# block 1

Figure 1. Cell sizes after repair (block 1).
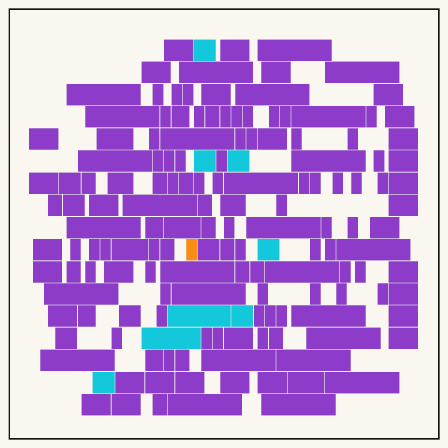

**src/rtl/des_pkg.sv**
```systemverilog
// Shared DES datapath constants, S-box edit payload and loader state encoding.
package des_pkg;

  localparam int unsigned NUM_SBOX = 8;
  localparam int unsigned NUM_ROWS = 4;
  localparam int unsigned NUM_COLS = 16;
  localparam int unsigned VAL_W    = 4;

  localparam int unsigned SBOX_W = $clog2(NUM_SBOX);
  localparam int unsigned ROW_W  = $clog2(NUM_ROWS);
  localparam int unsigned COL_W  = $clog2(NUM_COLS);

  localparam int unsigned ENTRIES_PER_SBOX = NUM_ROWS * NUM_COLS;

  // One write on the S-box edit port
  typedef struct packed {
    logic [SBOX_W-1:0] sbox;
    logic [ROW_W-1:0]  row;
    logic [COL_W-1:0]  col;
    logic [VAL_W-1:0]  val;
  } sbox_edit_t;

  typedef enum logic {
    ST_IDLE = 1'b0,
    ST_LOAD = 1'b1
  } loader_state_e;

endpackage

```
**src/rtl/sbox_addr_counter.sv**
```systemverilog
// Three-level S-box / row / column address counter, column fastest.
module sbox_addr_counter
  import des_pkg::*;
(
  input  logic              clk,
  input  logic              rst_n,
  input  logic              clear,
  input  logic [SBOX_W-1:0] start_sbox,
  input  logic              load_all,
  input  logic              advance,
  output logic [SBOX_W-1:0] sbox,
  output logic [ROW_W-1:0]  row,
  output logic [COL_W-1:0]  col,
  output logic              last_c
);

  logic [SBOX_W-1:0] sbox_q, sbox_d;
  logic [ROW_W-1:0]  row_q, row_d;
  logic [COL_W-1:0]  col_q, col_d;
  logic              col_wrap_c;
  logic              row_wrap_c;
  logic              sbox_wrap_c;

  assign col_wrap_c  = (col_q == COL_W'(NUM_COLS - 1));
  assign row_wrap_c  = (row_q == ROW_W'(NUM_ROWS - 1));
  assign sbox_wrap_c = (sbox_q == SBOX_W'(NUM_SBOX - 1));

  // Final entry: end of the last row; in load_all mode also the last S-box
  assign last_c = col_wrap_c && row_wrap_c && (!load_all || sbox_wrap_c);

  // Next address: clear loads the starting S-box, advance steps col/row/sbox
  always_comb begin
    sbox_d = sbox_q;
    row_d  = row_q;
    col_d  = col_q;
    if (clear) begin
      sbox_d = start_sbox;
      row_d  = '0;
      col_d  = '0;
    end else if (advance) begin
      if (col_wrap_c) begin
        col_d = '0;
        if (row_wrap_c) begin
          row_d = '0;
          if (load_all && !sbox_wrap_c) begin
            sbox_d = sbox_q + SBOX_W'(1);
          end
        end else begin
          row_d = row_q + ROW_W'(1);
        end
      end else begin
        col_d = col_q + COL_W'(1);
      end
    end
  end

  // Address registers
  always_ff @(posedge clk or negedge rst_n) begin
    if (!rst_n) begin
      sbox_q <= '0;
      row_q  <= '0;
      col_q  <= '0;
    end else begin
      sbox_q <= sbox_d;
      row_q  <= row_d;
      col_q  <= col_d;
    end
  end

  assign sbox = sbox_q;
  assign row  = row_q;
  assign col  = col_q;

endmodule

```
**src/rtl/sbox_table_loader.sv**
```systemverilog
// Turns a valid/ready nibble stream into the S-box array edit-port write sequence.
module sbox_table_loader
  import des_pkg::*;
(
  input  logic              clk,
  input  logic              rst_n,
  input  logic              start,
  input  logic              load_all,
  input  logic [SBOX_W-1:0] target_sbox,
  input  logic              abort,
  input  logic              s_valid,
  input  logic [VAL_W-1:0]  s_data,
  output logic              s_ready,
  output logic              edit_sbox,
  output logic [VAL_W-1:0]  new_sbox_val,
  output logic [SBOX_W-1:0] sbox_sel,
  output logic [ROW_W-1:0]  row_sel,
  output logic [COL_W-1:0]  col_sel,
  output logic              busy,
  output logic              done,
  output logic              aborted
);

  loader_state_e state_q, state_d;
  logic          load_all_q, load_all_d;
  sbox_edit_t    edit_q, edit_d;
  logic          edit_sbox_q, edit_sbox_d;
  logic          s_ready_q, s_ready_d;
  logic          busy_q, busy_d;
  logic          done_q, done_d;
  logic          aborted_q, aborted_d;

  logic              hs_c;
  logic              cnt_clear_c;
  logic              cnt_last_c;
  logic [SBOX_W-1:0] cnt_start_c;
  logic [SBOX_W-1:0] cnt_sbox;
  logic [ROW_W-1:0]  cnt_row;
  logic [COL_W-1:0]  cnt_col;

  assign cnt_start_c = load_all ? '0 : target_sbox;

  sbox_addr_counter u_addr (
    .clk        (clk),
    .rst_n      (rst_n),
    .clear      (cnt_clear_c),
    .start_sbox (cnt_start_c),
    .load_all   (load_all_q),
    .advance    (hs_c),
    .sbox       (cnt_sbox),
    .row        (cnt_row),
    .col        (cnt_col),
    .last_c     (cnt_last_c)
  );

  // Next state, handshake decode and next values of every registered output
  always_comb begin
    state_d     = state_q;
    load_all_d  = load_all_q;
    edit_d      = edit_q;
    edit_sbox_d = 1'b0;
    done_d      = 1'b0;
    aborted_d   = 1'b0;
    hs_c        = 1'b0;
    cnt_clear_c = 1'b0;
    case (state_q)
      ST_IDLE: begin
        if (start && !abort) begin
          state_d     = ST_LOAD;
          load_all_d  = load_all;
          cnt_clear_c = 1'b1;
        end
      end
      ST_LOAD: begin
        // A handshake coinciding with abort is dropped
        if (abort) begin
          state_d   = ST_IDLE;
          aborted_d = 1'b1;
        end else if (s_valid && s_ready_q) begin
          hs_c        = 1'b1;
          edit_sbox_d = 1'b1;
          edit_d.sbox = cnt_sbox;
          edit_d.row  = cnt_row;
          edit_d.col  = cnt_col;
          edit_d.val  = s_data;
          if (cnt_last_c) begin
            state_d = ST_IDLE;
            done_d  = 1'b1;
          end
        end
      end
      default: state_d = ST_IDLE;
    endcase
    s_ready_d = (state_d == ST_LOAD);
    busy_d    = (state_d == ST_LOAD);
  end

  // State and output registers
  always_ff @(posedge clk or negedge rst_n) begin
    if (!rst_n) begin
      state_q     <= ST_IDLE;
      load_all_q  <= 1'b0;
      edit_q      <= '0;
      edit_sbox_q <= 1'b0;
      s_ready_q   <= 1'b0;
      busy_q      <= 1'b0;
      done_q      <= 1'b0;
      aborted_q   <= 1'b0;
    end else begin
      state_q     <= state_d;
      load_all_q  <= load_all_d;
      edit_q      <= edit_d;
      edit_sbox_q <= edit_sbox_d;
      s_ready_q   <= s_ready_d;
      busy_q      <= busy_d;
      done_q      <= done_d;
      aborted_q   <= aborted_d;
    end
  end

  assign s_ready      = s_ready_q;
  assign edit_sbox    = edit_sbox_q;
  assign new_sbox_val = edit_q.val;
  assign sbox_sel     = edit_q.sbox;
  assign row_sel      = edit_q.row;
  assign col_sel      = edit_q.col;
  assign busy         = busy_q;
  assign done         = done_q;
  assign aborted      = aborted_q;

endmodule
```
**config.mk**
```make
export PLATFORM = sky130hd
export DESIGN_NAME = sbox_table_loader
export DESIGN_NICKNAME = d
export VERILOG_FILES = /design/src/rtl/des_pkg.sv /design/src/rtl/sbox_addr_counter.sv /design/src/rtl/sbox_table_loader.sv
export SDC_FILE = /design/constraint.sdc
export NUM_CORES = 1
export LEC_CHECK = 0
export CAP_MARGIN = 0
export CORE_MARGIN = 2
export CORE_UTILIZATION = 50
export DETAILED_ROUTE_END_ITERATION = 16
export PLACE_DENSITY = 0.9
export SETUP_SLACK_MARGIN = 0.5
export SLEW_MARGIN = 0
export SYNTH_ARGS = -nofsm -noshare
export SYNTH_HDL_FRONTEND = slang
export SYNTH_SLANG_ARGS = --single-unit
```
**constraint.sdc**
```tcl
create_clock -name clk -period 3.05 [get_ports clk]
set_clock_uncertainty 0.15 [all_clocks]
set_input_delay 0.915 -clock clk [delete_from_list [all_inputs] [get_ports clk]]
set_output_delay 0.915 -clock clk [all_outputs]
set_load 0.005 [all_outputs]
```
# block 2

## src/rtl/demux_1to8_collector.sv

```systemverilog
// rtl/demux_1to8_collector.sv - reassembles a word from (bit, position) pairs
// with duplicate detection and a mid-frame idle timeout.
module demux_1to8_collector #(
  parameter int SEL_W       = 3,
  parameter int TIMEOUT_CYC = 16
) (
  input  logic               clk,
  input  logic               rst,
  input  logic               mux_out,
  input  logic [SEL_W-1:0]   selection_in,
  input  logic               valid_in,
  output logic [(1<<SEL_W)-1:0] data_out,
  output logic               data_valid,
  output logic [(1<<SEL_W)-1:0] fill_mask,
  output logic               dup_err,
  output logic               timeout_err
);

  localparam int N     = 1 << SEL_W;
  localparam int CNT_W = (TIMEOUT_CYC > 0) ? $clog2(TIMEOUT_CYC + 1) : 1;
  localparam bit TO_EN = (TIMEOUT_CYC > 0);

  logic [N-1:0]     r_shd;
  logic [N-1:0]     r_fill_mask;
  logic [N-1:0]     r_data_out;
  logic             r_data_valid;
  logic             r_dup_err;
  logic             r_timeout_err;
  logic [CNT_W-1:0] r_idle_cnt;

  logic [N-1:0]     w_onehot;
  logic [N-1:0]     w_shd_next;
  logic             w_full;
  logic             w_is_dup;
  logic [CNT_W-1:0] w_cnt_inc;
  logic             w_to_hit;

  always_comb begin
    w_onehot   = N'(1) << selection_in;
    w_shd_next = r_shd;
    w_shd_next[selection_in] = mux_out;
    w_is_dup   = r_fill_mask[selection_in];
    w_full     = &(r_fill_mask | w_onehot);
    w_cnt_inc  = r_idle_cnt + CNT_W'(1);
    w_to_hit   = TO_EN && (w_cnt_inc == CNT_W'(TIMEOUT_CYC));
  end

  // Pulses default low every cycle; a write always beats the timeout.
  always_ff @(posedge clk or posedge rst) begin
    if (rst) begin
      r_shd         <= '0;
      r_fill_mask   <= '0;
      r_data_out    <= '0;
      r_data_valid  <= 1'b0;
      r_dup_err     <= 1'b0;
      r_timeout_err <= 1'b0;
      r_idle_cnt    <= '0;
    end else begin
      r_data_valid  <= 1'b0;
      r_dup_err     <= 1'b0;
      r_timeout_err <= 1'b0;
      if (valid_in) begin
        r_shd      <= w_shd_next;
        r_idle_cnt <= '0;
        if (w_is_dup) begin
          r_dup_err <= 1'b1;
        end else if (w_full) begin
          r_data_out   <= w_shd_next;
          r_data_valid <= 1'b1;
          r_fill_mask  <= '0;
        end else begin
          r_fill_mask <= r_fill_mask | w_onehot;
        end
      end else if (TO_EN && (r_fill_mask != '0)) begin
        if (w_to_hit) begin
          r_timeout_err <= 1'b1;
          r_fill_mask   <= '0;
          r_idle_cnt    <= '0;
        end else begin
          r_idle_cnt <= w_cnt_inc;
        end
      end else begin
        r_idle_cnt <= '0;
      end
    end
  end

  assign data_out    = r_data_out;
  assign data_valid  = r_data_valid;
  assign fill_mask   = r_fill_mask;
  assign dup_err     = r_dup_err;
  assign timeout_err = r_timeout_err;

endmodule

```

## config.mk

```make
export PLATFORM = sky130hd
export DESIGN_NAME = demux_1to8_collector
export DESIGN_NICKNAME = d
export VERILOG_FILES = /design/src/rtl/demux_1to8_collector.sv
export SDC_FILE = /design/constraint.sdc
export NUM_CORES = 1
export LEC_CHECK = 0
export ABC_AREA = 1
export ABC_CLOCK_PERIOD_IN_PS = 2200
export CAP_MARGIN = 0
export CORE_AREA = 4 4 60 62
export CTS_CLUSTER_SIZE = 30
export DETAILED_ROUTE_END_ITERATION = 8
export DIE_AREA = 0 0 64 66
export GPL_TIMING_DRIVEN = 0
export HOLD_SLACK_MARGIN = 0.1
export PLACE_DENSITY = 0.84
export RECOVER_POWER = 100
export SLEW_MARGIN = 20
export SYNTH_ARGS = -nofsm -noshare
export SYNTH_HDL_FRONTEND = slang
export SYNTH_SLANG_ARGS = --single-unit
```

## constraint.sdc

```tcl
create_clock -name clk -period 2.2 [get_ports clk]
set_input_delay 0.33 -clock clk [delete_from_list [all_inputs] [get_ports clk]]
set_output_delay 0.33 -clock clk [all_outputs]
set_load 0.005 [all_outputs]
```

# block 3

===== src/rtl/image_rom_arbiter.sv =====
// Single-port image ROM shared by a VGA display stream (absolute priority) and an auxiliary read port.
// Define IMAGE_ROM_ARB_STATS_EN to add the aux_stall_cnt output counting aux cycles blocked by the display.
module image_rom_arbiter #(
  parameter int unsigned IMG_W  = 640,
  parameter int unsigned IMG_H  = 480,
  parameter logic [3:0]  BORDER = 4'h0,
  localparam int unsigned ADDR_W = $clog2(IMG_W * IMG_H)
) (
  input  logic              clk,
  input  logic              rst,
  input  logic              disp_active,
  input  logic [9:0]        disp_x,
  input  logic [9:0]        disp_y,
  input  logic              disp_hsync,
  input  logic              disp_vsync,
  output logic [3:0]        disp_pixel,
  output logic              disp_de,
  output logic              disp_hsync_o,
  output logic              disp_vsync_o,
  input  logic              aux_req_valid,
  input  logic [ADDR_W-1:0] aux_addr,
  output logic              aux_req_ready,
  output logic              aux_rsp_valid,
  output logic [3:0]        aux_pixel,
  output logic              aux_rsp_err,
  input  logic              aux_rsp_ready,
  output logic [ADDR_W-1:0] rom_addr,
  input  logic [3:0]        rom_pixel
`ifdef IMAGE_ROM_ARB_STATS_EN
  ,
  output logic [15:0]       aux_stall_cnt
`endif
);

  localparam logic [ADDR_W:0]   NUM_PIX = (ADDR_W + 1)'(IMG_W * IMG_H);
  localparam logic [ADDR_W-1:0] IMG_W_A = ADDR_W'(IMG_W);

  localparam logic [1:0] S_IDLE  = 2'd0;
  localparam logic [1:0] S_FETCH = 2'd1;
  localparam logic [1:0] S_RESP  = 2'd2;

  logic              disp_hit;
  logic [ADDR_W-1:0] disp_addr;
  logic              aux_accept;

  // Display pipeline: stage 1 waits for ROM data, stage 2 drives the outputs.
  logic       s1_hit_q, s1_hit_d;
  logic       s1_active_q, s1_active_d;
  logic       s1_hsync_q, s1_hsync_d;
  logic       s1_vsync_q, s1_vsync_d;
  logic [3:0] disp_pixel_q, disp_pixel_d;
  logic       disp_de_q, disp_de_d;
  logic       disp_hsync_o_q, disp_hsync_o_d;
  logic       disp_vsync_o_q, disp_vsync_o_d;

  logic [1:0] state_q, state_d;
  logic       err_pend_q, err_pend_d;
  logic [3:0] aux_pixel_q, aux_pixel_d;
  logic       aux_rsp_err_q, aux_rsp_err_d;

  assign disp_hit   = disp_active && (32'(disp_x) < IMG_W) && (32'(disp_y) < IMG_H);
  assign disp_addr  = ADDR_W'(disp_y) * IMG_W_A + ADDR_W'(disp_x);

  assign aux_req_ready = (state_q == S_IDLE) && !disp_hit;
  assign aux_accept    = aux_req_valid && aux_req_ready;

  always_comb begin
    rom_addr = '0;
    if (disp_hit) begin
      rom_addr = disp_addr;
    end else if (aux_accept) begin
      rom_addr = aux_addr;
    end
  end

  always_comb begin
    s1_hit_d       = disp_hit;
    s1_active_d    = disp_active;
    s1_hsync_d     = disp_hsync;
    s1_vsync_d     = disp_vsync;
    disp_pixel_d   = 4'h0;
    if (s1_hit_q) begin
      disp_pixel_d = rom_pixel;
    end else if (s1_active_q) begin
      disp_pixel_d = BORDER;
    end
    disp_de_d      = s1_active_q;
    disp_hsync_o_d = s1_hsync_q;
    disp_vsync_o_d = s1_vsync_q;
  end

  // Out-of-range addresses are still accepted; the error flag is latched at acceptance.
  always_comb begin
    state_d       = state_q;
    err_pend_d    = err_pend_q;
    aux_pixel_d   = aux_pixel_q;
    aux_rsp_err_d = aux_rsp_err_q;
    case (state_q)
      S_IDLE: begin
        if (aux_accept) begin
          state_d    = S_FETCH;
          err_pend_d = ({1'b0, aux_addr} >= NUM_PIX);
        end
      end
      S_FETCH: begin
        aux_pixel_d   = err_pend_q ? 4'h0 : rom_pixel;
        aux_rsp_err_d = err_pend_q;
        state_d       = S_RESP;
      end
      S_RESP: begin
        if (aux_rsp_ready) begin
          state_d = S_IDLE;
        end
      end
      default: state_d = S_IDLE;
    endcase
  end

  always_ff @(posedge clk) begin
    if (rst) begin
      s1_hit_q       <= 1'b0;
      s1_active_q    <= 1'b0;
      s1_hsync_q     <= 1'b0;
      s1_vsync_q     <= 1'b0;
      disp_pixel_q   <= 4'h0;
      disp_de_q      <= 1'b0;
      disp_hsync_o_q <= 1'b0;
      disp_vsync_o_q <= 1'b0;
      state_q        <= S_IDLE;
      err_pend_q     <= 1'b0;
      aux_pixel_q    <= 4'h0;
      aux_rsp_err_q  <= 1'b0;
    end else begin
      s1_hit_q       <= s1_hit_d;
      s1_active_q    <= s1_active_d;
      s1_hsync_q     <= s1_hsync_d;
      s1_vsync_q     <= s1_vsync_d;
      disp_pixel_q   <= disp_pixel_d;
      disp_de_q      <= disp_de_d;
      disp_hsync_o_q <= disp_hsync_o_d;
      disp_vsync_o_q <= disp_vsync_o_d;
      state_q        <= state_d;
      err_pend_q     <= err_pend_d;
      aux_pixel_q    <= aux_pixel_d;
      aux_rsp_err_q  <= aux_rsp_err_d;
    end
  end

  assign disp_pixel    = disp_pixel_q;
  assign disp_de       = disp_de_q;
  assign disp_hsync_o  = disp_hsync_o_q;
  assign disp_vsync_o  = disp_vsync_o_q;
  assign aux_rsp_valid = (state_q == S_RESP);
  assign aux_pixel     = aux_pixel_q;
  assign aux_rsp_err   = aux_rsp_err_q;

`ifdef IMAGE_ROM_ARB_STATS_EN
  logic [15:0] stall_cnt_q, stall_cnt_d;

  always_comb begin
    stall_cnt_d = stall_cnt_q;
    if (aux_req_valid && (state_q == S_IDLE) && disp_hit && (stall_cnt_q != 16'hFFFF)) begin
      stall_cnt_d = stall_cnt_q + 16'd1;
    end
  end

  always_ff @(posedge clk) begin
    if (rst) begin
      stall_cnt_q <= 16'h0000;
    end else begin
      stall_cnt_q <= stall_cnt_d;
    end
  end

  assign aux_stall_cnt = stall_cnt_q;
`endif

endmodule


===== config.mk =====
export PLATFORM = sky130hd
export DESIGN_NAME = image_rom_arbiter
export DESIGN_NICKNAME = d
export VERILOG_FILES = /design/src/rtl/image_rom_arbiter.sv
export SDC_FILE = /design/constraint.sdc
export NUM_CORES = 1
export LEC_CHECK = 0
export ABC_CLOCK_PERIOD_IN_PS = 4000
export CAP_MARGIN = 15
export CORE_ASPECT_RATIO = 1.4
export CORE_UTILIZATION = 38
export CTS_BUF_LIST = sky130_fd_sc_hd__clkbuf_8 sky130_fd_sc_hd__clkbuf_16
export DETAILED_ROUTE_END_ITERATION = 6
export PLACE_DENSITY_LB_ADDON = 0.08
export SLEW_MARGIN = 0
export SYNTH_ARGS = -nofsm -noshare
export SYNTH_HDL_FRONTEND = slang
export SYNTH_SLANG_ARGS = --single-unit
export TNS_END_PERCENT = 5

===== constraint.sdc =====
create_clock -name clk -period 4 [get_ports clk]
set_clock_uncertainty 0.15 [all_clocks]
set_input_delay 0.4 -clock clk [delete_from_list [all_inputs] [get_ports clk]]
set_output_delay 0.4 -clock clk [all_outputs]
set_load 0.05 [all_outputs]

# block 4

<file path="src/rtl/dino_collision_ctrl.sv">
// Dino jump/collision controller: synchronizes the jump button, watches the obstacle
// line scroll past the player bit, counts cleared obstacles and latches game-over.
module dino_collision_ctrl #(
  parameter int PLAYER_POS = 0,
  parameter int JUMP_STEPS = 3,
  parameter int SCORE_W    = 8
) (
  input  logic               clk,
  input  logic               reset,
  input  logic [7:0]         ledLine,
  input  logic               jump_btn,
  input  logic               restart,
  output logic               dino_air,
  output logic               collision,
  output logic               game_over,
  output logic [SCORE_W-1:0] score
);

  typedef enum logic [1:0] {RUN, AIR, OVER} state_t;

  state_t             state, state_nxt;
  logic [3:0]         cnt, cnt_nxt, cnt_dec;
  logic [SCORE_W-1:0] score_nxt;
  logic               coll_nxt;
  logic               sync_p0, sync_p1, btn_p2, jump_req;
  logic [7:0]         line_q;
  logic               step, obs_now, obs_prev;

  function automatic logic [SCORE_W-1:0] sat_inc(input logic [SCORE_W-1:0] v);
    return (&v) ? v : v + SCORE_W'(1);
  endfunction

  assign step     = (ledLine != line_q);
  assign obs_now  = ledLine[PLAYER_POS];
  assign obs_prev = line_q[PLAYER_POS];
  assign cnt_dec  = cnt - 4'd1;

  // Button synchronizer, edge detect and registered request pulse
  always_ff @(posedge clk or negedge reset) begin
    if (!reset) begin
      sync_p0  <= 1'b0;
      sync_p1  <= 1'b0;
      btn_p2   <= 1'b0;
      jump_req <= 1'b0;
      line_q   <= 8'h00;
    end else begin
      sync_p0  <= jump_btn;
      sync_p1  <= sync_p0;
      btn_p2   <= sync_p1;
      jump_req <= sync_p1 & ~btn_p2;
      line_q   <= ledLine;
    end
  end

  always_comb begin
    state_nxt = state;
    cnt_nxt   = cnt;
    score_nxt = score;
    coll_nxt  = 1'b0;
    if (restart) begin
      state_nxt = RUN;
      cnt_nxt   = 4'd0;
      score_nxt = '0;
    end else begin
      case (state)
        RUN: begin
          if (obs_now) begin
            state_nxt = OVER;
            coll_nxt  = 1'b1;
          end else if (jump_req) begin
            state_nxt = AIR;
            cnt_nxt   = 4'(JUMP_STEPS);
          end
        end
        AIR: begin
          // Scoring and landing are evaluated independently in the same cycle
          if (obs_prev && !obs_now)
            score_nxt = sat_inc(score);
          if (step) begin
            cnt_nxt = cnt_dec;
            if (cnt_dec == 4'd0) begin
              if (obs_now) begin
                state_nxt = OVER;
                coll_nxt  = 1'b1;
              end else begin
                state_nxt = RUN;
              end
            end
          end
        end
        OVER:    state_nxt = OVER;
        default: state_nxt = RUN;
      endcase
    end
  end

  always_ff @(posedge clk or negedge reset) begin
    if (!reset) begin
      state     <= RUN;
      cnt       <= 4'd0;
      score     <= '0;
      collision <= 1'b0;
      dino_air  <= 1'b0;
      game_over <= 1'b0;
    end else begin
      state     <= state_nxt;
      cnt       <= cnt_nxt;
      score     <= score_nxt;
      collision <= coll_nxt;
      dino_air  <= (state_nxt == AIR);
      game_over <= (state_nxt == OVER);
    end
  end

endmodule

</file>
<file path="config.mk">
export PLATFORM = sky130hd
export DESIGN_NAME = dino_collision_ctrl
export DESIGN_NICKNAME = d
export VERILOG_FILES = /design/src/rtl/dino_collision_ctrl.sv
export SDC_FILE = /design/constraint.sdc
export NUM_CORES = 1
export LEC_CHECK = 0
export ABC_AREA = 1
export ABC_CLOCK_PERIOD_IN_PS = 1900
export CORE_MARGIN = 3
export CORE_UTILIZATION = 45
export CTS_CLUSTER_DIAMETER = 100
export DETAILED_ROUTE_END_ITERATION = 10
export GPL_ROUTABILITY_DRIVEN = 1
export PLACE_DENSITY = 0.73
export SLEW_MARGIN = 20
export SYNTH_ARGS = -nofsm -noshare
export SYNTH_HDL_FRONTEND = slang
export SYNTH_SLANG_ARGS = --single-unit
</file>
<file path="constraint.sdc">
create_clock -name clk -period 1.9 [get_ports clk]
set_clock_uncertainty 0.1 [all_clocks]
set_input_delay 0.285 -clock clk [delete_from_list [all_inputs] [get_ports clk]]
set_output_delay 0.285 -clock clk [all_outputs]
set_load 0.005 [all_outputs]
</file>
Figure 2. Local utilization (block 2).
6 x 7 tiles, from white (low) to dark blue (high), 0 to 100% covered.
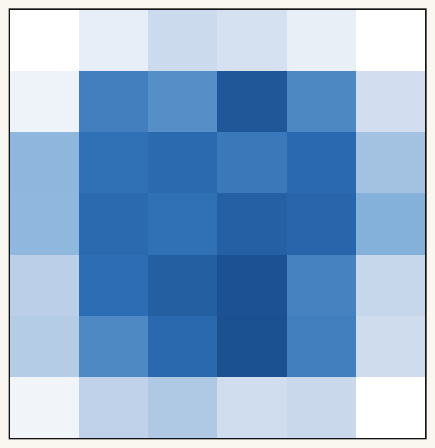
mean over tiles: 47%
densest ninth of the die: middle
tiles over 75% full: 26%
area of the core: 0.00303 mm^2
Core Util at FP: 56.4%
final design utilization: 67.3%

==> impl_metrics.yaml, block 2 <==
# generated from flow reports
cells_and_area:
  layout_top_cells: "nand2_1, nand3_1, dfrtp_1, inv_1, dlygate4sd3_1"
  num-nets-final: 266
  fin_area_mm2: 0.00204
yosys:
  common_cells: "nand2_1, nand3_1, dfrtp_1"
  aoi_share_pct: 6.67
  syn_area_per_cell_um2: 7.49
  ys_warn_count: 0
  synth-simple-area-share_pct: 36.3
  mux_share_pct: 0
  synth.distinct_cells: 23
detailed_routing:
  drt_first_iter_violations: 92
  dr.pass1.iters: 4
  drc: 0
power_and_ir_drop:
  clk-power_uw: 322
  total_power_uw: 1760
  vdd_drop_max_v: 0.000608
  power.switching_uw: 654
  swShare_pct: 37.3
  power_density_mw_per_mm2: 862
  seq_power_uw: 811
job:
  warnings: 26
  max_cap_violations: 0
floorplanning:
  boundaryPins: 26
  fp.dieW_um: 64
global_routing:
  grt_pass1_vias: 1429
critical_path:
  cp.depth: 10
  critPathTopFamily: "buffers and inverters"
  ff2ff_path_depth: 9
  r2r-end: "fill_mask[7]"
  path_cells: "dlygate4sd3_1 > inv_1 > nand3_1 > nand2_1 > nand2_1 > nor2_1 > nand2_4 > buf_6 > o21bai_2 > nand2_1"
place:
  dpl_cell_area_mm2: 0.00199
clock_network:
  insertion_delay_ns: 0.35
  ctsHoldBuffers: 0
  cts_buffer_depth: 2
outcome:
  status: "finished clean"
sta:
  finClkSkew_ns: 0.0120
  setup_violations: 0
## block 2: layout make-up
class	instances	area (um^2)	share of cell area, %
clock inverter	1	5.00	0.246
clock buffer	6	41.3	2.03
multi-input combinational	161	744	36.5
buffer	6	48.8	2.40
inverter	29	111	5.47
tap	44	55.1	2.70
timing repair buffer	23	230	11.3
sequential	32	801	39.3
## block 2: layer usage
layer  vias up  wire length [um]  global-route usage [%]
li1        784                 -                       -
met5         -                 0                       0
met3         9               229                    4.93
met1       697              1710                    25.7
met2        46              1770                    31.9
met4         0                78                    13.2
## block 2: stage by stage
| stage | worst slack, ns | utilization (%) | hold WS, ns | std cells |
|---|---|---|---|---|
| global route | 0.182 | 67.3 | 0.475 | 302 |
| global placement | 0.178 | 65.8 | 0.463 | 295 |
| CTS | 0.531 | 67.4 | 0.410 | 302 |
| floorplan | 0.797 | - | 0.446 | 228 |
| detailed placement | 0.160 | 65.8 | 0.470 | 295 |
| finish | 0.298 | 67.3 | 0.493 | 302 |
## block 2: sequential cells by signal (all words and copies together) (netlist names)
signal	cells
data_out	8
r_shd	8
r_idle_cnt	5
dup_err	1
data_valid	1
timeout_err	1
fill_mask	8
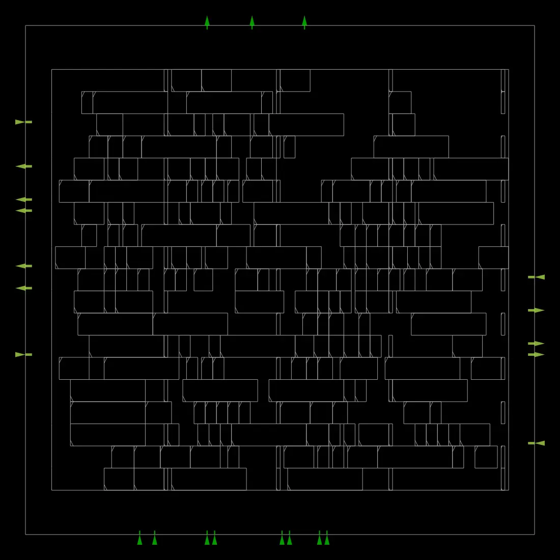
Figure 3: block 4, cell placement.
final design utilization: 62.4%
area of the core: 0.00290 mm^2
num tapcells: 42
Seq/total area: 40.1%

==> impl_metrics.yaml, block 4 <==
# generated from flow reports
floorplanning:
  die_h_um: 62.5
  fp.dieW_um: 62.5
sta:
  setup_violations: 0
  period_needed_ns: 1.74
  fmax_mhz: 573
  finalCritPeriodShare_pct: 91.8
power_and_ir_drop:
  seq_power_uw: 675
  combPwrFrac_pct: 16.0
  clock_power_share_pct: 29.5
  clk-power_uw: 365
detailed_routing:
  wl_met2_um: 1310
  wirelength_um: 2650
  dr.pass1.iters: 4
  drt_first_iter_violations: 53
critical_path:
  r2r_slack_ns: 0.30
  max_stage_delay_ns: 0.55
  critPathLaunchType: "flop"
  cp.depth: 1
yosys:
  numSynthFlops: 29
  synthesis.instances: 169
global_routing:
  use_met2_pct: 24.5
  grt_busiest_layer: "met2"
cells_and_area:
  comb_area_share_pct: 33.2
  num-nets-final: 218
  area_growth_pct: 25.9
clock_network:
  cts_buffer_depth: 2
  cts_setup_buffers: 0
outcome:
  status: "finished clean"
block 4: kinds of logic after synthesis:
| family | synth area share (%) |
|---|---|
| adder cells (fa/ha/maj) | 3.48 |
| XOR/XNOR | 3.05 |
| AND/OR/NAND/NOR | 26.5 |
| buffers and inverters | 7.66 |
| AND-OR/OR-AND | 8.88 |
| flip-flops | 50.5 |
block 4: cells in the mapped netlist, drive strengths merged:
cell type  instances  area share (%)
a21oi              6             2.9
buf                2             1.1
clkbuf             1            0.26
dfrtp             29              50
ha                 4             3.5
inv               24             6.3
nand2             50              13
nand3             13             5.2
nand3b             2             1.0
nand4              2            0.87
nor2              13             4.1
nor3               2            0.70
o21ai             12             5.5
o21bai             1            0.52
or2                3             1.3
xnor2              5             3.0
block 4: flip-flops by register name, indices dropped and copies added (netlist names):
register	flops
jump_req	1
game_over	1
dino_air	1
score	8
sync_p0	1
cnt	4
line_q	8
state	2
btn_p2	1
sync_p1	1
collision	1
block 4: metrics by stage:
step           instances  utilization, %
2_1_floorplan        169               -
3_5_place_dp         237            60.5
6_report             245            62.4
4_1_cts              245            62.4
5_1_grt              245            62.4
3_3_place_gp         237            60.5
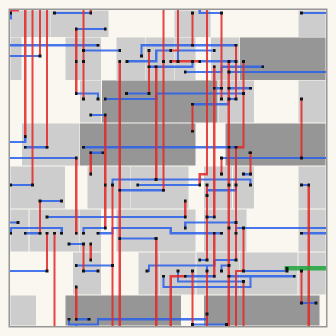
Figure 4: block 3, layout detail.
Window x 31 to 51, y 47 to 67 um. Cells in gray, sequential cells in the stronger gray; small squares are vias.
| color | layer |
|---|---|
| green | metal 3 |
| red | metal 2 |
| blue | metal 1 |
netlist names of flops here include: `aux_pixel` (2), `state_q` (2)
sequential cells in the window: 6
most frequent: dfxtp_1 (6), clkdlybuf4s50_1 (5), a21oi_1 (4)
cells with their middle in the window: 32

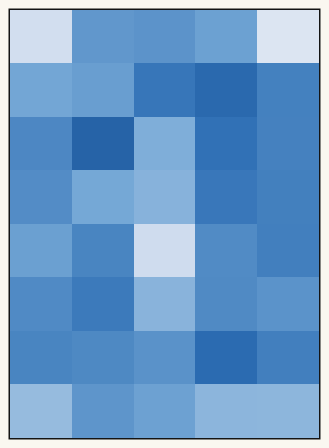
Figure 5: block 3, local utilization.
5 x 8 tiles, from white (low) to dark blue (high), 0 to 100% covered.
fullest tile: 80%
mean over tiles: 58%
tiles over 75% full: 7.5%
area of the core: 0.00368 mm^2
Core Util at FP: 39.9%
final design utilization: 65.9%

==> impl_metrics.yaml, block 3 <==
# generated from flow reports
outcome:
  status: "finished clean"
sta:
  maxSlewHeadroom_pct: 50.6
  setup_violations: 0
  rsz0062_at_grt: "false"
  timing.hold.ws_ns: 0.286
  maxSlewViolCount: 0
cells_and_area:
  n_antenna_cell: 0
  clock_buffers: 3
  clock_area_share_pct: 1.86
  dominant_cells: "combinational gates"
  logic_gate_count: 141
  fin_area_mm2: 0.00242
  seq_cells: 19
global_routing:
  antenna_found_initial: 0
  grtUsageMet3_pct: 1.40
  track_usage_pct: 18.7
power_and_ir_drop:
  power_density_mw_per_mm2: 291
  combPwrFrac_pct: 53.9
  pwr-share-seq_pct: 28.5
  total_power_uw: 705
  p_comb_uw: 380
  vdd_drop_max_v: 0.000252
  clk-power_uw: 124
clock_network:
  clockRootBuffer: "clkbuf_8"
  cts_resized: 1
  clock-sinks: 19
  cts_buffer_depth: 2
  cts_buffers: 3
  cts_tree: "done"
yosys:
  ys.flop_type: "dfxtp_1"
  netlist.area_leader.share_pct: 26.0
  fp_nets: 242
  synthesis.instances: 171
  synth-edff-count: 0
place:
  gp_congestion: 0.849
  placedCellCount: 293
floorplanning:
  fp.dieW_um: 54.5
  chipArea_mm2: 0.00411
  die_h_um: 75.5
min_path:
  hold_end: "disp_de"
  min_delay_path_depth: 1
  hold_path.startpoint: "disp_de_d"
critical_path:
  critPathTopFamily: "AND-OR/OR-AND gates"
  critPathBufInv: 2
  arrival_ns: 3.27
detailed_routing:
  drt_first_iter_violations: 13
  ant_nets: 0
==> block 3: sequential cells by signal, indices dropped and copies added, names as in the netlist <==
| signal | flops |
|---|---|
| s1_hit_q | 1 |
| disp_vsync_o | 1 |
| disp_vsync_o_d | 1 |
| aux_rsp_err | 1 |
| err_pend_q | 1 |
| aux_pixel | 4 |
| disp_pixel | 4 |
| disp_de_d | 1 |
| state_q | 2 |
| disp_de | 1 |
| disp_hsync_o_d | 1 |
| disp_hsync_o | 1 |
==> block 3: logic make-up after synthesis <==
logic type                 share of synthesized area [%]
muxes                                              0.683
AOI/OAI and AO/OA                                   22.5
and+or+nand+nor                                     21.2
DFF                                                 26.0
buffers and inverters                               2.99
xor gates and xnor gates                            7.77
adders and majority gates                           19.0
==> block 3: layout by cell type (no fill, tap or decap), types with 3 or more instances in the layout <==
master / n
clkdlybuf4s50_1: 61
nor2b_1: 10
buf_12: 5
buf_4: 17
and2_1: 6
a21o_1: 3
a21oi_1: 10
xnor2_1: 5
dfxtp_1: 19
ha_1: 18
a22o_1: 8
xor2_1: 8
inv_1: 6
clkbuf_8: 3
nand2_1: 13
nand3_1: 3
o21bai_1: 3
nor2_1: 12
o21ai_0: 10
nor3b_1: 5
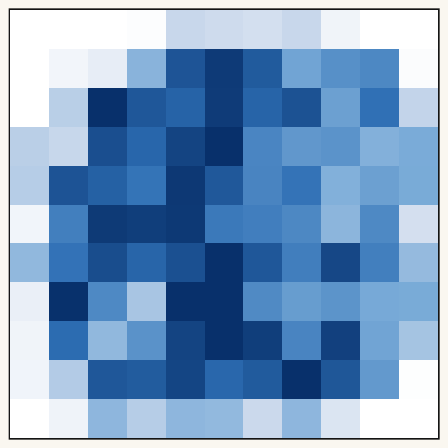
Figure 6: block 1, local utilization.
11 x 11 tiles, from white (low) to dark blue (high), 0 to 100% covered.
fullest tile: 100%
nearly empty tiles: 9.9%
emptiest ninth of the die: top left
tiles over 75% full: 34%
densest ninth of the die: middle
mean over tiles: 55%
Core Util at FP: 53.3%
final design utilization: 69.8%
area of the core: 0.00221 mm^2

About Figure 1:
| color | size | cells | share |
|---|---|---|---|
| cyan | _3 and _4 cells | 8 | 5.1% |
| orange | _2 cells | 1 | 0.64% |
| purple | _0 and _1 cells | 147 | 94% |
P&R area growth vs syn: 31.0%
Non-CTS buffers: 33
design area: 0.00154 mm^2
final worst slack: 0.651 ns

==> impl_metrics.yaml, block 1 <==
# generated from flow reports
outcome:
  status: "finished clean"
critical_path:
  crit_slowest_cell: "clkdlybuf4s50_1"
  ff2ff_path_depth: 6
  critPathKind: "reg -> out"
  r2r_slack_ns: 1.13
  critPathLaunchType: "flop"
  r2r-end: "u_addr.sbox[1]"
  critPathCapture: "s_ready"
  path_cells: "clkdlybuf4s50_1"
yosys:
  yosysChipArea_mm2: 0.00118
  syn_area_per_cell_um2: 9.58
  numSynthFlops: 27
  fp_nets: 140
  ys_cells: 123
  synth.distinct_cells: 24
  top_cell: "nand2_1"
  yosysSeqAreaShare_pct: 57.3
  syn_area_mm2: 0.00118
clock_network:
  cts_tree: "done"
  ctsHoldBuffers: 0
  htree_levels: 1
  insertion_delay_ns: 0.32
  cts_resized: 0
  cts.clk_slew.worst_paths_ns: 0.14
  cts_buffers: 3
global_routing:
  antenna_found_initial: 0
  track_usage_pct: 21.3
  gr-total-overflow: 0
  grt_max_degree: 28
cells_and_area:
  fillers: 173
  inv_count: 2
  num-nets-final: 174
  comb_area_um2: 477
  clock_area_share_pct: 1.70
  sh_seq_area_pct: 43.8
  drive_gt1_share_pct: 5.77
place:
  gp_congestion: 0.787
min_path:
  hold_end: "col_sel[1]"
  min_path_type: "reg -> reg"
sta:
  setup_tns_ns: 0
  hold_viol_final: 0
  setup_violations: 0
  maxSlewViolCount: 0
  maxSlewHeadroom_pct: 75.5
  rsz0062_at_grt: "false"
  finalCritPeriodShare_pct: 78.7
  period_needed_ns: 2.40
detailed_routing:
  drt_first_iter_violations: 18
  wl_per_cell_um: 13.4
  vias: 959
floorplanning:
  fp.dieW_um: 52.6
  boundaryPins: 31
power_and_ir_drop:
  p_comb_uw: 166
  combPwrFrac_pct: 22.0
  power_density_mw_per_mm2: 487
  pwr-share-seq_pct: 58.1
  p_leak_uw: 0.000750
job:
  max_cap_violations: 0
-- block 1: metrics by stage --
| step | total power [uW] | worst slack (ns) | hold WS (ns) | cell area, um^2 |
|---|---|---|---|---|
| final | 752 | 0.651 | 0.350 | 1540 |
| after global routing | 794 | 0.569 | 0.367 | 1540 |
| after CTS | 764 | 0.629 | 0.351 | 1540 |
| after detailed placement | 612 | 0.404 | 0.320 | 1520 |
| after global placement | 600 | 0.473 | 0.309 | 1520 |
| after floorplan | 499 | 1.03 | 0.297 | 1180 |
-- block 1: per-layer routing --
| layer | up-vias | wire length, um |
|---|---|---|
| met4 | 0 | 35 |
| met2 | 28 | 1310 |
| met5 | - | 0 |
| met1 | 461 | 1020 |
| met3 | 6 | 98 |
| li1 | 464 | - |
-- block 1: kinds of logic (layout without fill, tap and decap cells) --
kind of cell    Yosys count  count (layout)  synth area share (%)
fa+ha+maj                 4               4                  4.25
xor+xnor                  2               2                  1.49
simple gates             70              70                  27.9
buf+inv                   6              39                  2.23
mux                       2               2                  1.70
compound gates           12              12                  5.09
flops                    27              27                  57.3

## Gallery

Cell sizes after repair.
image #1
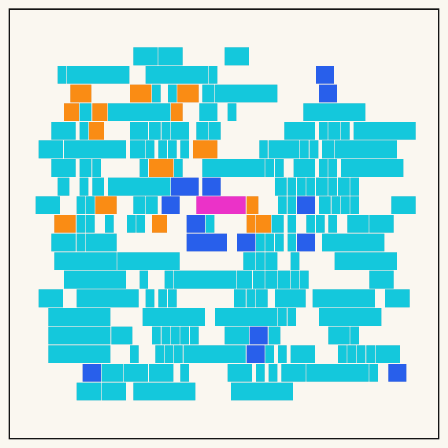
image #2
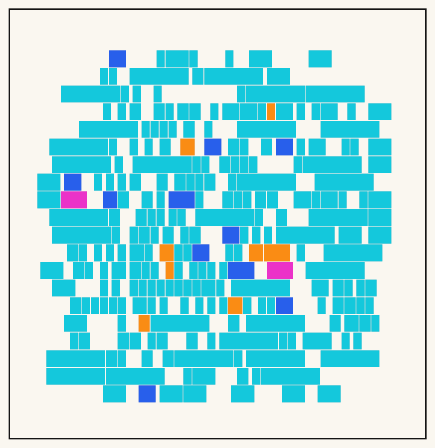
image #3
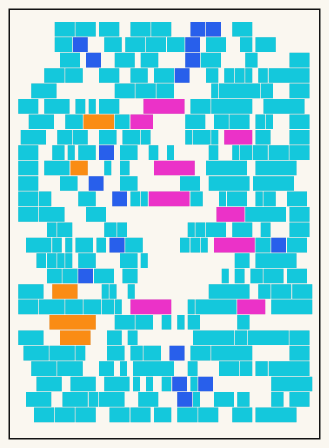
Of these, fewest cells: image #1
image #2: block 2
image #3: block 3
image #1: block 4

Key to image #1:
| color | size | cells | share | most used |
|---|---|---|---|---|
| orange | _2 cells | 15 | 7.4% | o21ai_2 |
| blue | _3 and _4 cells | 14 | 6.9% | buf_4 |
| cyan | _0 and _1 cells | 173 | 85% | nand2_1 |
| magenta | _6 and larger | 1 | 0.49% | buf_12 |


# block 5

Figure 7. Where the registers sit (block 5).
The bar under the picture is 10 um long. Other sequential cells in the stronger gray, the rest of the logic in the fainter gray.
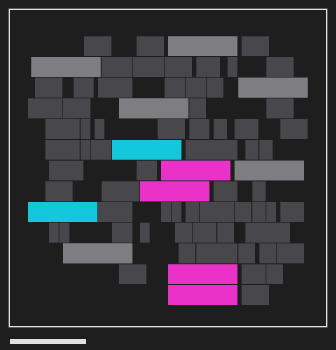

`src/rtl/life_cell.sv`:
```
// Single Game-of-Life cell: seed load, handshaked generation stepping, change/stability tracking.
// Optional LIFE_CELL_AGE_EN adds an 8-bit saturating survival-age counter on port age.
module life_cell (
  input  logic       clk,
  input  logic       reset_n,
  input  logic       two_ln,
  input  logic       three_ln,
  input  logic       load,
  input  logic       seed,
  input  logic       step_req,
  output logic       step_ack,
  output logic       alive,
  output logic       changed,
  output logic       stable,
  output logic       err
`ifdef LIFE_CELL_AGE_EN
  ,
  output logic [7:0] age
`endif
);

  typedef enum logic [1:0] {IDLE, SAMPLE, COMMIT, WAIT_DROP} state_t;

  state_t     state, state_nxt;
  logic       two_ln_r, three_ln_r;
  logic [3:0] stable_cnt;
  logic       alive_next;
  logic       commit;

  // Three neighbours always wins, so a contradictory flag pair still yields a live cell.
  assign alive_next = three_ln_r | (alive & two_ln_r);
  assign commit     = (state == SAMPLE) && !load;
  assign stable     = (stable_cnt == 4'hF);

  // NOTE: every combinational output gets a default before the case, so no latch is inferred.
  always_comb begin
    state_nxt = state;
    case (state)
      IDLE:      if (step_req) state_nxt = SAMPLE;
      SAMPLE:    state_nxt = COMMIT;
      COMMIT:    state_nxt = WAIT_DROP;
      WAIT_DROP: if (!step_req) state_nxt = IDLE;
      default:   state_nxt = IDLE;
    endcase
    if (load) state_nxt = IDLE;
  end

  // NOTE: sequential state uses non-blocking assignments so every register sees pre-edge values.
  always_ff @(posedge clk or negedge reset_n) begin
    if (!reset_n) state <= IDLE;
    else          state <= state_nxt;
  end

  always_ff @(posedge clk or negedge reset_n) begin
    if (!reset_n) begin
      two_ln_r   <= 1'b0;
      three_ln_r <= 1'b0;
    end else if (state == IDLE && step_req && !load) begin
      two_ln_r   <= two_ln;
      three_ln_r <= three_ln;
    end
  end

  always_ff @(posedge clk or negedge reset_n) begin
    if (!reset_n) begin
      alive      <= 1'b0;
      changed    <= 1'b0;
      stable_cnt <= 4'd0;
      step_ack   <= 1'b0;
    end else if (load) begin
      alive      <= seed;
      changed    <= 1'b0;
      stable_cnt <= 4'd0;
      step_ack   <= 1'b0;
    end else begin
      step_ack <= commit;
      if (commit) begin
        alive   <= alive_next;
        changed <= (alive_next != alive);
        if (alive_next != alive)     stable_cnt <= 4'd0;
        else if (stable_cnt != 4'hF) stable_cnt <= stable_cnt + 4'd1;
      end
    end
  end

  // err is deliberately untouched by load; only reset clears it.
  always_ff @(posedge clk or negedge reset_n) begin
    if (!reset_n)                            err <= 1'b0;
    else if (commit && two_ln_r && three_ln_r) err <= 1'b1;
  end

`ifdef LIFE_CELL_AGE_EN
  always_ff @(posedge clk or negedge reset_n) begin
    if (!reset_n)   age <= 8'd0;
    else if (load)  age <= 8'd0;
    else if (commit) begin
      if (!alive_next)                  age <= 8'd0;
      else if (alive && age != 8'hFF)   age <= age + 8'd1;
    end
  end
`endif

endmodule

```
`config.mk`:
```
export PLATFORM = sky130hd
export DESIGN_NAME = life_cell
export DESIGN_NICKNAME = d
export VERILOG_FILES = /design/src/rtl/life_cell.sv
export SDC_FILE = /design/constraint.sdc
export NUM_CORES = 1
export LEC_CHECK = 0
export CAP_MARGIN = 20
export CORE_MARGIN = 2
export CORE_UTILIZATION = 50
export CTS_CLUSTER_DIAMETER = 30
export DETAILED_ROUTE_END_ITERATION = 8
export PLACE_DENSITY = 0.76
export SLEW_MARGIN = 20
export SYNTH_ARGS = -nofsm -noshare
export SYNTH_HDL_FRONTEND = slang
export SYNTH_SLANG_ARGS = --single-unit
export TNS_END_PERCENT = 10
```
`constraint.sdc`:
```
create_clock -name clk -period 2.25 [get_ports clk]
set_clock_uncertainty 0.2 [all_clocks]
set_input_delay 0.3375 -clock clk [delete_from_list [all_inputs] [get_ports clk]]
set_output_delay 0.3375 -clock clk [all_outputs]
set_load 0.02 [all_outputs]
```
# block 6

==> config.mk <==
export PLATFORM = sky130hd
export DESIGN_NAME = regfile_dbg_ctrl
export DESIGN_NICKNAME = d
export VERILOG_FILES = /design/src/rtl/regfile_dbg_ctrl.sv
export SDC_FILE = /design/constraint.sdc
export NUM_CORES = 1
export LEC_CHECK = 0
export CORE_ASPECT_RATIO = 0.5
export CORE_MARGIN = 2
export CORE_UTILIZATION = 42
export CTS_CLUSTER_SIZE = 24
export DETAILED_ROUTE_END_ITERATION = 10
export GPL_ROUTABILITY_DRIVEN = 0
export PLACE_DENSITY = 0.8
export SLEW_MARGIN = 20
export SYNTH_ARGS = -nofsm -noshare
export SYNTH_HDL_FRONTEND = slang
export SYNTH_SLANG_ARGS = --single-unit
export TNS_END_PERCENT = 5
==> constraint.sdc <==
create_clock -name clk_i -period 2.3 [get_ports clk_i]
set_input_delay 0.46 -clock clk_i [delete_from_list [all_inputs] [get_ports clk_i]]
set_output_delay 0.46 -clock clk_i [all_outputs]
set_load 0.005 [all_outputs]
==> src/rtl/regfile_dbg_ctrl.sv <==
// rtl/regfile_dbg_ctrl.sv - debug-side initiator for the integer register file
module regfile_dbg_ctrl #(
    parameter int ADDR_W = 5,
    parameter int DATA_W = 32
) (
    input  logic              clk_i,
    input  logic              rst_i,
    input  logic              cmd_valid_i,
    output logic              cmd_ready_o,
    input  logic [1:0]        cmd_op_i,
    input  logic [ADDR_W-1:0] cmd_addr_i,
    input  logic [DATA_W-1:0] cmd_data_i,
    output logic              rsp_valid_o,
    input  logic              rsp_ready_i,
    output logic [ADDR_W-1:0] rsp_addr_o,
    output logic [DATA_W-1:0] rsp_data_o,
    output logic              rsp_last_o,
    output logic              busy_o,
    output logic [ADDR_W-1:0] rf_rs1_addr_o,
    input  logic [DATA_W-1:0] rf_rs1_data_i,
    output logic [ADDR_W-1:0] rf_rd_addr_o,
    output logic [DATA_W-1:0] rf_rd_data_o,
    output logic              rf_rd_wren_o
);

    typedef enum logic [2:0] {
        S_IDLE    = 3'd0,
        S_WRITE   = 3'd1,
        S_RD_ADDR = 3'd2,
        S_RSP     = 3'd3,
        S_CLEAR   = 3'd4
    } state_t;

    localparam logic [1:0] OP_WRITE = 2'b00;
    localparam logic [1:0] OP_READ  = 2'b01;
    localparam logic [1:0] OP_DUMP  = 2'b10;
    localparam logic [1:0] OP_CLEAR = 2'b11;

    // One extra bit so the terminal index is compared without wrapping to zero.
    localparam logic [ADDR_W:0] LAST_IDX  = {1'b0, {ADDR_W{1'b1}}};
    localparam logic [ADDR_W:0] IDX_ONE   = (ADDR_W+1)'(1);

    state_t              state_q, state_d;
    logic [1:0]          op_q, op_d;
    logic [ADDR_W-1:0]   addr_q, addr_d;
    logic [DATA_W-1:0]   data_q, data_d;
    logic [ADDR_W:0]     idx_q, idx_d;
    logic [ADDR_W-1:0]   rsp_addr_q, rsp_addr_d;
    logic [DATA_W-1:0]   rsp_data_q, rsp_data_d;
    logic                rsp_last_q, rsp_last_d;

    logic                cmd_fire;
    logic                idx_at_last;
    logic [ADDR_W-1:0]   cur_addr;

    assign cmd_fire    = cmd_valid_i && cmd_ready_o;
    assign idx_at_last = (idx_q == LAST_IDX);
    // READ targets the latched address; DUMP walks the index counter.
    assign cur_addr    = (op_q == OP_DUMP) ? idx_q[ADDR_W-1:0] : addr_q;

    // State register with synchronous reset back to IDLE.
    always_ff @(posedge clk_i) begin
        if (rst_i) begin
            state_q <= S_IDLE;
        end else begin
            state_q <= state_d;
        end
    end

    // Next-state logic: sequencing of write, read, dump and clear operations.
    always_comb begin
        state_d = state_q;
        case (state_q)
            S_IDLE: begin
                if (cmd_fire) begin
                    case (cmd_op_i)
                        OP_WRITE: state_d = S_WRITE;
                        OP_READ:  state_d = S_RD_ADDR;
                        OP_DUMP:  state_d = S_RD_ADDR;
                        default:  state_d = S_CLEAR;
                    endcase
                end
            end
            S_WRITE:   state_d = S_IDLE;
            S_RD_ADDR: state_d = S_RSP;
            S_RSP: begin
                if (rsp_ready_i) begin
                    state_d = (op_q == OP_DUMP && !rsp_last_q) ? S_RD_ADDR : S_IDLE;
                end
            end
            S_CLEAR: begin
                if (idx_at_last) begin
                    state_d = S_IDLE;
                end
            end
            default: state_d = S_IDLE;
        endcase
    end

    // Datapath next values: command latch, index counter and response capture.
    always_comb begin
        op_d       = op_q;
        addr_d     = addr_q;
        data_d     = data_q;
        idx_d      = idx_q;
        rsp_addr_d = rsp_addr_q;
        rsp_data_d = rsp_data_q;
        rsp_last_d = rsp_last_q;
        case (state_q)
            S_IDLE: begin
                if (cmd_fire) begin
                    op_d   = cmd_op_i;
                    addr_d = cmd_addr_i;
                    data_d = cmd_data_i;
                    idx_d  = (cmd_op_i == OP_CLEAR) ? IDX_ONE : '0;
                end
            end
            S_RD_ADDR: begin
                rsp_addr_d = cur_addr;
                // x0 reads as zero whatever the regfile drives.
                rsp_data_d = (cur_addr == '0) ? '0 : rf_rs1_data_i;
                rsp_last_d = (op_q != OP_DUMP) || idx_at_last;
            end
            S_RSP: begin
                if (rsp_ready_i && op_q == OP_DUMP && !rsp_last_q) begin
                    idx_d = idx_q + IDX_ONE;
                end
            end
            S_CLEAR: begin
                idx_d = idx_q + IDX_ONE;
            end
            default: begin
                idx_d = idx_q;
            end
        endcase
    end

    // Datapath registers; reset clears any pending response.
    always_ff @(posedge clk_i) begin
        if (rst_i) begin
            op_q       <= OP_WRITE;
            addr_q     <= '0;
            data_q     <= '0;
            idx_q      <= '0;
            rsp_addr_q <= '0;
            rsp_data_q <= '0;
            rsp_last_q <= 1'b0;
        end else begin
            op_q       <= op_d;
            addr_q     <= addr_d;
            data_q     <= data_d;
            idx_q      <= idx_d;
            rsp_addr_q <= rsp_addr_d;
            rsp_data_q <= rsp_data_d;
            rsp_last_q <= rsp_last_d;
        end
    end

    // Output decode from the current state.
    always_comb begin
        cmd_ready_o   = (state_q == S_IDLE) && !rst_i;
        busy_o        = (state_q != S_IDLE);
        rsp_valid_o   = (state_q == S_RSP);
        rsp_last_o    = (state_q == S_RSP) && rsp_last_q;
        rsp_addr_o    = rsp_addr_q;
        rsp_data_o    = rsp_data_q;
        rf_rs1_addr_o = '0;
        rf_rd_addr_o  = '0;
        rf_rd_data_o  = '0;
        rf_rd_wren_o  = 1'b0;
        case (state_q)
            S_RD_ADDR: begin
                rf_rs1_addr_o = cur_addr;
            end
            S_WRITE: begin
                rf_rd_addr_o = addr_q;
                rf_rd_data_o = data_q;
                rf_rd_wren_o = (addr_q != '0);
            end
            S_CLEAR: begin
                rf_rd_addr_o = idx_q[ADDR_W-1:0];
                rf_rd_data_o = '0;
                rf_rd_wren_o = 1'b1;
            end
            default: begin
                rf_rd_wren_o = 1'b0;
            end
        endcase
    end

endmodule

# block 7

$ cat config.mk
export PLATFORM = sky130hd
export DESIGN_NAME = bcd_serial_add_ctrl
export DESIGN_NICKNAME = d
export VERILOG_FILES = /design/src/rtl/bcd_serial_add_ctrl.sv
export SDC_FILE = /design/constraint.sdc
export NUM_CORES = 1
export LEC_CHECK = 0
export CORE_MARGIN = 10
export CORE_UTILIZATION = 52
export DETAILED_ROUTE_END_ITERATION = 16
export PLACE_DENSITY = 0.8
export SYNTH_ARGS = -nofsm -noshare
export SYNTH_HDL_FRONTEND = slang
export SYNTH_SLANG_ARGS = --single-unit
export TNS_END_PERCENT = 100
$ cat constraint.sdc
create_clock -name clk -period 4.3 [get_ports clk]
set_input_delay 0.86 -clock clk [delete_from_list [all_inputs] [get_ports clk]]
set_output_delay 0.86 -clock clk [all_outputs]
set_load 0.01 [all_outputs]
$ cat src/rtl/bcd_serial_add_ctrl.sv
`default_nettype none
// ============================================================================
//  Module      : bcd_serial_add_ctrl
//  Description : Digit-serial packed-BCD adder, one decimal digit per clock,
//                LSD first, with non-BCD operand rejection.
//  Revision    : 1.0  initial release
// ============================================================================
module bcd_serial_add_ctrl #(
   parameter int NDIG = 4
) (
   input  logic              clk,
   input  logic              rst_n,
   input  logic              start,
   input  logic              cin,
   input  logic [4*NDIG-1:0] a,
   input  logic [4*NDIG-1:0] b,
   output logic [4*NDIG-1:0] sum,
   output logic              cout,
   output logic              busy,
   output logic              done,
   output logic              err
);

   localparam int c_W    = 4 * NDIG;
   localparam int c_IDXW = (NDIG > 1) ? $clog2(NDIG) : 1;
   localparam logic [c_IDXW-1:0] c_LAST = c_IDXW'(NDIG - 1);

   typedef enum logic [1:0] {
      S_IDLE = 2'd0,
      S_LOAD = 2'd1,
      S_ADD  = 2'd2,
      S_DONE = 2'd3
   } state_t;

   state_t            r_state;
   state_t            w_next;
   logic [c_W-1:0]    r_a;
   logic [c_W-1:0]    r_b;
   logic              r_cin;
   logic              r_carry;
   logic [c_IDXW-1:0] r_idx;
   logic [c_W-1:0]    r_sum;
   logic              r_cout;
   logic              r_err;

   logic [NDIG-1:0]   w_bad;
   logic              w_any_bad;
   logic [3:0]        w_da;
   logic [3:0]        w_db;
   logic [4:0]        w_t;
   logic              w_gt9;
   logic [3:0]        w_dig;

   for (genvar g = 0; g < NDIG; g++) begin : g_chk
      assign w_bad[g] = (r_a[4*g +: 4] > 4'd9) || (r_b[4*g +: 4] > 4'd9);
   end
   assign w_any_bad = |w_bad;

   // Shared digit stage: binary add, then +6 folds 10..19 back into 0..9.
   assign w_da  = r_a[4*r_idx +: 4];
   assign w_db  = r_b[4*r_idx +: 4];
   assign w_t   = {1'b0, w_da} + {1'b0, w_db} + {4'd0, r_carry};
   assign w_gt9 = (w_t > 5'd9);
   assign w_dig = w_gt9 ? (w_t[3:0] + 4'd6) : w_t[3:0];

   always_ff @(posedge clk or negedge rst_n) begin
      if (!rst_n) r_state <= S_IDLE;
      else        r_state <= w_next;
   end

   always_comb begin
      w_next = r_state;
      case (r_state)
         S_IDLE:  if (start) w_next = S_LOAD;
         S_LOAD:  w_next = w_any_bad ? S_DONE : S_ADD;
         S_ADD:   if (r_idx == c_LAST) w_next = S_DONE;
         S_DONE:  w_next = S_IDLE;
         default: w_next = S_IDLE;
      endcase
   end

   always_ff @(posedge clk or negedge rst_n) begin
      if (!rst_n) begin
         r_a     <= '0;
         r_b     <= '0;
         r_cin   <= 1'b0;
         r_carry <= 1'b0;
         r_idx   <= '0;
         r_sum   <= '0;
         r_cout  <= 1'b0;
         r_err   <= 1'b0;
      end else begin
         case (r_state)
            S_IDLE: begin
               if (start) begin
                  r_a    <= a;
                  r_b    <= b;
                  r_cin  <= cin;
                  r_sum  <= '0;
                  r_cout <= 1'b0;
                  r_err  <= 1'b0;
               end
            end
            S_LOAD: begin
               r_idx   <= '0;
               r_carry <= r_cin;
               if (w_any_bad) begin
                  r_err  <= 1'b1;
                  r_sum  <= '0;
                  r_cout <= 1'b0;
               end
            end
            S_ADD: begin
               r_sum[4*r_idx +: 4] <= w_dig;
               r_carry             <= w_gt9;
               r_idx               <= r_idx + 1'b1;
               if (r_idx == c_LAST) r_cout <= w_gt9;
            end
            default: ;
         endcase
      end
   end

   assign sum  = r_sum;
   assign cout = r_cout;
   assign err  = r_err;
   assign busy = (r_state != S_IDLE);
   assign done = (r_state == S_DONE);

endmodule
`default_nettype wire

Figure 8. Layout detail (block 7).
Window x 60 to 80, y 60 to 80 um. Cells in gray, sequential cells in the stronger gray; small squares are vias.
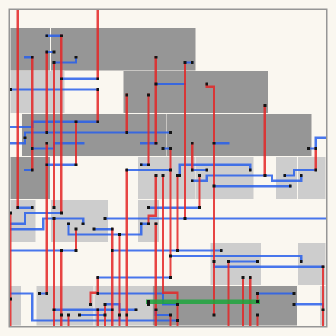
| color | layer |
|---|---|
| red | metal 2 |
| blue | metal 1 |
| green | metal 3 |
sequential cells in the window: 5
netlist names of flops here include: `sum` (5)
most frequent: dfrtp_1 (5), a32o_1 (4)
cells with their middle in the window: 14

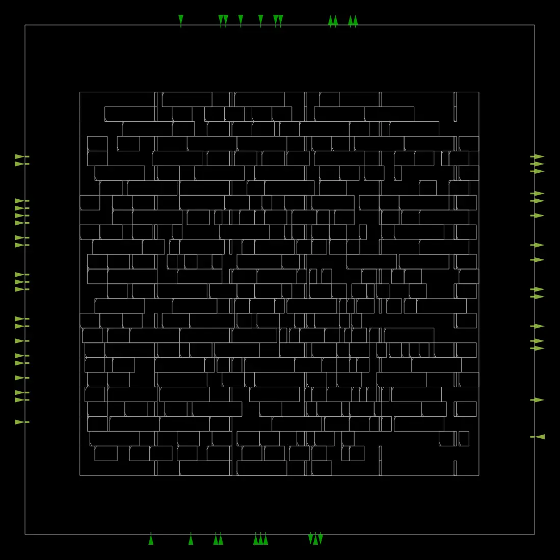
Figure 9: block 7, cell placement.
fill cell count: 397
# rows: 26
final design utilization: 68.4%

==> impl_metrics.yaml, block 7 <==
# generated from flow reports
outcome:
  status: "finished clean"
power_and_ir_drop:
  power_density_mw_per_mm2: 830
sta:
  setup_violations: 0
  finalCritPeriodShare_pct: 86.5
  setup_tns_ns: 0
  hold_viol_final: 0
  timing.hold.ws_ns: 0.498
  maxSlewHeadroom_pct: 54.2
global_routing:
  grt_max_degree: 57
  grt_busiest_layer: "met2"
  use_met2_pct: 25.9
yosys:
  common_cells: "dfrtp_1, mux2_2, o21ai_0"
  async_flop_share_pct: 100
  netlist.area_leader.share_pct: 49.3
  syn_area_mm2: 0.00285
  synth-edff-count: 0
  synthesis.instances: 219
  ys_top_logic_family: "multiplexers"
  fp_nets: 271
  top_cells_by_area: "dfrtp_1, mux2_2, mux4_2"
  ys.flop_type: "dfrtp_1"
  ys_cells: 219
critical_path:
  critPathKind: "reg -> reg"
  crit_path_end_kind: "flop"
  critPathTopFamily: "adder cells"
  cp-startpoint: "r_idx[0]"
  critPathLaunchType: "flop"
  r2r_slack_ns: 0.58
  cp.depth: 10
  max_stage_delay_ns: 0.58
clock_network:
  cts_tree: "done"
  clockRootBuffer: "clkbuf_8"
  cts_buffers: 5
  cts_buffer_depth: 2
  cts_resized: 0
  insertion_delay_ns: 0.30
place:
  gp_congestion: 0.820
cells_and_area:
  n_antenna_cell: 0
  num-nets-final: 331
  area_growth_pct: 25.2
job:
  max_cap_violations: 0
min_path:
  hold_end: "sum[13]"
detailed_routing:
  avgViaCountPerCell: 5.57
  top_layer_used: "met4"
  drc: 0
floorplanning:
  chipArea_mm2: 0.00883
## block 7: area by class of cell
| cell class | instances | area (um^2) | share of cell area [%] |
|---|---|---|---|
| flip-flops and latches | 56 | 1400 | 39.3 |
| multi-input cells | 144 | 1370 | 38.4 |
| repair buffers | 60 | 583 | 16.4 |
| well taps | 70 | 87.6 | 2.46 |
| clock buffers | 6 | 72.6 | 2.04 |
| inverters | 12 | 45.0 | 1.26 |
| clock inverters | 1 | 5.00 | 0.140 |
## block 7: per-stage QoR
stage | instance area (um^2) | setup WS [ns] | cells | utilization [%] | total power (uW)
global route | 3560 | 0.401 | 349 | 68.4 | 3200
floorplan | 2850 | 0.787 | 219 | - | 2210
finish | 3560 | 0.582 | 349 | 68.4 | 2960
detailed placement | 3480 | 0.645 | 342 | 66.9 | 2690
CTS | 3560 | 0.587 | 349 | 68.4 | 2970
global placement | 3480 | 0.758 | 342 | 66.9 | 2610
## block 7: where the power goes
group | switching [uW] | internal (uW) | total (uW)
clock | 158 | 111 | 269
sequential | 156 | 726 | 882
combinational | 956 | 852 | 1810
total | 1270 | 1690 | 2960
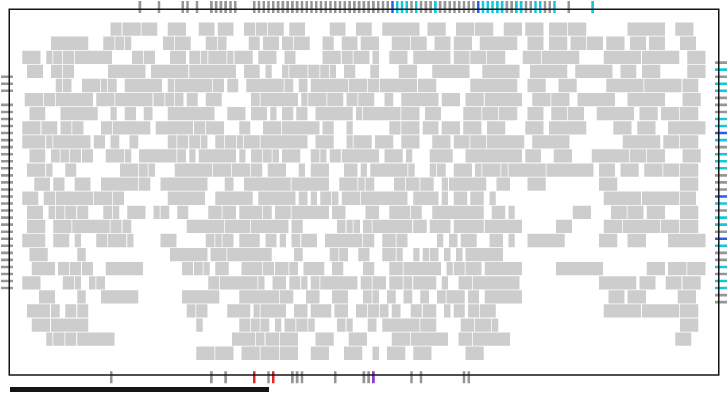
Figure 10: block 6, ports around the boundary.
The bar under the picture is 50 um long. Pins as bars across the die edge, other pins in gray.
| color | port | pins | direction | edge |
|---|---|---|---|---|
| blue | `rsp_addr_o` | 5 | output | 3 right, 2 top |
| purple | `rsp_ready_i` | 1 | input | bottom |
| red | `cmd_op_i` | 2 | input | bottom |
| cyan | `rsp_data_o` | 32 | output | 16 right, 16 top |
DIE HEIGHT: 70.3 um
port buffer count: 158
Die W: 137 um

==> impl_metrics.yaml, block 6 <==
# generated from flow reports
sta:
  finalCritPeriodShare_pct: 98.6
  rsz0062_at_grt: "true"
  maxSlewViolCount: 0
  tightestPinTransition_ns: 0.537
critical_path:
  cp.depth: 5
  max_stage_delay_ns: 0.54
  critPathLaunchType: "flop"
detailed_routing:
  wirelength_um: 10100
  dr.pass1.iters: 4
  vias: 3431
yosys:
  yosysSeqAreaShare_pct: 46.6
  synthesis.instances: 415
clock_network:
  cts_tree: "done"
  cts_setup_buffers: 0
  ctsHoldBuffers: 0
cells_and_area:
  logic_gate_count: 290
  clock_buffers: 9
  inv_count: 10
power_and_ir_drop:
  seq_power_uw: 1760
  vdd_drop_max_v: 0.000392
  p_comb_uw: 947
  pwr-share-seq_pct: 42.1
min_path:
  min_path_type: "reg -> reg"
  min_delay_path_depth: 2
place:
  dpl_cell_area_mm2: 0.00537
outcome:
  status: "finished clean"
global_routing:
  antenna_found_initial: 0
  grt_busiest_layer: "met2"
floorplanning:
  coreArea_mm2: 0.00862
block 6: cell usage after synthesis, types with 2 or more instances:
cell	number	area (um^2)
a22oi_1	9	67.6
o211ai_1	2	15.0
dfxtp_1	86	1720
nand2_1	41	154
a211oi_1	5	37.5
nor3_1	3	15.0
or3_1	6	37.5
ha_1	4	50.1
buf_6	3	33.8
nor2b_1	3	18.8
or4_1	2	15.0
inv_1	10	37.5
o21a_1	2	15.0
a21oi_1	8	40.0
a22o_1	32	280
nand2b_1	41	257
nand3_1	5	25.0
o21ai_0	23	115
and2_1	33	206
clkbuf_1	15	56.3
mux2i_1	2	20.0
o21ai_1	22	110
buf_2	7	35.0
nor2_2	3	18.8
o32ai_1	4	35.0
buf_4	3	22.5
nor2_1	25	93.8
block 6: layout by cell type (no fill, tap or decap), types with 22 or more instances in the layout:
cell,Yosys,layout
clkdlybuf4s50_1,0,124
dfxtp_1,86,83
nand2_1,41,41
nand2b_1,41,41
and2_1,33,33
a22o_1,32,32
dlygate4sd2_1,0,28
nor2_1,25,23
o21ai_0,23,23
o21ai_1,22,22
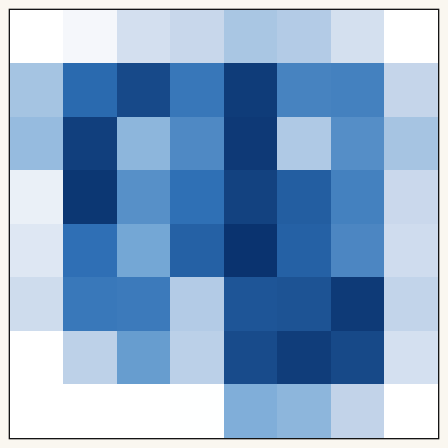
Figure 11: block 5, local utilization.
8 x 8 tiles, from white (low) to dark blue (high), 0 to 100% covered.
mean over tiles: 49%
fullest tile: 99%
emptiest ninth of the die: bottom left
nearly empty tiles: 13%
tiles over 75% full: 27%
densest ninth of the die: middle
Core Util at FP: 53.9%
final design utilization: 66.3%
area of the core: 0.00130 mm^2

## Picture notes: Figure 7
| color | name in the netlist | placed flops |
|---|---|---|
| cyan | `state` | 2 |
| magenta | `stable_cnt` | 4 |
not colored: 6
FF/Latch Area: 300 um^2
P_seq: 377 uW

==> impl_metrics.yaml, block 5 <==
# generated from flow reports
outcome:
  status: "finished clean"
power_and_ir_drop:
  clk-power_uw: 172
  swShare_pct: 38.0
  power.switching_uw: 374
sta:
  maxSlewViolCount: 0
clock_network:
  cts_buffers: 3
  htree_levels: 1
  cts_tree: "done"
cells_and_area:
  comb_area_share_pct: 44.0
  drive_gt1_share_pct: 18.2
  clock_buffers: 4
  n_all_buffers: 12
  comb_area_um2: 379
  inv_count: 3
global_routing:
  track_usage_pct: 17.1
yosys:
  syn_area_um2: 702
  syn_area_per_cell_um2: 11.3
  top_area_cell: "dfrtp_1"
  ys_warn_count: 0
  top_cells_by_area: "dfrtp_1, ha_1, mux2_2"
critical_path:
  crit_path_end_kind: "output port"
  critPathTopFamily: "buffers and inverters"
  reg2reg_from: "state[1]"
floorplanning:
  boundaryPins: 12
  nWellTaps: 15
  die_h_um: 41.5
  chipArea_mm2: 0.00172
  rows: 13
detailed_routing:
  wl_per_cell_um: 13.8
  wirelength_um: 1270
  dr.pass1.iters: 4
-- block 5: routing by layer --
layer / share of wire, % / vias to the layer above / GRT usage [%]
met3: 4.3 / 2 / 3.91
li1: - / 258 / -
met5: 0 / - / 0
met4: 0.94 / 0 / 12.3
met1: 46 / 245 / 20.2
met2: 48 / 17 / 27.2
-- block 5: worst max-delay path by stage --
stage,cells after the start,end,start
floorplan,5,stable_cnt[2],state[1]
global placement,4,stable,stable_cnt[0]
detailed placement,4,stable,stable_cnt[0]
CTS,4,stable,stable_cnt[0]
global route,4,stable,stable_cnt[0]
finish,4,stable,stable_cnt[0]
-- block 5: cells by family (layout without fill, tap and decap cells) --
family                   count (synthesis)  count (layout)  share of synthesized area [%]
buffers and inverters                    4              19                           3.21
flip-flops                              12              12                           42.8
multiplexers                             4               4                           6.06
adder cells (fa/ha/maj)                  6               6                           10.7
AND-OR/OR-AND                           13              13                           16.8
AND/OR/NAND/NOR                         23              23                           20.5
-- block 5: synthesized netlist by cell type (2+ instances only) --
master   instances
o22a_1           2
nor2_1           6
o21ai_0          3
mux2i_1          2
nor3_1           2
a22o_1           2
inv_1            3
ha_1             6
nor2b_1          2
and2_1           2
dfrtp_1         12
mux2_2           2

# block 8

Figure 12. Layout detail (block 8).
Window x 266 to 286, y 268 to 288 um. Cells in gray, sequential cells in the stronger gray; small squares are vias.
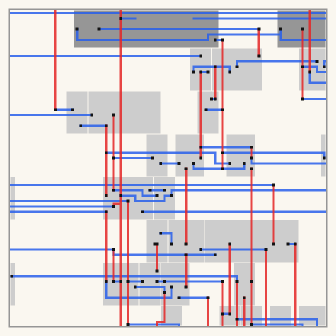

[src/rtl/fifo_cmd_arb_pkg.sv]
// Shared types and constants for the fifo-cache command arbiter.
// Used by fifo_cmd_arbiter and fifo_cmd_tag_fifo.
package fifo_cmd_arb_pkg;

    localparam logic CMD_READ  = 1'b0;
    localparam logic CMD_WRITE = 1'b1;

    typedef logic [1:0] state_t;
    localparam state_t StIdle   = 2'd0;
    localparam state_t StHold   = 2'd1;
    localparam state_t StWburst = 2'd2;

    typedef struct packed {
        logic       owner;
        logic [6:0] beats;
    } tag_t;

    // A burst count of zero encodes the maximum burst of 64 beats.
    function automatic logic [6:0] beats_f(input logic [5:0] burst_cnt);
        return (burst_cnt == 6'd0) ? 7'd64 : {1'b0, burst_cnt};
    endfunction

endpackage

[src/rtl/fifo_cmd_tag_fifo.sv]
// In-order FIFO of read-ownership tags; push and pop may coincide, even when full.
module fifo_cmd_tag_fifo
    import fifo_cmd_arb_pkg::*;
#(
    parameter int unsigned DEPTH = 4
) (
    input  logic clk,
    input  logic rst,
    input  logic push,
    input  tag_t wdata,
    input  logic pop,
    output tag_t rdata,
    output logic full,
    output logic empty
);

    localparam int unsigned PW = $clog2(DEPTH);

    tag_t          mem_q [DEPTH];
    logic [PW-1:0] wptr_q, rptr_q;
    logic [PW:0]   cnt_q, cnt_d;
    logic          do_push, do_pop;

    assign full    = (cnt_q == (PW + 1)'(DEPTH));
    assign empty   = (cnt_q == '0);
    assign do_pop  = pop && !empty;
    assign do_push = push && (!full || do_pop);
    assign rdata   = mem_q[rptr_q];

    always_comb begin
        cnt_d = cnt_q;
        unique case ({do_push, do_pop})
            2'b10:   cnt_d = cnt_q + 1'b1;
            2'b01:   cnt_d = cnt_q - 1'b1;
            default: cnt_d = cnt_q;
        endcase
    end

    always_ff @(posedge clk or posedge rst) begin
        if (rst) begin
            wptr_q <= '0;
            rptr_q <= '0;
            cnt_q  <= '0;
        end else begin
            if (do_push) wptr_q <= wptr_q + 1'b1;
            if (do_pop)  rptr_q <= rptr_q + 1'b1;
            cnt_q <= cnt_d;
        end
    end

    always_ff @(posedge clk) begin
        if (do_push) mem_q[wptr_q] <= wdata;
    end

endmodule

[src/rtl/fifo_cmd_arbiter.sv]
// Two-port arbiter for the fifo-cache cmd/rsp channel with write-burst locking and read tag routing.
// Define FIFO_CMD_ARB_FIXED_PRIO_EN for fixed port-0 priority instead of round-robin.
module fifo_cmd_arbiter
    import fifo_cmd_arb_pkg::*;
#(
    parameter int unsigned OT_DEPTH = 4,
    parameter int unsigned AW       = 27,
    parameter int unsigned DW       = 128
) (
    input  logic            clk,
    input  logic            rst,
    input  logic            s0_cmd_valid,
    output logic            s0_cmd_ready,
    input  logic            s0_cmd_type,
    input  logic [AW-1:0]   s0_cmd_addr,
    input  logic [5:0]      s0_cmd_burst_cnt,
    input  logic [DW-1:0]   s0_cmd_wt_data,
    input  logic [DW/8-1:0] s0_cmd_wt_mask,
    output logic            s0_rsp_valid,
    input  logic            s0_rsp_ready,
    output logic [DW-1:0]   s0_rsp_data,
    input  logic            s1_cmd_valid,
    output logic            s1_cmd_ready,
    input  logic            s1_cmd_type,
    input  logic [AW-1:0]   s1_cmd_addr,
    input  logic [5:0]      s1_cmd_burst_cnt,
    input  logic [DW-1:0]   s1_cmd_wt_data,
    input  logic [DW/8-1:0] s1_cmd_wt_mask,
    output logic            s1_rsp_valid,
    input  logic            s1_rsp_ready,
    output logic [DW-1:0]   s1_rsp_data,
    output logic            fifo_cmd_valid,
    input  logic            fifo_cmd_ready,
    output logic            fifo_cmd_type,
    output logic [AW-1:0]   fifo_cmd_addr,
    output logic [5:0]      fifo_cmd_burst_cnt,
    output logic [DW-1:0]   fifo_cmd_wt_data,
    output logic [DW/8-1:0] fifo_cmd_wt_mask,
    input  logic            fifo_rsp_valid,
    output logic            fifo_rsp_ready,
    input  logic [DW-1:0]   fifo_rsp_data,
    output logic            err_unexp_rsp
);

    state_t     state_q, state_d;
    logic       gnt_q, gnt_d;
    logic [6:0] wcnt_q, wcnt_d;
    logic [6:0] rsp_cnt_q, rsp_cnt_d;
    logic       err_q, err_d;
    logic       act, prio, sel, sel_vld, rr_flip, accept;
    logic       elig0, elig1;
    logic [6:0] sel_beats;
    logic       tag_push, tag_pop, tag_full, tag_empty, rsp_hs;
    tag_t       tag_head;

    // Outputs are forced idle while reset is held, not just after it releases.
    assign act = !rst;

    assign elig0 = s0_cmd_valid && (s0_cmd_type == CMD_WRITE || !tag_full);
    assign elig1 = s1_cmd_valid && (s1_cmd_type == CMD_WRITE || !tag_full);

`ifdef FIFO_CMD_ARB_FIXED_PRIO_EN
    assign prio = 1'b0;
`else
    logic rr_q, rr_d;

    assign prio = rr_q;
    assign rr_d = rr_flip ? ~sel : rr_q;

    always_ff @(posedge clk or posedge rst) begin
        if (rst) rr_q <= 1'b0;
        else     rr_q <= rr_d;
    end
`endif

    always_comb begin
        sel     = gnt_q;
        sel_vld = 1'b0;
        unique case (state_q)
            StIdle: begin
                sel_vld = elig0 || elig1;
                sel     = (elig0 && elig1) ? prio : elig1;
            end
            StHold, StWburst: begin
                sel     = gnt_q;
                sel_vld = gnt_q ? s1_cmd_valid : s0_cmd_valid;
            end
            default: begin
                sel     = gnt_q;
                sel_vld = 1'b0;
            end
        endcase
        sel_vld = sel_vld && act;
    end

    assign fifo_cmd_valid     = sel_vld;
    assign fifo_cmd_type      = sel ? s1_cmd_type      : s0_cmd_type;
    assign fifo_cmd_addr      = sel ? s1_cmd_addr      : s0_cmd_addr;
    assign fifo_cmd_burst_cnt = sel ? s1_cmd_burst_cnt : s0_cmd_burst_cnt;
    assign fifo_cmd_wt_data   = sel ? s1_cmd_wt_data   : s0_cmd_wt_data;
    assign fifo_cmd_wt_mask   = sel ? s1_cmd_wt_mask   : s0_cmd_wt_mask;
    assign s0_cmd_ready       = fifo_cmd_ready && sel_vld && !sel;
    assign s1_cmd_ready       = fifo_cmd_ready && sel_vld && sel;

    assign accept    = sel_vld && fifo_cmd_ready;
    assign sel_beats = beats_f(fifo_cmd_burst_cnt);

    always_comb begin
        state_d  = state_q;
        gnt_d    = gnt_q;
        wcnt_d   = wcnt_q;
        rr_flip  = 1'b0;
        tag_push = 1'b0;
        if (accept) begin
            if (state_q == StWburst) begin
                wcnt_d = wcnt_q - 7'd1;
                if (wcnt_q == 7'd1) begin
                    state_d = StIdle;
                    rr_flip = 1'b1;
                end
            end else if (fifo_cmd_type == CMD_READ) begin
                tag_push = 1'b1;
                rr_flip  = 1'b1;
                state_d  = StIdle;
            end else if (sel_beats > 7'd1) begin
                state_d = StWburst;
                wcnt_d  = sel_beats - 7'd1;
                gnt_d   = sel;
            end else begin
                rr_flip = 1'b1;
                state_d = StIdle;
            end
        end else if (state_q == StIdle && sel_vld) begin
            state_d = StHold;
            gnt_d   = sel;
        end
    end

    fifo_cmd_tag_fifo #(
        .DEPTH(OT_DEPTH)
    ) u_tag_fifo (
        .clk  (clk),
        .rst  (rst),
        .push (tag_push),
        .wdata(tag_t'{owner: sel, beats: sel_beats}),
        .pop  (tag_pop),
        .rdata(tag_head),
        .full (tag_full),
        .empty(tag_empty)
    );

    // With no tag outstanding, beats are drained and flagged instead of stalling the controller.
    assign fifo_rsp_ready = act && (tag_empty ? fifo_rsp_valid
                                              : (tag_head.owner ? s1_rsp_ready : s0_rsp_ready));
    assign s0_rsp_valid   = act && fifo_rsp_valid && !tag_empty && !tag_head.owner;
    assign s1_rsp_valid   = act && fifo_rsp_valid && !tag_empty && tag_head.owner;
    assign s0_rsp_data    = fifo_rsp_data;
    assign s1_rsp_data    = fifo_rsp_data;
    assign err_unexp_rsp  = err_q;

    assign rsp_hs    = fifo_rsp_valid && fifo_rsp_ready && !tag_empty;
    assign tag_pop   = rsp_hs && (rsp_cnt_q == tag_head.beats - 7'd1);
    assign rsp_cnt_d = tag_pop ? 7'd0 : (rsp_hs ? rsp_cnt_q + 7'd1 : rsp_cnt_q);
    assign err_d     = err_q || (act && tag_empty && fifo_rsp_valid);

    always_ff @(posedge clk or posedge rst) begin
        if (rst) begin
            state_q   <= StIdle;
            gnt_q     <= 1'b0;
            wcnt_q    <= 7'd0;
            rsp_cnt_q <= 7'd0;
            err_q     <= 1'b0;
        end else begin
            state_q   <= state_d;
            gnt_q     <= gnt_d;
            wcnt_q    <= wcnt_d;
            rsp_cnt_q <= rsp_cnt_d;
            err_q     <= err_d;
        end
    end

endmodule

[config.mk]
export PLATFORM = sky130hd
export DESIGN_NAME = fifo_cmd_arbiter
export DESIGN_NICKNAME = d
export VERILOG_FILES = /design/src/rtl/fifo_cmd_arb_pkg.sv /design/src/rtl/fifo_cmd_tag_fifo.sv /design/src/rtl/fifo_cmd_arbiter.sv
export SDC_FILE = /design/constraint.sdc
export NUM_CORES = 1
export LEC_CHECK = 0
export ABC_AREA = 1
export CAP_MARGIN = 20
export CORE_AREA = 3 3 365 367
export DETAILED_ROUTE_END_ITERATION = 10
export DIE_AREA = 0 0 368 370
export GPL_TIMING_DRIVEN = 0
export SLEW_MARGIN = 20
export SYNTH_ARGS = -nofsm -noshare
export SYNTH_HDL_FRONTEND = slang
export SYNTH_SLANG_ARGS = --single-unit
[constraint.sdc]
create_clock -name clk -period 3.47 [get_ports clk]
set_input_delay 0.694 -clock clk [delete_from_list [all_inputs] [get_ports clk]]
set_output_delay 0.694 -clock clk [all_outputs]
set_load 0.1 [all_outputs]
# block 9

===== src/rtl/mul_div_unit.sv =====
// Iterative RV32M multiply/divide unit: shift-add multiply and restoring
// radix-2 divide, one bit per cycle, with a registered one-cycle write request.
module mul_div_unit #(
  parameter int XLEN = 32
) (
  input  logic            clk,
  input  logic            rst_n,
  input  logic            start,
  input  logic [2:0]      funct3,
  input  logic [XLEN-1:0] srcA,
  input  logic [XLEN-1:0] srcB,
  input  logic [4:0]      rd,
  output logic            busy,
  output logic            done,
  output logic            we,
  output logic [4:0]      wa,
  output logic [XLEN-1:0] wd
);

  typedef enum logic [1:0] {
    ST_IDLE,
    ST_CALC,
    ST_DONE
  } state_t;

  state_t              state_q;
  logic [2:0]          f3_q;
  logic [4:0]          rd_q;
  logic [4:0]          cnt_q;
  logic [2*XLEN-1:0]   a_q;      // multiplicand (mul) or divisor in low half (div)
  logic [2*XLEN-1:0]   acc_q;    // product (mul) or remainder in low XLEN+1 bits (div)
  logic [XLEN-1:0]     b_q;      // multiplier (mul) or dividend/quotient shifter (div)
  logic                neg_q;    // sign of product / quotient
  logic                rneg_q;   // sign of remainder
  logic                busy_q;
  logic                done_q;
  logic                we_q;
  logic [4:0]          wa_q;
  logic [XLEN-1:0]     wd_q;

  logic                is_div;
  logic                a_sgn;
  logic                b_sgn;
  logic                neg_a;
  logic                neg_b;
  logic [XLEN-1:0]     abs_a;
  logic [XLEN-1:0]     abs_b;
  logic                fast;
  logic [XLEN-1:0]     fast_res;

  logic [2*XLEN-1:0]   acc_step;
  logic [2*XLEN-1:0]   prod_fin;
  logic [XLEN:0]       rem_shift;
  logic [XLEN:0]       diff;
  logic [XLEN:0]       rem_step;
  logic                q_bit;
  logic [XLEN-1:0]     quo_fin;
  logic [XLEN-1:0]     res_d;

  assign busy = busy_q;
  assign done = done_q;
  assign we   = we_q;
  assign wa   = wa_q;
  assign wd   = wd_q;

  // Operand signedness, magnitudes and divide fast-path detection at accept time
  always_comb begin
    is_div = funct3[2];
    if (is_div) begin
      a_sgn = ~funct3[0];
      b_sgn = ~funct3[0];
    end else begin
      a_sgn = (funct3[1:0] != 2'b11);
      b_sgn = ~funct3[1];
    end
    neg_a = a_sgn & srcA[XLEN-1];
    neg_b = b_sgn & srcB[XLEN-1];
    abs_a = neg_a ? -srcA : srcA;
    abs_b = neg_b ? -srcB : srcB;

    fast     = 1'b0;
    fast_res = '0;
    if (is_div) begin
      if (srcB == '0) begin
        fast     = 1'b1;
        fast_res = funct3[1] ? srcA : '1;
      end else if (!funct3[0] && (srcA == {1'b1, {(XLEN-1){1'b0}}}) && (srcB == '1)) begin
        fast     = 1'b1;
        fast_res = funct3[1] ? '0 : srcA;
      end
    end
  end

  // One iteration of shift-add / restoring divide plus final sign correction
  always_comb begin
    acc_step  = b_q[0] ? (acc_q + a_q) : acc_q;
    prod_fin  = neg_q ? -acc_step : acc_step;
    rem_shift = {acc_q[XLEN-1:0], b_q[XLEN-1]};
    diff      = rem_shift - {1'b0, a_q[XLEN-1:0]};
    q_bit     = ~diff[XLEN];
    rem_step  = q_bit ? diff : rem_shift;
    quo_fin   = {b_q[XLEN-2:0], q_bit};
    if (!f3_q[2]) begin
      res_d = (f3_q[1:0] == 2'b00) ? prod_fin[XLEN-1:0] : prod_fin[2*XLEN-1:XLEN];
    end else if (!f3_q[1]) begin
      res_d = neg_q ? -quo_fin : quo_fin;
    end else begin
      res_d = rneg_q ? -rem_step[XLEN-1:0] : rem_step[XLEN-1:0];
    end
  end

  // Control FSM and datapath registers
  always_ff @(posedge clk) begin
    if (!rst_n) begin
      state_q <= ST_IDLE;
      f3_q    <= '0;
      rd_q    <= '0;
      cnt_q   <= '0;
      a_q     <= '0;
      acc_q   <= '0;
      b_q     <= '0;
      neg_q   <= 1'b0;
      rneg_q  <= 1'b0;
      busy_q  <= 1'b0;
      done_q  <= 1'b0;
      we_q    <= 1'b0;
      wa_q    <= '0;
      wd_q    <= '0;
    end else begin
      case (state_q)
        ST_IDLE: begin
          if (start) begin
            f3_q   <= funct3;
            rd_q   <= rd;
            cnt_q  <= '0;
            acc_q  <= '0;
            busy_q <= 1'b1;
            neg_q  <= neg_a ^ neg_b;
            rneg_q <= neg_a;
            a_q    <= {{XLEN{1'b0}}, (is_div ? abs_b : abs_a)};
            b_q    <= is_div ? abs_a : abs_b;
            if (fast) begin
              state_q <= ST_DONE;
              done_q  <= 1'b1;
              we_q    <= (rd != 5'd0);
              wa_q    <= rd;
              wd_q    <= fast_res;
            end else begin
              state_q <= ST_CALC;
            end
          end
        end
        ST_CALC: begin
          cnt_q <= cnt_q + 5'd1;
          if (f3_q[2]) begin
            acc_q <= {{(XLEN-1){1'b0}}, rem_step};
            b_q   <= quo_fin;
          end else begin
            acc_q <= acc_step;
            a_q   <= a_q << 1;
            b_q   <= b_q >> 1;
          end
          if (cnt_q == 5'd31) begin
            state_q <= ST_DONE;
            done_q  <= 1'b1;
            we_q    <= (rd_q != 5'd0);
            wa_q    <= rd_q;
            wd_q    <= res_d;
          end
        end
        ST_DONE: begin
          state_q <= ST_IDLE;
          busy_q  <= 1'b0;
          done_q  <= 1'b0;
          we_q    <= 1'b0;
        end
        default: begin
          state_q <= ST_IDLE;
          busy_q  <= 1'b0;
          done_q  <= 1'b0;
          we_q    <= 1'b0;
        end
      endcase
    end
  end

endmodule


===== config.mk =====
export PLATFORM = sky130hd
export DESIGN_NAME = mul_div_unit
export DESIGN_NICKNAME = d
export VERILOG_FILES = /design/src/rtl/mul_div_unit.sv
export SDC_FILE = /design/constraint.sdc
export NUM_CORES = 1
export LEC_CHECK = 0
export ABC_AREA = 1
export CAP_MARGIN = 20
export CORE_ASPECT_RATIO = 0.8
export CORE_MARGIN = 2
export CORE_UTILIZATION = 30
export DETAILED_ROUTE_END_ITERATION = 16
export DONT_BUFFER_PORTS = 1
export GPL_ROUTABILITY_DRIVEN = 1
export HOLD_SLACK_MARGIN = 0.15
export PLACE_DENSITY = 0.54
export SYNTH_ARGS = -nofsm -noshare
export SYNTH_HDL_FRONTEND = slang
export SYNTH_SLANG_ARGS = --single-unit

===== constraint.sdc =====
create_clock -name clk -period 5.6 [get_ports clk]
set_input_delay 0.84 -clock clk [delete_from_list [all_inputs] [get_ports clk]]
set_output_delay 0.84 -clock clk [all_outputs]
set_load 0.005 [all_outputs]

# block 10

**config.mk**
```make
export PLATFORM = sky130hd
export DESIGN_NAME = tdm_demux_flat
export DESIGN_NICKNAME = d
export VERILOG_FILES = /design/src/rtl/tdm_demux_if.sv /design/src/rtl/tdm_demux.sv /design/src/flat_wrapper.sv
export SDC_FILE = /design/constraint.sdc
export NUM_CORES = 1
export LEC_CHECK = 0
export ABC_AREA = 0
export CORE_MARGIN = 5
export CORE_UTILIZATION = 45
export DETAILED_ROUTE_END_ITERATION = 16
export PLACE_DENSITY = 0.8
export SETUP_SLACK_MARGIN = 0.15
export SLEW_MARGIN = 20
export SYNTH_ARGS = -nofsm -noshare
export SYNTH_HDL_FRONTEND = slang
export SYNTH_SLANG_ARGS = --single-unit
```
**constraint.sdc**
```tcl
create_clock -name clk -period 3.1 [get_ports clk]
set_clock_uncertainty 0.15 [all_clocks]
set_input_delay 0.775 -clock clk [delete_from_list [all_inputs] [get_ports clk]]
set_output_delay 0.775 -clock clk [all_outputs]
set_load 0.01 [all_outputs]
```
**src/rtl/tdm_demux_if.sv**
```systemverilog
// TDM demux bus: serial word/valid/sync in, parallel channel registers and status out.
// The slave modport is the demux side; the master modport is the link/driver side.
interface tdm_demux_if #(
  parameter int WIDTH    = 8,
  parameter int CHANNELS = 4
);
  logic [WIDTH-1:0]          din;
  logic                      din_valid;
  logic                      frame_sync;
  logic [CHANNELS*WIDTH-1:0] dout;
  logic [CHANNELS-1:0]       dout_valid;
  logic                      frame_done;
  logic                      sync_err;
  logic                      locked;

  modport master (
    output din, din_valid, frame_sync,
    input  dout, dout_valid, frame_done, sync_err, locked
  );

  modport slave (
    input  din, din_valid, frame_sync,
    output dout, dout_valid, frame_done, sync_err, locked
  );
endinterface

```
**src/rtl/tdm_demux.sv**
```systemverilog
// Registered TDM demultiplexer: steers one serial word per valid beat into its channel register.
// Optional TDM_DEMUX_FRAME_LATCH_EN double-buffers a whole frame and publishes it on frame_done.
module tdm_demux #(
  parameter int WIDTH    = 8,
  parameter int CHANNELS = 4
) (
  input  logic        clk,
  input  logic        rst_n,
  tdm_demux_if.slave  bus
);
  localparam int CW = $clog2(CHANNELS);
  localparam logic [CW-1:0] LAST = CW'(CHANNELS - 1);

  typedef enum logic {HUNT = 1'b0, LOCKED = 1'b1} state_e;

  state_e                         state_q, state_d;
  logic [CW-1:0]                  ch_q, ch_d;
  logic [CHANNELS-1:0][WIDTH-1:0] dout_q, dout_d;
  logic [CHANNELS-1:0]            dv_q, dv_d;
  logic                           fd_q, fd_d;
  logic                           se_q, se_d;
  logic                           wr_en;
  logic [CW-1:0]                  wr_ch;
  logic                           resync;

  // ---------------- state register ----------------
  always_ff @(posedge clk or negedge rst_n) begin
    if (!rst_n) state_q <= HUNT;
    else        state_q <= state_d;
  end

  // ---------------- next state ----------------
  always_comb begin
    state_d = state_q;
    if (bus.din_valid) begin
      case (state_q)
        HUNT:    if (bus.frame_sync) state_d = LOCKED;
        LOCKED:  if (!bus.frame_sync && ch_q == '0) state_d = HUNT;
        default: state_d = HUNT;
      endcase
    end
  end

  // ---------------- output / datapath decode ----------------
  always_comb begin
    wr_en  = 1'b0;
    wr_ch  = '0;
    ch_d   = ch_q;
    fd_d   = 1'b0;
    se_d   = 1'b0;
    resync = 1'b0;
    if (bus.din_valid) begin
      case (state_q)
        HUNT: begin
          if (bus.frame_sync) begin
            wr_en = 1'b1;
            ch_d  = CW'(1);
          end
        end
        LOCKED: begin
          if (bus.frame_sync) begin
            // sync always restarts the frame at channel 0; only flag it when it came early
            wr_en  = 1'b1;
            ch_d   = CW'(1);
            se_d   = (ch_q != '0);
            resync = (ch_q != '0);
          end else if (ch_q == '0) begin
            se_d = 1'b1;
          end else begin
            wr_en = 1'b1;
            wr_ch = ch_q;
            ch_d  = ch_q + CW'(1);
            fd_d  = (ch_q == LAST);
          end
        end
        default: ;
      endcase
    end
  end

`ifdef TDM_DEMUX_FRAME_LATCH_EN
  logic [CHANNELS-1:0][WIDTH-1:0] shadow_q, shadow_d;

  always_comb begin
    shadow_d = shadow_q;
    if (resync) shadow_d = '0;
    if (wr_en)  shadow_d[wr_ch] = bus.din;
    dout_d = fd_d ? shadow_d : dout_q;
    dv_d   = fd_d ? '1 : '0;
  end

  always_ff @(posedge clk or negedge rst_n) begin
    if (!rst_n) shadow_q <= '0;
    else        shadow_q <= shadow_d;
  end
`else
  always_comb begin
    dout_d = dout_q;
    dv_d   = '0;
    if (wr_en) begin
      dout_d[wr_ch] = bus.din;
      dv_d[wr_ch]   = 1'b1;
    end
  end
`endif

  always_ff @(posedge clk or negedge rst_n) begin
    if (!rst_n) begin
      ch_q   <= '0;
      dout_q <= '0;
      dv_q   <= '0;
      fd_q   <= 1'b0;
      se_q   <= 1'b0;
    end else begin
      ch_q   <= ch_d;
      dout_q <= dout_d;
      dv_q   <= dv_d;
      fd_q   <= fd_d;
      se_q   <= se_d;
    end
  end

  assign bus.dout       = dout_q;
  assign bus.dout_valid = dv_q;
  assign bus.frame_done = fd_q;
  assign bus.sync_err   = se_q;
  assign bus.locked     = (state_q == LOCKED);
endmodule

```
**src/flat_wrapper.sv**
```systemverilog
// flat-port wrapper written by rule: the top's interface ports become plain ports
module tdm_demux_flat 
#(
  parameter int WIDTH    = 8,
  parameter int CHANNELS = 4
)
  (clk, rst_n, bus_din, bus_din_valid, bus_frame_sync, bus_dout, bus_dout_valid, bus_frame_done, bus_sync_err, bus_locked);
  tdm_demux_if #(.WIDTH(WIDTH), .CHANNELS(CHANNELS)) bus_i ();
  input  logic clk;
  input  logic rst_n;
  input wire logic [$bits(bus_i.din)-1:0] bus_din;
  input wire logic [$bits(bus_i.din_valid)-1:0] bus_din_valid;
  input wire logic [$bits(bus_i.frame_sync)-1:0] bus_frame_sync;
  output wire logic [$bits(bus_i.dout)-1:0] bus_dout;
  output wire logic [$bits(bus_i.dout_valid)-1:0] bus_dout_valid;
  output wire logic [$bits(bus_i.frame_done)-1:0] bus_frame_done;
  output wire logic [$bits(bus_i.sync_err)-1:0] bus_sync_err;
  output wire logic [$bits(bus_i.locked)-1:0] bus_locked;
  assign bus_i.din = bus_din;
  assign bus_i.din_valid = bus_din_valid;
  assign bus_i.frame_sync = bus_frame_sync;
  assign bus_dout = bus_i.dout;
  assign bus_dout_valid = bus_i.dout_valid;
  assign bus_frame_done = bus_i.frame_done;
  assign bus_sync_err = bus_i.sync_err;
  assign bus_locked = bus_i.locked;
  tdm_demux #(.WIDTH(WIDTH), .CHANNELS(CHANNELS)) u_core (.clk(clk), .rst_n(rst_n), .bus(bus_i));
endmodule
```

==> notes/layouts.md <==
Pictures saved along the way, in no particular order.

Ports around the boundary.
panel A
The bar under the picture is 100 um long. Pins as bars across the die edge, other pins in gray.
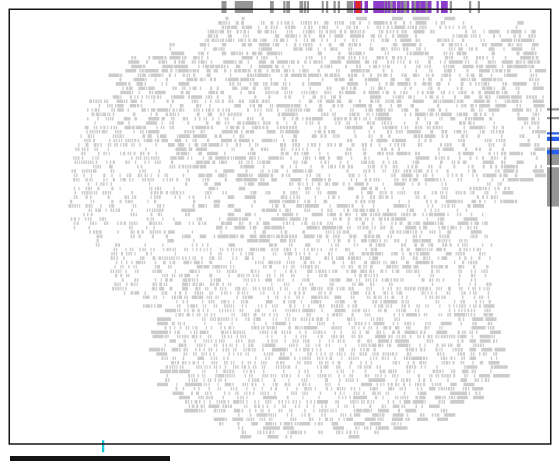
panel B
The bar under the picture is 20 um long. Pins as bars across the die edge, other pins in gray.
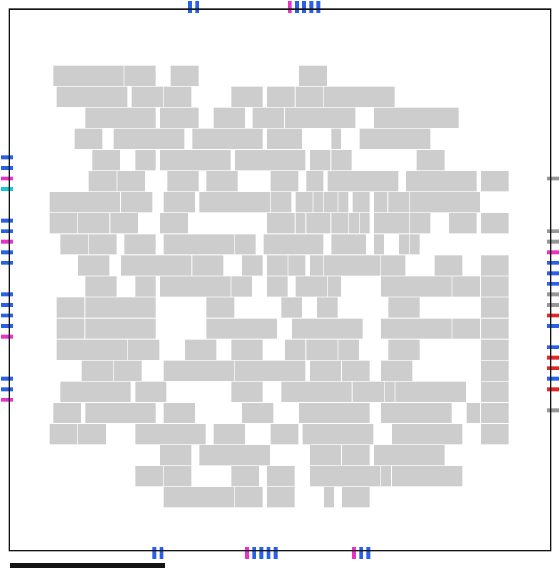
panel C
The bar under the picture is 100 um long. Pins as bars across the die edge, other pins in gray.
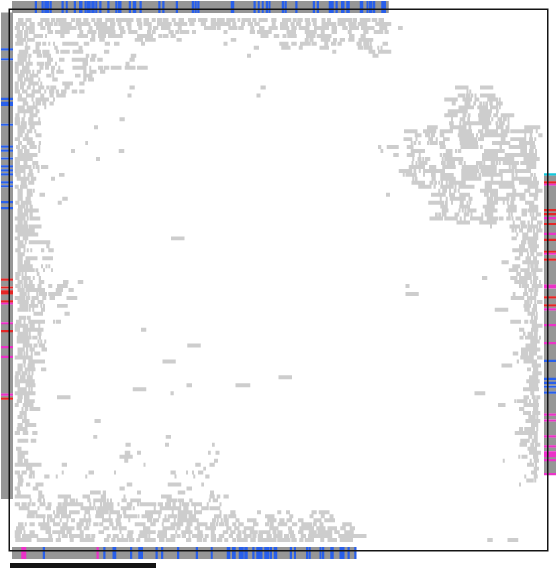
| from | picture |
|---|---|
| block 9 | panel A |
| block 10 | panel B |
| block 8 | panel C |

Figure 13. Local utilization (block 8).
37 x 37 tiles, from white (low) to dark blue (high), 0 to 100% covered.
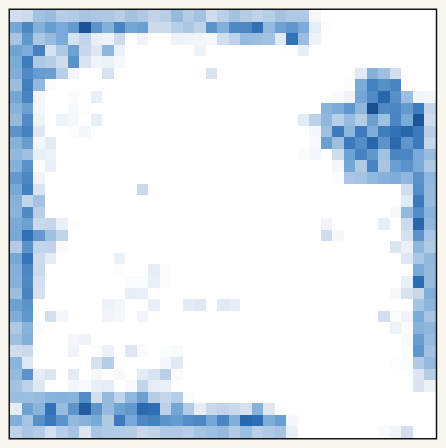
tiles over 75% full: 0.90%
nearly empty tiles: 64%
fullest tile: 88%
mean over tiles: 13%
final design utilization: 15.0%
Core Util at FP: 5.81%
area of the core: 0.130 mm^2

## Picture notes: Figure 12
| color | layer |
|---|---|
| red | metal 2 |
| blue | metal 1 |
most frequent: inv_1 (4), nand2_1 (4)
cells with their middle in the window: 19
sequential cells in the window: 1
netlist names of flops here include: `u_tag_fifo.cnt_q` (1)

==> impl_metrics.yaml, block 8 <==
# generated from flow reports
clock_network:
  cts_resized: 1368
  clock-sinks: 58
  htree_levels: 3
  insertion_delay_ns: 0.33
global_routing:
  use_met2_pct: 16.6
  grtUsageMet1_pct: 15.1
  grt_pass1_vias: 10700
power_and_ir_drop:
  seq_power_uw: 1010
  p_int_uw: 5480
  power_density_mw_per_mm2: 858
cells_and_area:
  comb_area_share_pct: 19.3
  n_all_buffers: 1123
  sh_seq_area_pct: 8.28
  regArea_mm2: 0.00161
yosys:
  yosysSeqAreaShare_pct: 21.3
  fp_nets: 1745
  synth.distinct_cells: 38
sta:
  fmax_mhz: 296
outcome:
  status: "finished clean"
critical_path:
  worst-endpoint-required_ns: 2.78
[block 8: path summary, 6_finish.rpt]
check,end,slack (ns),cells after the start
worst min-delay path,err_unexp_rsp,0.47,2
worst min register to register,err_unexp_rsp,0.47,2
min in group asynchronous,state_q[0],0.94,2
worst max-delay path,fifo_cmd_wt_data[62],0.09,11
max in group asynchronous,u_tag_fifo.rptr_q[1],2.25,2
worst max register to register,u_tag_fifo.cnt_q[2],0.18,16
[block 8: layout by cell type (no fill, tap or decap), drive strengths merged, types with 2 or more instances in the layout]
master	count
clkinvlp	2
a21oi	6
xor2	9
nand4	2
clkbuf	44
nand2	645
or2	2
nor2	37
dfrtp	26
nand3	56
clkdlybuf4s15	8
o21ai	22
dlymetal6s2s	2
buf	467
clkinv	4
nor3	6
ha	14
diode	10
inv	66
nand3b	3
clkdlybuf4s50	609
xnor2	3
edfxtp	32
[block 8: registers in the layout (all words and copies together), names as in the netlist]
name / flops
state_q: 2
wcnt_q: 7
u_tag_fifo.mem_q: 32
u_tag_fifo.wptr_q: 2
u_tag_fifo.rptr_q: 2
gnt_q: 1
u_tag_fifo.cnt_q: 3
prio: 1
rsp_cnt_q: 7
err_unexp_rsp: 1
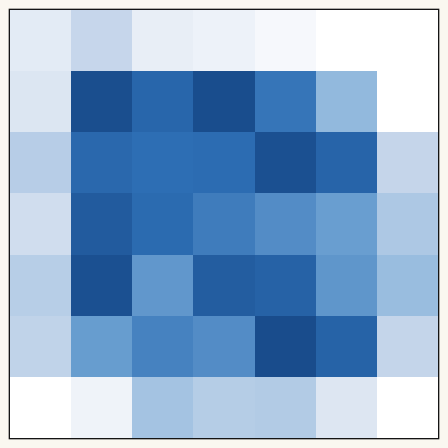
Figure 14: block 10, local utilization.
7 x 7 tiles, from white (low) to dark blue (high), 0 to 100% covered.
nearly empty tiles: 10%
fullest tile: 89%
mean over tiles: 46%
densest ninth of the die: middle
tiles over 75% full: 29%
emptiest ninth of the die: top right
Core Util at FP: 47.3%
final design utilization: 67.7%
area of the core: 0.00339 mm^2

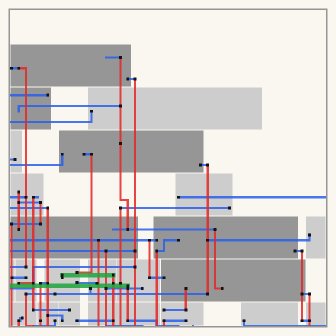
Figure 15: block 10, layout detail.
Window x 42 to 62, y 42 to 62 um. Cells in gray, sequential cells in the stronger gray; small squares are vias.
| color | layer |
|---|---|
| green | metal 3 |
| blue | metal 1 |
| red | metal 2 |
sequential cells in the window: 5
cells with their middle in the window: 19
netlist names of flops here include: `u_core.ch_q` (2)
most frequent: dfrtp_1 (5), nand2_1 (3), clkdlybuf4s50_1 (2)

==> impl_metrics.yaml, block 10 <==
# generated from flow reports
detailed_routing:
  vias: 1084
  dr.pass1.iters: 4
  drc: 0
  wl_per_cell_um: 16.4
  top_layer_used: "met4"
  wl_met3_um: 287
global_routing:
  grt_busiest_layer: "met2"
  track_usage_pct: 15.7
yosys:
  ys_top_logic_family: "multiplexers"
  ys_sh_adder_pct: 2.34
  aoi_share_pct: 3.90
  synth-simple-area-share_pct: 5.31
  syn_area_mm2: 0.00160
  mux_share_pct: 22.5
  ys_warn_count: 0
sta:
  fmax_mhz: 386
  tightestPinTransition_ns: 0.872
  hold_viol_final: 0
  fin_ws_ns: 0.510
  rsz0062_at_grt: "false"
  timing.hold.ws_ns: 0.365
place:
  gp_congestion: 0.733
  preCtsSetupSlack_ns: 0.146
critical_path:
  critPathTopFamily: "buffers and inverters"
  path_cells: "clkdlybuf4s50_1 > inv_1 > ha_1 > and3b_1 > nand2_2 > nor4_4 > buf_4 > mux2_2"
  r2r_slack_ns: 0.67
  cp_max_fo: 5
cells_and_area:
  comb_area_um2: 546
  fin_cells: 215
outcome:
  status: "finished clean"
clock_network:
  insertion_delay_ns: 0.34
  htree_levels: 2
min_path:
  hold_path.startpoint: "u_core.bus.dout[9]"
[block 10: cells by family after synthesis]
| family | after synthesis |
|---|---|
| flops | 41 |
| simple gates | 13 |
| mux | 32 |
| buf+inv | 7 |
| compound gates | 8 |
| fa+ha+maj | 3 |
[block 10: synthesized netlist by cell type, types with 2 or more instances]
library cell	count
dfrtp_1	41
ha_1	3
inv_1	5
mux2_1	2
mux2_2	30
nand2_1	4
nand4_1	2
nor2_1	2
o21ai_0	3
[block 10: layout by cell type (no fill, tap or decap), types with 2 or more instances in the layout]
cell type	n
mux2_2	30
nor2_1	2
o21ai_0	3
mux2_1	2
buf_4	9
nand4_1	2
clkbuf_4	5
inv_1	5
ha_1	3
nand2_1	4
dfrtp_1	41
clkdlybuf4s50_1	49
[block 10: power by group]
group	internal, uW	switching (uW)
registers	771	147
logic	638	403
clock network	193	165
total	1600	715
[block 10: final cells by class]
cell class	instances	area share, %
tap	46	2.51
clock inverter	1	1.31
inverter	5	0.817
timing repair buffer	59	24.5
multi-input combinational	56	23.8
clock buffer	7	2.40
sequential	41	44.7
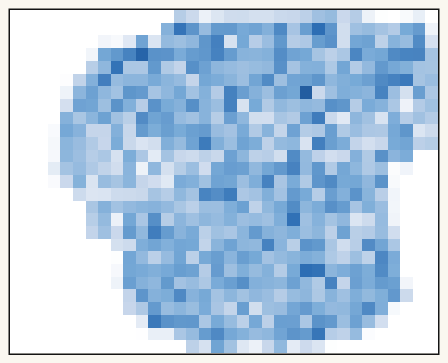
Figure 16: block 9, local utilization.
34 x 27 tiles, from white (low) to dark blue (high), 0 to 100% covered.
tiles over 75% full: 0.40%
mean over tiles: 30%
nearly empty tiles: 26%
Core Util at FP: 30.4%
final design utilization: 33.3%
area of the core: 0.0877 mm^2

==> impl_metrics.yaml, block 9 <==
# generated from flow reports
outcome:
  status: "finished clean"
clock_network:
  cts_tree: "done"
critical_path:
  cp_max_fo: 10
  arrival_ns: 5.59
  critPathMostFrequentCell: "nand2_1"
detailed_routing:
  avgViaCountPerCell: 5.33
  wl_met3_um: 17000
cells_and_area:
  dominant_cells: "combinational gates"
  layout_top_cell: "nand2_1"
  num-nets-final: 5052
  layout_top_cells: "nand2_1, inv_1, nor2_1, a21oi_1, nand3_1"
  comb_area_share_pct: 63.5
min_path:
  min_path_type: "in -> reg"
global_routing:
  track_usage_pct: 28.4
  grtUsageMet3_pct: 8.38
  grt_pass1_wl_um: 193000
  grt_max_degree: 128
floorplanning:
  chipArea_mm2: 0.0912
  die_h_um: 271
yosys:
  top_cell: "nand2_1"
power_and_ir_drop:
  p_int_uw: 4230
  p_leak_uw: 0.0152
sta:
  rsz0062_at_grt: "false"
[block 9: cell families (layout without fill, tap and decap cells)]
family	after synthesis	after routing	share of synthesized area [%]
simple gates	2775	2775	45.5
xor+xnor	67	67	2.20
flops	217	217	16.3
fa+ha+maj	106	106	5.04
buf+inv	998	951	14.3
other cells	0	2	0
compound gates	780	780	16.6
[block 9: worst paths after layout]
path / to / startpoint / slack (ns) / depth (start not counted)
min reg2reg: rd_q[2] / rd_q[2] / 0.47 / 2
min: b_q[27] / rst_n / 0.39 / 2
max: wd[28] / a_q[0] / 0.51 / 34
max reg2reg: wd[28] / a_q[0] / 0.51 / 34
[block 9: worst max-delay path: cells and delay by family (launching register included)]
kind / cells / cell delay, ns
AND-OR/OR-AND: 5 / 0.56
adder cells (fa/ha/maj): 4 / 1.05
buffers and inverters: 4 / 0.36
flip-flops: 1 / 0.38
AND/OR/NAND/NOR: 21 / 2.62
[block 9: registers in the layout, summed over array words and instances (netlist names), 2 cells and up]
name / cells
wd: 32
wa: 5
f3_q: 3
a_q: 64
state_q: 2
b_q: 32
rd_q: 5
acc_q: 64
cnt_q: 5

# block 11

Figure 17. Local utilization (block 11).
8 x 8 tiles, from white (low) to dark blue (high), 0 to 100% covered.
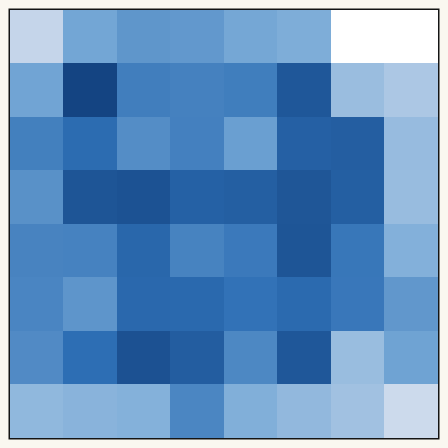

File: src/rtl/btn_sw_debounce_pkg.sv
// Shared types and defaults for the button/switch debounce slice.
// Package name is btn_sw_pkg; imported by the interface, debounce_bit and btn_sw_debounce.
package btn_sw_pkg;

    typedef enum logic [1:0] {
        STABLE_LO = 2'd0,
        CHECK_HI  = 2'd1,
        STABLE_HI = 2'd2,
        CHECK_LO  = 2'd3
    } db_state_e;

    localparam int DEF_DEBOUNCE_CYCLES = 16;
    localparam int DEF_CNT_W           = 5;
    localparam int SW_W                = 8;

endpackage

File: src/rtl/btn_sw_debounce_if.sv
// Raw inputs and conditioned outputs of the debounce stage.
// master = board/stimulus side, slave = debounce block.
interface btn_sw_debounce_if;
    import btn_sw_pkg::*;

    logic            btn_raw;
    logic [SW_W-1:0] sw_raw;
    logic            btn_level;
    logic            btn_press;
    logic            sel;
    logic [SW_W-1:0] sw_clean;

    modport master (
        output btn_raw, sw_raw,
        input  btn_level, btn_press, sel, sw_clean
    );

    modport slave (
        input  btn_raw, sw_raw,
        output btn_level, btn_press, sel, sw_clean
    );

endinterface

File: src/rtl/btn_sw_debounce_bit.sv
// One debounced input: 2-flop synchroniser, 4-state qualify FSM, down-stream clean level.
// level is registered; level_nxt is its D input so a parent can act on the same edge.
//
// state     | meaning
// STABLE_LO | accepted level 0, watching for a 1
// CHECK_HI  | qualifying a 1, cnt = consecutive 1 samples seen
// STABLE_HI | accepted level 1, watching for a 0
// CHECK_LO  | qualifying a 0, cnt = consecutive 0 samples seen
module debounce_bit
    import btn_sw_pkg::*;
#(
    parameter int DEBOUNCE_CYCLES = DEF_DEBOUNCE_CYCLES,
    parameter int CNT_W           = DEF_CNT_W
) (
    input  logic clk,
    input  logic rst,
    input  logic din,
    output logic level,
    output logic level_nxt
);

    localparam logic [CNT_W-1:0] TC = CNT_W'(DEBOUNCE_CYCLES - 1);

    if (DEBOUNCE_CYCLES < 2 || DEBOUNCE_CYCLES >= (1 << CNT_W)) begin : g_bad_cfg
        $error("debounce_bit: DEBOUNCE_CYCLES must lie in 2..2**CNT_W-1");
    end

    logic             s1;
    logic             s2;
    db_state_e        state;
    db_state_e        state_nxt;
    logic [CNT_W-1:0] cnt;
    logic [CNT_W-1:0] cnt_nxt;

    always_ff @(posedge clk) begin
        if (rst) begin
            s1    <= 1'b0;
            s2    <= 1'b0;
            state <= STABLE_LO;
            cnt   <= '0;
            level <= 1'b0;
        end else begin
            s1    <= din;
            s2    <= s1;
            state <= state_nxt;
            cnt   <= cnt_nxt;
            level <= level_nxt;
        end
    end

    always_comb begin
        state_nxt = state;
        cnt_nxt   = cnt;
        case (state)
            STABLE_LO: begin
                if (s2) begin
                    state_nxt = CHECK_HI;
                    cnt_nxt   = CNT_W'(1);
                end else begin
                    cnt_nxt   = '0;
                end
            end
            CHECK_HI: begin
                if (!s2) begin
                    state_nxt = STABLE_LO;
                    cnt_nxt   = '0;
                end else if (cnt == TC) begin
                    state_nxt = STABLE_HI;
                    cnt_nxt   = '0;
                end else begin
                    cnt_nxt   = cnt + CNT_W'(1);
                end
            end
            STABLE_HI: begin
                if (!s2) begin
                    state_nxt = CHECK_LO;
                    cnt_nxt   = CNT_W'(1);
                end else begin
                    cnt_nxt   = '0;
                end
            end
            CHECK_LO: begin
                if (s2) begin
                    state_nxt = STABLE_HI;
                    cnt_nxt   = '0;
                end else if (cnt == TC) begin
                    state_nxt = STABLE_LO;
                    cnt_nxt   = '0;
                end else begin
                    cnt_nxt   = cnt + CNT_W'(1);
                end
            end
            default: begin
                state_nxt = STABLE_LO;
                cnt_nxt   = '0;
            end
        endcase
    end

    // A pending CHECK_LO still reports the previously accepted high level.
    assign level_nxt = (state_nxt == STABLE_HI) || (state_nxt == CHECK_LO);

endmodule

File: src/rtl/btn_sw_debounce.sv
// Debounces the push-button and 8 slide switches; derives press pulse and nibble select.
// Build option: define BTN_SEL_TOGGLE_EN for latched (toggle-per-press) select; default is momentary.
module btn_sw_debounce
    import btn_sw_pkg::*;
#(
    parameter int DEBOUNCE_CYCLES = DEF_DEBOUNCE_CYCLES,
    parameter int CNT_W           = DEF_CNT_W
) (
    input  logic          clk,
    input  logic          rst,
    btn_sw_debounce_if.slave bus
);

    logic            btn_level;
    logic            btn_level_nxt;
    logic            btn_rise;
    logic            press_q;
    logic            sel_q;
    logic [SW_W-1:0] sw_level;
    logic [SW_W-1:0] sw_nxt_unused;

    debounce_bit #(
        .DEBOUNCE_CYCLES (DEBOUNCE_CYCLES),
        .CNT_W           (CNT_W)
    ) u_btn (
        .clk       (clk),
        .rst       (rst),
        .din       (bus.btn_raw),
        .level     (btn_level),
        .level_nxt (btn_level_nxt)
    );

    for (genvar i = 0; i < SW_W; i++) begin : g_sw
        debounce_bit #(
            .DEBOUNCE_CYCLES (DEBOUNCE_CYCLES),
            .CNT_W           (CNT_W)
        ) u_sw (
            .clk       (clk),
            .rst       (rst),
            .din       (bus.sw_raw[i]),
            .level     (sw_level[i]),
            .level_nxt (sw_nxt_unused[i])
        );
    end

    // Only a LO->HI acceptance counts; CHECK_LO->STABLE_HI keeps level at 1.
    assign btn_rise = btn_level_nxt & ~btn_level;

    always_ff @(posedge clk) begin
        if (rst) begin
            press_q <= 1'b0;
            sel_q   <= 1'b0;
        end else begin
            press_q <= btn_rise;
`ifdef BTN_SEL_TOGGLE_EN
            if (btn_rise) begin
                sel_q <= ~sel_q;
            end
`else
            sel_q   <= btn_level_nxt;
`endif
        end
    end

    assign bus.btn_level = btn_level;
    assign bus.btn_press = press_q;
    assign bus.sel       = sel_q;
    assign bus.sw_clean  = sw_level;

endmodule

File: src/flat_wrapper.sv
// flat-port wrapper written by rule: the top's interface ports become plain ports
module btn_sw_debounce_flat import btn_sw_pkg::*;
#(
    parameter int DEBOUNCE_CYCLES = DEF_DEBOUNCE_CYCLES,
    parameter int CNT_W           = DEF_CNT_W
)
  (clk, rst, bus_btn_raw, bus_sw_raw, bus_btn_level, bus_btn_press, bus_sel, bus_sw_clean);
  btn_sw_debounce_if bus_i ();
  input  logic clk;
  input  logic rst;
  input wire logic [$bits(bus_i.btn_raw)-1:0] bus_btn_raw;
  input wire logic [$bits(bus_i.sw_raw)-1:0] bus_sw_raw;
  output wire logic [$bits(bus_i.btn_level)-1:0] bus_btn_level;
  output wire logic [$bits(bus_i.btn_press)-1:0] bus_btn_press;
  output wire logic [$bits(bus_i.sel)-1:0] bus_sel;
  output wire logic [$bits(bus_i.sw_clean)-1:0] bus_sw_clean;
  assign bus_i.btn_raw = bus_btn_raw;
  assign bus_i.sw_raw = bus_sw_raw;
  assign bus_btn_level = bus_i.btn_level;
  assign bus_btn_press = bus_i.btn_press;
  assign bus_sel = bus_i.sel;
  assign bus_sw_clean = bus_i.sw_clean;
  btn_sw_debounce #(.DEBOUNCE_CYCLES(DEBOUNCE_CYCLES), .CNT_W(CNT_W)) u_core (.clk(clk), .rst(rst), .bus(bus_i));
endmodule
File: config.mk
export PLATFORM = sky130hd
export DESIGN_NAME = btn_sw_debounce_flat
export DESIGN_NICKNAME = d
export VERILOG_FILES = /design/src/rtl/btn_sw_debounce_pkg.sv /design/src/rtl/btn_sw_debounce_if.sv /design/src/rtl/btn_sw_debounce_bit.sv /design/src/rtl/btn_sw_debounce.sv /design/src/flat_wrapper.sv
export SDC_FILE = /design/constraint.sdc
export NUM_CORES = 1
export LEC_CHECK = 0
export CORE_MARGIN = 1
export CORE_UTILIZATION = 58
export DETAILED_ROUTE_END_ITERATION = 12
export MAX_ROUTING_LAYER = met4
export PLACE_DENSITY = 0.76
export SYNTH_ARGS = -nofsm -noshare
export SYNTH_HDL_FRONTEND = slang
export SYNTH_SLANG_ARGS = --single-unit
export TNS_END_PERCENT = 100
File: constraint.sdc
create_clock -name clk -period 1.6 [get_ports clk]
set_clock_uncertainty 0.15 [all_clocks]
set_input_delay 0.32 -clock clk [delete_from_list [all_inputs] [get_ports clk]]
set_output_delay 0.32 -clock clk [all_outputs]
set_load 0.01 [all_outputs]
# block 12

==> src/rtl/logic_axi4_lite_arbiter_if.sv <==
// AXI4-Lite bundle with PORTS parallel lanes; lane i occupies slice i of every vector.
// Use PORTS=SLAVES for the upstream requesters and PORTS=1 for the shared downstream port.
interface logic_axi4_lite_arbiter_if #(
  parameter int PORTS         = 1,
  parameter int DATA_BYTES    = 4,
  parameter int ADDRESS_WIDTH = 1
);
  logic [PORTS-1:0]                 awvalid;
  logic [PORTS-1:0]                 awready;
  logic [PORTS*ADDRESS_WIDTH-1:0]   awaddr;
  logic [PORTS*3-1:0]               awprot;
  logic [PORTS-1:0]                 wvalid;
  logic [PORTS-1:0]                 wready;
  logic [PORTS*8*DATA_BYTES-1:0]    wdata;
  logic [PORTS*DATA_BYTES-1:0]      wstrb;
  logic [PORTS-1:0]                 bvalid;
  logic [PORTS-1:0]                 bready;
  logic [PORTS*2-1:0]               bresp;
  logic [PORTS-1:0]                 arvalid;
  logic [PORTS-1:0]                 arready;
  logic [PORTS*ADDRESS_WIDTH-1:0]   araddr;
  logic [PORTS*3-1:0]               arprot;
  logic [PORTS-1:0]                 rvalid;
  logic [PORTS-1:0]                 rready;
  logic [PORTS*8*DATA_BYTES-1:0]    rdata;
  logic [PORTS*2-1:0]               rresp;

  modport master (
    output awvalid, awaddr, awprot, wvalid, wdata, wstrb, bready,
           arvalid, araddr, arprot, rready,
    input  awready, wready, bvalid, bresp, arready, rvalid, rdata, rresp
  );

  modport slave (
    input  awvalid, awaddr, awprot, wvalid, wdata, wstrb, bready,
           arvalid, araddr, arprot, rready,
    output awready, wready, bvalid, bresp, arready, rvalid, rdata, rresp
  );
endinterface

==> src/rtl/logic_axi4_lite_arbiter.sv <==
// Round-robin AXI4-Lite arbiter: SLAVES requesters share one downstream port, one
// outstanding transaction per path, 1 arbitration cycle, backpressure passed straight through.
module logic_axi4_lite_arbiter #(
  parameter int SLAVES        = 2,
  parameter int DATA_BYTES    = 4,
  parameter int ADDRESS_WIDTH = 1
) (
  input  logic                            aclk,
  input  logic                            areset,
  logic_axi4_lite_arbiter_if.slave        slave_io,
  logic_axi4_lite_arbiter_if.master       master_io
);
  localparam int DW    = 8 * DATA_BYTES;
  localparam int IDX_W = (SLAVES > 1) ? $clog2(SLAVES) : 1;
  typedef logic [IDX_W-1:0] idx_t;
  localparam idx_t LAST = idx_t'(SLAVES - 1);

  typedef enum logic [1:0] {W_IDLE, W_REQ, W_RESP} wr_state_e;
  typedef enum logic [1:0] {R_IDLE, R_ADDR, R_DATA} rd_state_e;

  // First requester found walking upward from ptr, wrapping at SLAVES-1.
  function automatic idx_t rr_pick(input logic [SLAVES-1:0] req, input idx_t ptr);
    idx_t idx;
    idx_t pick;
    logic found;
    idx   = ptr;
    pick  = ptr;
    found = 1'b0;
    for (int k = 0; k < SLAVES; k++) begin
      if (!found && req[idx]) begin
        found = 1'b1;
        pick  = idx;
      end
      idx = (idx == LAST) ? '0 : idx + idx_t'(1);
    end
    return pick;
  endfunction

  function automatic idx_t rr_next(input idx_t g);
    return (g == LAST) ? '0 : g + idx_t'(1);
  endfunction

  wr_state_e wr_state_q, wr_state_d;
  idx_t      wr_grant_q, wr_grant_d, wr_ptr_q, wr_ptr_d;
  logic      aw_done_q, aw_done_d, w_done_q, w_done_d;
  logic      aw_hs, w_hs;
  rd_state_e rd_state_q, rd_state_d;
  idx_t      rd_grant_q, rd_grant_d, rd_ptr_q, rd_ptr_d;

  always_ff @(posedge aclk) begin
    if (areset) begin
      wr_state_q <= W_IDLE;
      wr_grant_q <= '0;
      wr_ptr_q   <= '0;
      aw_done_q  <= 1'b0;
      w_done_q   <= 1'b0;
      rd_state_q <= R_IDLE;
      rd_grant_q <= '0;
      rd_ptr_q   <= '0;
    end else begin
      wr_state_q <= wr_state_d;
      wr_grant_q <= wr_grant_d;
      wr_ptr_q   <= wr_ptr_d;
      aw_done_q  <= aw_done_d;
      w_done_q   <= w_done_d;
      rd_state_q <= rd_state_d;
      rd_grant_q <= rd_grant_d;
      rd_ptr_q   <= rd_ptr_d;
    end
  end

  // Write path: AW and W may finish in either order; each is masked once done.
  always_comb begin
    wr_state_d       = wr_state_q;
    wr_grant_d       = wr_grant_q;
    wr_ptr_d         = wr_ptr_q;
    aw_done_d        = aw_done_q;
    w_done_d         = w_done_q;
    aw_hs            = 1'b0;
    w_hs             = 1'b0;
    master_io.awvalid = 1'b0;
    master_io.awaddr  = slave_io.awaddr[wr_grant_q*ADDRESS_WIDTH +: ADDRESS_WIDTH];
    master_io.awprot  = slave_io.awprot[wr_grant_q*3 +: 3];
    master_io.wvalid  = 1'b0;
    master_io.wdata   = slave_io.wdata[wr_grant_q*DW +: DW];
    master_io.wstrb   = slave_io.wstrb[wr_grant_q*DATA_BYTES +: DATA_BYTES];
    master_io.bready  = 1'b0;
    slave_io.awready  = '0;
    slave_io.wready   = '0;
    slave_io.bvalid   = '0;
    slave_io.bresp    = '0;
    case (wr_state_q)
      W_IDLE: begin
        if (|(slave_io.awvalid | slave_io.wvalid)) begin
          wr_grant_d = rr_pick(slave_io.awvalid | slave_io.wvalid, wr_ptr_q);
          wr_state_d = W_REQ;
        end
      end
      W_REQ: begin
        master_io.awvalid            = slave_io.awvalid[wr_grant_q] & ~aw_done_q;
        slave_io.awready[wr_grant_q] = master_io.awready[0] & ~aw_done_q;
        master_io.wvalid             = slave_io.wvalid[wr_grant_q] & ~w_done_q;
        slave_io.wready[wr_grant_q]  = master_io.wready[0] & ~w_done_q;
        aw_hs     = slave_io.awvalid[wr_grant_q] & ~aw_done_q & master_io.awready[0];
        w_hs      = slave_io.wvalid[wr_grant_q] & ~w_done_q & master_io.wready[0];
        aw_done_d = aw_done_q | aw_hs;
        w_done_d  = w_done_q | w_hs;
        if (aw_done_d && w_done_d) wr_state_d = W_RESP;
      end
      W_RESP: begin
        slave_io.bvalid[wr_grant_q]       = master_io.bvalid[0];
        slave_io.bresp[wr_grant_q*2 +: 2] = master_io.bresp;
        master_io.bready                  = slave_io.bready[wr_grant_q];
        if (master_io.bvalid[0] && slave_io.bready[wr_grant_q]) begin
          wr_ptr_d   = rr_next(wr_grant_q);
          aw_done_d  = 1'b0;
          w_done_d   = 1'b0;
          wr_state_d = W_IDLE;
        end
      end
      default: wr_state_d = W_IDLE;
    endcase
  end

  always_comb begin
    rd_state_d        = rd_state_q;
    rd_grant_d        = rd_grant_q;
    rd_ptr_d          = rd_ptr_q;
    master_io.arvalid = 1'b0;
    master_io.araddr  = slave_io.araddr[rd_grant_q*ADDRESS_WIDTH +: ADDRESS_WIDTH];
    master_io.arprot  = slave_io.arprot[rd_grant_q*3 +: 3];
    master_io.rready  = 1'b0;
    slave_io.arready  = '0;
    slave_io.rvalid   = '0;
    slave_io.rdata    = '0;
    slave_io.rresp    = '0;
    case (rd_state_q)
      R_IDLE: begin
        if (|slave_io.arvalid) begin
          rd_grant_d = rr_pick(slave_io.arvalid, rd_ptr_q);
          rd_state_d = R_ADDR;
        end
      end
      R_ADDR: begin
        master_io.arvalid            = slave_io.arvalid[rd_grant_q];
        slave_io.arready[rd_grant_q] = master_io.arready[0];
        if (slave_io.arvalid[rd_grant_q] && master_io.arready[0]) rd_state_d = R_DATA;
      end
      R_DATA: begin
        slave_io.rvalid[rd_grant_q]        = master_io.rvalid[0];
        slave_io.rdata[rd_grant_q*DW +: DW] = master_io.rdata;
        slave_io.rresp[rd_grant_q*2 +: 2]  = master_io.rresp;
        master_io.rready                   = slave_io.rready[rd_grant_q];
        if (master_io.rvalid[0] && slave_io.rready[rd_grant_q]) begin
          rd_ptr_d   = rr_next(rd_grant_q);
          rd_state_d = R_IDLE;
        end
      end
      default: rd_state_d = R_IDLE;
    endcase
  end
endmodule

==> src/flat_wrapper.sv <==
// flat-port wrapper written by rule: the top's interface ports become plain ports
module logic_axi4_lite_arbiter_flat 
#(
  parameter int SLAVES        = 2,
  parameter int DATA_BYTES    = 4,
  parameter int ADDRESS_WIDTH = 1
)
  (aclk, areset, slave_io_awvalid, slave_io_awaddr, slave_io_awprot, slave_io_wvalid, slave_io_wdata, slave_io_wstrb, slave_io_bready, slave_io_arvalid, slave_io_araddr, slave_io_arprot, slave_io_rready, slave_io_awready, slave_io_wready, slave_io_bvalid, slave_io_bresp, slave_io_arready, slave_io_rvalid, slave_io_rdata, slave_io_rresp, master_io_awvalid, master_io_awaddr, master_io_awprot, master_io_wvalid, master_io_wdata, master_io_wstrb, master_io_bready, master_io_arvalid, master_io_araddr, master_io_arprot, master_io_rready, master_io_awready, master_io_wready, master_io_bvalid, master_io_bresp, master_io_arready, master_io_rvalid, master_io_rdata, master_io_rresp);
  logic_axi4_lite_arbiter_if #(.PORTS((2)), .DATA_BYTES(DATA_BYTES), .ADDRESS_WIDTH(ADDRESS_WIDTH)) slave_io_i ();
  logic_axi4_lite_arbiter_if #(.PORTS(1), .DATA_BYTES(DATA_BYTES), .ADDRESS_WIDTH(ADDRESS_WIDTH)) master_io_i ();
  input  logic aclk;
  input  logic areset;
  input wire logic [$bits(slave_io_i.awvalid)-1:0] slave_io_awvalid;
  input wire logic [$bits(slave_io_i.awaddr)-1:0] slave_io_awaddr;
  input wire logic [$bits(slave_io_i.awprot)-1:0] slave_io_awprot;
  input wire logic [$bits(slave_io_i.wvalid)-1:0] slave_io_wvalid;
  input wire logic [$bits(slave_io_i.wdata)-1:0] slave_io_wdata;
  input wire logic [$bits(slave_io_i.wstrb)-1:0] slave_io_wstrb;
  input wire logic [$bits(slave_io_i.bready)-1:0] slave_io_bready;
  input wire logic [$bits(slave_io_i.arvalid)-1:0] slave_io_arvalid;
  input wire logic [$bits(slave_io_i.araddr)-1:0] slave_io_araddr;
  input wire logic [$bits(slave_io_i.arprot)-1:0] slave_io_arprot;
  input wire logic [$bits(slave_io_i.rready)-1:0] slave_io_rready;
  output wire logic [$bits(slave_io_i.awready)-1:0] slave_io_awready;
  output wire logic [$bits(slave_io_i.wready)-1:0] slave_io_wready;
  output wire logic [$bits(slave_io_i.bvalid)-1:0] slave_io_bvalid;
  output wire logic [$bits(slave_io_i.bresp)-1:0] slave_io_bresp;
  output wire logic [$bits(slave_io_i.arready)-1:0] slave_io_arready;
  output wire logic [$bits(slave_io_i.rvalid)-1:0] slave_io_rvalid;
  output wire logic [$bits(slave_io_i.rdata)-1:0] slave_io_rdata;
  output wire logic [$bits(slave_io_i.rresp)-1:0] slave_io_rresp;
  output wire logic [$bits(master_io_i.awvalid)-1:0] master_io_awvalid;
  output wire logic [$bits(master_io_i.awaddr)-1:0] master_io_awaddr;
  output wire logic [$bits(master_io_i.awprot)-1:0] master_io_awprot;
  output wire logic [$bits(master_io_i.wvalid)-1:0] master_io_wvalid;
  output wire logic [$bits(master_io_i.wdata)-1:0] master_io_wdata;
  output wire logic [$bits(master_io_i.wstrb)-1:0] master_io_wstrb;
  output wire logic [$bits(master_io_i.bready)-1:0] master_io_bready;
  output wire logic [$bits(master_io_i.arvalid)-1:0] master_io_arvalid;
  output wire logic [$bits(master_io_i.araddr)-1:0] master_io_araddr;
  output wire logic [$bits(master_io_i.arprot)-1:0] master_io_arprot;
  output wire logic [$bits(master_io_i.rready)-1:0] master_io_rready;
  input wire logic [$bits(master_io_i.awready)-1:0] master_io_awready;
  input wire logic [$bits(master_io_i.wready)-1:0] master_io_wready;
  input wire logic [$bits(master_io_i.bvalid)-1:0] master_io_bvalid;
  input wire logic [$bits(master_io_i.bresp)-1:0] master_io_bresp;
  input wire logic [$bits(master_io_i.arready)-1:0] master_io_arready;
  input wire logic [$bits(master_io_i.rvalid)-1:0] master_io_rvalid;
  input wire logic [$bits(master_io_i.rdata)-1:0] master_io_rdata;
  input wire logic [$bits(master_io_i.rresp)-1:0] master_io_rresp;
  assign slave_io_i.awvalid = slave_io_awvalid;
  assign slave_io_i.awaddr = slave_io_awaddr;
  assign slave_io_i.awprot = slave_io_awprot;
  assign slave_io_i.wvalid = slave_io_wvalid;
  assign slave_io_i.wdata = slave_io_wdata;
  assign slave_io_i.wstrb = slave_io_wstrb;
  assign slave_io_i.bready = slave_io_bready;
  assign slave_io_i.arvalid = slave_io_arvalid;
  assign slave_io_i.araddr = slave_io_araddr;
  assign slave_io_i.arprot = slave_io_arprot;
  assign slave_io_i.rready = slave_io_rready;
  assign slave_io_awready = slave_io_i.awready;
  assign slave_io_wready = slave_io_i.wready;
  assign slave_io_bvalid = slave_io_i.bvalid;
  assign slave_io_bresp = slave_io_i.bresp;
  assign slave_io_arready = slave_io_i.arready;
  assign slave_io_rvalid = slave_io_i.rvalid;
  assign slave_io_rdata = slave_io_i.rdata;
  assign slave_io_rresp = slave_io_i.rresp;
  assign master_io_awvalid = master_io_i.awvalid;
  assign master_io_awaddr = master_io_i.awaddr;
  assign master_io_awprot = master_io_i.awprot;
  assign master_io_wvalid = master_io_i.wvalid;
  assign master_io_wdata = master_io_i.wdata;
  assign master_io_wstrb = master_io_i.wstrb;
  assign master_io_bready = master_io_i.bready;
  assign master_io_arvalid = master_io_i.arvalid;
  assign master_io_araddr = master_io_i.araddr;
  assign master_io_arprot = master_io_i.arprot;
  assign master_io_rready = master_io_i.rready;
  assign master_io_i.awready = master_io_awready;
  assign master_io_i.wready = master_io_wready;
  assign master_io_i.bvalid = master_io_bvalid;
  assign master_io_i.bresp = master_io_bresp;
  assign master_io_i.arready = master_io_arready;
  assign master_io_i.rvalid = master_io_rvalid;
  assign master_io_i.rdata = master_io_rdata;
  assign master_io_i.rresp = master_io_rresp;
  logic_axi4_lite_arbiter #(.SLAVES(SLAVES), .DATA_BYTES(DATA_BYTES), .ADDRESS_WIDTH(ADDRESS_WIDTH)) u_core (.aclk(aclk), .areset(areset), .slave_io(slave_io_i), .master_io(master_io_i));
endmodule
==> config.mk <==
export PLATFORM = sky130hd
export DESIGN_NAME = logic_axi4_lite_arbiter_flat
export DESIGN_NICKNAME = d
export VERILOG_FILES = /design/src/rtl/logic_axi4_lite_arbiter_if.sv /design/src/rtl/logic_axi4_lite_arbiter.sv /design/src/flat_wrapper.sv
export SDC_FILE = /design/constraint.sdc
export NUM_CORES = 1
export LEC_CHECK = 0
export CORE_AREA = 2 2 106 108
export DETAILED_ROUTE_END_ITERATION = 8
export DIE_AREA = 0 0 108 110
export GPL_ROUTABILITY_DRIVEN = 0
export GPL_TIMING_DRIVEN = 0
export PLACE_DENSITY = 0.74
export SLEW_MARGIN = 30
export SYNTH_ARGS = -nofsm -noshare
export SYNTH_HDL_FRONTEND = slang
export SYNTH_SLANG_ARGS = --single-unit
export TNS_END_PERCENT = 100
==> constraint.sdc <==
create_clock -name aclk -period 1.3 [get_ports aclk]
set_input_delay 0.13 -clock aclk [delete_from_list [all_inputs] [get_ports aclk]]
set_output_delay 0.13 -clock aclk [all_outputs]
set_load 0.02 [all_outputs]
# block 13

File: src/rtl/calc_status_ctrl_pkg.sv
// Shared definitions for the operation-status tracker: FSM state encoding,
// latched error codes and the raw-code to stored-code mapping.
package calc_status_ctrl_pkg;

  typedef enum logic [1:0] {
    ST_IDLE  = 2'b00,
    ST_BUSY  = 2'b01,
    ST_ERROR = 2'b10
  } state_t;

  localparam logic [2:0] ERR_NONE    = 3'b000;
  localparam logic [2:0] ERR_GENERIC = 3'b001;
  localparam logic [2:0] ERR_TIMEOUT = 3'b111;

  // A zero fault code would read as "no error", so it is promoted to GENERIC.
  function automatic logic [2:0] map_err_code(input logic [2:0] code);
    logic [2:0] res;
    if (code == ERR_NONE) begin
      res = ERR_GENERIC;
    end else begin
      res = code;
    end
    return res;
  endfunction

endpackage

File: src/rtl/calc_status_ctrl_watchdog_timer.sv
// Watchdog counter for the BUSY state: cleared on entry, advanced while
// enabled, and signals expiry when the count reaches LIMIT-1.
import calc_status_ctrl_pkg::*;

module watchdog_timer #(
  parameter int LIMIT = 5_000_000,
  parameter int W     = 23
) (
  input  logic clk,
  input  logic rst,
  input  logic clr,
  input  logic en,
  output logic expire
);

  logic [W-1:0] count_r;

  // Elapsed-cycle counter; clear has priority over counting.
  always_ff @(posedge clk or posedge rst) begin
    if (rst) begin
      count_r <= {W{1'b0}};
    end else if (clr) begin
      count_r <= {W{1'b0}};
    end else if (en) begin
      count_r <= count_r + W'(1);
    end else begin
      count_r <= count_r;
    end
  end

  assign expire = (count_r == W'(LIMIT - 1));

endmodule

File: src/rtl/calc_status_ctrl.sv
// Operation-status tracker: turns start/done/error pulses into mutually
// exclusive busy/done/error flags, latches the first fault code until it is
// acknowledged, times out hung operations and counts completions.
import calc_status_ctrl_pkg::*;

module calc_status_ctrl #(
  parameter int TIMEOUT_CYCLES = 5_000_000,
  parameter int TMR_W          = 23,
  parameter int CNT_W          = 8
) (
  input  logic             clk,
  input  logic             rst,
  input  logic             op_start,
  input  logic             op_done,
  input  logic             op_error,
  input  logic [2:0]       op_err_code,
  input  logic             err_clear,
  output logic             busy_flag,
  output logic             done_flag,
  output logic             error_flag,
  output logic [2:0]       err_code,
  output logic [CNT_W-1:0] op_count
);

  state_t             state_r;
  state_t             state_s;
  logic               wd_clr_s;
  logic               wd_en_s;
  logic               wd_expire_s;
  logic [2:0]         code_s;
  logic               done_s;
  logic [CNT_W-1:0]   count_s;

  // The timer restarts on every entry into BUSY and only runs while BUSY.
  assign wd_clr_s = (state_r != ST_BUSY) && (state_s == ST_BUSY);
  assign wd_en_s  = (state_r == ST_BUSY);

  watchdog_timer #(
    .LIMIT (TIMEOUT_CYCLES),
    .W     (TMR_W)
  ) u_watchdog (
    .clk    (clk),
    .rst    (rst),
    .clr    (wd_clr_s),
    .en     (wd_en_s),
    .expire (wd_expire_s)
  );

  // State register.
  always_ff @(posedge clk or posedge rst) begin
    if (rst) begin
      state_r <= ST_IDLE;
    end else begin
      state_r <= state_s;
    end
  end

  // Next-state logic; faults always win over completion or launch.
  always_comb begin
    state_s = state_r;
    case (state_r)
      ST_IDLE: begin
        if (op_error) begin
          state_s = ST_ERROR;
        end else if (op_start) begin
          state_s = ST_BUSY;
        end else begin
          state_s = ST_IDLE;
        end
      end
      ST_BUSY: begin
        if (op_error) begin
          state_s = ST_ERROR;
        end else if (op_done) begin
          state_s = ST_IDLE;
        end else if (wd_expire_s) begin
          state_s = ST_ERROR;
        end else begin
          state_s = ST_BUSY;
        end
      end
      ST_ERROR: begin
        if (err_clear) begin
          state_s = ST_IDLE;
        end else begin
          state_s = ST_ERROR;
        end
      end
      default: begin
        state_s = ST_IDLE;
      end
    endcase
  end

  // Next values for the code latch, done pulse and completion counter.
  always_comb begin
    code_s  = err_code;
    done_s  = 1'b0;
    count_s = op_count;
    case (state_r)
      ST_IDLE: begin
        if (op_error) begin
          code_s = map_err_code(op_err_code);
        end else begin
          code_s = ERR_NONE;
        end
      end
      ST_BUSY: begin
        if (op_error) begin
          code_s = map_err_code(op_err_code);
        end else if (op_done) begin
          done_s = 1'b1;
          if (op_count != {CNT_W{1'b1}}) begin
            count_s = op_count + CNT_W'(1);
          end else begin
            count_s = op_count;
          end
        end else if (wd_expire_s) begin
          code_s = ERR_TIMEOUT;
        end else begin
          code_s = err_code;
        end
      end
      ST_ERROR: begin
        if (err_clear) begin
          code_s = ERR_NONE;
        end else begin
          code_s = err_code;
        end
      end
      default: begin
        code_s = ERR_NONE;
      end
    endcase
  end

  // Output registers; flags follow the state being entered so they line up
  // with the state register.
  always_ff @(posedge clk or posedge rst) begin
    if (rst) begin
      busy_flag  <= 1'b0;
      done_flag  <= 1'b0;
      error_flag <= 1'b0;
      err_code   <= ERR_NONE;
      op_count   <= {CNT_W{1'b0}};
    end else begin
      busy_flag  <= (state_s == ST_BUSY);
      done_flag  <= done_s;
      error_flag <= (state_s == ST_ERROR);
      err_code   <= code_s;
      op_count   <= count_s;
    end
  end

endmodule

File: config.mk
export PLATFORM = sky130hd
export DESIGN_NAME = calc_status_ctrl
export DESIGN_NICKNAME = d
export VERILOG_FILES = /design/src/rtl/calc_status_ctrl_pkg.sv /design/src/rtl/calc_status_ctrl_watchdog_timer.sv /design/src/rtl/calc_status_ctrl.sv
export SDC_FILE = /design/constraint.sdc
export NUM_CORES = 1
export LEC_CHECK = 0
export CORE_MARGIN = 2
export CORE_UTILIZATION = 49
export DETAILED_ROUTE_END_ITERATION = 8
export GPL_TIMING_DRIVEN = 0
export PLACE_DENSITY = 0.75
export SYNTH_ARGS = -nofsm -noshare
export SYNTH_HDL_FRONTEND = slang
export SYNTH_SLANG_ARGS = --single-unit
File: constraint.sdc
create_clock -name clk -period 1.8 [get_ports clk]
set_input_delay 0.36 -clock clk [delete_from_list [all_inputs] [get_ports clk]]
set_output_delay 0.36 -clock clk [all_outputs]
set_load 0.01 [all_outputs]
Figure 18. Ports around the boundary (block 11).
The bar under the picture is 20 um long. Pins as bars across the die edge, other pins in gray.
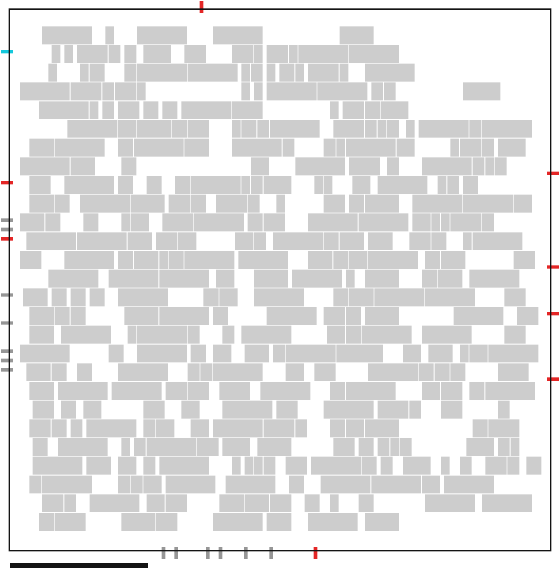
| color | port | pins | direction | edge |
|---|---|---|---|---|
| red | `bus_sw_clean` | 8 | output | 4 right, 2 left, 1 top, 1 bottom |
| cyan | `clk` | 1 | input | left |
all pins by edge: 10 left, 7 bottom, 4 right, 1 top
port buffer count: 21
Die W: 78.5 um

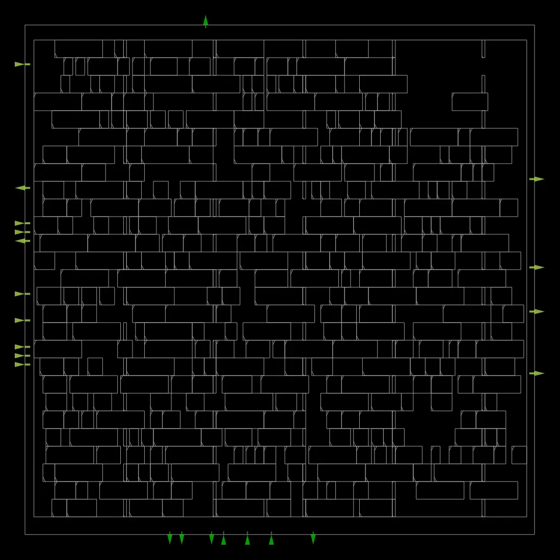
Figure 19: block 11, cell placement.
final cell count without fillers: 432
area of the core: 0.00557 mm^2
num tapcells: 72
final design utilization: 69.5%
fill cell count: 453

## Picture notes: Figure 17
mean over tiles: 61%
tiles over 75% full: 30%
nearly empty tiles: 3.1%
fullest tile: 92%
emptiest ninth of the die: top right
Core Util at FP: 60.9%

==> impl_metrics.yaml, block 11 <==
# generated from flow reports
power_and_ir_drop:
  p_comb_uw: 120
  p_int_uw: 2960
  clock_power_share_pct: 35.7
clock_network:
  cts_resized: 11
  insertion_delay_ns: 0.35
yosys:
  ys_sh_xor_pct: 5.16
  numSynthFlops: 89
  mux_share_pct: 5.53
  ys_warn_count: 0
  synthesis.instances: 327
  netlist.area_leader.share_pct: 52.5
global_routing:
  use_met2_pct: 30.2
  grtUsageMet3_pct: 5.58
detailed_routing:
  top_layer_used: "met4"
critical_path:
  crit_slowest_cell: "dfxtp_1"
  crit_path_end_kind: "flop"
sta:
  fmax_mhz: 666
  maxSlewHeadroom_pct: 75.5
job:
  warnings: 26
floorplanning:
  boundaryPins: 22
outcome:
  status: "finished clean"
## block 11: stage by stage
stage               utilization (%)  cell area (um^2)  worst slack [ns]  hold WS (ns)
floorplan                         -              3390             0.224         0.255
global placement               66.6              3710            -0.133         0.271
detailed placement             66.6              3710            -0.147         0.279
CTS                            69.2              3860            0.0807         0.290
global route                   69.5              3870          0.000204         0.311
finish                         69.5              3870            0.0996         0.284
## block 11: path summary, 6_finish.rpt
kind	from	endpoint	slack, ns	cells after the start
worst max-delay path	u_core.g_sw[0].u_sw.cnt[1]	u_core.g_sw[0].u_sw.state[1]	0.1	4
worst min-delay path	u_core.g_sw[7].u_sw.cnt[4]	u_core.g_sw[7].u_sw.cnt[4]	0.28	2
worst max register to register	u_core.g_sw[0].u_sw.cnt[1]	u_core.g_sw[0].u_sw.state[1]	0.1	4
worst min register to register	u_core.g_sw[7].u_sw.cnt[4]	u_core.g_sw[7].u_sw.cnt[4]	0.28	2
## block 11: cell type report
cell class / instances / area share (%)
flip-flops and latches: 89 / 46.0
multi-input cells: 219 / 39.2
repair buffers: 34 / 7.92
clock buffers: 14 / 4.20
well taps: 72 / 2.33
inverters: 4 / 0.388
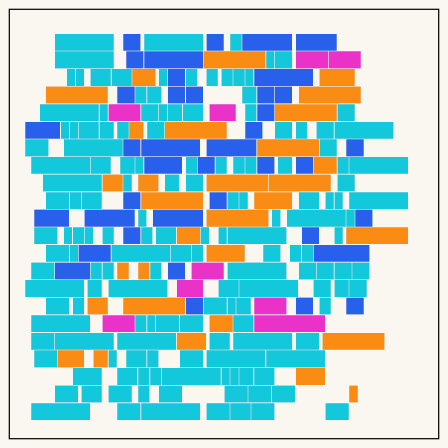
Figure 20: block 13, cell sizes after repair.
| color | size | cells | share | most used |
|---|---|---|---|---|
| cyan | _0 and _1 cells | 154 | 66% | dfrtp_1 |
| magenta | _6 and larger | 9 | 3.9% | clkbuf_8 |
| orange | _2 cells | 31 | 13% | dfrtp_2 |
| blue | _3 and _4 cells | 39 | 17% | buf_4 |
Non-CTS buffers: 50
final worst slack: -0.0397 ns
design area: 0.00267 mm^2
P&R area growth vs syn: 41.1%

==> impl_metrics.yaml, block 13 <==
# generated from flow reports
outcome:
  status: "finished, violations left"
  failed_checks: "setup timing"
place:
  io_buffers: 22
critical_path:
  critPathLaunchType: "flop"
  critPathBufInv: 0
  r2r-end: "err_code[0]"
cells_and_area:
  layout_top_cells: "dfrtp_1, buf_4, clkdlybuf4s50_1, nand3_1, nand2_1"
sta:
  fin_ws_ns: -0.0397
  setup_violations: 5
yosys:
  ys.flop_type: "dfrtp_1"
  top_cells_by_area: "dfrtp_1, nand3_1, o31ai_1"
power_and_ir_drop:
  clock_power_share_pct: 34.3
  p_int_uw: 1630
detailed_routing:
  wl_met2_um: 2670
global_routing:
  grt_max_degree: 40
clock_network:
  cts_buffer_depth: 2
min_path:
  hold_path.startpoint: "u_watchdog.count_r[22]"
block 13: Yosys cell counts (2+ instances only):
library cell,n
xor2_1,5
nand4_1,8
a21oi_1,4
nor3_1,2
ha_1,2
nand3_1,17
nand2_1,17
xnor2_1,6
clkbuf_1,3
nand2b_1,2
nor2_1,10
dfrtp_1,39
nor4bb_1,2
mux2_1,3
inv_1,4
o41ai_1,4
o211ai_1,8
nor4b_1,3
o21ai_0,11
o31ai_1,9
nor3_2,2
block 13: layout make-up:
type / instances / area, um^2
buffer: 4 / 31.3
clock buffer: 6 / 82.6
clock inverter: 2 / 35.0
fill: 259 / 1010
inverter: 4 / 15.0
multi-input combinational: 132 / 1050
sequential: 39 / 992
tap: 48 / 60.1
timing repair buffer: 46 / 404
block 13: power by group through the flow:
stage	Combinational (uW)	Sequential, uW	Clock, uW
finish	447	1030	773
global route	492	1040	816
CTS	396	1030	769
detailed placement	309	1050	0
global placement	300	1050	0
floorplan	150	1060	0
block 13: flip-flops by register name (all words and copies together) (netlist names):
signal              cells
u_watchdog.count_r     23
op_count                8
err_code                3
state_r                 2
busy_flag               1
done_flag               1
error_flag              1
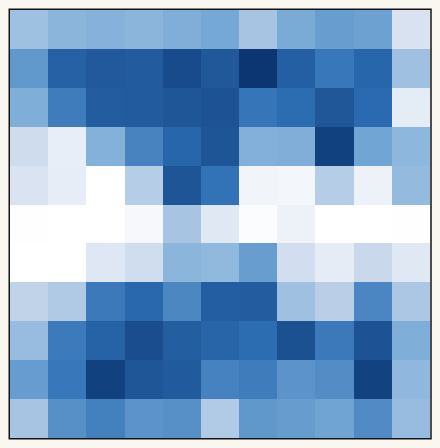
Figure 21: block 12, local utilization.
11 x 11 tiles, from white (low) to dark blue (high), 0 to 100% covered.
fullest tile: 98%
nearly empty tiles: 8.3%
emptiest ninth of the die: left middle
final design utilization: 57.5%
area of the core: 0.0107 mm^2
Core Util at FP: 15.6%

==> impl_metrics.yaml, block 12 <==
# generated from flow reports
critical_path:
  r2r-end: "u_core.wr_state_q[0]"
  worst-endpoint-required_ns: 1.17
  arrival_ns: 1.44
  cp_max_fo: 6
  ff2ff_path_depth: 6
  r2r_slack_ns: -0.26
sta:
  setup_tns_ns: -26.02
  fmax_mhz: 637
  setup_violations: 136
  fin_ws_ns: -0.270
  maxSlewViolCount: 0
outcome:
  status: "finished, violations left"
  failed_checks: "setup timing"
job:
  max_cap_violations: 0
power_and_ir_drop:
  power.switching_uw: 837
  p_leak_uw: 0.00266
  power_leader: "combinational logic"
  p_int_uw: 1640
  clock_power_share_pct: 15.7
clock_network:
  insertion_delay_ns: 0.23
  cts_resized: 888
  htree_levels: 1
yosys:
  syn_area_per_cell_um2: 7.64
  ys.flop_type: "dfxtp_1"
  top_cells_by_area: "mux2_2, and2_1, and3_1"
  top_area_cell: "mux2_2"
detailed_routing:
  wl_per_cell_um: 19.9
  dr.pass1.iters: 4
  wirelength_um: 13500
  avgViaCountPerCell: 4.48
  vias: 3048
  drt_first_iter_violations: 155
cells_and_area:
  n_all_buffers: 338
  nonClkBufAreaFrac_pct: 59.7
  fin_area_mm2: 0.00615
  drive_gt1_share_pct: 66.9
  dominant_cells: "non-clock buffers"
place:
  preCtsSetupSlack_ns: -0.993
global_routing:
  grt_pass1_wl_um: 17900
floorplanning:
  fp.dieW_um: 108
[block 12: routing by layer]
layer,global-route usage [%],part of all wire [%]
met1,25.7,42
met2,33.7,53
met3,3.17,3.8
met4,4.30,2.0
met5,0,0
[block 12: cell usage in the layout (no fill, tap or decap), types with 3 or more instances in the layout]
cell type / n
buf_4: 22
nand2b_4: 3
nor2b_4: 3
nor3_1: 4
nand2_2: 3
dfxtp_4: 5
clkbuf_8: 4
buf_8: 23
buf_12: 4
mux2_2: 10
a21oi_2: 4
clkdlybuf4s50_1: 139
nor2_4: 4
dfxtp_1: 4
nor2_1: 9
buf_2: 10
nand2_1: 4
mux2_4: 36
and3_4: 35
clkbuf_16: 4
nor3_4: 7
buf_6: 132
and2_4: 35
[block 12: sequential cells by signal, indices dropped and copies added, names as in the netlist]
name and flops:
u_core.wr_ptr_q 1, u_core.rd_state_q 2, u_core.wr_grant_q 1, u_core.w_done_q 1, u_core.wr_state_q 2, u_core.aw_done_q 1, u_core.rd_ptr_q 1, u_core.rd_grant_q 1
[block 12: worst max-delay path: stages (launching register included)]
cell and delay [ns]:
dfxtp_4 0.40, buf_8 0.15, buf_8 0.13, mux2_2 0.36, buf_2 0.17


==> screenshots <==
Cell placement.
picture 1
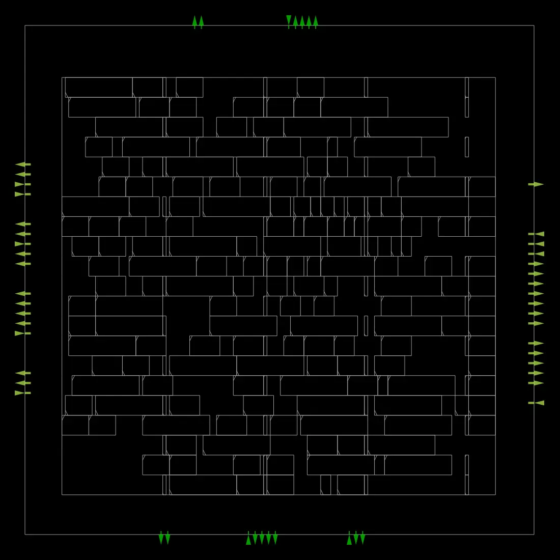
picture 2
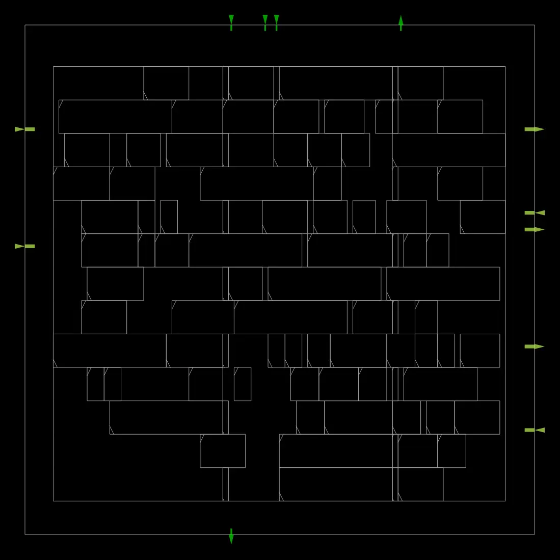
picture 3
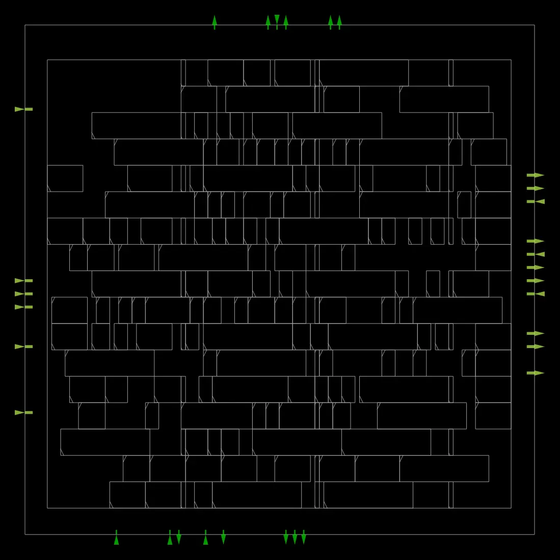
picture 4
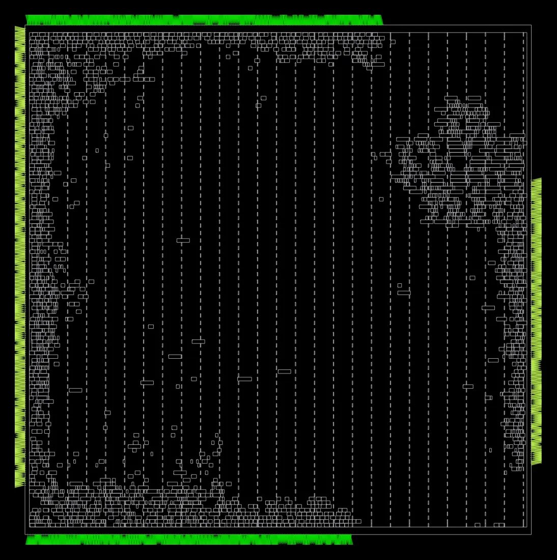
picture 5
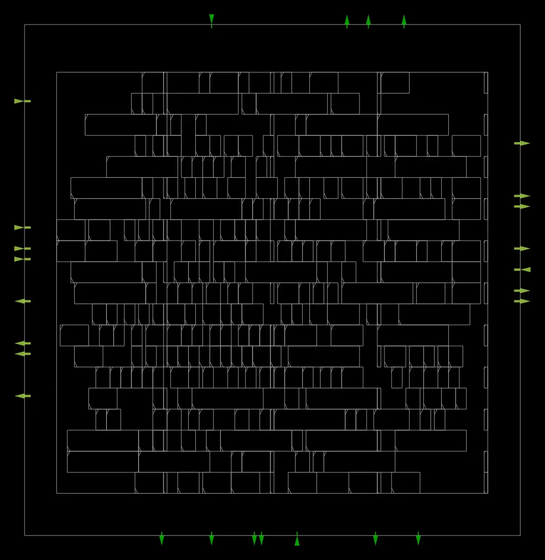
picture 6
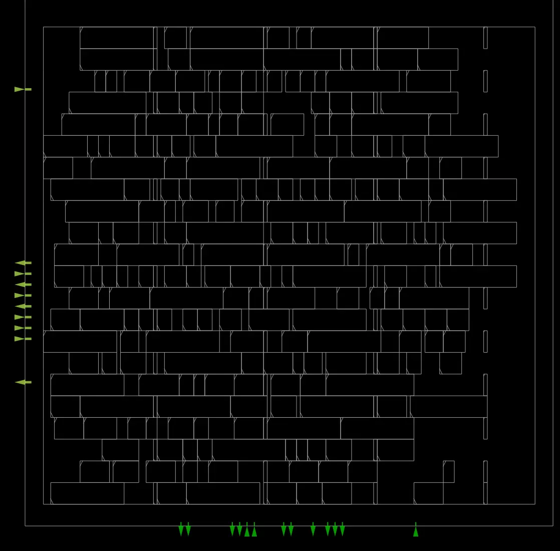
Picture 2 is block 5.
Picture 3 is block 1.
Picture 1 is block 10.
Picture 5 is block 2.
Picture 6 is block 13.
Picture 4 is block 8.
Of these, fewest sequential cells: picture 2
Of these, fewest cells: picture 2


==> gallery <==
Cell sizes after repair.
(a)
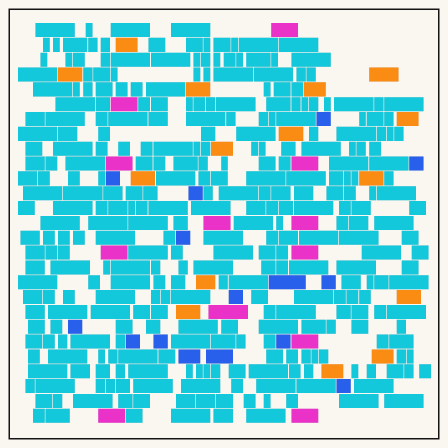
(b)
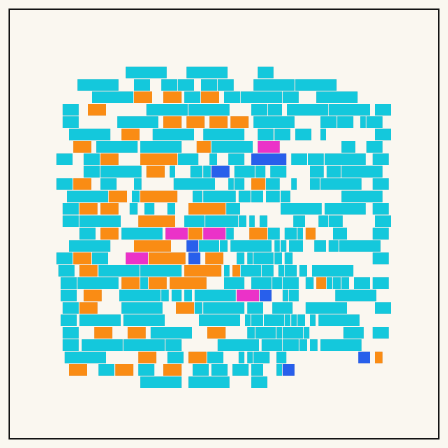
(c)
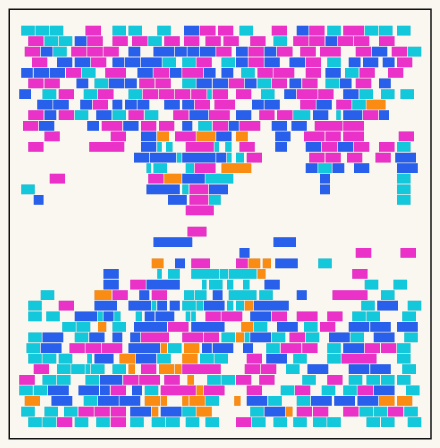
(d)
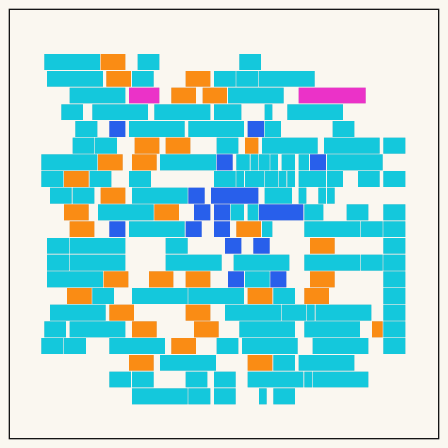
(e)
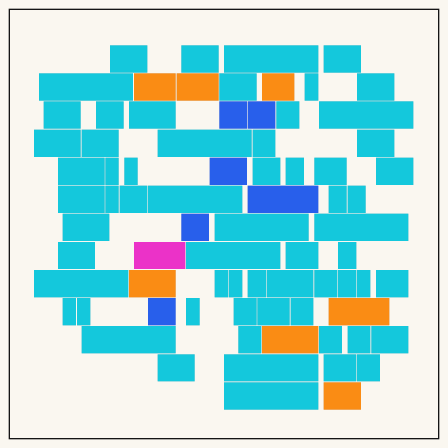
(f)
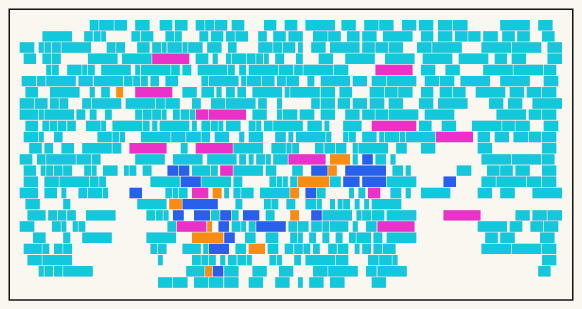
| picture | from |
|---|---|
| (a) | block 11 |
| (b) | block 7 |
| (d) | block 10 |
| (c) | block 12 |
| (f) | block 6 |
| (e) | block 5 |
- fewest cells: (e)

Key to (a):
| color | size | cells | share | most used |
|---|---|---|---|---|
| magenta | _6 and larger | 12 | 3.3% | clkbuf_8 |
| orange | _2 cells | 15 | 4.2% | nor3b_2 |
| blue | _3 and _4 cells | 15 | 4.2% | buf_4 |
| cyan | _0 and _1 cells | 318 | 88% | dfxtp_1 |

Power figures rest on the tool's default switching activity, not on a simulated workload.
